######## design 1 ########
**Design 1: the metal 1 layer**

The bar under the picture is 10 microns long. Supply wires on this layer in grey.
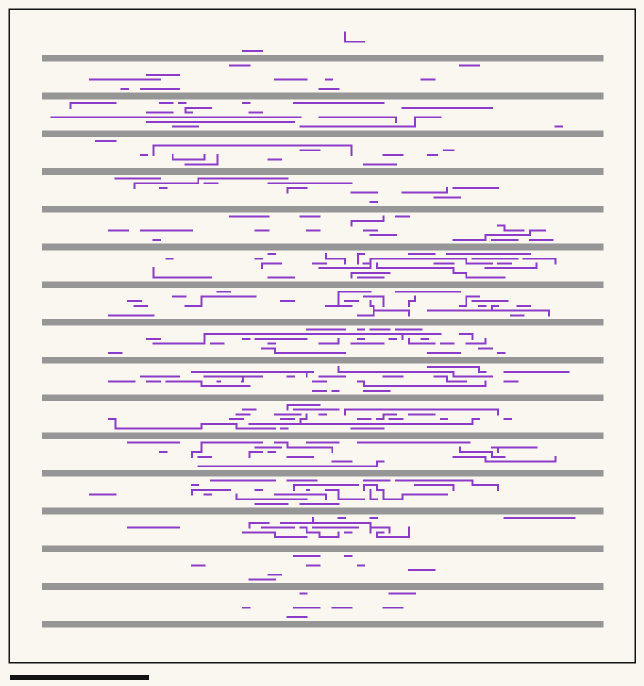
**Design 1: the metal 2 layer**

Cells faint in the background.
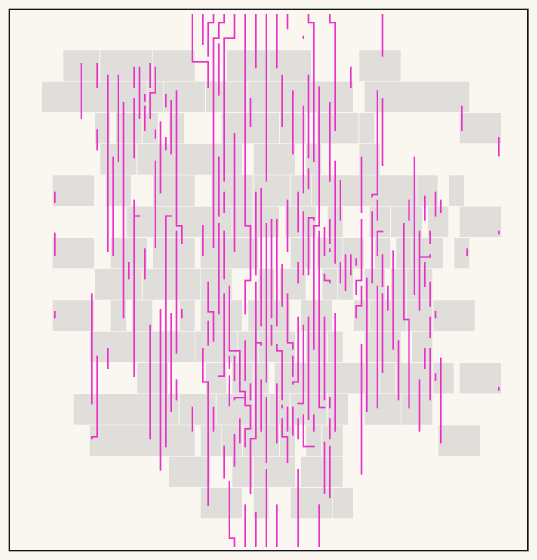
File: src/rtl/cond_status_unit.sv
// Condition-evaluation unit: owns the NZCV status register, counts in-flight flag setters,
// and returns a registered pass/fail per lane. Optional same-cycle write-back bypass via COND_BYPASS_EN.
module cond_status_unit #(
  parameter int LANES  = 2,
  parameter int PEND_W = 2
) (
  input  logic                 clk,
  input  logic                 rst,
  input  logic                 flag_issue,
  output logic                 issue_ready,
  input  logic                 status_we,
  input  logic [3:0]           status_in,
  input  logic [4*LANES-1:0]   cond,
  input  logic [LANES-1:0]     cond_valid,
  output logic                 cond_ready,
  output logic [LANES-1:0]     pass,
  output logic [LANES-1:0]     pass_valid,
  output logic [3:0]           status_q,
  output logic [PEND_W-1:0]    pend_cnt
);

  localparam logic [PEND_W-1:0] PEND_MAX = {PEND_W{1'b1}};
  localparam logic [PEND_W-1:0] PEND_ONE = PEND_W'(1);

  typedef enum logic [3:0] {
    C_EQ = 4'b0000, C_NE = 4'b0001, C_CS = 4'b0010, C_CC = 4'b0011,
    C_MI = 4'b0100, C_PL = 4'b0101, C_VS = 4'b0110, C_VC = 4'b0111,
    C_HI = 4'b1000, C_LS = 4'b1001, C_GE = 4'b1010, C_LT = 4'b1011,
    C_GT = 4'b1100, C_LE = 4'b1101, C_AL = 4'b1110, C_NV = 4'b1111
  } cond_e;

  // Flags are packed {N,Z,C,V}.
  function automatic logic cond_eval(input logic [3:0] code, input logic [3:0] flags);
    logic n, z, c, v;
    logic res;
    n = flags[3];
    z = flags[2];
    c = flags[1];
    v = flags[0];
    res = 1'b0;
    case (cond_e'(code))
      C_EQ: res = z;
      C_NE: res = ~z;
      C_CS: res = c;
      C_CC: res = ~c;
      C_MI: res = n;
      C_PL: res = ~n;
      C_VS: res = v;
      C_VC: res = ~v;
      C_HI: res = c & ~z;
      C_LS: res = ~c | z;
      C_GE: res = (n == v);
      C_LT: res = (n != v);
      C_GT: res = ~z & (n == v);
      C_LE: res = z | (n != v);
      C_AL: res = 1'b1;
      C_NV: res = 1'b0;
      default: res = 1'b0;
    endcase
    return res;
  endfunction

  logic                issue_acc;
  logic                retire;
  logic                bypass_hit;
  logic [3:0]          eval_flags;
  logic [PEND_W-1:0]   pend_next;
  logic [LANES-1:0]    pass_d;
  logic [LANES-1:0]    pass_valid_d;

  assign issue_ready = (pend_cnt != PEND_MAX);
  assign issue_acc   = flag_issue && issue_ready;
  assign retire      = status_we && (pend_cnt != '0);

`ifdef COND_BYPASS_EN
  // The last outstanding setter retiring this cycle may feed its flags straight to the query.
  assign bypass_hit  = status_we && (pend_cnt == PEND_ONE) && !issue_acc;
  assign eval_flags  = bypass_hit ? status_in : status_q;
`else
  assign bypass_hit  = 1'b0;
  assign eval_flags  = status_q;
`endif

  // Queries issued alongside flag_issue are older, so they see the pre-issue count.
  assign cond_ready  = (pend_cnt == '0) || bypass_hit;

  always_comb begin
    pend_next = pend_cnt;
    case ({issue_acc, retire})
      2'b10:   pend_next = pend_cnt + PEND_ONE;
      2'b01:   pend_next = pend_cnt - PEND_ONE;
      default: pend_next = pend_cnt;
    endcase
  end

  always_comb begin
    pass_d       = '0;
    pass_valid_d = '0;
    for (int i = 0; i < LANES; i++) begin
      if (cond_valid[i] && cond_ready) begin
        pass_valid_d[i] = 1'b1;
        pass_d[i]       = cond_eval(cond[4*i +: 4], eval_flags);
      end
    end
  end

  always_ff @(posedge clk or posedge rst) begin
    if (rst) begin
      status_q   <= '0;
      pend_cnt   <= '0;
      pass       <= '0;
      pass_valid <= '0;
    end else begin
      if (status_we)
        status_q <= status_in;
      pend_cnt   <= pend_next;
      pass       <= pass_d;
      pass_valid <= pass_valid_d;
    end
  end

endmodule

File: config.mk
export PLATFORM = sky130hd
export DESIGN_NAME = cond_status_unit
export DESIGN_NICKNAME = d
export VERILOG_FILES = /design/src/rtl/cond_status_unit.sv
export SDC_FILE = /design/constraint.sdc
export NUM_CORES = 1
export LEC_CHECK = 0
export CAP_MARGIN = 20
export CORE_AREA = 2 2 43 45
export CTS_BUF_LIST = sky130_fd_sc_hd__clkbuf_8
export DETAILED_ROUTE_END_ITERATION = 8
export DIE_AREA = 0 0 45 47
export GPL_TIMING_DRIVEN = 0
export PLACE_DENSITY = 0.86
export SYNTH_ARGS = -nofsm -noshare
export SYNTH_HDL_FRONTEND = slang
export SYNTH_SLANG_ARGS = --single-unit
File: constraint.sdc
create_clock -name clk -period 4 [get_ports clk]
set_input_delay 0.6 -clock clk [delete_from_list [all_inputs] [get_ports clk]]
set_output_delay 0.6 -clock clk [all_outputs]
set_load 0.005 [all_outputs]
==> impl_metrics.tcl <==
# place-and-route summary
set metrics [dict create \
    htreeDepth 1 \
    fmax_mhz 489.5 \
    chipWidth_microns 45 \
    crit_start "pend_cnt[0]" \
    cell_types_occupying_the_most_area_after_synthesis "sky130_fd_sc_hd__dfrtp_1 35%, sky130_fd_sc_hd__nand2_1 6.8%, sky130_fd_sc_hd__xnor2_1 6.1%" \
    hold_buffers 0 \
    clk_pin_slew_worst_paths_ns 0.05 \
    layout.cells.most_common "sky130_fd_sc_hd__clkdlybuf4s50_1" \
    floorplan.tapcells 17 \
    asyncSetResetFlopFracSynth 1.000 \
    run_status "finished clean" \
    yosysTopAreaCell "sky130_fd_sc_hd__dfrtp_1" \
    postSynthCellCount 92 \
    rows 15 \
    final_nets 141 \
]
About 'the metal 1 layer' of design 1:
main direction	horizontal
share of all routed wire	39%
nets with wire on the layer	119
total via count in the routed design: 764
routed wire length: 1719 microns
GR met1 Demand/Resource: 0.2156

About 'the metal 2 layer' of design 1:
longest straight run	20.1 microns
wire length on this layer	951 microns
nets with wire on the layer	120
main direction	vertical
global routing usage on met2: 0.3429

[per-layer routing]
layer  up-vias  routed length (microns)
met2        25                      951
met1       359                      667
met4         0                       16
met3         2                       84
met5         -                        0
li1        378                        -
[cell families after synthesis]
family / Yosys count / share of synthesized area
buffers and inverters: 12 / 0.06957
adders and majority gates: 1 / 0.01739
AOI/OAI and AO/OA: 28 / 0.2365
DFF: 10 / 0.3478
xor gates and xnor gates: 8 / 0.09740
and+or+nand+nor: 31 / 0.2018
muxes: 2 / 0.02956
[path summary, 6_finish.rpt]
check	to	slack [ns]	depth (start not counted)
setup reg to reg	pass[0]	2.48	6
min in group asynchronous	status_q[2]	0.65	2
max in group asynchronous	status_q[3]	3.06	2
setup / recovery	cond_ready	1.96	2
hold / removal	pend_cnt[1]	0.52	1
hold reg to reg	pend_cnt[1]	0.52	1
[flip-flops by register name, indices dropped and copies added (netlist names)]
name / cells
pass_valid: 2
status_q: 4
pass: 2
pend_cnt: 2
[worst max-delay path, delay by kind of cell (launching register included)]
kind          cells  cell delay, ns
buf+inv           1            0.55
flops             1            0.43
simple gates      1            0.23

######## design 2 ########
**Design 2: the metal 1 layer**

The bar under the picture is 50 microns long. Supply wires on this layer in grey.
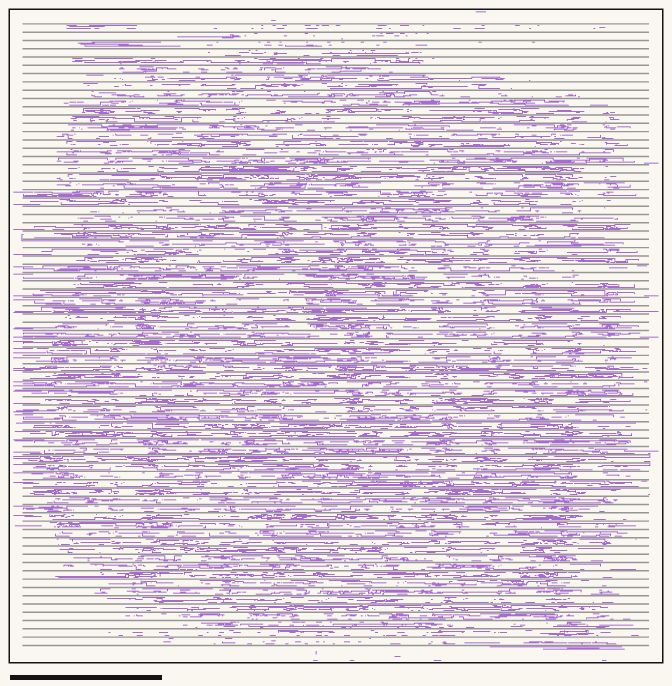
**Design 2: the metal 2 layer**

Cells faint in the background.
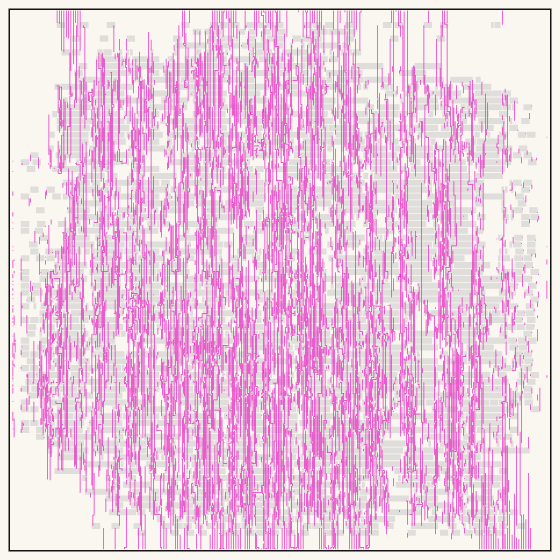
**Design 2: the metal 3 layer**

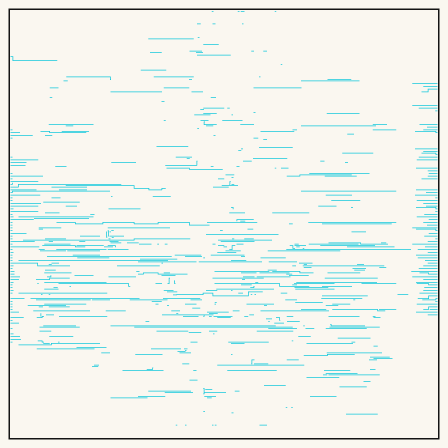
--- src/rtl/fft_frame_packer.sv ---
`default_nettype none
// ============================================================================
// Module   : fft_frame_packer
// Purpose  : Ping-pong packer turning a serial complex stream into N-lane frames
//            for the downstream FFT. Define PAK_DSP_FRAME_BITREV_EN for
//            bit-reversed lane placement (DIT FFT input order).
// Revision : 1.0 - initial release
// ============================================================================
module fft_frame_packer #(
  parameter int DATA_WIDTH = 16,
  parameter int N          = 8
) (
  input  logic                    clk,
  input  logic                    rst,
  input  logic [2*DATA_WIDTH-1:0] src_data_in,
  input  logic                    src_valid_in,
  output logic                    src_ready_out,
  input  logic                    flush,
  output logic [N*DATA_WIDTH-1:0] dst_real_out,
  output logic [N*DATA_WIDTH-1:0] dst_imag_out,
  output logic                    dst_valid_out,
  input  logic                    dst_ready_in,
  output logic [$clog2(N):0]      fill_count
);

  localparam int IDX_W = $clog2(N);
  localparam int CNT_W = IDX_W + 1;

  logic [DATA_WIDTH-1:0] r_real_mem [2][N];
  logic [DATA_WIDTH-1:0] r_imag_mem [2][N];
  logic [1:0]            r_bank_full;
  logic                  r_wr_bank;
  logic                  r_rd_bank;
  logic [IDX_W-1:0]      r_wr_idx;

  logic                  w_accept;
  logic                  w_last;
  logic                  w_flush_close;
  logic                  w_close;
  logic                  w_release;
  logic [CNT_W-1:0]      w_zero_from;
  logic [1:0]            w_full_next;

  function automatic logic [IDX_W-1:0] lane_of(input logic [IDX_W-1:0] pos);
    logic [IDX_W-1:0] lane;
`ifdef PAK_DSP_FRAME_BITREV_EN
    for (int b = 0; b < IDX_W; b++) begin
      lane[b] = pos[IDX_W-1-b];
    end
`else
    lane = pos;
`endif
    return lane;
  endfunction

  assign src_ready_out = !rst && !r_bank_full[r_wr_bank];
  assign dst_valid_out = r_bank_full[r_rd_bank];
  assign fill_count    = {1'b0, r_wr_idx};

  assign w_accept      = src_valid_in && src_ready_out;
  assign w_last        = (r_wr_idx == IDX_W'(N - 1));
  assign w_flush_close = flush && ((r_wr_idx != '0) || w_accept);
  assign w_close       = (w_accept && w_last) || w_flush_close;
  assign w_release     = dst_valid_out && dst_ready_in;
  // First frame position that flush padding clears; the same-cycle sample survives.
  assign w_zero_from   = {1'b0, r_wr_idx} + CNT_W'(w_accept);

  always_comb begin
    w_full_next = r_bank_full;
    if (w_release) begin
      w_full_next[r_rd_bank] = 1'b0;
    end
    if (w_close) begin
      w_full_next[r_wr_bank] = 1'b1;
    end
  end

  always_ff @(posedge clk) begin
    if (rst) begin
      r_bank_full <= '0;
      r_wr_bank   <= 1'b0;
      r_rd_bank   <= 1'b0;
      r_wr_idx    <= '0;
      for (int b = 0; b < 2; b++) begin
        for (int p = 0; p < N; p++) begin
          r_real_mem[b][p] <= '0;
          r_imag_mem[b][p] <= '0;
        end
      end
    end else begin
      if (w_flush_close) begin
        for (int p = 0; p < N; p++) begin
          if (CNT_W'(p) >= w_zero_from) begin
            r_real_mem[r_wr_bank][lane_of(IDX_W'(p))] <= '0;
            r_imag_mem[r_wr_bank][lane_of(IDX_W'(p))] <= '0;
          end
        end
      end
      if (w_accept) begin
        r_real_mem[r_wr_bank][lane_of(r_wr_idx)] <= src_data_in[DATA_WIDTH-1:0];
        r_imag_mem[r_wr_bank][lane_of(r_wr_idx)] <= src_data_in[2*DATA_WIDTH-1:DATA_WIDTH];
      end
      if (w_close) begin
        r_wr_idx  <= '0;
        r_wr_bank <= ~r_wr_bank;
      end else if (w_accept) begin
        r_wr_idx  <= r_wr_idx + 1'b1;
      end
      if (w_release) begin
        r_rd_bank <= ~r_rd_bank;
      end
      r_bank_full <= w_full_next;
    end
  end

  for (genvar k = 0; k < N; k++) begin : g_lane
    assign dst_real_out[k*DATA_WIDTH +: DATA_WIDTH] = dst_valid_out ? r_real_mem[r_rd_bank][k] : '0;
    assign dst_imag_out[k*DATA_WIDTH +: DATA_WIDTH] = dst_valid_out ? r_imag_mem[r_rd_bank][k] : '0;
  end

endmodule
`default_nettype wire
--- config.mk ---
export PLATFORM = sky130hd
export DESIGN_NAME = fft_frame_packer
export DESIGN_NICKNAME = d
export VERILOG_FILES = /design/src/rtl/fft_frame_packer.sv
export SDC_FILE = /design/constraint.sdc
export NUM_CORES = 1
export LEC_CHECK = 0
export CORE_MARGIN = 4
export CORE_UTILIZATION = 55
export DETAILED_ROUTE_END_ITERATION = 6
export GPL_TIMING_DRIVEN = 0
export PLACE_DENSITY = 0.83
export SYNTH_ARGS = -nofsm -noshare
export SYNTH_HDL_FRONTEND = slang
export SYNTH_SLANG_ARGS = --single-unit
export TNS_END_PERCENT = 10
--- constraint.sdc ---
create_clock -name clk -period 6 [get_ports clk]
set_input_delay 1.2 -clock clk [delete_from_list [all_inputs] [get_ports clk]]
set_output_delay 1.2 -clock clk [all_outputs]
set_load 0.03 [all_outputs]
==> impl_metrics.tcl <==
# place-and-route summary
set metrics [dict create \
    layout.cells.most_common "sky130_fd_sc_hd__edfxtp_1" \
    cts_buffers 49 \
    yosysTopAreaCell "sky130_fd_sc_hd__edfxtp_1" \
    ant_nets 0 \
    worst_ir_drop_vdd_mv 0.1959 \
    critical_path.max_stage_delay_ns 0.72 \
    run_status "finished clean" \
    layout-area-overhead-vs-synth_pct 22.82 \
    ys_top_cells_by_count "512 x sky130_fd_sc_hd__edfxtp_1, 422 x sky130_fd_sc_hd__nor2_1, 306 x sky130_fd_sc_hd__and2_1, 258 x sky130_fd_sc_hd__mux2i_1, 131 x sky130_fd_sc_hd__clkbuf_1" \
    adder_cell_share_of_the_synthesized_area 0.002681 \
    crit_buf_inv 3 \
    multi_input_comb_area_sq_um 7214 \
    final_setup_violation_count 0 \
    p_int_mw 6.011 \
    yosys-stat-area_sq_um 23340 \
    timing.critical_path.from_type "flip-flop" \
    timing_worst_setup_path_type "reg -> out" \
    synth-simple-area-share 0.1796 \
    netlist_area_sq_um 23340 \
    slowest_stage_cell_crit_path "sky130_fd_sc_hd__clkbuf_1" \
    critical_path_arrival_ns 3.67 \
    first_pass_iters 6 \
    drt_iter0_markers 1748 \
    worst_setup_path_end_kind "output port" \
    slew_violations 0 \
    crit_path_depth 5 \
    postSynthAreaPerCell_sq_um 12.68 \
    fmax_mhz 205.2 \
]
## Picture notes: 'the metal 1 layer' of design 2
main direction	horizontal
nets with wire on the layer	2101
longest straight run	64.4 microns
wire length on this layer	25.0 mm

## Picture notes: 'the metal 2 layer' of design 2
longest straight run	129 microns
nets with wire on the layer	1986
wire length on this layer	30.9 mm
main direction	vertical
share of all routed wire	48%
global routing usage on met2: 0.4537
routed wire length: 63830 microns
total via count in the routed design: 15900

## Picture notes: 'the metal 3 layer' of design 2
nets with wire on the layer	369
longest straight run	82.3 microns
share of all routed wire	8.6%
main direction	horizontal
met3 usage: 0.04879

-- layer usage --
| metal | routed length (microns) | track usage | vias up |
|---|---|---|---|
| li1 | - | - | 7046 |
| met1 | 24980 | 0.3648 | 7832 |
| met2 | 30920 | 0.4537 | 870 |
| met3 | 5478 | 0.04879 | 155 |
| met4 | 2449 | 0.09228 | 0 |
| met5 | 0 | 0 | - |
-- final cells by class --
cell class / count / area share
Buffer: 157 / 0.02178
Clock buffer: 64 / 0.04622
Multi-Input combinational cell: 1154 / 0.2517
Tap cell: 539 / 0.02353
Timing Repair Buffer: 304 / 0.1093
Antenna cell: 1 / 0.00008730
Clock inverter: 23 / 0.004278
Inverter: 9 / 0.001179
Sequential cell: 520 / 0.5419
-- worst min-delay path by stage --
stage                              start        endpoint  slack [ns]
after floorplan           r_bank_full[0]  r_bank_full[0]        0.51
after global placement    r_bank_full[0]  r_bank_full[0]        0.52
after detailed placement  r_bank_full[0]  r_bank_full[0]        0.53
after CTS                 r_bank_full[0]  r_bank_full[0]        0.54
after global routing      r_bank_full[0]  r_bank_full[0]        0.58
final                     r_bank_full[0]  r_bank_full[0]        0.54

######## design 3 ########
**Design 3: the metal 1 layer**

The bar under the picture is 200 microns long. Supply wires on this layer in grey.
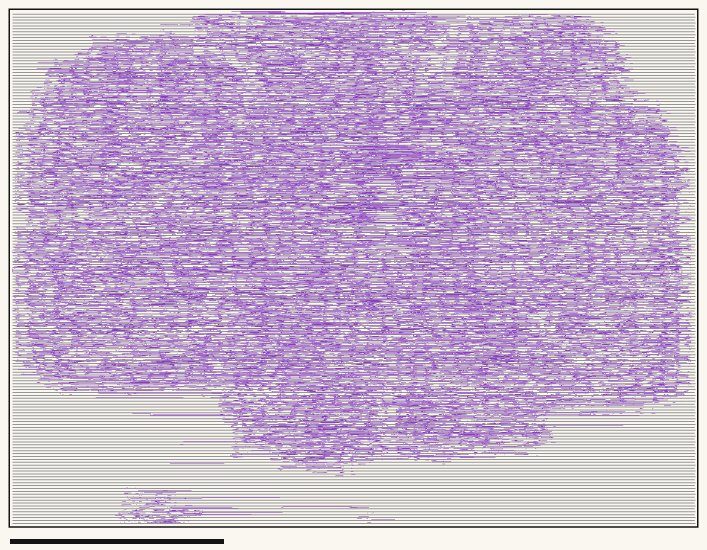
**Design 3: the metal 2 layer**

Cells faint in the background.
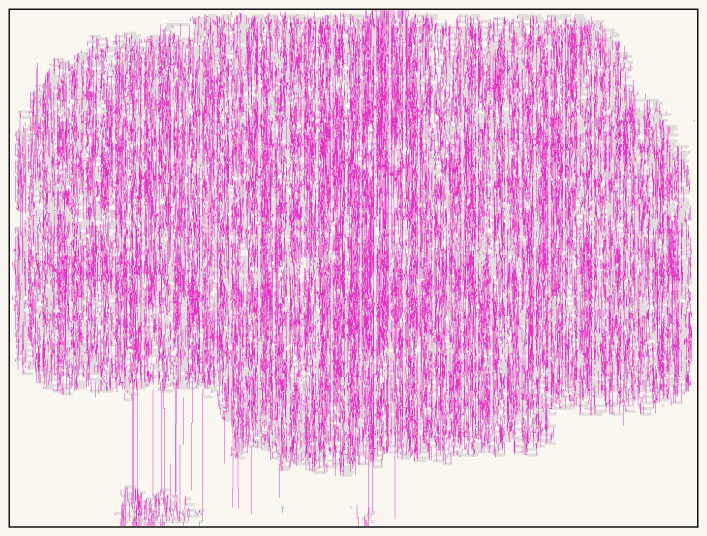
===== config.mk =====
export PLATFORM = sky130hd
export DESIGN_NAME = mem_responder
export DESIGN_NICKNAME = d
export VERILOG_FILES = /design/src/rtl/mem_pkg.sv /design/src/rtl/mem_array.sv /design/src/rtl/mem_responder.sv
export SDC_FILE = /design/constraint.sdc
export NUM_CORES = 2
export LEC_CHECK = 0
export ABC_CLOCK_PERIOD_IN_PS = 5800
export CAP_MARGIN = 30
export CORE_ASPECT_RATIO = 0.75
export CORE_MARGIN = 2
export CORE_UTILIZATION = 50
export CTS_CLUSTER_DIAMETER = 40
export DETAILED_ROUTE_END_ITERATION = 6
export PLACE_DENSITY = 0.68
export SYNTH_ARGS = -nofsm -noshare
export SYNTH_HDL_FRONTEND = slang
export SYNTH_SLANG_ARGS = --single-unit

===== constraint.sdc =====
create_clock -name clk -period 5.8 [get_ports clk]
set_input_delay 1.16 -clock clk [delete_from_list [all_inputs] [get_ports clk]]
set_output_delay 1.16 -clock clk [all_outputs]
set_load 0.005 [all_outputs]

===== src/rtl/mem_pkg.sv =====
// rtl/mem_pkg.sv - shared types and constants for the mem_responder slice
//
// Purpose: FSM state encoding, default bus widths and the wait-counter width
// used by mem_responder and mem_array.
// Contents:
//    MEM_ADDR_W  default address width (256 words)
//    MEM_DATA_W  default word width
//    CNT_W       wait-state counter width (WAIT_STATES range 0..15)
//    state_e     responder FSM states
package mem_pkg;

   localparam int MEM_ADDR_W = 8;
   localparam int MEM_DATA_W = 16;
   localparam int CNT_W      = 4;

   typedef enum logic [1:0] {
      IDLE = 2'd0,
      WAIT = 2'd1,
      RESP = 2'd2
   } state_e;

endpackage


===== src/rtl/mem_array.sv =====
// rtl/mem_array.sv - single-port word RAM with registered, holding read port
//
// Purpose: storage for mem_responder. One address port shared by reads and
// writes; the caller guarantees we and re are never high together.
// Ports:
//    clk    in   system clock
//    rst    in   synchronous active-high reset; clears only the read register
//    we     in   write strobe, mem[addr] <= wdata
//    re     in   read strobe, rdata <= mem[addr]
//    addr   in   word address
//    wdata  in   write data
//    rdata  out  last read result; held while re is low
module mem_array
   import mem_pkg::*;
#(
   parameter int ADDR_W = MEM_ADDR_W,
   parameter int DATA_W = MEM_DATA_W
) (
   input  logic              clk,
   input  logic              rst,
   input  logic              we,
   input  logic              re,
   input  logic [ADDR_W-1:0] addr,
   input  logic [DATA_W-1:0] wdata,
   output logic [DATA_W-1:0] rdata
);

   localparam int DEPTH = 2 ** ADDR_W;

   logic [DATA_W-1:0] mem_q [0:DEPTH-1];
   logic [DATA_W-1:0] rdata_q;
   logic [DATA_W-1:0] rdata_d;

   always_comb begin
      rdata_d = rdata_q;
      if (re) begin
         rdata_d = mem_q[addr];
      end
   end

   // Array contents deliberately survive reset.
   always_ff @(posedge clk) begin
      if (we) begin
         mem_q[addr] <= wdata;
      end
   end

   always_ff @(posedge clk) begin
      if (rst) begin
         rdata_q <= '0;
      end else begin
         rdata_q <= rdata_d;
      end
   end

   assign rdata = rdata_q;

endmodule


===== src/rtl/mem_responder.sv =====
// rtl/mem_responder.sv - MAR/MBR memory responder with wait states and loader
//
// Purpose: accepts one CPU read/write at a time, inserts WAIT_STATES wait
// cycles, then pulses mem_ready for one cycle. A side-band loader writes the
// array whenever the responder is idle and has priority over a new request.
// Optional feature: define MEM_WPROT_EN to drop CPU writes to addresses
// 0..PROTECT_TOP and raise the sticky mem_err flag.
// Ports:
//    clk        in   system clock
//    rst        in   synchronous active-high reset
//    mem_addr   in   CPU address
//    mem_wdata  in   CPU write data
//    mem_rd     in   read request (held until mem_ready)
//    mem_wr     in   write request (wins over mem_rd)
//    mem_rdata  out  last read result
//    mem_ready  out  one-cycle completion pulse
//    mem_busy   out  request in flight
//    load_en    in   loader write strobe
//    load_addr  in   loader address
//    load_data  in   loader data
//    mem_err    out  sticky protection violation (0 without MEM_WPROT_EN)
module mem_responder
   import mem_pkg::*;
#(
   parameter int                ADDR_W      = MEM_ADDR_W,
   parameter int                DATA_W      = MEM_DATA_W,
   parameter int                WAIT_STATES = 0,
   parameter logic [ADDR_W-1:0] PROTECT_TOP = 'h0F
) (
   input  logic              clk,
   input  logic              rst,
   input  logic [ADDR_W-1:0] mem_addr,
   input  logic [DATA_W-1:0] mem_wdata,
   input  logic              mem_rd,
   input  logic              mem_wr,
   output logic [DATA_W-1:0] mem_rdata,
   output logic              mem_ready,
   output logic              mem_busy,
   input  logic              load_en,
   input  logic [ADDR_W-1:0] load_addr,
   input  logic [DATA_W-1:0] load_data,
   output logic              mem_err
);

   localparam int                WS_M1    = (WAIT_STATES > 0) ? WAIT_STATES - 1 : 0;
   localparam logic [CNT_W-1:0] CNT_INIT = CNT_W'(WS_M1);

   state_e            state_q, state_d;
   logic [CNT_W-1:0]  cnt_q, cnt_d;
   logic [ADDR_W-1:0] addr_q, addr_d;
   logic [DATA_W-1:0] wdata_q, wdata_d;
   logic              wr_q, wr_d;

   logic              ram_we;
   logic              ram_re;
   logic [ADDR_W-1:0] ram_addr;
   logic [DATA_W-1:0] ram_wdata;

`ifdef MEM_WPROT_EN
   logic err_q, err_d;
`endif

   always_comb begin
      state_d   = state_q;
      cnt_d     = cnt_q;
      addr_d    = addr_q;
      wdata_d   = wdata_q;
      wr_d      = wr_q;
      ram_we    = 1'b0;
      ram_re    = 1'b0;
      ram_addr  = addr_q;
      ram_wdata = wdata_q;
`ifdef MEM_WPROT_EN
      err_d     = err_q;
`endif

      case (state_q)
         IDLE: begin
            if (load_en) begin
               ram_we    = 1'b1;
               ram_addr  = load_addr;
               ram_wdata = load_data;
            end else if (mem_rd || mem_wr) begin
               addr_d  = mem_addr;
               wdata_d = mem_wdata;
               wr_d    = mem_wr;
               if (WAIT_STATES == 0) begin
                  // No wait cycles: the read must launch on the accepting
                  // edge itself, straight from the request address.
                  state_d  = RESP;
                  ram_re   = ~mem_wr;
                  ram_addr = mem_addr;
               end else begin
                  state_d = WAIT;
                  cnt_d   = CNT_INIT;
               end
            end
         end

         WAIT: begin
            if (cnt_q == '0) begin
               state_d = RESP;
               ram_re  = ~wr_q;
            end else begin
               cnt_d = cnt_q - CNT_W'(1);
            end
         end

         RESP: begin
            state_d = IDLE;
            if (wr_q) begin
`ifdef MEM_WPROT_EN
               if (addr_q <= PROTECT_TOP) begin
                  err_d = 1'b1;
               end else begin
                  ram_we = 1'b1;
               end
`else
               ram_we = 1'b1;
`endif
            end
         end

         default: begin
            state_d = IDLE;
         end
      endcase

      // Reset aborts everything, including a write about to commit.
      if (rst) begin
         ram_we = 1'b0;
         ram_re = 1'b0;
      end
   end

   always_ff @(posedge clk) begin
      if (rst) begin
         state_q <= IDLE;
         cnt_q   <= '0;
      end else begin
         state_q <= state_d;
         cnt_q   <= cnt_d;
      end
   end

   always_ff @(posedge clk) begin
      addr_q  <= addr_d;
      wdata_q <= wdata_d;
      wr_q    <= wr_d;
   end

`ifdef MEM_WPROT_EN
   always_ff @(posedge clk) begin
      if (rst) begin
         err_q <= 1'b0;
      end else begin
         err_q <= err_d;
      end
   end

   assign mem_err = err_q;
`else
   logic unused_protect_top;
   assign unused_protect_top = ^PROTECT_TOP;
   assign mem_err            = 1'b0;
`endif

   mem_array #(
      .ADDR_W (ADDR_W),
      .DATA_W (DATA_W)
   ) u_mem_array (
      .clk   (clk),
      .rst   (rst),
      .we    (ram_we),
      .re    (ram_re),
      .addr  (ram_addr),
      .wdata (ram_wdata),
      .rdata (mem_rdata)
   );

   // A reset arriving during RESP suppresses the pulse.
   assign mem_ready = (state_q == RESP) && !rst;
   assign mem_busy  = (state_q != IDLE);

endmodule


==> impl_metrics.tcl <==
# place-and-route summary
set metrics [dict create \
    cts_resized 0 \
    num-nonclk-inverters 3 \
    non_clock_buffer_area_share 0.05539 \
    post-route-worst-setup-slack_ns 0.3885 \
    adder_cell_share_of_the_synthesized_area 0 \
    hold_buffers 0 \
    powerDensity_nw_per_um2 380.2 \
    buffer_ports.inserted 70 \
    layout.cell_area.non_filler_sq_um 179600 \
    p_int_mw 51.36 \
    grt_first_pass_wirelength_microns 645000 \
    timing.hold.worst_endpoint "u_mem_array.rdata[4]" \
    finalSetupTns_ns 0 \
    cts.repair_timing.setup_buffer_count 0 \
    critical_path_arrival_ns 6.25 \
    grt_busiest_layer "met1" \
    run_status "finished clean" \
    post-route-period-util 0.9330 \
    post-place-ws_ns -0.09195 \
    leakage_nw 56.28 \
    clockBufferDepth 4 \
    multi_input_comb_cells 4050 \
    yosys-stat-area_sq_um 152800 \
    ys_dominant_reg_cell "sky130_fd_sc_hd__edfxtp_1" \
]
## Picture notes: 'the metal 1 layer' of design 3
main direction	horizontal
longest straight run	138 microns
routed wire length: 455700 microns
total via count in the routed design: 92730
GR met1 Demand/Resource: 0.4174

## Picture notes: 'the metal 2 layer' of design 3
main direction	vertical
nets with wire on the layer	8051
wire length on this layer	197 mm

## worst max-delay path by stage
stage,startpoint,to
6_report,state_q[1],u_mem_array.rdata[13]
2_1_floorplan,load_en,u_mem_array.mem_q[0][0]
5_1_grt,state_q[1],u_mem_array.rdata[13]
4_1_cts,state_q[1],u_mem_array.rdata[13]
3_3_place_gp,mem_wr,u_mem_array.rdata[13]
3_5_place_dp,load_en,u_mem_array.rdata[12]
## worst max-delay path, delay by kind of cell (launching register included)
| family | cells | cell delay [ns] |
|---|---|---|
| AOI/OAI and AO/OA | 6 | 1.43 |
| and+or+nand+nor | 3 | 1.40 |
| buffers and inverters | 5 | 1.35 |
| DFF | 1 | 0.95 |
## power groups by stage
stage | sequential (mW) | clock, mW | combinational (mW)
finish | 33.4 | 27.5 | 7.43
CTS | 33.3 | 27.7 | 7.18
global placement | 34.0 | 0 | 7.03
detailed placement | 34.0 | 0 | 7.15
global route | 33.3 | 28.9 | 7.69
floorplan | 34.2 | 0 | 3.38
## registers in the layout, indices dropped and copies added, names as in the netlist
name,cells
u_mem_array.mem_q,4096
u_mem_array.rdata,16
wdata_q,16
addr_q,8
state_q,1
wr_q,1

######## design 4 ########
**Design 4: the metal 1 layer**

The bar under the picture is 20 microns long. Supply wires on this layer in grey.
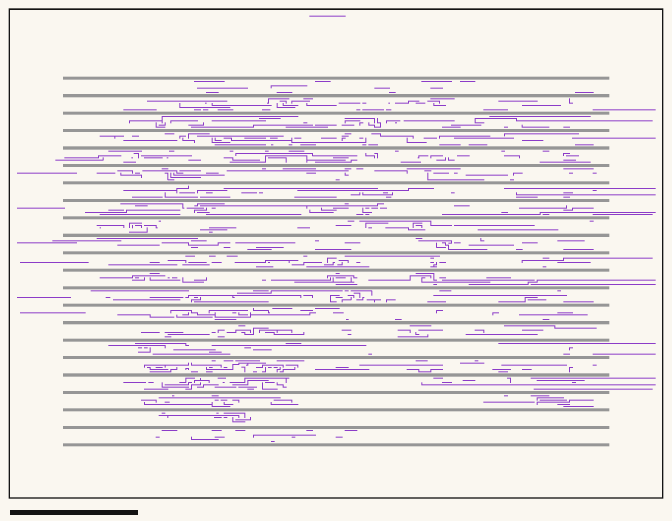
**Design 4: the metal 2 layer**

Cells faint in the background.
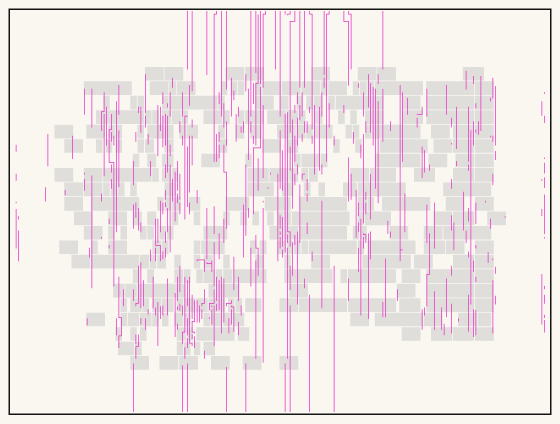
**Design 4: the metal 3 layer**

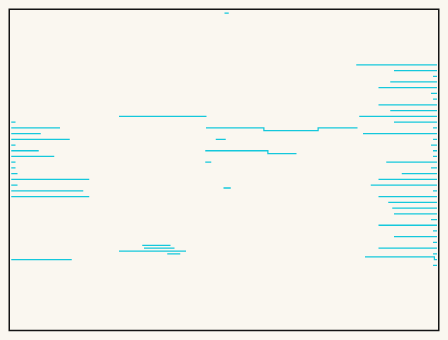
==> config.mk <==
export PLATFORM = sky130hd
export DESIGN_NAME = sine_rom_arbiter
export DESIGN_NICKNAME = d
export VERILOG_FILES = /design/src/rtl/sine_arb_pkg.sv /design/src/rtl/rr_arbiter.sv /design/src/rtl/sine_rom_arbiter.sv
export SDC_FILE = /design/constraint.sdc
export NUM_CORES = 1
export LEC_CHECK = 0
export ABC_AREA = 1
export CAP_MARGIN = 5
export CORE_ASPECT_RATIO = 0.7
export CORE_MARGIN = 8
export CORE_UTILIZATION = 35
export DETAILED_ROUTE_END_ITERATION = 6
export PLACE_DENSITY = 0.72
export SYNTH_ARGS = -nofsm -noshare
export SYNTH_HDL_FRONTEND = slang
export SYNTH_SLANG_ARGS = --single-unit
==> constraint.sdc <==
create_clock -name clk_pix -period 7.7 [get_ports clk_pix]
set_clock_uncertainty 0.05 [all_clocks]
set_input_delay 1.54 -clock clk_pix [delete_from_list [all_inputs] [get_ports clk_pix]]
set_output_delay 1.54 -clock clk_pix [all_outputs]
set_load 0.05 [all_outputs]
==> src/rtl/sine_arb_pkg.sv <==
// rtl/sine_arb_pkg.sv - shared defaults, quadrant codes and pointer helper for the sine ROM arbiter
package sine_arb_pkg;

  localparam int N_REQ_DEF  = 4;
  localparam int ADDR_W_DEF = 9;
  localparam int DATA_W_DEF = 12;

  localparam logic [1:0] Q0 = 2'd0;
  localparam logic [1:0] Q1 = 2'd1;
  localparam logic [1:0] Q2 = 2'd2;
  localparam logic [1:0] Q3 = 2'd3;

  function automatic int next_ptr(input int g, input int n);
    return (g + 1) % n;
  endfunction

endpackage

==> src/rtl/rr_arbiter.sv <==
// rtl/rr_arbiter.sv - round-robin one-hot arbiter with its rotating priority pointer
module rr_arbiter
  import sine_arb_pkg::*;
#(
  parameter int N = 4
) (
  input  logic         clk_pix,
  input  logic         resetn,
  input  logic [N-1:0] req,
  output logic [N-1:0] grant
);

  localparam int PTR_W = (N > 1) ? $clog2(N) : 1;

  logic [PTR_W-1:0] ptr;
  logic [PTR_W-1:0] idx;
  logic [PTR_W-1:0] g_idx;
  logic             found;

  // Scan upward from the pointer, wrapping, and take the first requester.
  always_comb begin
    grant = '0;
    idx   = '0;
    g_idx = '0;
    found = 1'b0;
    for (int k = 0; k < N; k++) begin
      idx = PTR_W'((int'(ptr) + k) % N);
      if (!found && req[idx]) begin
        found = 1'b1;
        g_idx = idx;
      end
    end
    if (found) grant[g_idx] = 1'b1;
  end

  always_ff @(posedge clk_pix or negedge resetn) begin
    if (!resetn) begin
      ptr <= '0;
    end else if (found) begin
      ptr <= PTR_W'(next_ptr(int'(g_idx), N));
    end
  end

endmodule

==> src/rtl/sine_rom_arbiter.sv <==
// rtl/sine_rom_arbiter.sv - round-robin shared sine ROM lookup, 2-cycle pipeline; SINE_ROM_ARBITER_FOLD_EN enables quarter-wave folding
module sine_rom_arbiter
  import sine_arb_pkg::*;
#(
  parameter int N_REQ   = N_REQ_DEF,
  parameter int ADDR_W  = ADDR_W_DEF,
  parameter int DATA_W  = DATA_W_DEF,
  parameter int PHASE_W = ADDR_W + 2
) (
  input  logic                     clk_pix,
  input  logic                     resetn,
  input  logic [N_REQ-1:0]         req_valid,
  input  logic [N_REQ*PHASE_W-1:0] req_phase,
  output logic [N_REQ-1:0]         req_ready,
  output logic [ADDR_W-1:0]        rom_addr,
  input  logic [DATA_W-1:0]        rom_data,
  output logic [N_REQ-1:0]         rsp_valid,
  output logic [DATA_W-1:0]        rsp_data
);

  logic [PHASE_W-1:0] sel_phase;
  logic [ADDR_W-1:0]  map_addr;
  logic [N_REQ-1:0]   s1_tag;

  rr_arbiter #(.N(N_REQ)) u_arb (
    .clk_pix (clk_pix),
    .resetn  (resetn),
    .req     (req_valid),
    .grant   (req_ready)
  );

  always_comb begin
    sel_phase = '0;
    for (int i = 0; i < N_REQ; i++) begin
      if (req_ready[i]) sel_phase = req_phase[i*PHASE_W +: PHASE_W];
    end
  end

`ifdef SINE_ROM_ARBITER_FOLD_EN
  logic [1:0] sel_q;
  logic [1:0] s1_q;

  // Odd quadrants walk the quarter wave backwards; lower half-cycle negates.
  always_comb begin
    sel_q    = sel_phase[PHASE_W-1:PHASE_W-2];
    map_addr = sel_phase[ADDR_W-1:0];
    if (sel_q == Q1 || sel_q == Q3) map_addr = ~sel_phase[ADDR_W-1:0];
  end

  always_ff @(posedge clk_pix or negedge resetn) begin
    if (!resetn) begin
      s1_q <= Q0;
    end else begin
      s1_q <= sel_q;
    end
  end

  always_ff @(posedge clk_pix or negedge resetn) begin
    if (!resetn) begin
      rsp_data <= '0;
    end else if (|s1_tag) begin
      rsp_data <= (s1_q == Q2 || s1_q == Q3) ? -rom_data : rom_data;
    end
  end
`else
  logic unused_phase_hi;

  assign map_addr        = sel_phase[ADDR_W-1:0];
  assign unused_phase_hi = ^sel_phase[PHASE_W-1:ADDR_W];

  always_ff @(posedge clk_pix or negedge resetn) begin
    if (!resetn) begin
      rsp_data <= '0;
    end else if (|s1_tag) begin
      rsp_data <= rom_data;
    end
  end
`endif

  always_ff @(posedge clk_pix or negedge resetn) begin
    if (!resetn) begin
      rom_addr  <= '0;
      s1_tag    <= '0;
      rsp_valid <= '0;
    end else begin
      if (|req_ready) rom_addr <= map_addr;
      s1_tag    <= req_ready;
      rsp_valid <= s1_tag;
    end
  end

endmodule

==> impl_metrics.tcl <==
# place-and-route summary
set metrics [dict create \
    num-fill-cells 452 \
    synthDominantCellAreaShare 0.4324 \
    final_setup_violation_count 0 \
    clock-root-buffer "sky130_fd_sc_hd__clkbuf_8" \
    min-delay-start "s1_tag[1]" \
    crit_path_depth 10 \
    floorplan.core_area_sq_um 4861 \
    finalSetupTns_ns 0 \
    dieArea_sq_um 7710 \
    wl_per_cell_microns 13.62 \
    num-clock-buffers 6 \
    run_status "finished clean" \
    postSynthCellCount 225 \
    timing.hold.worst_path_depth 0 \
    critical_path.max_stage_delay_ns 0.81 \
    buffers_excl_clock 83 \
    final_layout_size_suffix_gt1_frac 0.1355 \
    synth-cells-yosys 225 \
    grt_first_pass_wirelength_microns 8142 \
    slew_violations 0 \
    r2r_setup_slack_ns 4.89 \
]
## Picture notes: 'the metal 1 layer' of design 4
longest straight run	36.3 microns
nets with wire on the layer	328
main direction	horizontal

## Picture notes: 'the metal 2 layer' of design 4
wire length on this layer	2220 microns
longest straight run	33.0 microns
main direction	vertical
nets with wire on the layer	280
share of all routed wire	43%
routed wire length: 5161 microns
total via count in the routed design: 1721
global routing usage on met2: 0.2000

## Picture notes: 'the metal 3 layer' of design 4
wire length on this layer	519 microns
share of all routed wire	10%
nets with wire on the layer	58
longest straight run	20.5 microns
main direction	horizontal

==> state kept, by name, indices dropped and copies added, names as in the netlist <==
register and cells:
s1_tag 4, rsp_valid 4, rom_addr 9, rsp_data 12, u_arb.ptr 2
==> logic make-up (layout without fill, tap and decap cells) <==
family | Yosys count | after routing | share of synthesized area
AND-OR/OR-AND | 14 | 14 | 0.04114
adder cells (fa/ha/maj) | 4 | 4 | 0.02790
buffers and inverters | 39 | 124 | 0.09344
flip-flops | 31 | 31 | 0.4324
multiplexers | 12 | 12 | 0.07531
AND/OR/NAND/NOR | 125 | 125 | 0.3298
==> per-stage QoR <==
stage	std cells
floorplan	225
global placement	371
detailed placement	371
CTS	379
global route	379
finish	379
==> per-layer routing <==
metal / up-vias / global-route usage
li1: 877 / -
met1: 770 / 0.1663
met2: 67 / 0.2000
met3: 7 / 0.05748
met4: 0 / 0.03259
met5: - / 0

######## design 5 ########
--- config.mk ---
export PLATFORM = sky130hd
export DESIGN_NAME = pipeline_stall_controller
export DESIGN_NICKNAME = d
export VERILOG_FILES = /design/src/rtl/pipeline_stall_controller.sv
export SDC_FILE = /design/constraint.sdc
export NUM_CORES = 1
export LEC_CHECK = 0
export ABC_AREA = 0
export CORE_MARGIN = 5
export CORE_UTILIZATION = 36
export DETAILED_ROUTE_END_ITERATION = 6
export GPL_ROUTABILITY_DRIVEN = 0
export PLACE_DENSITY = 0.68
export SLEW_MARGIN = 20
export SYNTH_ARGS = -nofsm -noshare
export SYNTH_HDL_FRONTEND = slang
export SYNTH_SLANG_ARGS = --single-unit
--- constraint.sdc ---
create_clock -name clk -period 3.7 [get_ports clk]
set_input_delay 1.11 -clock clk [delete_from_list [all_inputs] [get_ports clk]]
set_output_delay 1.11 -clock clk [all_outputs]
set_load 0.01 [all_outputs]
--- src/rtl/pipeline_stall_controller.sv ---
// Hazard and sequencing unit for the 5-stage pipeline: stalls, flushes and bubbles for
// load-use, taken branches, multi-cycle MUL/DIV in EX and data-memory wait states.
module pipeline_stall_controller #(
   parameter int MUL_LATENCY = 2,
   parameter int DIV_LATENCY = 32,
   parameter int CNT_W       = 6
) (
   input  logic        clk,
   input  logic        reset,
   input  logic [4:0]  id_rs1_addr,
   input  logic [4:0]  id_rs2_addr,
   input  logic        id_uses_rs1,
   input  logic        id_uses_rs2,
   input  logic [4:0]  ex_dest_addr,
   input  logic        ex_mem_read,
   input  logic        ex_muldiv_start,
   input  logic        ex_muldiv_is_div,
   input  logic        ex_branch_taken,
   input  logic        dmem_busy,
   output logic        pc_stall,
   output logic        if_id_stall,
   output logic        if_id_flush,
   output logic        id_ex_stall,
   output logic        id_ex_flush,
   output logic        ex_mem_stall,
   output logic        mem_wb_bubble,
   output logic        muldiv_busy,
   output logic        muldiv_done,
   output logic [31:0] stall_count
);

   typedef enum logic {IDLE = 1'b0, MULDIV = 1'b1} state_t;

   // The start cycle itself is one of the LAT cycles, so the counter loads LAT-1.
   localparam logic [CNT_W-1:0] MUL_INIT = CNT_W'(MUL_LATENCY - 1);
   localparam logic [CNT_W-1:0] DIV_INIT = CNT_W'(DIV_LATENCY - 1);
   localparam logic [CNT_W-1:0] CNT_ONE  = CNT_W'(1);

   state_t           state, state_nxt;
   logic [CNT_W-1:0] cnt, cnt_nxt;
   logic             load_use;

   assign load_use = ex_mem_read && (ex_dest_addr != 5'd0) &&
                     ((id_uses_rs1 && (id_rs1_addr == ex_dest_addr)) ||
                      (id_uses_rs2 && (id_rs2_addr == ex_dest_addr)));

   assign muldiv_busy = (state == MULDIV);

   always_comb begin
      pc_stall      = 1'b0;
      if_id_stall   = 1'b0;
      if_id_flush   = 1'b0;
      id_ex_stall   = 1'b0;
      id_ex_flush   = 1'b0;
      ex_mem_stall  = 1'b0;
      mem_wb_bubble = 1'b0;
      muldiv_done   = 1'b0;
      state_nxt     = state;
      cnt_nxt       = cnt;
      if (!reset) begin
         if (dmem_busy) begin
            // Memory wait freezes everything upstream; an M-op keeps its count.
            pc_stall      = 1'b1;
            if_id_stall   = 1'b1;
            id_ex_stall   = 1'b1;
            ex_mem_stall  = 1'b1;
            mem_wb_bubble = 1'b1;
         end else if (state == MULDIV) begin
            if (cnt != CNT_ONE) begin
               pc_stall     = 1'b1;
               if_id_stall  = 1'b1;
               id_ex_stall  = 1'b1;
               ex_mem_stall = 1'b1;
               cnt_nxt      = cnt - CNT_ONE;
            end else begin
               muldiv_done = 1'b1;
               state_nxt   = IDLE;
               cnt_nxt     = '0;
            end
         end else if (ex_muldiv_start) begin
            pc_stall     = 1'b1;
            if_id_stall  = 1'b1;
            id_ex_stall  = 1'b1;
            ex_mem_stall = 1'b1;
            state_nxt    = MULDIV;
            cnt_nxt      = ex_muldiv_is_div ? DIV_INIT : MUL_INIT;
         end else if (ex_branch_taken) begin
            // ID is flushed, so any simultaneous load-use hazard is moot.
            if_id_flush = 1'b1;
            id_ex_flush = 1'b1;
         end else if (load_use) begin
            pc_stall    = 1'b1;
            if_id_stall = 1'b1;
            id_ex_flush = 1'b1;
         end
      end
   end

   always_ff @(posedge clk) begin
      if (reset) begin
         state       <= IDLE;
         cnt         <= '0;
         stall_count <= '0;
      end else begin
         state <= state_nxt;
         cnt   <= cnt_nxt;
         if (pc_stall) stall_count <= stall_count + 32'd1;
      end
   end

endmodule

**Design 5: the metal 1 layer**

The bar under the picture is 20 microns long. Supply wires on this layer in grey.
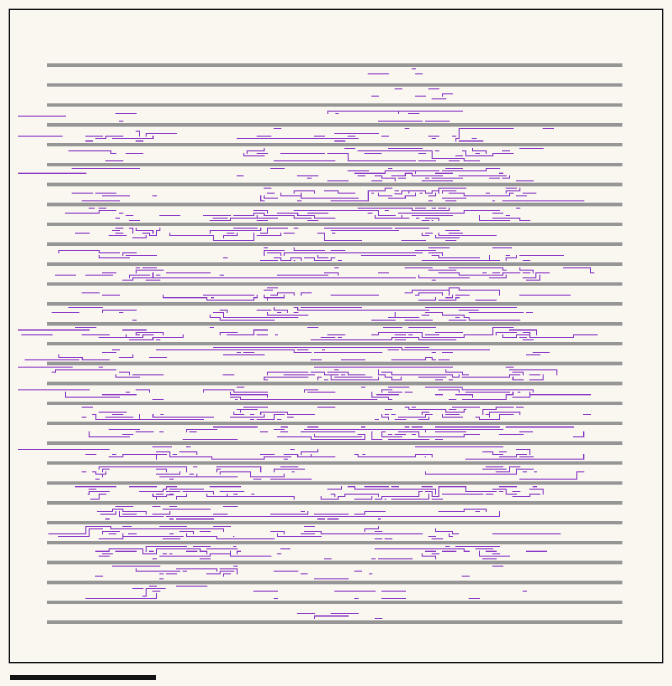
nets with wire on the layer	326
longest straight run	45.5 microns
wire length on this layer	2700 microns
main direction	horizontal
share of all routed wire	44%

==> impl_metrics.tcl <==
# place-and-route summary
set metrics [dict create \
    wirelength_microns 6104 \
    synth.net_count 312 \
    asyncSetResetFlopFracSynth 0 \
    synth-seq-area-share 0.3463 \
    route.layer.met1.wl_microns 2704 \
    floorplan.core_area_sq_um 5991 \
    rows 28 \
    placed_cells 418 \
    worst_ir_drop_vdd_mv 0.1405 \
    power_switching_mw 0.2401 \
    dieArea_sq_um 7946 \
    finalHoldViolations 0 \
    multi_input_comb_cells 225 \
    run_status "finished clean" \
    adder_cell_share_of_the_synthesized_area 0.01665 \
    topRoutingLayerUsed "met4" \
    cap_violations 0 \
    enable_flop_cells 0 \
    layout.area.top_class "combinational gates" \
    r2r_setup_slack_ns 1.20 \
    postSynthCellCount 285 \
    worst_pin_slew_ns 0.5033 \
    yosysTopAreaCell "sky130_fd_sc_hd__dfxtp_1" \
    crit_start "ex_dest_addr[1]" \
    worstSkewPairLatency_ns 0.29 \
]
-- cell usage in the layout (no fill, tap or decap), types with 6 or more instances in the layout --
cell                               n
sky130_fd_sc_hd__nor2_1           16
sky130_fd_sc_hd__o31ai_1          11
sky130_fd_sc_hd__nand4_1          11
sky130_fd_sc_hd__buf_4            11
sky130_fd_sc_hd__nand3_1          15
sky130_fd_sc_hd__a21oi_1          34
sky130_fd_sc_hd__or4_1            11
sky130_fd_sc_hd__nor2b_1           6
sky130_fd_sc_hd__o21ai_0          23
sky130_fd_sc_hd__xnor2_1           8
sky130_fd_sc_hd__clkdlybuf4s50_1  48
sky130_fd_sc_hd__dfxtp_1          39
sky130_fd_sc_hd__and3_1            7
sky130_fd_sc_hd__nor3_1            7
sky130_fd_sc_hd__dlygate4sd2_1     8
sky130_fd_sc_hd__or3_1            16
sky130_fd_sc_hd__nand2_1          19
-- power groups by stage --
stage               clock network (mW)  registers, mW  logic, mW
floorplan                            0          0.451     0.0810
global placement                     0          0.451      0.144
detailed placement                   0          0.451      0.146
CTS                              0.297          0.441      0.148
global route                     0.318          0.443      0.163
finish                           0.287          0.441      0.148

######## design 6 ########
`config.mk`:
```
export PLATFORM = sky130hd
export DESIGN_NAME = instr_fetch
export DESIGN_NICKNAME = d
export VERILOG_FILES = /design/src/rtl/fetch_pkg.sv /design/src/rtl/next_pc_gen.sv /design/src/rtl/instr_fetch.sv
export SDC_FILE = /design/constraint.sdc
export NUM_CORES = 1
export LEC_CHECK = 0
export ABC_CLOCK_PERIOD_IN_PS = 7200
export CORE_MARGIN = 2
export CORE_UTILIZATION = 52
export DETAILED_ROUTE_END_ITERATION = 16
export PLACE_DENSITY_LB_ADDON = 0.2
export SETUP_SLACK_MARGIN = 0.02
export SLEW_MARGIN = 10
export SYNTH_ARGS = -nofsm -noshare
export SYNTH_HDL_FRONTEND = slang
export SYNTH_SLANG_ARGS = --single-unit
```
`constraint.sdc`:
```
create_clock -name clk -period 7.2 [get_ports clk]
set_input_delay 1.8 -clock clk [delete_from_list [all_inputs] [get_ports clk]]
set_output_delay 1.8 -clock clk [all_outputs]
set_load 0.005 [all_outputs]
```
`src/rtl/fetch_pkg.sv`:
```
// rtl/fetch_pkg.sv - shared types and constants for the instruction fetch stage
package fetch_pkg;

    typedef enum logic [1:0] {
        FETCH = 2'd0,
        WAIT  = 2'd1,
        ISSUE = 2'd2,
        HALT  = 2'd3
    } fetch_state_t;

    localparam logic [5:0]  OP_HALT    = 6'b111111;
    localparam logic [31:0] WORD_BYTES = 32'd4;

endpackage

```
`src/rtl/next_pc_gen.sv`:
```
// rtl/next_pc_gen.sv - combinational next-PC selection (sequential, branch, jump)
module next_pc_gen (
    input  logic [31:0] pcplus4,
    input  logic [31:0] instr,
    input  logic        branch_taken,
    input  logic        jump,
    output logic [31:0] next_pc
);

    // Word offset of the branch immediate, sign-extended and scaled to bytes.
    logic [31:0] branch_off;
    assign branch_off = {{14{instr[15]}}, instr[15:0], 2'b00};

    // Jump overrides branch; both targets keep the low two bits at zero.
    always_comb begin
        next_pc = pcplus4;
        if (jump) begin
            next_pc = {pcplus4[31:28], instr[25:0], 2'b00};
        end else if (branch_taken) begin
            next_pc = pcplus4 + branch_off;
        end
    end

endmodule

```
`src/rtl/instr_fetch.sv`:
```
// rtl/instr_fetch.sv - PC register, imem handshake and instruction hold for decode
module instr_fetch
    import fetch_pkg::*;
#(
    parameter logic [31:0] RESET_PC = 32'h0000_0000,
    parameter int          TIMEOUT  = 16,
    parameter int          CNT_W    = 32
) (
    input  logic             clk,
    input  logic             reset,
    output logic             imem_req,
    output logic [31:0]      imem_addr,
    input  logic             imem_rvalid,
    input  logic [31:0]      imem_rdata,
    output logic [31:0]      instr,
    output logic [31:0]      pc,
    output logic [31:0]      pcplus4,
    output logic             instr_valid,
    input  logic             instr_ready,
    input  logic             branch_taken,
    input  logic             jump,
    output logic             halted,
    output logic             fetch_err,
    output logic [CNT_W-1:0] retired_count
);

    // The wait counter only has to reach TIMEOUT-1.
    localparam int              TMO_W    = (TIMEOUT > 1) ? $clog2(TIMEOUT) : 1;
    localparam logic [TMO_W-1:0] TMO_LAST = TMO_W'(TIMEOUT - 1);

    fetch_state_t     state_q;
    fetch_state_t     state_d;
    logic [31:0]      pc_q;
    logic [31:0]      instr_q;
    logic             instr_valid_q;
    logic             halted_q;
    logic             fetch_err_q;
    logic [CNT_W-1:0] retired_q;
    logic [TMO_W-1:0] tmo_q;
    logic [31:0]      next_pc;
    logic             is_halt_op;

    assign is_halt_op    = (instr_q[31:26] == OP_HALT);
    assign pcplus4       = pc_q + WORD_BYTES;
    assign pc            = pc_q;
    assign imem_addr     = pc_q;
    assign instr         = instr_q;
    assign instr_valid   = instr_valid_q;
    assign halted        = halted_q;
    assign fetch_err     = fetch_err_q;
    assign retired_count = retired_q;

    next_pc_gen u_next_pc_gen (
        .pcplus4      (pcplus4),
        .instr        (instr_q),
        .branch_taken (branch_taken),
        .jump         (jump),
        .next_pc      (next_pc)
    );

    // State register.
    always_ff @(posedge clk) begin
        if (reset) begin
            state_q <= FETCH;
        end else begin
            state_q <= state_d;
        end
    end

    // Next-state selection and the one-cycle request strobe.
    always_comb begin
        state_d  = state_q;
        imem_req = 1'b0;
        case (state_q)
            FETCH: begin
                imem_req = !reset;
                state_d  = WAIT;
            end
            WAIT: begin
                if (imem_rvalid) begin
                    state_d = ISSUE;
                end else if (tmo_q == TMO_LAST) begin
                    state_d = HALT;
                end
            end
            ISSUE: begin
                if (is_halt_op) begin
                    state_d = HALT;
                end else if (instr_ready) begin
                    state_d = FETCH;
                end
            end
            HALT:    state_d = HALT;
            default: state_d = FETCH;
        endcase
    end

    // Datapath: capture response, count wait cycles, retire and advance PC.
    always_ff @(posedge clk) begin
        if (reset) begin
            pc_q          <= RESET_PC;
            instr_q       <= '0;
            instr_valid_q <= 1'b0;
            halted_q      <= 1'b0;
            fetch_err_q   <= 1'b0;
            retired_q     <= '0;
            tmo_q         <= '0;
        end else begin
            case (state_q)
                FETCH: begin
                    tmo_q <= '0;
                end
                WAIT: begin
                    if (imem_rvalid) begin
                        instr_q       <= imem_rdata;
                        instr_valid_q <= 1'b1;
                    end else if (tmo_q == TMO_LAST) begin
                        fetch_err_q <= 1'b1;
                        halted_q    <= 1'b1;
                    end else begin
                        tmo_q <= tmo_q + TMO_W'(1);
                    end
                end
                ISSUE: begin
                    if (is_halt_op) begin
                        instr_valid_q <= 1'b0;
                        halted_q      <= 1'b1;
                    end else if (instr_ready) begin
                        retired_q     <= retired_q + CNT_W'(1);
                        instr_valid_q <= 1'b0;
                        pc_q          <= next_pc;
                    end
                end
                default: begin
                end
            endcase
        end
    end

endmodule

```
**Design 6: the metal 1 layer**

The bar under the picture is 20 microns long. Supply wires on this layer in grey.
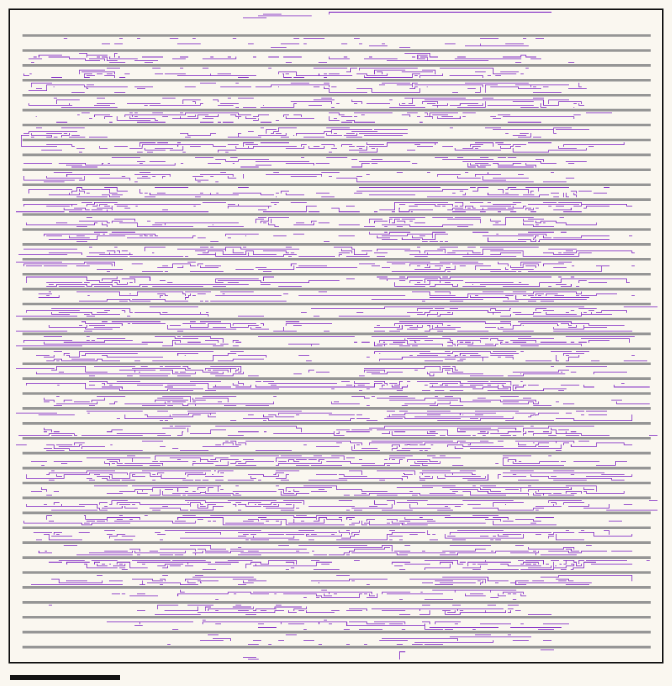
wire length on this layer	8710 microns
longest straight run	40.5 microns
share of all routed wire	44%
main direction	horizontal
GR met1 Demand/Resource: 0.3530
total via count in the routed design: 6791
routed wire length: 19680 microns

**Design 6: the metal 2 layer**

Cells faint in the background.
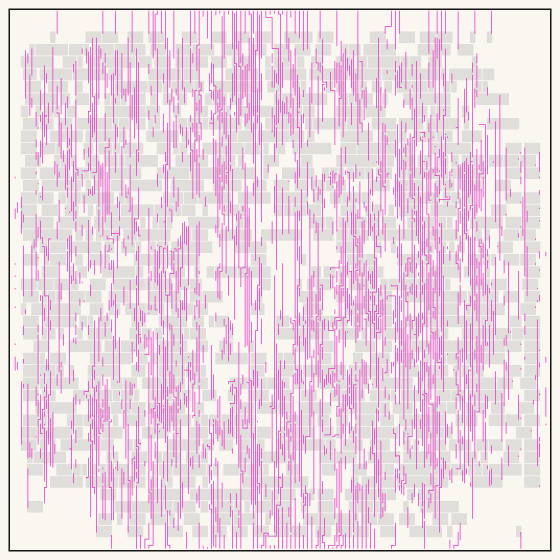
main direction	vertical
wire length on this layer	9110 microns
share of all routed wire	46%
longest straight run	46.2 microns
nets with wire on the layer	913

**Design 6: the metal 3 layer**

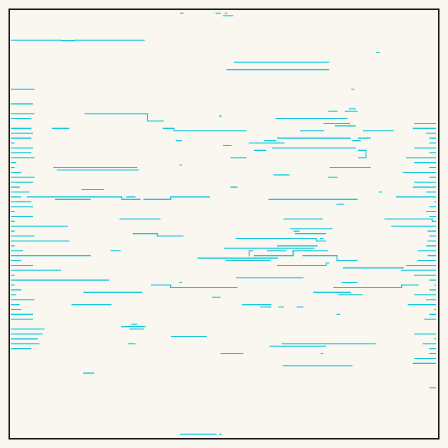
wire length on this layer	1390 microns
nets with wire on the layer	155
longest straight run	28.3 microns
share of all routed wire	7.1%
main direction	horizontal

==> sequential cells by signal, indices dropped and copies added, names as in the netlist <==
signal,cells
fetch_err,1
halted,1
imem_addr,30
instr,32
instr_valid,1
retired_count,32
state_q,2
tmo_q,4
==> power by group through the flow <==
| stage | logic, mW | clock network, mW | registers, mW |
|---|---|---|---|
| 3_5_place_dp | 0.165 | 0 | 0.610 |
| 5_1_grt | 0.183 | 0.546 | 0.599 |
| 6_report | 0.167 | 0.513 | 0.597 |
| 3_3_place_gp | 0.163 | 0 | 0.610 |
| 4_1_cts | 0.166 | 0.521 | 0.597 |
| 2_1_floorplan | 0.0922 | 0 | 0.609 |
==> final cells by class <==
type | instances | share of cell area
Multi-Input combinational cell | 688 | 0.4789
Sequential cell | 103 | 0.2291
Timing Repair Buffer | 204 | 0.2241
Clock buffer | 9 | 0.02503
Tap cell | 172 | 0.02392
Clock inverter | 7 | 0.01098
Inverter | 19 | 0.007925
==> through the flow <==
step | area, sq um | hold slack [ns]
CTS | 8999 | 0.4723
finish | 8999 | 0.4693
detailed placement | 8675 | 0.4604
global placement | 8675 | 0.4556
floorplan | 6884 | 0.4606
global route | 8999 | 0.5002
==> impl_metrics.tcl <==
# place-and-route summary
set metrics [dict create \
    xor_share 0.09696 \
    r2r_setup_slack_ns 2.61 \
    groute.layer.met3.usage 0.06322 \
    postSynthAreaPerCell_sq_um 7.810 \
    cap_violations 0 \
    crit_path_depth 7 \
    worst-path-max-fanout 8 \
    run_status "finished clean" \
    mux_share 0.007472 \
    final_setup_violation_count 0 \
    clkPwrFrac 0.402 \
    wl_per_cell_microns 16.37 \
    fmax_mhz 187.4 \
    first_global_vias 6358 \
    postSynthCellCount 879 \
    buffer_ports.inserted 195 \
    routed-wl-met3_microns 1390 \
    worstSkewPairLatency_ns 0.36 \
    timing.reg2reg.worst_path_depth 15 \
    clock_sinks 103 \
    grt-ovfl-total 0 \
    final_nets 1102 \
    yosysTopAreaCell "sky130_fd_sc_hd__dfxtp_1" \
    post_drt_via_cell_ratio 5.650 \
    clock-skew-final_ns 0.01005 \
    cts_tree "built" \
    cts_buffers 9 \
    critical_path_arrival_ns 3.54 \
    power.share.switching 0.2849 \
    req_time_crit_path_ns 5.40 \
]

######## design 7 ########
**Design 7: the metal 1 layer**

The bar under the picture is 20 microns long. Supply wires on this layer in grey.
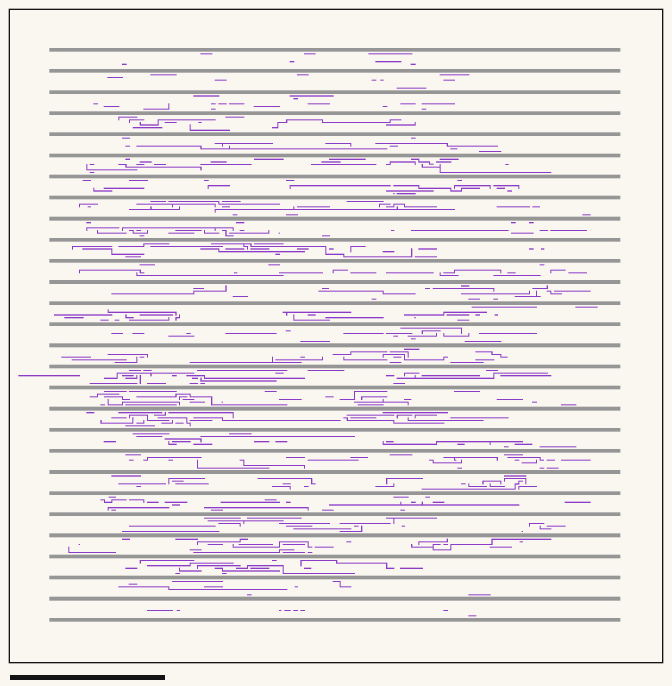
**Design 7: the metal 2 layer**

Cells faint in the background.
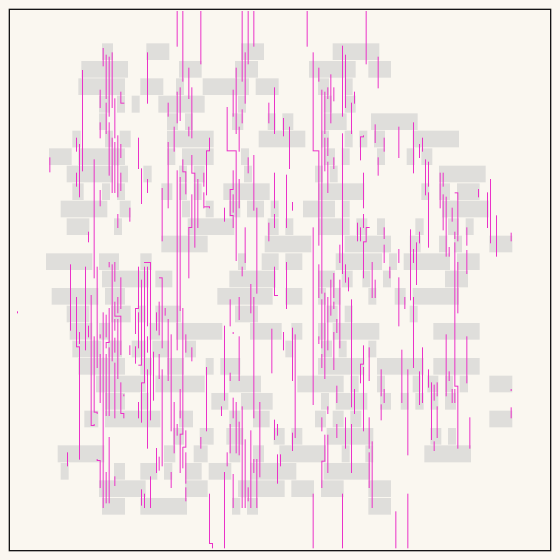
[config.mk]
export PLATFORM = sky130hd
export DESIGN_NAME = shiftin
export DESIGN_NICKNAME = d
export VERILOG_FILES = /design/src/rtl/shiftin.sv
export SDC_FILE = /design/constraint.sdc
export NUM_CORES = 1
export LEC_CHECK = 0
export ABC_CLOCK_PERIOD_IN_PS = 2200
export CELL_PAD_IN_SITES_DETAIL_PLACEMENT = 1
export CELL_PAD_IN_SITES_GLOBAL_PLACEMENT = 2
export CORE_MARGIN = 5
export CORE_UTILIZATION = 32
export DETAILED_ROUTE_END_ITERATION = 12
export PLACE_DENSITY_LB_ADDON = 0.2
export SYNTH_ARGS = -nofsm -noshare
export SYNTH_HDL_FRONTEND = slang
export SYNTH_SLANG_ARGS = --single-unit
[constraint.sdc]
create_clock -name clk_in -period 2.2 [get_ports clk_in]
set_input_delay 0.44 -clock clk_in [delete_from_list [all_inputs] [get_ports clk_in]]
set_output_delay 0.44 -clock clk_in [all_outputs]
set_load 0.05 [all_outputs]
[src/rtl/shiftin.sv]
// Serial-in reader for a parallel-in/serial-out chain (74HC165 style):
// pulses the active-low load, clocks WIDTH bits in MSB first, then presents the word.
module shiftin #(
  parameter int WIDTH = 16,
  parameter int HALF  = 1
) (
  input  logic             clk_in,
  input  logic             reset_in,
  input  logic             start_in,
  input  logic             data_in,
  output logic             clk_out,
  output logic             load_out,
  output logic [WIDTH-1:0] bits_out,
  output logic             busy_out,
  output logic             done_out
);

  localparam int PW = (HALF > 1) ? $clog2(HALF) : 1;
  localparam int BW = $clog2(WIDTH + 1);

  typedef enum logic [2:0] {
    S_IDLE,
    S_LOAD,
    S_LOW,
    S_HIGH,
    S_DONE
  } state_t;

  state_t           r_state;
  logic [PW-1:0]    r_phase;
  logic [BW-1:0]    r_bitcnt;
  logic [WIDTH-1:0] r_sr;
  logic             w_phase_end;

  assign w_phase_end = (r_phase == PW'(HALF - 1));

  always_ff @(posedge clk_in) begin
    if (reset_in) begin
      r_state  <= S_IDLE;
      r_phase  <= '0;
      r_bitcnt <= '0;
      r_sr     <= '0;
      clk_out  <= 1'b0;
      load_out <= 1'b1;
      bits_out <= '0;
      busy_out <= 1'b0;
      done_out <= 1'b0;
    end else begin
      done_out <= 1'b0;
      case (r_state)
        S_IDLE: begin
          clk_out  <= 1'b0;
          load_out <= 1'b1;
          busy_out <= 1'b0;
          r_phase  <= '0;
          if (start_in) begin
            r_state  <= S_LOAD;
            load_out <= 1'b0;
            busy_out <= 1'b1;
            r_bitcnt <= '0;
          end
        end
        S_LOAD: begin
          if (w_phase_end) begin
            r_phase  <= '0;
            r_state  <= S_LOW;
            load_out <= 1'b1;
          end else begin
            r_phase <= r_phase + 1'b1;
          end
        end
        S_LOW: begin
          if (w_phase_end) begin
            r_phase <= '0;
            if (r_bitcnt < BW'(WIDTH)) begin
              // data_in is captured on the same edge that raises clk_out,
              // so the value seen is the one present before the rise.
              r_state  <= S_HIGH;
              clk_out  <= 1'b1;
              r_sr     <= {r_sr[WIDTH-2:0], data_in};
              r_bitcnt <= r_bitcnt + 1'b1;
            end else begin
              r_state  <= S_DONE;
              bits_out <= r_sr;
              done_out <= 1'b1;
            end
          end else begin
            r_phase <= r_phase + 1'b1;
          end
        end
        S_HIGH: begin
          if (w_phase_end) begin
            r_phase <= '0;
            r_state <= S_LOW;
            clk_out <= 1'b0;
          end else begin
            r_phase <= r_phase + 1'b1;
          end
        end
        S_DONE: begin
          r_state  <= S_IDLE;
          r_phase  <= '0;
          busy_out <= 1'b0;
        end
        default: begin
          r_state <= S_IDLE;
          r_phase <= '0;
        end
      endcase
    end
  end

endmodule

==> impl_metrics.tcl <==
# place-and-route summary
set metrics [dict create \
    first_pass_iters 4 \
    crit_path_depth 1 \
    synth.net_count 207 \
    yosys_warnings 0 \
    clk_pin_slew_worst_paths_ns 0.08 \
    synth-cells-yosys 202 \
    multi_input_comb_area_sq_um 764.5 \
    post-route-worst-setup-slack_ns 0.3090 \
    drt_iter0_markers 72 \
    run_status "finished clean" \
    yosys-stat-area_sq_um 1753 \
    asyncSetResetFlopFracSynth 0 \
    timing.critical_path.from_type "flip-flop" \
    finalSetupTns_ns 0 \
    crit_path_cell_trace "clkdlybuf4s50_1" \
    antenna_violations_before_repair 0 \
    synthDominantCellAreaShare 0.5139 \
    clock_sinks 45 \
]
Notes on 'the metal 1 layer' of design 7 above:
share of all routed wire	46%
main direction	horizontal
wire length on this layer	1870 microns
nets with wire on the layer	209
routed wire length: 4047 microns
GR met1 Demand/Resource: 0.1453
total via count in the routed design: 1451

Notes on 'the metal 2 layer' of design 7 above:
nets with wire on the layer	197
wire length on this layer	1960 microns
longest straight run	31.6 microns
share of all routed wire	48%
main direction	vertical

-- sequential cells by signal (all words and copies together), names as in the netlist --
register  count
r_bitcnt      5
r_state       3
r_phase       1
r_sr         16
load_out      1
busy_out      1
clk_out       1
bits_out     16
done_out      1
-- worst paths after layout --
| kind | from | end |
|---|---|---|
| worst max-delay path | bits_out[9] | bits_out[9] |
| worst min-delay path | bits_out[7] | bits_out[7] |
| worst max register to register | r_state[2] | r_bitcnt[2] |
| worst min register to register | bits_out[7] | bits_out[7] |
-- metal layers --
layer / global-route usage / wire, microns / part of all wire / vias up
met5: 0 / 0 / 0 / -
met4: 0.05409 / 74 / 0.018 / 0
met3: 0.03949 / 146 / 0.036 / 6
li1: - / - / - / 722
met1: 0.1453 / 1866 / 0.46 / 701
met2: 0.2169 / 1959 / 0.48 / 22
-- cells by family after synthesis --
logic type / after synthesis / synth area share
buffers and inverters: 15 / 0.04996
AND/OR/NAND/NOR: 91 / 0.2691
other: 1 / 0.002139
adder cells (fa/ha/maj): 1 / 0.007137
multiplexers: 1 / 0.005710
flip-flops: 45 / 0.5139
AND-OR/OR-AND: 48 / 0.1520

######## design 8 ########
File: src/rtl/player_move_scheduler.sv
// player_move_scheduler: per-tick movement sequencing for two players that share a single
// map-RAM read port, plus a round-robin bomb-placement request arbiter.
// Optional feature macro: PLAYER_COLLIDE_EN. When defined, a move onto the other
// player's current cell is rejected. When undefined, only the map tile gates movement.
// Each served slot costs ADDR, WAIT, CHECK, NEXT when a RAM read is needed, or ADDR and
// NEXT when the move is absent or off-grid. A position commits on the CHECK edge.
module player_move_scheduler #(
  parameter int unsigned GRID_W  = 15,
  parameter int unsigned GRID_H  = 13,
  parameter int unsigned COORD_W = 4,
  parameter int unsigned ADDR_W  = 8,
  parameter int unsigned P1_X0   = 1,
  parameter int unsigned P1_Y0   = 1,
  parameter int unsigned P2_X0   = 13,
  parameter int unsigned P2_Y0   = 11
) (
  input  logic               clock,
  input  logic               resetn,
  input  logic               tick,
  input  logic               p1_bomb,
  input  logic               p1_xdir,
  input  logic               p1_ydir,
  input  logic               p1_x_mov,
  input  logic               p1_y_mov,
  input  logic               p2_bomb,
  input  logic               p2_xdir,
  input  logic               p2_ydir,
  input  logic               p2_x_mov,
  input  logic               p2_y_mov,
  output logic [ADDR_W-1:0]  map_addr,
  input  logic [1:0]         map_rdata,
  output logic [COORD_W-1:0] p1_x,
  output logic [COORD_W-1:0] p1_y,
  output logic [COORD_W-1:0] p2_x,
  output logic [COORD_W-1:0] p2_y,
  output logic               bomb_valid,
  output logic               bomb_player,
  output logic [COORD_W-1:0] bomb_x,
  output logic [COORD_W-1:0] bomb_y,
  input  logic               bomb_ready,
  output logic               busy
);

  typedef enum logic [2:0] {StIdle, StAddr, StWait, StCheck, StNext} state_e;

  // Move sequencer state. Index 0 of every pair belongs to P1, index 1 to P2.
  state_e                    state_q;
  logic                      slot_q;
  logic                      first_slot_q;
  logic [1:0]                xdir_q, ydir_q, xmov_q, ymov_q;
  logic [1:0][COORD_W-1:0]   pos_x_q, pos_y_q;
  logic [COORD_W-1:0]        tgt_x_q, tgt_y_q;
  logic [ADDR_W-1:0]         map_addr_q;

  // Bomb arbiter state.
  logic [1:0]                pend_q;
  logic [1:0][COORD_W-1:0]   bx_q, by_q;
  logic                      last_valid_q, last_q;
  logic                      bomb_valid_q, bomb_player_q;
  logic [COORD_W-1:0]        bomb_x_q, bomb_y_q;

  // Combinational helpers.
  logic [COORD_W-1:0]        cur_x, cur_y, nxt_x, nxt_y;
  logic                      move_ok;
  logic [ADDR_W-1:0]         nxt_addr;
  logic                      collide;
  logic                      accept;
  logic                      handshake;
  logic [1:0]                pend_clr, pend_set;
  logic                      last_valid_d, last_d;
  logic                      grant_sel, present;

  assign accept = (state_q == StIdle) && tick;

  // Target cell for the player in the current slot, with grid-edge rejection.
  always_comb begin
    cur_x   = pos_x_q[slot_q];
    cur_y   = pos_y_q[slot_q];
    nxt_x   = cur_x;
    nxt_y   = cur_y;
    move_ok = 1'b0;
    if (xmov_q[slot_q]) begin
      if (xdir_q[slot_q]) begin
        nxt_x   = cur_x + COORD_W'(1);
        move_ok = (cur_x < COORD_W'(GRID_W - 1));
      end else begin
        nxt_x   = cur_x - COORD_W'(1);
        move_ok = (cur_x != '0);
      end
    end else if (ymov_q[slot_q]) begin
      if (ydir_q[slot_q]) begin
        nxt_y   = cur_y + COORD_W'(1);
        move_ok = (cur_y < COORD_W'(GRID_H - 1));
      end else begin
        nxt_y   = cur_y - COORD_W'(1);
        move_ok = (cur_y != '0);
      end
    end
  end

  assign nxt_addr = ADDR_W'(nxt_y) * ADDR_W'(GRID_W) + ADDR_W'(nxt_x);

`ifdef PLAYER_COLLIDE_EN
  // The other player's position already reflects any commit made earlier in this tick.
  assign collide = (tgt_x_q == pos_x_q[~slot_q]) && (tgt_y_q == pos_y_q[~slot_q]);
`else
  assign collide = 1'b0;
`endif

  // Move FSM: snapshot controls on tick, then serve both slots through the shared RAM port.
  always_ff @(posedge clock) begin
    if (!resetn) begin
      state_q      <= StIdle;
      slot_q       <= 1'b0;
      first_slot_q <= 1'b0;
      xdir_q       <= '0;
      ydir_q       <= '0;
      xmov_q       <= '0;
      ymov_q       <= '0;
      pos_x_q[0]   <= COORD_W'(P1_X0);
      pos_y_q[0]   <= COORD_W'(P1_Y0);
      pos_x_q[1]   <= COORD_W'(P2_X0);
      pos_y_q[1]   <= COORD_W'(P2_Y0);
      tgt_x_q      <= '0;
      tgt_y_q      <= '0;
      map_addr_q   <= '0;
    end else begin
      case (state_q)
        StIdle: begin
          if (tick) begin
            xdir_q  <= {p2_xdir, p1_xdir};
            ydir_q  <= {p2_ydir, p1_ydir};
            xmov_q  <= {p2_x_mov, p1_x_mov};
            ymov_q  <= {p2_y_mov, p1_y_mov};
            slot_q  <= first_slot_q;
            state_q <= StAddr;
          end
        end
        StAddr: begin
          if (move_ok) begin
            map_addr_q <= nxt_addr;
            tgt_x_q    <= nxt_x;
            tgt_y_q    <= nxt_y;
            state_q    <= StWait;
          end else begin
            state_q <= StNext;
          end
        end
        StWait: state_q <= StCheck;
        StCheck: begin
          if ((map_rdata == 2'd0) && !collide) begin
            pos_x_q[slot_q] <= tgt_x_q;
            pos_y_q[slot_q] <= tgt_y_q;
          end
          state_q <= StNext;
        end
        StNext: begin
          // Slot differs from first_slot only after the second player has been served.
          if (slot_q != first_slot_q) begin
            first_slot_q <= ~first_slot_q;
            state_q      <= StIdle;
          end else begin
            slot_q  <= ~slot_q;
            state_q <= StAddr;
          end
        end
        default: state_q <= StIdle;
      endcase
    end
  end

  // Bomb arbiter next-state: retire the accepted request, pick the next one round-robin.
  always_comb begin
    handshake = bomb_valid_q & bomb_ready;
    pend_clr  = pend_q;
    if (handshake) pend_clr[bomb_player_q] = 1'b0;
    last_valid_d = last_valid_q | handshake;
    last_d       = handshake ? bomb_player_q : last_q;
    // With no grant history P1 wins a tie; afterwards the player not granted last wins.
    if (&pend_clr) grant_sel = last_valid_d ? ~last_d : 1'b0;
    else           grant_sel = pend_clr[1];
    present  = (|pend_clr) & (~bomb_valid_q | handshake);
    pend_set = accept ? ({p2_bomb, p1_bomb} & ~pend_q) : 2'b00;
  end

  // Bomb arbiter registers; runs regardless of the move FSM state.
  always_ff @(posedge clock) begin
    if (!resetn) begin
      pend_q        <= '0;
      bx_q          <= '0;
      by_q          <= '0;
      last_valid_q  <= 1'b0;
      last_q        <= 1'b0;
      bomb_valid_q  <= 1'b0;
      bomb_player_q <= 1'b0;
      bomb_x_q      <= '0;
      bomb_y_q      <= '0;
    end else begin
      pend_q       <= pend_clr | pend_set;
      last_valid_q <= last_valid_d;
      last_q       <= last_d;
      // Latch the pre-move cell; the move FSM commits no earlier than three edges later.
      for (int p = 0; p < 2; p++) begin
        if (pend_set[p]) begin
          bx_q[p] <= pos_x_q[p];
          by_q[p] <= pos_y_q[p];
        end
      end
      if (present) begin
        bomb_valid_q  <= 1'b1;
        bomb_player_q <= grant_sel;
        bomb_x_q      <= bx_q[grant_sel];
        bomb_y_q      <= by_q[grant_sel];
      end else if (handshake) begin
        bomb_valid_q <= 1'b0;
      end
    end
  end

  assign map_addr    = map_addr_q;
  assign p1_x        = pos_x_q[0];
  assign p1_y        = pos_y_q[0];
  assign p2_x        = pos_x_q[1];
  assign p2_y        = pos_y_q[1];
  assign bomb_valid  = bomb_valid_q;
  assign bomb_player = bomb_player_q;
  assign bomb_x      = bomb_x_q;
  assign bomb_y      = bomb_y_q;
  assign busy        = (state_q != StIdle);

endmodule
File: config.mk
export PLATFORM = sky130hd
export DESIGN_NAME = player_move_scheduler
export DESIGN_NICKNAME = d
export VERILOG_FILES = /design/src/rtl/player_move_scheduler.sv
export SDC_FILE = /design/constraint.sdc
export NUM_CORES = 1
export LEC_CHECK = 0
export CAP_MARGIN = 20
export CORE_MARGIN = 2
export CORE_UTILIZATION = 40
export DETAILED_ROUTE_END_ITERATION = 16
export HOLD_SLACK_MARGIN = 0.03
export PLACE_DENSITY = 0.71
export SLEW_MARGIN = 20
export SYNTH_ARGS = -nofsm -noshare
export SYNTH_HDL_FRONTEND = slang
export SYNTH_SLANG_ARGS = --single-unit
File: constraint.sdc
create_clock -name clock -period 5.1 [get_ports clock]
set_input_delay 1.275 -clock clock [delete_from_list [all_inputs] [get_ports clock]]
set_output_delay 1.275 -clock clock [all_outputs]
set_load 0.02 [all_outputs]
==> impl_metrics.tcl <==
# place-and-route summary
set metrics [dict create \
    run_status "finished clean" \
    combPwrFrac 0.238 \
    antennaDiodeCount 0 \
    die_y_microns 103.5 \
    groute.layer.met3.usage 0.04772 \
    r2r_end "map_addr[7]" \
    post-place-ws_ns 0.2079 \
    finalWorstPathRequiredPeriod_ns 4.770 \
    numSequentialCells 75 \
    yosysTopAreaCell "sky130_fd_sc_hd__dfxtp_1" \
    adder_cell_share_of_the_synthesized_area 0.1119 \
    worstSkewPairLatency_ns 0.35 \
    met2_length_microns 3805 \
    clock-root-buffer "sky130_fd_sc_hd__clkbuf_8" \
    power-top-group "sequential cells" \
    req_time_crit_path_ns 5.33 \
    critical-path-top-delay-family "adder cells" \
    num-nonclk-inverters 25 \
]
registers in the layout, summed over array words and instances, names as in the netlist, 2 cells and up:
signal    flops
bomb_x        4
bomb_y        4
bx_q          8
by_q          8
map_addr      8
p1_x          4
p1_y          4
p2_x          4
p2_y          4
pend_q        2
state_q       3
tgt_x_q       4
tgt_y_q       4
xdir_q        2
xmov_q        2
ydir_q        2
ymov_q        2
how the worst max path moves through the flow:
| stage | slack, ns | start | cells after the start | endpoint |
|---|---|---|---|---|
| after global routing | 0.02 | slot_q | 17 | map_addr[7] |
| after CTS | 0.18 | slot_q | 17 | map_addr[7] |
| after detailed placement | 0.21 | slot_q | 17 | map_addr[7] |
| final | 0.33 | slot_q | 17 | map_addr[7] |
| after floorplan | 0.25 | slot_q | 18 | map_addr[7] |
| after global placement | 0.37 | slot_q | 17 | map_addr[7] |
through the flow:
step                      hold slack, ns  std cells  power, mW
after global placement            0.4404        594     0.9731
after detailed placement          0.4461        594     0.9815
final                             0.4570        610      1.395
after CTS                         0.4569        610      1.408
after global routing              0.4780        610      1.476
after floorplan                   0.4306        424     0.8892
**Design 8: the metal 1 layer**

The bar under the picture is 20 microns long. Supply wires on this layer in grey.
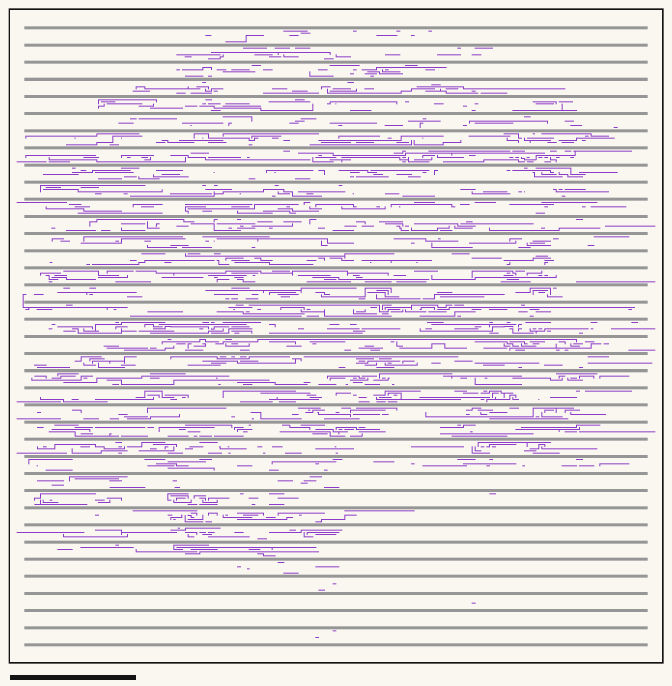
main direction	horizontal
wire length on this layer	4060 microns
longest straight run	50.6 microns
share of all routed wire	49%
total via count in the routed design: 3064
GR met1 Demand/Resource: 0.2224
routed wire length: 8341 microns

**Design 8: the metal 2 layer**

Cells faint in the background.
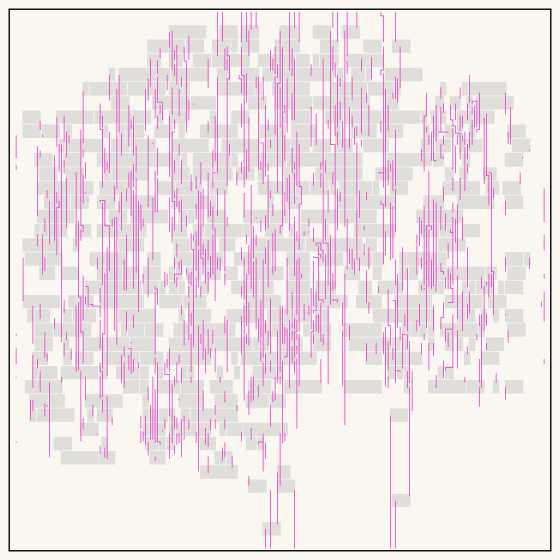
longest straight run	37.7 microns
nets with wire on the layer	438
global routing usage on met2: 0.2700


######## design 9 ########
**Design 9: the metal 1 layer**

The bar under the picture is 20 microns long. Supply wires on this layer in grey.
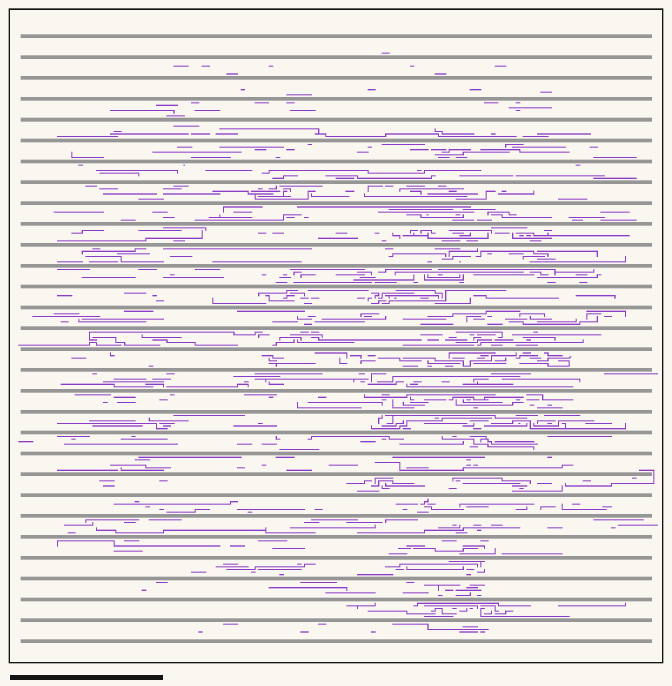
**Design 9: the metal 2 layer**

Cells faint in the background.
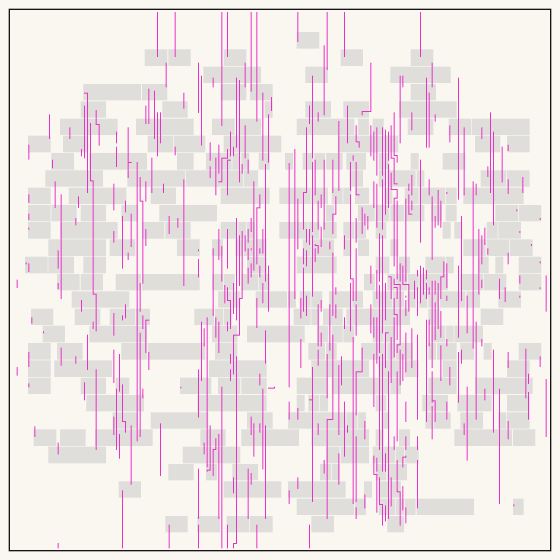
**Design 9: the metal 3 layer**

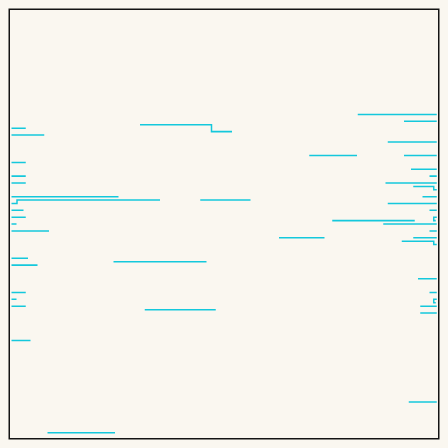
File: config.mk
export PLATFORM = sky130hd
export DESIGN_NAME = multicycle_cu
export DESIGN_NICKNAME = d
export VERILOG_FILES = /design/src/rtl/multicycle_cu_pkg.sv /design/src/rtl/multicycle_cu_decoder.sv /design/src/rtl/multicycle_cu.sv
export SDC_FILE = /design/constraint.sdc
export NUM_CORES = 1
export LEC_CHECK = 0
export CORE_UTILIZATION = 35
export CTS_CLUSTER_DIAMETER = 150
export DETAILED_ROUTE_END_ITERATION = 8
export PLACE_DENSITY_LB_ADDON = 0.3
export SETUP_SLACK_MARGIN = 0.4
export SLEW_MARGIN = 15
export SYNTH_ARGS = -nofsm -noshare
export SYNTH_HDL_FRONTEND = slang
export SYNTH_SLANG_ARGS = --single-unit
File: constraint.sdc
create_clock -name clk -period 4.3 [get_ports clk]
set_input_delay 0.86 -clock clk [delete_from_list [all_inputs] [get_ports clk]]
set_output_delay 0.86 -clock clk [all_outputs]
set_load 0.005 [all_outputs]
File: src/rtl/multicycle_cu_pkg.sv
// Shared RV32I control types: instruction formats, ALU ops, FSM states, trap causes
// and the decoded-instruction record passed from rv_decoder to the sequencer.
package riscv_structures;

    typedef enum logic [2:0] {
        R_TYPE, I_TYPE, S_TYPE, B_TYPE, U_TYPE, J_TYPE, INVALID
    } instr_type_e;

    typedef enum logic [3:0] {
        ALU_ADD, ALU_SUB, ALU_SLL, ALU_SLT, ALU_SLTU, ALU_XOR,
        ALU_SRL, ALU_SRA, ALU_OR, ALU_AND, ALU_PASSB, ALU_INVALID
    } alu_op_e;

    typedef enum logic [2:0] {
        S_FETCH, S_DECODE, S_EXEC, S_MEM, S_WB, S_TRAP
    } cu_state_e;

    typedef enum logic [1:0] {
        TC_ILLEGAL, TC_ECALL, TC_EBREAK, TC_TIMEOUT
    } trap_cause_e;

    localparam logic [6:0] OPC_LUI    = 7'b0110111;
    localparam logic [6:0] OPC_AUIPC  = 7'b0010111;
    localparam logic [6:0] OPC_JAL    = 7'b1101111;
    localparam logic [6:0] OPC_JALR   = 7'b1100111;
    localparam logic [6:0] OPC_BRANCH = 7'b1100011;
    localparam logic [6:0] OPC_LOAD   = 7'b0000011;
    localparam logic [6:0] OPC_STORE  = 7'b0100011;
    localparam logic [6:0] OPC_OP_IMM = 7'b0010011;
    localparam logic [6:0] OPC_OP     = 7'b0110011;
    localparam logic [6:0] OPC_SYSTEM = 7'b1110011;

    localparam logic [1:0] PC_SEQ  = 2'd0;
    localparam logic [1:0] PC_BR   = 2'd1;
    localparam logic [1:0] PC_JALR = 2'd2;
    localparam logic [1:0] PC_TRAP = 2'd3;

    localparam logic [1:0] WB_ALU = 2'd0;
    localparam logic [1:0] WB_MEM = 2'd1;
    localparam logic [1:0] WB_PC4 = 2'd2;
    localparam logic [1:0] WB_CSR = 2'd3;

    typedef struct packed {
        instr_type_e instr_type;
        alu_op_e     alu_op;
        logic        use_imm;
        logic        illegal;
        logic        is_load;
        logic        is_store;
        logic        is_branch;
        logic        is_jal;
        logic        is_jalr;
        logic        is_ecall;
        logic        is_ebreak;
        logic        is_csr;
    } dec_t;

    // alt selects SUB/SRA; callers only set it where the encoding allows it
    function automatic alu_op_e alu_map(input logic [2:0] f3, input logic alt);
        case (f3)
            3'b000:  return alt ? ALU_SUB : ALU_ADD;
            3'b001:  return ALU_SLL;
            3'b010:  return ALU_SLT;
            3'b011:  return ALU_SLTU;
            3'b100:  return ALU_XOR;
            3'b101:  return alt ? ALU_SRA : ALU_SRL;
            3'b110:  return ALU_OR;
            default: return ALU_AND;
        endcase
    endfunction

endpackage

File: src/rtl/multicycle_cu_decoder.sv
// Combinational RV32I classifier: latched instruction word -> format, ALU op,
// operand select, legality and per-class flags used by the sequencer.
module rv_decoder
    import riscv_structures::*;
#(
    parameter bit HAS_ZICSR = 1'b0
) (
    input  logic [31:0] instr_i,
    output dec_t        dec_o
);

    logic [6:0] opc;
    logic [2:0] f3;
    logic [6:0] f7;

    assign opc = instr_i[6:0];
    assign f3  = instr_i[14:12];
    assign f7  = instr_i[31:25];

    always_comb begin
        dec_o.instr_type = INVALID;
        dec_o.alu_op     = ALU_INVALID;
        dec_o.use_imm    = 1'b0;
        dec_o.illegal    = 1'b0;
        dec_o.is_load    = 1'b0;
        dec_o.is_store   = 1'b0;
        dec_o.is_branch  = 1'b0;
        dec_o.is_jal     = 1'b0;
        dec_o.is_jalr    = 1'b0;
        dec_o.is_ecall   = 1'b0;
        dec_o.is_ebreak  = 1'b0;
        dec_o.is_csr     = 1'b0;
        case (opc)
            OPC_LUI:    begin dec_o.instr_type = U_TYPE; dec_o.alu_op = ALU_PASSB; dec_o.use_imm = 1'b1; end
            OPC_AUIPC:  begin dec_o.instr_type = U_TYPE; dec_o.alu_op = ALU_ADD;   dec_o.use_imm = 1'b1; end
            OPC_JAL:    begin dec_o.instr_type = J_TYPE; dec_o.alu_op = ALU_ADD;   dec_o.use_imm = 1'b1; dec_o.is_jal  = 1'b1; end
            OPC_JALR:   begin dec_o.instr_type = I_TYPE; dec_o.alu_op = ALU_ADD;   dec_o.use_imm = 1'b1; dec_o.is_jalr = 1'b1; end
            OPC_BRANCH: begin dec_o.instr_type = B_TYPE; dec_o.is_branch = 1'b1; end
            OPC_LOAD:   begin dec_o.instr_type = I_TYPE; dec_o.alu_op = ALU_ADD;   dec_o.use_imm = 1'b1; dec_o.is_load  = 1'b1; end
            OPC_STORE:  begin dec_o.instr_type = S_TYPE; dec_o.alu_op = ALU_ADD;   dec_o.use_imm = 1'b1; dec_o.is_store = 1'b1; end
            OPC_OP_IMM: begin
                dec_o.instr_type = I_TYPE;
                dec_o.use_imm    = 1'b1;
                dec_o.alu_op     = alu_map(f3, (f3 == 3'b101) && f7[5]);
                dec_o.illegal    = ((f3 == 3'b001) && (f7 != 7'b0)) ||
                                   ((f3 == 3'b101) && (f7 != 7'b0) && (f7 != 7'b0100000));
            end
            OPC_OP: begin
                dec_o.instr_type = R_TYPE;
                dec_o.alu_op     = alu_map(f3, f7[5]);
                dec_o.illegal    = !((f7 == 7'b0) ||
                                     ((f7 == 7'b0100000) && ((f3 == 3'b000) || (f3 == 3'b101))));
            end
            OPC_SYSTEM: begin
                dec_o.instr_type = I_TYPE;
                dec_o.alu_op     = ALU_ADD;
                dec_o.use_imm    = 1'b1;
                // funct3=0: only the exact ECALL/EBREAK encodings are accepted
                if (f3 == 3'b000) begin
                    if ((instr_i[31:21] == 11'b0) && (instr_i[19:7] == 13'b0)) begin
                        dec_o.is_ecall  = !instr_i[20];
                        dec_o.is_ebreak = instr_i[20];
                    end else begin
                        dec_o.illegal = 1'b1;
                    end
                end else if (HAS_ZICSR) begin
                    dec_o.is_csr = 1'b1;
                end else begin
                    dec_o.illegal = 1'b1;
                end
            end
            default: dec_o.illegal = 1'b1;
        endcase
    end

endmodule

File: src/rtl/multicycle_cu.sv
// Multi-cycle RV32I sequencer: holds the instruction register, steps
// FETCH/DECODE/EXEC/MEM/WB/TRAP and decodes datapath strobes from the state.
module multicycle_cu
    import riscv_structures::*;
#(
    parameter int XLEN        = 32,
    parameter int MEM_TIMEOUT = 16,
    parameter bit HAS_ZICSR   = 1'b0
) (
    input  logic            clk,
    input  logic            rst_n,
    input  logic            instr_valid,
    input  logic [XLEN-1:0] instr,
    input  logic            mem_ready,
    input  logic            branch_taken,
    output logic            fetch_req,
    output alu_op_e         alu_op,
    output logic            use_imm,
    output instr_type_e     instr_type,
    output logic            mem_read,
    output logic            mem_write,
    output logic            reg_write,
    output logic [1:0]      wb_sel,
    output logic            pc_write,
    output logic [1:0]      pc_sel,
    output logic            trap,
    output logic [1:0]      trap_cause,
    output logic            busy
);

    localparam int CW = $clog2(MEM_TIMEOUT + 1);

    cu_state_e   state_q, state_d;
    logic [31:0] ir_q, ir_d;
    logic [CW-1:0] cnt_q, cnt_d, cnt_inc;
    trap_cause_e cause_q, cause_d;
    dec_t        dec;

    rv_decoder #(.HAS_ZICSR(HAS_ZICSR)) u_dec (
        .instr_i (ir_q),
        .dec_o   (dec)
    );

    assign alu_op     = dec.alu_op;
    assign use_imm    = dec.use_imm;
    assign instr_type = dec.instr_type;
    assign trap_cause = cause_q;
    assign busy       = (state_q != S_FETCH);
    assign cnt_inc    = cnt_q + CW'(1);

    always_ff @(posedge clk or negedge rst_n) begin
        if (!rst_n) begin
            state_q <= S_FETCH;
            ir_q    <= 32'h0000_0013;
            cnt_q   <= '0;
            cause_q <= TC_ILLEGAL;
        end else begin
            state_q <= state_d;
            ir_q    <= ir_d;
            cnt_q   <= cnt_d;
            cause_q <= cause_d;
        end
    end

    always_comb begin
        state_d   = state_q;
        ir_d      = ir_q;
        cnt_d     = cnt_q;
        cause_d   = cause_q;
        fetch_req = 1'b0;
        mem_read  = 1'b0;
        mem_write = 1'b0;
        reg_write = 1'b0;
        wb_sel    = WB_ALU;
        pc_write  = 1'b0;
        pc_sel    = PC_SEQ;
        trap      = 1'b0;
        case (state_q)
            S_FETCH: begin
                fetch_req = 1'b1;
                if (instr_valid) begin
                    ir_d    = instr[31:0];
                    state_d = S_DECODE;
                end
            end
            S_DECODE: begin
                if (dec.illegal) begin
                    cause_d = TC_ILLEGAL;
                    state_d = S_TRAP;
                end else begin
                    state_d = S_EXEC;
                end
            end
            S_EXEC: begin
                if (dec.is_branch) begin
                    pc_write = 1'b1;
                    pc_sel   = branch_taken ? PC_BR : PC_SEQ;
                    state_d  = S_FETCH;
                end else if (dec.is_load || dec.is_store) begin
                    state_d = S_MEM;
                end else if (dec.is_ecall || dec.is_ebreak) begin
                    cause_d = dec.is_ecall ? TC_ECALL : TC_EBREAK;
                    state_d = S_TRAP;
                end else begin
                    state_d = S_WB;
                end
            end
            S_MEM: begin
                mem_read  = dec.is_load;
                mem_write = dec.is_store;
                cnt_d     = cnt_inc;
                // a completion in the last allowed cycle still beats the timeout
                if (mem_ready) begin
                    cnt_d = '0;
                    if (dec.is_load) begin
                        state_d = S_WB;
                    end else begin
                        pc_write = 1'b1;
                        state_d  = S_FETCH;
                    end
                end else if (cnt_inc == CW'(MEM_TIMEOUT)) begin
                    cnt_d   = '0;
                    cause_d = TC_TIMEOUT;
                    state_d = S_TRAP;
                end
            end
            S_WB: begin
                reg_write = (ir_q[11:7] != 5'd0);
                wb_sel    = dec.is_load ? WB_MEM :
                            (dec.is_jal || dec.is_jalr) ? WB_PC4 :
                            dec.is_csr ? WB_CSR : WB_ALU;
                pc_write  = 1'b1;
                pc_sel    = dec.is_jal ? PC_BR : dec.is_jalr ? PC_JALR : PC_SEQ;
                state_d   = S_FETCH;
            end
            S_TRAP: begin
                trap     = 1'b1;
                pc_write = 1'b1;
                pc_sel   = PC_TRAP;
                state_d  = S_FETCH;
            end
            default: state_d = S_FETCH;
        endcase
    end

endmodule

==> impl_metrics.tcl <==
# place-and-route summary
set metrics [dict create \
    openroad.warnings 28 \
    run_status "finished clean" \
    worstSetupEndpoint "pc_write" \
    layout-area-overhead-vs-synth_pct 30.34 \
    post_drt_via_cell_ratio 5.211 \
    unrepaired_setup_endpoints_after_global_routing "false" \
    first_pass_iters 4 \
    slowest_stage_cell_crit_path "sky130_fd_sc_hd__nor3_1" \
    crit_path_depth 6 \
    synth_cell_type_count 51 \
    layout.cell_area.non_filler_sq_um 3144 \
    synth-seq-area-share 0.4372 \
    grt_util_all_layers 0.1602 \
    clock-root-buffer "sky130_fd_sc_hd__clkbuf_8" \
    clk_pin_slew_worst_paths_ns 0.08 \
    drt_iter0_markers 71 \
    leakage_nw 1.226 \
    hold_path.class "reg -> reg" \
    dp_hpwl_microns 4021 \
    clock_net_power_mw 0.307 \
]
Notes on 'the metal 1 layer' of design 9 above:
share of all routed wire	49%
longest straight run	22.5 microns
routed wire length: 5335 microns
GR met1 Demand/Resource: 0.2282

Notes on 'the metal 2 layer' of design 9 above:
longest straight run	43.9 microns
share of all routed wire	44%
wire length on this layer	2370 microns
nets with wire on the layer	264
main direction	vertical

Notes on 'the metal 3 layer' of design 9 above:
share of all routed wire	5.9%
longest straight run	28.3 microns
total via count in the routed design: 1923
met3 usage: 0.04280

-- how the worst min path moves through the flow --
stage	from	endpoint	slack, ns	cells past startpoint
after floorplan	ir_q[27]	ir_q[27]	0.47	1
after global placement	ir_q[28]	ir_q[28]	0.49	1
after detailed placement	ir_q[28]	ir_q[28]	0.49	1
after CTS	ir_q[28]	ir_q[28]	0.51	1
after global routing	trap_cause[1]	trap_cause[1]	0.53	1
final	ir_q[28]	ir_q[28]	0.50	1
-- registers in the layout, summed over array words and instances, names as in the netlist --
signal,count
state_q,3
trap_cause,2
cnt_q,5
ir_q,32
-- cell families (layout without fill, tap and decap cells) --
family,Yosys count,count (layout),share of synthesized area
simple gates,81,81,0.1862
compound gates,56,56,0.1551
flops,42,42,0.4372
mux,35,35,0.1644
buf+inv,18,72,0.02905
fa+ha+maj,4,4,0.02075
xor+xnor,2,2,0.007263
-- per-layer routing --
metal | global-route usage | share of wire | up-vias | wire (microns)
met2 | 0.2353 | 0.44 | 53 | 2365
met1 | 0.2282 | 0.49 | 897 | 2618
met4 | 0.05393 | 0.0064 | 0 | 34
met3 | 0.04280 | 0.059 | 2 | 317
li1 | - | - | 971 | -
met5 | 0 | 0 | - | 0

######## design 10 ########
**Design 10: the metal 1 layer**

The bar under the picture is 20 microns long. Supply wires on this layer in grey.
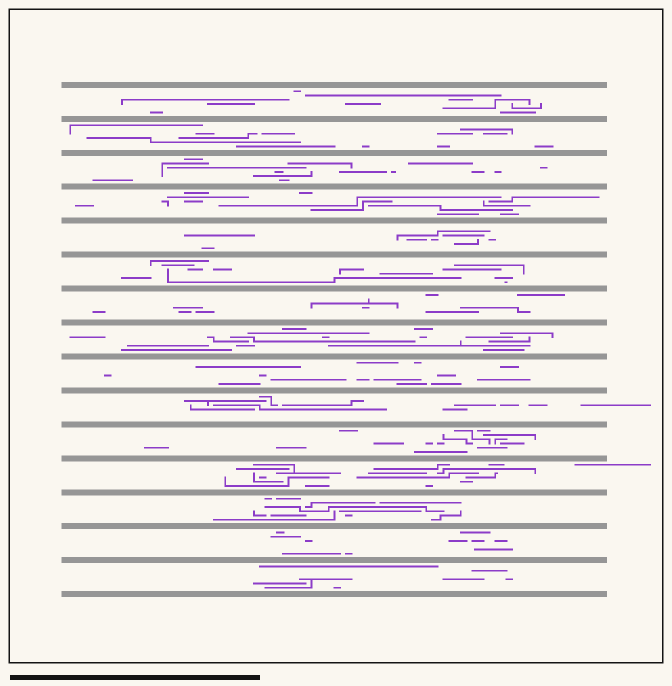
**Design 10: the metal 2 layer**

Cells faint in the background.
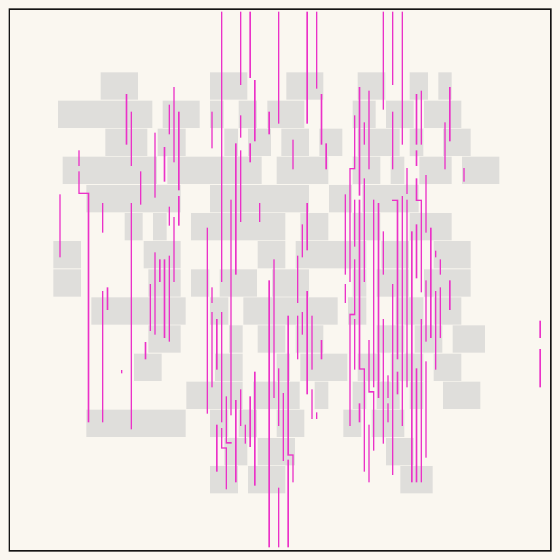
File: src/rtl/slink_tx_credit_ctrl_pkg.sv
// rtl/slink_tx_credit_ctrl_pkg.sv - credit counter next-state helpers for slink_tx_credit_ctrl
package slink_tx_credit_ctrl_pkg;

    // Reload wins; a return at the ceiling saturates instead of wrapping.
    function automatic int unsigned credit_next(
        input int unsigned cnt,
        input logic        consume,
        input logic        ret,
        input logic        reload,
        input int unsigned max_credits
    );
        if (reload) begin
            return max_credits;
        end
        if (consume && !ret) begin
            return cnt - 1;
        end
        if (ret && !consume && (cnt < max_credits)) begin
            return cnt + 1;
        end
        return cnt;
    endfunction

    function automatic logic credit_overflow_next(
        input logic        ovf,
        input int unsigned cnt,
        input logic        consume,
        input logic        ret,
        input logic        reload,
        input int unsigned max_credits
    );
        if (reload) begin
            return 1'b0;
        end
        return ovf | (ret & ~consume & (cnt == max_credits));
    endfunction

endpackage

File: src/rtl/slink_tx_credit_ctrl_stream_register.sv
// rtl/slink_tx_credit_ctrl_stream_register.sv - single-entry valid/ready register with pass-through ready
module slink_tx_credit_ctrl_stream_register #(
    parameter type T = logic
) (
    input  logic clk_i,
    input  logic rst_ni,
    input  logic valid_i,
    output logic ready_o,
    input  T     data_i,
    output logic valid_o,
    input  logic ready_i,
    output T     data_o
);

    logic reg_ena;

    assign ready_o = ready_i | ~valid_o;
    assign reg_ena = valid_i & ready_o;

    always_ff @(posedge clk_i or negedge rst_ni) begin
        if (!rst_ni) begin
            valid_o <= 1'b0;
        end else if (ready_o) begin
            valid_o <= valid_i;
        end
    end

    always_ff @(posedge clk_i or negedge rst_ni) begin
        if (!rst_ni) begin
            data_o <= '0;
        end else if (reg_ena) begin
            data_o <= data_i;
        end
    end

endmodule

File: src/rtl/slink_tx_credit_ctrl.sv
// rtl/slink_tx_credit_ctrl.sv - credit-based flow-control gate on the serial-link TX path
module slink_tx_credit_ctrl
    import slink_tx_credit_ctrl_pkg::*;
#(
    parameter type         phy_data_t  = logic,
    parameter int unsigned NumChannels = 1,
    parameter int unsigned NumCredits  = 8,
    localparam int unsigned CntWidth   = $clog2(NumCredits + 1)
) (
    input  logic                              clk_i,
    input  logic                              rst_i,
    input  phy_data_t [NumChannels-1:0]       data_in_i,
    input  logic      [NumChannels-1:0]       data_in_valid_i,
    output logic                              data_in_ready_o,
    output phy_data_t [NumChannels-1:0]       data_out_o,
    output logic      [NumChannels-1:0]       data_out_valid_o,
    input  logic                              data_out_ready_i,
    input  logic                              credit_return_i,
    input  logic                              cfg_credit_bypass_i,
    input  logic                              cfg_credit_reload_i,
    output logic      [CntWidth-1:0]          credits_o,
    output logic                              credit_stall_o,
    output logic                              credit_overflow_o
);

    typedef phy_data_t [NumChannels-1:0] beat_t;

    logic [NumChannels-1:0] out_valid_q;
    logic [CntWidth-1:0]    cnt_q, cnt_d;
    logic                   ovf_q, ovf_d;
    logic                   space, credit_ok, offered, accept, consume;
    logic                   reg_valid;

    assign offered         = |data_in_valid_i;
    assign credit_ok       = cfg_credit_bypass_i | (cnt_q != '0);
    assign data_in_ready_o = space & credit_ok;
    assign accept          = offered & data_in_ready_o;
    assign consume         = accept & ~cfg_credit_bypass_i;
    assign credit_stall_o  = offered & space & ~credit_ok;

    // Register's ready is ready_i | ~valid, i.e. the empty-or-draining space term.
    slink_tx_credit_ctrl_stream_register #(
        .T (beat_t)
    ) i_out_reg (
        .clk_i   (clk_i),
        .rst_ni  (~rst_i),
        .valid_i (offered & credit_ok),
        .ready_o (space),
        .data_i  (data_in_i),
        .valid_o (reg_valid),
        .ready_i (data_out_ready_i),
        .data_o  (data_out_o)
    );

    always_ff @(posedge clk_i or posedge rst_i) begin
        if (rst_i) begin
            out_valid_q <= '0;
        end else if (accept) begin
            out_valid_q <= data_in_valid_i;
        end else if (data_out_ready_i) begin
            out_valid_q <= '0;
        end
    end

    assign data_out_valid_o = reg_valid ? out_valid_q : '0;

    always_comb begin
        cnt_d = CntWidth'(credit_next(int'(cnt_q), consume, credit_return_i,
                                      cfg_credit_reload_i, NumCredits));
        ovf_d = credit_overflow_next(ovf_q, int'(cnt_q), consume, credit_return_i,
                                     cfg_credit_reload_i, NumCredits);
    end

    always_ff @(posedge clk_i or posedge rst_i) begin
        if (rst_i) begin
            cnt_q <= CntWidth'(NumCredits);
            ovf_q <= 1'b0;
        end else begin
            cnt_q <= cnt_d;
            ovf_q <= ovf_d;
        end
    end

    assign credits_o         = cnt_q;
    assign credit_overflow_o = ovf_q;

endmodule

File: config.mk
export PLATFORM = sky130hd
export DESIGN_NAME = slink_tx_credit_ctrl
export DESIGN_NICKNAME = d
export VERILOG_FILES = /design/src/rtl/slink_tx_credit_ctrl_pkg.sv /design/src/rtl/slink_tx_credit_ctrl_stream_register.sv /design/src/rtl/slink_tx_credit_ctrl.sv
export SDC_FILE = /design/constraint.sdc
export NUM_CORES = 1
export LEC_CHECK = 0
export CAP_MARGIN = 10
export CELL_PAD_IN_SITES_DETAIL_PLACEMENT = 1
export CELL_PAD_IN_SITES_GLOBAL_PLACEMENT = 2
export CORE_MARGIN = 4
export CORE_UTILIZATION = 28
export CTS_BUF_LIST = sky130_fd_sc_hd__clkbuf_2 sky130_fd_sc_hd__clkbuf_4 sky130_fd_sc_hd__clkbuf_8
export CTS_CLUSTER_DIAMETER = 40
export DETAILED_ROUTE_END_ITERATION = 8
export HOLD_SLACK_MARGIN = 0.03
export PLACE_DENSITY = 0.88
export SYNTH_ARGS = -nofsm -noshare
export SYNTH_HDL_FRONTEND = slang
export SYNTH_SLANG_ARGS = --single-unit
File: constraint.sdc
create_clock -name clk_i -period 1.79 [get_ports clk_i]
set_clock_uncertainty 0.05 [all_clocks]
set_input_delay 0.2685 -clock clk_i [delete_from_list [all_inputs] [get_ports clk_i]]
set_output_delay 0.2685 -clock clk_i [all_outputs]
set_load 0.02 [all_outputs]
==> impl_metrics.tcl <==
# place-and-route summary
set metrics [dict create \
    clock-root-buffer "sky130_fd_sc_hd__clkbuf_4" \
    antenna_violations_before_repair 0 \
    worstSetupEndpoint "credits_o[2]" \
    clkPwrFrac 0.282 \
    synth-cells-yosys 57 \
    buffer_ports.inserted 16 \
    openroad.warnings 30 \
    power-top-group "sequential cells" \
    layout.cell_area.non_filler_sq_um 917.1 \
    floorplan.tapcells 25 \
    ys_dominant_reg_cell "sky130_fd_sc_hd__dfrtp_1" \
    power_switching_mw 0.1735 \
    cell_types_occupying_the_most_area_after_synthesis "sky130_fd_sc_hd__dfrtp_1 32%, sky130_fd_sc_hd__ha_1 6.8%, sky130_fd_sc_hd__dfstp_2 4.8%" \
    run_status "finished clean" \
    area_occupied_by_registers_sq_um 202.7 \
    hold_buffers 0 \
    postSynthAreaPerCell_sq_um 9.614 \
    timing.rr.start "credits_o[1]" \
    crit_buf_inv 2 \
    globalplace.congestion 0.7556 \
    first_pass_iters 4 \
    comb_area_frac 0.3806 \
]
Notes on 'the metal 1 layer' of design 10 above:
nets with wire on the layer	92
main direction	horizontal
longest straight run	16.1 microns
share of all routed wire	41%

Notes on 'the metal 2 layer' of design 10 above:
longest straight run	26.0 microns
nets with wire on the layer	97
share of all routed wire	54%

[layout by cell type, fill, tap and decap left out, drive strengths merged]
master / count
o311ai: 1
o21ai: 4
nor2: 2
and2: 2
clkbuf: 4
nand3: 1
dfstp: 1
nand2: 3
and2b: 1
and3: 2
a21oi: 3
o31a: 1
ha: 3
a221oi: 1
mux2: 1
mux2i: 1
buf: 18
nand2b: 3
o2111ai: 2
o22ai: 1
dfrtp: 7
nor4: 1
or4: 1
o31ai: 1
nor3: 3
nor3b: 1
dlygate4sd2: 1
a211o: 1
nor2b: 2
clkdlybuf4s50: 13
inv: 7
[stage by stage]
stage                     hold WS [ns]  setup WS [ns]  setup TNS [ns]
after floorplan                0.03337        0.01560               0
after global placement          0.4395        -0.1705         -0.5502
after CTS                       0.2245       -0.06312         -0.1686
after detailed placement        0.4596        -0.2313         -0.8520
final                           0.2225       0.008675               0
after global routing            0.2275       -0.07132         -0.1982
[per-layer routing]
metal	GRT usage	up-vias	wire, microns
met1	0.1751	274	706
met3	0.02849	4	54
li1	-	282	-
met2	0.2720	12	930
met5	0	-	0
met4	0.07660	0	38

######## design 11 ########
==> config.mk <==
export PLATFORM = sky130hd
export DESIGN_NAME = i2s_transmitter
export DESIGN_NICKNAME = d
export VERILOG_FILES = /design/src/rtl/i2s_transmitter_pkg.sv /design/src/rtl/i2s_transmitter_clk_gen.sv /design/src/rtl/i2s_transmitter.sv
export SDC_FILE = /design/constraint.sdc
export NUM_CORES = 1
export LEC_CHECK = 0
export ABC_AREA = 1
export CORE_UTILIZATION = 60
export CTS_BUF_LIST = sky130_fd_sc_hd__clkbuf_2 sky130_fd_sc_hd__clkbuf_4 sky130_fd_sc_hd__clkbuf_8
export DETAILED_ROUTE_END_ITERATION = 10
export PLACE_DENSITY = 0.8
export SYNTH_ARGS = -nofsm -noshare
export SYNTH_HDL_FRONTEND = slang
export SYNTH_HIERARCHICAL = 1
export SYNTH_SLANG_ARGS = --single-unit
export TNS_END_PERCENT = 30
==> constraint.sdc <==
create_clock -name clk -period 2.4 [get_ports clk]
set_input_delay 0.48 -clock clk [delete_from_list [all_inputs] [get_ports clk]]
set_output_delay 0.48 -clock clk [all_outputs]
set_load 0.01 [all_outputs]
==> src/rtl/i2s_transmitter_pkg.sv <==
// Audio-path constants and sample typedefs shared by the I2S transmitter, receiver and effect controller.
package i2s_transmitter_pkg;
  localparam int AUDIO_D_WIDTH  = 24;
  localparam int I2S_SLOT_WIDTH = 32;
  localparam int I2S_SCLK_HALF  = 4;

  typedef logic [AUDIO_D_WIDTH-1:0] audio_sample_t;

  typedef struct packed {
    audio_sample_t l;
    audio_sample_t r;
  } audio_pair_t;
endpackage

==> src/rtl/i2s_transmitter_clk_gen.sv <==
// I2S master timing: SCLK divider, bit counter within the stereo frame, LRCK and the
// strobes that tell the datapath where the next SCLK fall lands in the frame.
module i2s_transmitter_clk_gen
  import i2s_transmitter_pkg::*;
#(
  parameter int  slot_width = I2S_SLOT_WIDTH,
  parameter int  sclk_half  = I2S_SCLK_HALF,
  localparam int BW         = $clog2(2*slot_width)
) (
  input  logic          clk,
  input  logic          reset,
  output logic          o_sclk,
  output logic          o_lrck,
  output logic          sclk_fall,
  output logic          frame_start,
  output logic          next_right,
  output logic [BW-1:0] next_pos
);
  localparam int             DIVW     = $clog2(sclk_half);
  localparam logic [DIVW-1:0] DIV_LAST = DIVW'(sclk_half - 1);
  localparam logic [BW-1:0]   BIT_LAST = BW'(2*slot_width - 1);
  localparam logic [BW-1:0]   SLOT_W   = BW'(slot_width);

  logic [DIVW-1:0] div_cnt;
  logic [BW-1:0]   bit_cnt;
  logic [BW-1:0]   bit_nxt;

  // next_* describe the bit position that becomes current on this fall
  assign sclk_fall   = (div_cnt == DIV_LAST) && o_sclk;
  assign frame_start = sclk_fall && (bit_cnt == BIT_LAST);
  assign bit_nxt     = (bit_cnt == BIT_LAST) ? '0 : bit_cnt + BW'(1);
  assign next_right  = (bit_nxt >= SLOT_W);
  assign next_pos    = next_right ? bit_nxt - SLOT_W : bit_nxt;

  always_ff @(posedge clk) begin
    if (!reset) begin
      div_cnt <= '0;
      o_sclk  <= 1'b0;
      bit_cnt <= BIT_LAST;
      o_lrck  <= 1'b1;
    end else begin
      if (div_cnt == DIV_LAST) begin
        div_cnt <= '0;
        o_sclk  <= ~o_sclk;
      end else begin
        div_cnt <= div_cnt + DIVW'(1);
      end
      if (sclk_fall) begin
        bit_cnt <= bit_nxt;
        o_lrck  <= next_right;
      end
    end
  end
endmodule

==> src/rtl/i2s_transmitter.sv <==
// I2S master transmitter: one-deep holding register with valid/ready, MSB-first serializer.
// Build option MUTE_ON_UNDERRUN_EN: an underrun frame sends zeros instead of repeating the last pair.
module i2s_transmitter
  import i2s_transmitter_pkg::*;
#(
  parameter int d_width    = AUDIO_D_WIDTH,
  parameter int slot_width = I2S_SLOT_WIDTH,
  parameter int sclk_half  = I2S_SCLK_HALF
) (
  input  logic               clk,
  input  logic               reset,
  input  logic [d_width-1:0] i_l_data,
  input  logic [d_width-1:0] i_r_data,
  input  logic               i_valid,
  output logic               o_ready,
  output logic               o_sclk,
  output logic               o_lrck,
  output logic               o_sd,
  output logic               o_frame_start,
  output logic               o_underrun
);
  localparam int            BW        = $clog2(2*slot_width);
  localparam logic [BW-1:0] POS_LAST  = BW'(d_width);

  logic               sclk_fall;
  logic               frame_start;
  logic               next_right;
  logic [BW-1:0]      next_pos;
  logic               hold_full;
  logic               accept;
  logic               data_slot;
  logic [d_width-1:0] hold_l, hold_r;
  logic [d_width-1:0] shift_l, shift_r;
`ifndef MUTE_ON_UNDERRUN_EN
  logic [d_width-1:0] last_l, last_r;
`endif

  assign o_ready   = reset && !hold_full;
  assign accept    = i_valid && o_ready;
  // position 0 is the I2S one-bit delay, positions past d_width are padding
  assign data_slot = (next_pos != '0) && (next_pos <= POS_LAST);

  i2s_transmitter_clk_gen #(
    .slot_width (slot_width),
    .sclk_half  (sclk_half)
  ) u_clk_gen (
    .clk         (clk),
    .reset       (reset),
    .o_sclk      (o_sclk),
    .o_lrck      (o_lrck),
    .sclk_fall   (sclk_fall),
    .frame_start (frame_start),
    .next_right  (next_right),
    .next_pos    (next_pos)
  );

  always_ff @(posedge clk) begin
    if (!reset) begin
      hold_full     <= 1'b0;
      hold_l        <= '0;
      hold_r        <= '0;
      shift_l       <= '0;
      shift_r       <= '0;
`ifndef MUTE_ON_UNDERRUN_EN
      last_l        <= '0;
      last_r        <= '0;
`endif
      o_sd          <= 1'b0;
      o_frame_start <= 1'b0;
      o_underrun    <= 1'b0;
    end else begin
      o_frame_start <= 1'b0;
      o_underrun    <= 1'b0;
      // accept only happens while empty, so it never collides with the load below
      if (accept) begin
        hold_l    <= i_l_data;
        hold_r    <= i_r_data;
        hold_full <= 1'b1;
      end else if (frame_start && hold_full) begin
        hold_full <= 1'b0;
      end
      if (frame_start) begin
        o_frame_start <= 1'b1;
        o_sd          <= 1'b0;
        if (hold_full) begin
          shift_l <= hold_l;
          shift_r <= hold_r;
`ifndef MUTE_ON_UNDERRUN_EN
          last_l  <= hold_l;
          last_r  <= hold_r;
`endif
        end else begin
          o_underrun <= 1'b1;
`ifdef MUTE_ON_UNDERRUN_EN
          shift_l    <= '0;
          shift_r    <= '0;
`else
          shift_l    <= last_l;
          shift_r    <= last_r;
`endif
        end
      end else if (sclk_fall) begin
        if (!data_slot) begin
          o_sd <= 1'b0;
        end else if (next_right) begin
          o_sd    <= shift_r[d_width-1];
          shift_r <= {shift_r[d_width-2:0], 1'b0};
        end else begin
          o_sd    <= shift_l[d_width-1];
          shift_l <= {shift_l[d_width-2:0], 1'b0};
        end
      end
    end
  end
endmodule

**Design 11: the metal 1 layer**

The bar under the picture is 20 microns long. Supply wires on this layer in grey.
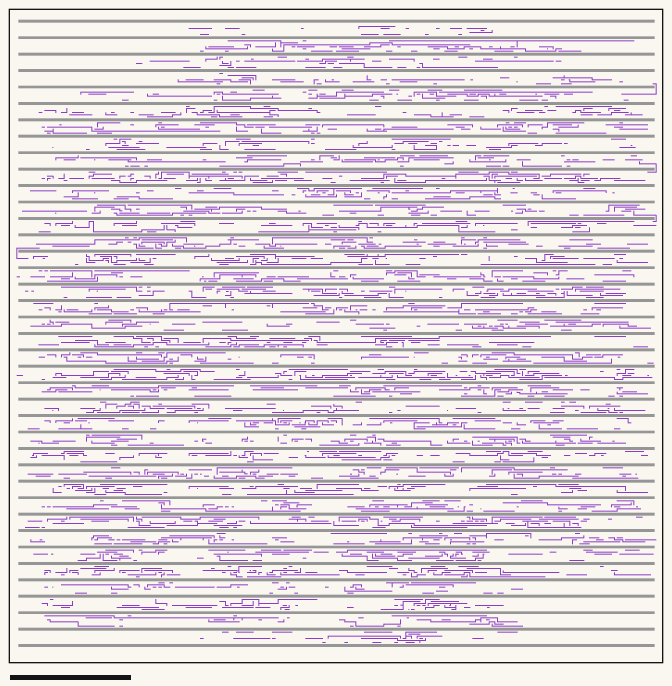
share of all routed wire	46%
longest straight run	40.5 microns
main direction	horizontal
nets with wire on the layer	956

==> impl_metrics.tcl <==
# place-and-route summary
set metrics [dict create \
    worst_setup_path_end_kind "flip-flop" \
    floorplan.core_area_sq_um 10890 \
    run_status "finished clean" \
    combPwrFrac 0.080 \
    powerDensity_nw_per_um2 671.2 \
    enable_flop_cells 0 \
    total_power_mw 5.139 \
    post-synth-top-count-cell "sky130_fd_sc_hd__nand2_1" \
    htreeDepth 4 \
    postSynthCellCount 945 \
    combinationalPower_mw 0.410 \
    hold_path.class "reg -> reg" \
    first_pass_iters 6 \
    layout.cell_area.non_filler_sq_um 7656 \
    routed-wl-met3_microns 510 \
    clockBufferDepth 2 \
    top_level_ports 57 \
    grt_max_degree 54 \
    worst_ir_drop_vdd_mv 0.4825 \
]
==> final cells by class <==
cell class                      instances  area (sq um)  share of cell area
Clock inverter                         10         110.1             0.01438
Multi-Input combinational cell        646          2920              0.3814
Inverter                               74         282.8             0.03693
Timing Repair Buffer                   74         706.9             0.09234
Clock buffer                           22         296.5             0.03873
Sequential cell                       158          3164              0.4133
Tap cell                              140         175.2             0.02288
==> final timing paths <==
kind | end | start | slack [ns] | cells after the start
min reg2reg | u_clk_gen/div_cnt[0] | u_clk_gen/div_cnt[0] | 0.43 | 1
max reg2reg | shift_l[0] | u_clk_gen/bit_cnt[1] | 0.25 | 14
min | u_clk_gen/div_cnt[0] | u_clk_gen/div_cnt[0] | 0.43 | 1
max | shift_l[0] | u_clk_gen/bit_cnt[1] | 0.25 | 14
==> logic make-up after synthesis <==
logic type / share of synthesized area
AOI/OAI and AO/OA: 0.1689
buffers and inverters: 0.1009
DFF: 0.4697
adders and majority gates: 0.003715
other: 0.0005569
and+or+nand+nor: 0.2562
==> per-layer routing <==
layer	track usage	up-vias
met5	0	-
met3	0.04702	22
met1	0.2912	2643
li1	-	3079
met4	0.1155	0
met2	0.4359	108

######## design 12 ########
**Design 12: the metal 1 layer**

The bar under the picture is 20 microns long. Supply wires on this layer in grey.
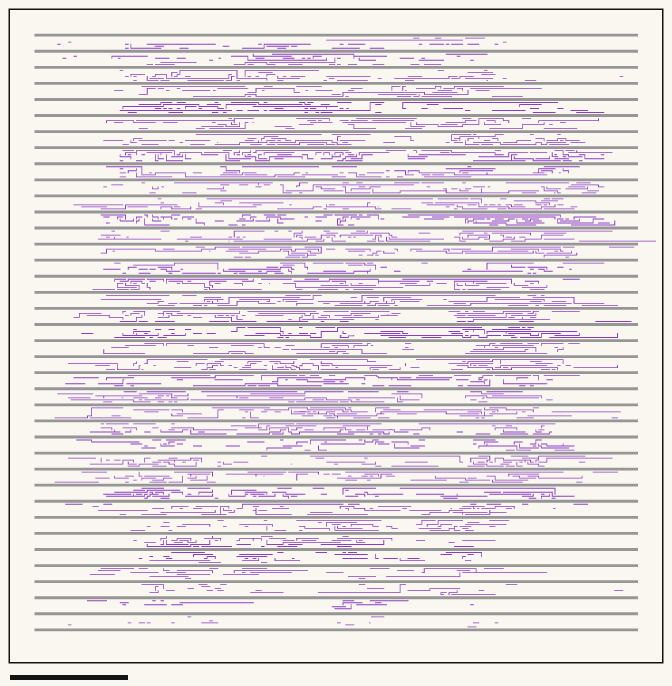
**Design 12: the metal 2 layer**

Cells faint in the background.
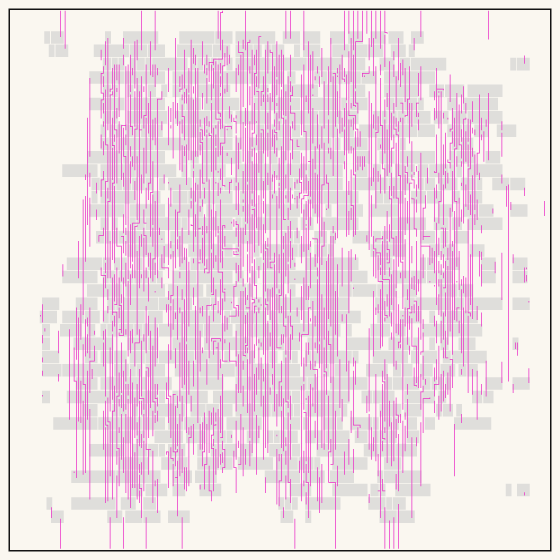
`src/rtl/plot_sink_fb.sv`:
```
// Plot-stream receiver: queues x/y/colour plots as linear framebuffer writes and
// provides a full-screen clear sweep. Optional bounds clipping under PLOT_CLIP_EN.
module plot_sink_fb #(
  parameter int WIDTH      = 160,
  parameter int HEIGHT     = 120,
  parameter int COLOUR_W   = 3,
  parameter int ADDR_W     = 15,
  parameter int FIFO_DEPTH = 4
) (
  input  logic                clock,
  input  logic                reset,
  input  logic                plot,
  input  logic [7:0]          x,
  input  logic [7:0]          y,
  input  logic [COLOUR_W-1:0] colour,
  input  logic                clear_req,
  input  logic [COLOUR_W-1:0] clear_colour,
  output logic                mem_we,
  output logic [ADDR_W-1:0]   mem_addr,
  output logic [COLOUR_W-1:0] mem_data,
  input  logic                mem_ready,
  output logic                busy,
  output logic                full,
  output logic                overflow,
  output logic [7:0]          clip_count
);

  localparam int PTR_W   = $clog2(FIFO_DEPTH);
  localparam int ENTRY_W = ADDR_W + COLOUR_W;
  localparam logic [ADDR_W-1:0] LAST_ADDR = ADDR_W'(WIDTH * HEIGHT - 1);
  localparam logic [PTR_W:0]    DEPTH_CNT = (PTR_W + 1)'(FIFO_DEPTH);

  typedef enum logic [1:0] {S_IDLE, S_DRAIN, S_CLEAR} state_e;

  state_e                state_q, state_d;
  logic [ADDR_W-1:0]     clr_cnt_q, clr_cnt_d;
  logic                  clear_pending_q, clear_pending_d;
  logic [COLOUR_W-1:0]   clear_colour_q, clear_colour_d;
  logic [ENTRY_W-1:0]    fifo_mem_q [FIFO_DEPTH];
  logic [ENTRY_W-1:0]    fifo_mem_d [FIFO_DEPTH];
  logic [PTR_W-1:0]      wr_ptr_q, wr_ptr_d;
  logic [PTR_W-1:0]      rd_ptr_q, rd_ptr_d;
  logic [PTR_W:0]        count_q, count_d;
  logic                  overflow_q, overflow_d;

  logic                  full_w, in_range, push, pop, clear_now;
  logic [ADDR_W-1:0]     plot_addr;
  logic [ENTRY_W-1:0]    head;

  assign full_w    = (count_q == DEPTH_CNT);
  assign plot_addr = ADDR_W'(y) * ADDR_W'(WIDTH) + ADDR_W'(x);
  assign head      = fifo_mem_q[rd_ptr_q];
  assign push      = plot && in_range && !full_w;
  assign pop       = (state_q == S_DRAIN) && mem_ready;
  // A request arriving this cycle counts as pending so it pre-empts the next queued write.
  assign clear_now = clear_pending_q || clear_req;

`ifdef PLOT_CLIP_EN
  logic [7:0] clip_cnt_q, clip_cnt_d;
  assign in_range   = ({24'd0, x} < 32'(WIDTH)) && ({24'd0, y} < 32'(HEIGHT));
  assign clip_count = clip_cnt_q;
`else
  assign in_range   = 1'b1;
  assign clip_count = '0;
`endif

  always_comb begin
    state_d         = state_q;
    clr_cnt_d       = clr_cnt_q;
    clear_pending_d = clear_pending_q;
    clear_colour_d  = clear_colour_q;
    fifo_mem_d      = fifo_mem_q;
    wr_ptr_d        = wr_ptr_q;
    rd_ptr_d        = rd_ptr_q;
    overflow_d      = overflow_q;
`ifdef PLOT_CLIP_EN
    clip_cnt_d      = clip_cnt_q;
    if (plot && !in_range && clip_cnt_q != 8'hFF) clip_cnt_d = clip_cnt_q + 8'd1;
`endif

    if (push) begin
      fifo_mem_d[wr_ptr_q] = {plot_addr, colour};
      wr_ptr_d             = wr_ptr_q + 1'b1;
    end
    if (pop) rd_ptr_d = rd_ptr_q + 1'b1;

    case ({push, pop})
      2'b10:   count_d = count_q + 1'b1;
      2'b01:   count_d = count_q - 1'b1;
      default: count_d = count_q;
    endcase

    if (plot && in_range && full_w) overflow_d = 1'b1;

    if (clear_req) begin
      clear_pending_d = 1'b1;
      clear_colour_d  = clear_colour;
    end

    case (state_q)
      S_IDLE: begin
        if (clear_now) begin
          state_d   = S_CLEAR;
          clr_cnt_d = '0;
        end else if (count_q != '0) begin
          state_d = S_DRAIN;
        end
      end
      S_DRAIN: begin
        if (mem_ready) begin
          if (clear_now) begin
            state_d   = S_CLEAR;
            clr_cnt_d = '0;
          end else if (count_q == (PTR_W + 1)'(1) && !push) begin
            state_d = S_IDLE;
          end
        end
      end
      S_CLEAR: begin
        if (mem_ready) begin
          clr_cnt_d = clr_cnt_q + 1'b1;
          if (clr_cnt_q == LAST_ADDR) begin
            clear_pending_d = 1'b0;
            clr_cnt_d       = '0;
            state_d         = S_IDLE;
          end
        end
      end
      default: state_d = S_IDLE;
    endcase
  end

  always_ff @(posedge clock) begin
    if (reset) begin
      state_q         <= S_IDLE;
      clr_cnt_q       <= '0;
      clear_pending_q <= 1'b0;
      clear_colour_q  <= '0;
      fifo_mem_q      <= '{default: '0};
      wr_ptr_q        <= '0;
      rd_ptr_q        <= '0;
      count_q         <= '0;
      overflow_q      <= 1'b0;
`ifdef PLOT_CLIP_EN
      clip_cnt_q      <= '0;
`endif
    end else begin
      state_q         <= state_d;
      clr_cnt_q       <= clr_cnt_d;
      clear_pending_q <= clear_pending_d;
      clear_colour_q  <= clear_colour_d;
      fifo_mem_q      <= fifo_mem_d;
      wr_ptr_q        <= wr_ptr_d;
      rd_ptr_q        <= rd_ptr_d;
      count_q         <= count_d;
      overflow_q      <= overflow_d;
`ifdef PLOT_CLIP_EN
      clip_cnt_q      <= clip_cnt_d;
`endif
    end
  end

  always_comb begin
    mem_we   = (state_q != S_IDLE);
    mem_addr = '0;
    mem_data = '0;
    if (state_q == S_DRAIN) begin
      mem_addr = head[ENTRY_W-1:COLOUR_W];
      mem_data = head[COLOUR_W-1:0];
    end else if (state_q == S_CLEAR) begin
      mem_addr = clr_cnt_q;
      mem_data = clear_colour_q;
    end
  end

  assign busy     = (state_q != S_IDLE) || (count_q != '0) || clear_pending_q;
  assign full     = full_w;
  assign overflow = overflow_q;

endmodule
```
`config.mk`:
```
export PLATFORM = sky130hd
export DESIGN_NAME = plot_sink_fb
export DESIGN_NICKNAME = d
export VERILOG_FILES = /design/src/rtl/plot_sink_fb.sv
export SDC_FILE = /design/constraint.sdc
export NUM_CORES = 1
export LEC_CHECK = 0
export CAP_MARGIN = 20
export CORE_MARGIN = 4
export CORE_UTILIZATION = 52
export DETAILED_ROUTE_END_ITERATION = 6
export GPL_TIMING_DRIVEN = 0
export PLACE_DENSITY = 0.86
export SKIP_LAST_GASP = 1
export SLEW_MARGIN = 20
export SYNTH_ARGS = -nofsm -noshare
export SYNTH_HDL_FRONTEND = slang
export SYNTH_SLANG_ARGS = --single-unit
export TNS_END_PERCENT = 100
```
`constraint.sdc`:
```
create_clock -name clock -period 2.6 [get_ports clock]
set_clock_uncertainty 0.1 [all_clocks]
set_input_delay 0.39 -clock clock [delete_from_list [all_inputs] [get_ports clock]]
set_output_delay 0.39 -clock clock [all_outputs]
set_load 0.01 [all_outputs]
```
==> impl_metrics.tcl <==
# place-and-route summary
set metrics [dict create \
    synth-cells-yosys 617 \
    layoutNonFillerInstCount 831 \
    hold_buffers 0 \
    drc_errors 2 \
    clock_area_frac 0.03145 \
    clock_sinks 101 \
    run_status "finished, violations left" \
    req_time_crit_path_ns 2.11 \
    powerDensity_nw_per_um2 560.7 \
    dp_hpwl_microns 10760 \
    failed_checks "DRC" \
    rows 37 \
    dominant_comb_cell "AND-OR/OR-AND gates" \
    layout_top_cells_excl_fill_tap "112 x sky130_fd_sc_hd__nand2_1, 97 x sky130_fd_sc_hd__dfxtp_1, 66 x sky130_fd_sc_hd__a21oi_1" \
    ao_oa_area_frac 0.2049 \
]
About 'the metal 1 layer' of design 12:
nets with wire on the layer	693
longest straight run	38.2 microns
share of all routed wire	39%
wire length on this layer	6000 microns
total via count in the routed design: 4990
GR met1 Demand/Resource: 0.3174
routed wire length: 15290 microns

About 'the metal 2 layer' of design 12:
main direction	vertical
nets with wire on the layer	636
wire length on this layer	7850 microns

## registers in the layout, summed over array words and instances (netlist names)
| name | count |
|---|---|
| clear_colour_q | 3 |
| clear_pending_q | 1 |
| clr_cnt_q | 15 |
| count_q | 3 |
| fifo_mem_q | 72 |
| overflow | 1 |
| rd_ptr_q | 2 |
| state_q | 2 |
| wr_ptr_q | 2 |
## worst paths after layout
check / to / slack [ns]
worst max-delay path: mem_addr[4] / 0.06
worst min-delay path: clr_cnt_q[3] / 0.14
worst max register to register: fifo_mem_q[13] / 0.21
worst min register to register: fifo_mem_q[10] / 0.36
## through the flow
step                setup TNS (ns)    util
floorplan                        0       -
global placement            -14.05  0.5957
detailed placement          -16.32  0.5957
CTS                              0  0.6342
global route               -0.1837  0.6426
finish                           0  0.6426
## power breakdown
group / total, mW / internal [mW] / switching, mW
registers: 1.69 / 1.63 / 0.0534
logic: 0.976 / 0.406 / 0.570
clock network: 1.04 / 0.390 / 0.649
total: 3.70 / 2.43 / 1.27
## routing by layer
metal / global-route usage / vias up
li1: - / 2336
met1: 0.3174 / 2395
met2: 0.4580 / 222
met3: 0.03960 / 37
met4: 0.1082 / 0
met5: 0 / -


==> layout pictures side by side <==
Signal wires on met4.
picture 1
The bar under the picture is 20 microns long. Supply wires on this layer in grey.
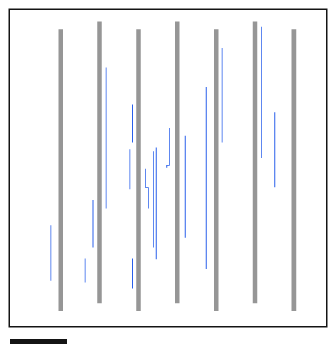
picture 2
The bar under the picture is 50 microns long. Supply wires on this layer in grey.
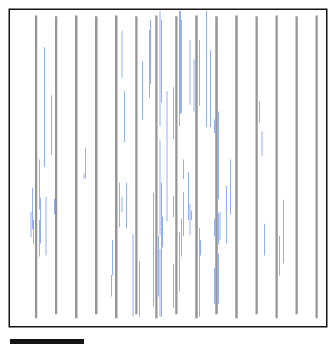
picture 3
The bar under the picture is 20 microns long. Supply wires on this layer in grey.
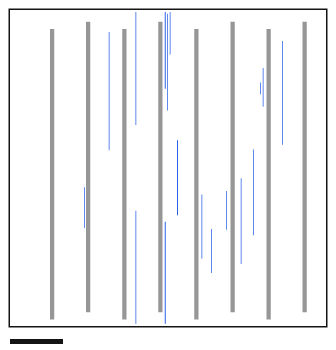
picture 4
The bar under the picture is 20 microns long. Supply wires on this layer in grey.
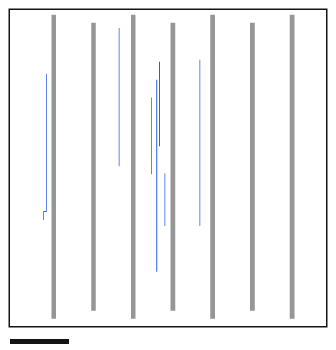
picture 5
The bar under the picture is 200 microns long. Supply wires on this layer in grey.
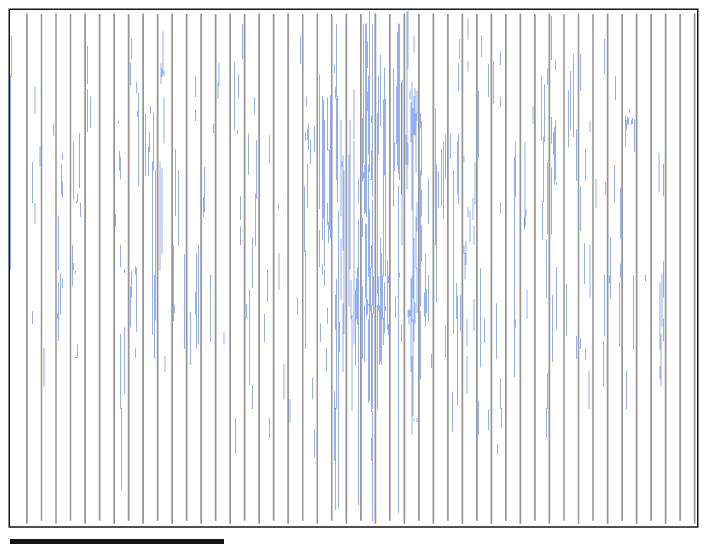
The one with the largest die is picture 5.
Picture 1 comes from design 12.
Picture 4 comes from design 11.
Picture 5 comes from design 3.
Picture 3 comes from design 6.
Picture 2 comes from design 2.


==> layout pictures side by side <==
Placement by cell class.
Plate I
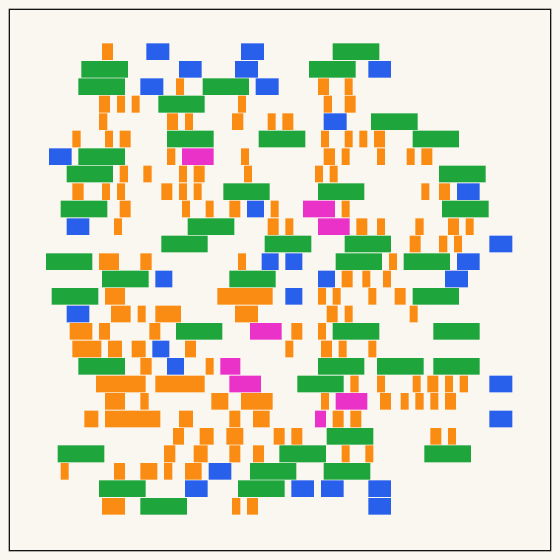
Plate II
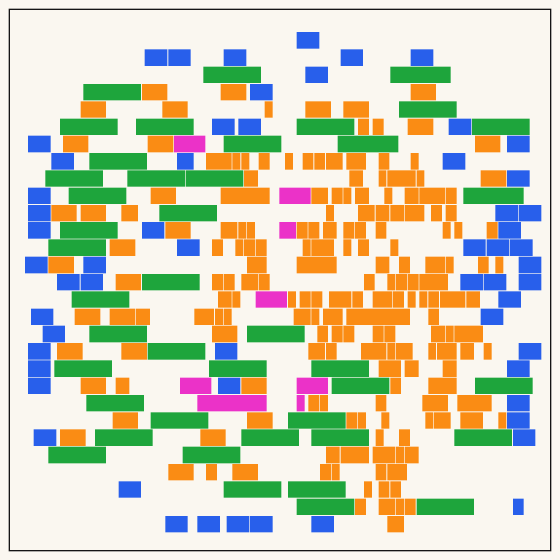
Plate III
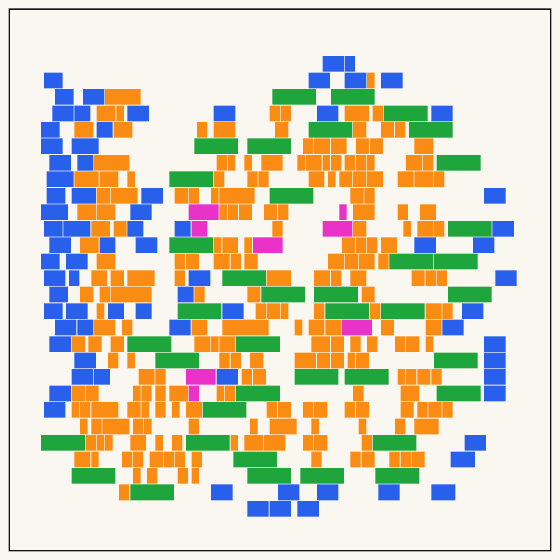
Plate IV
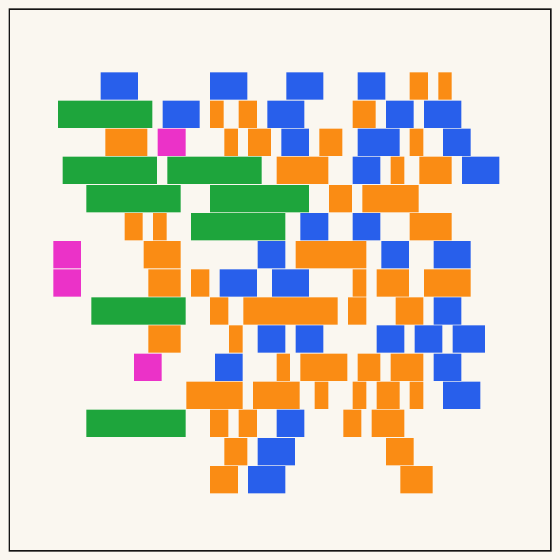
Plate V
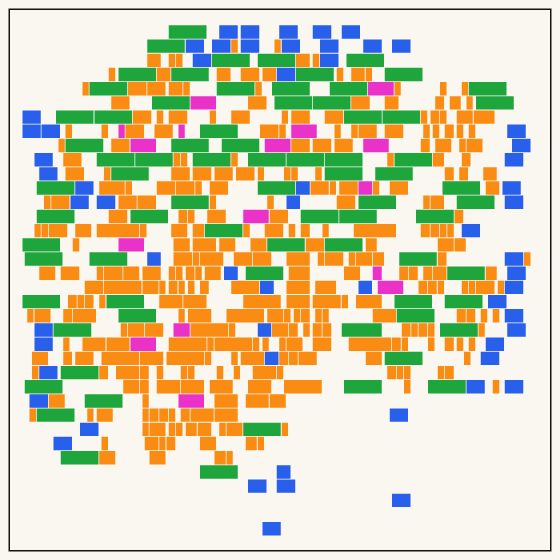
Plate VI
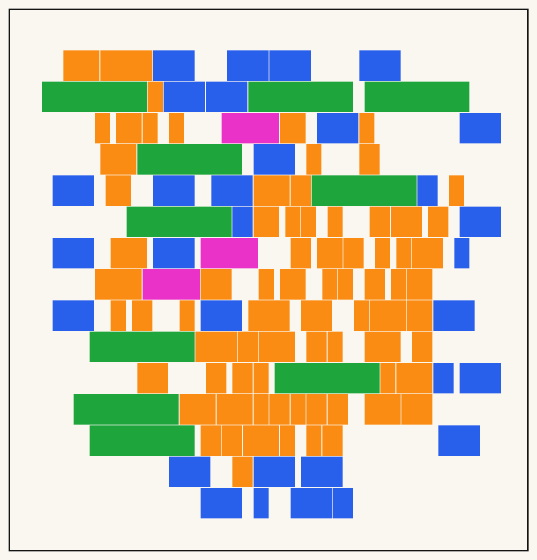
Plate III: design 5
Plate V: design 8
Plate I: design 7
Plate IV: design 10
Plate VI: design 1
Plate II: design 9

Key to Plate IV:
class	colour	cells
other buffers and delay cells	blue	32
all other logic	orange	49
clock drivers and dummy loads	magenta	4
flops	green	8

Power figures rest on the tool's default switching activity, not on a simulated workload.
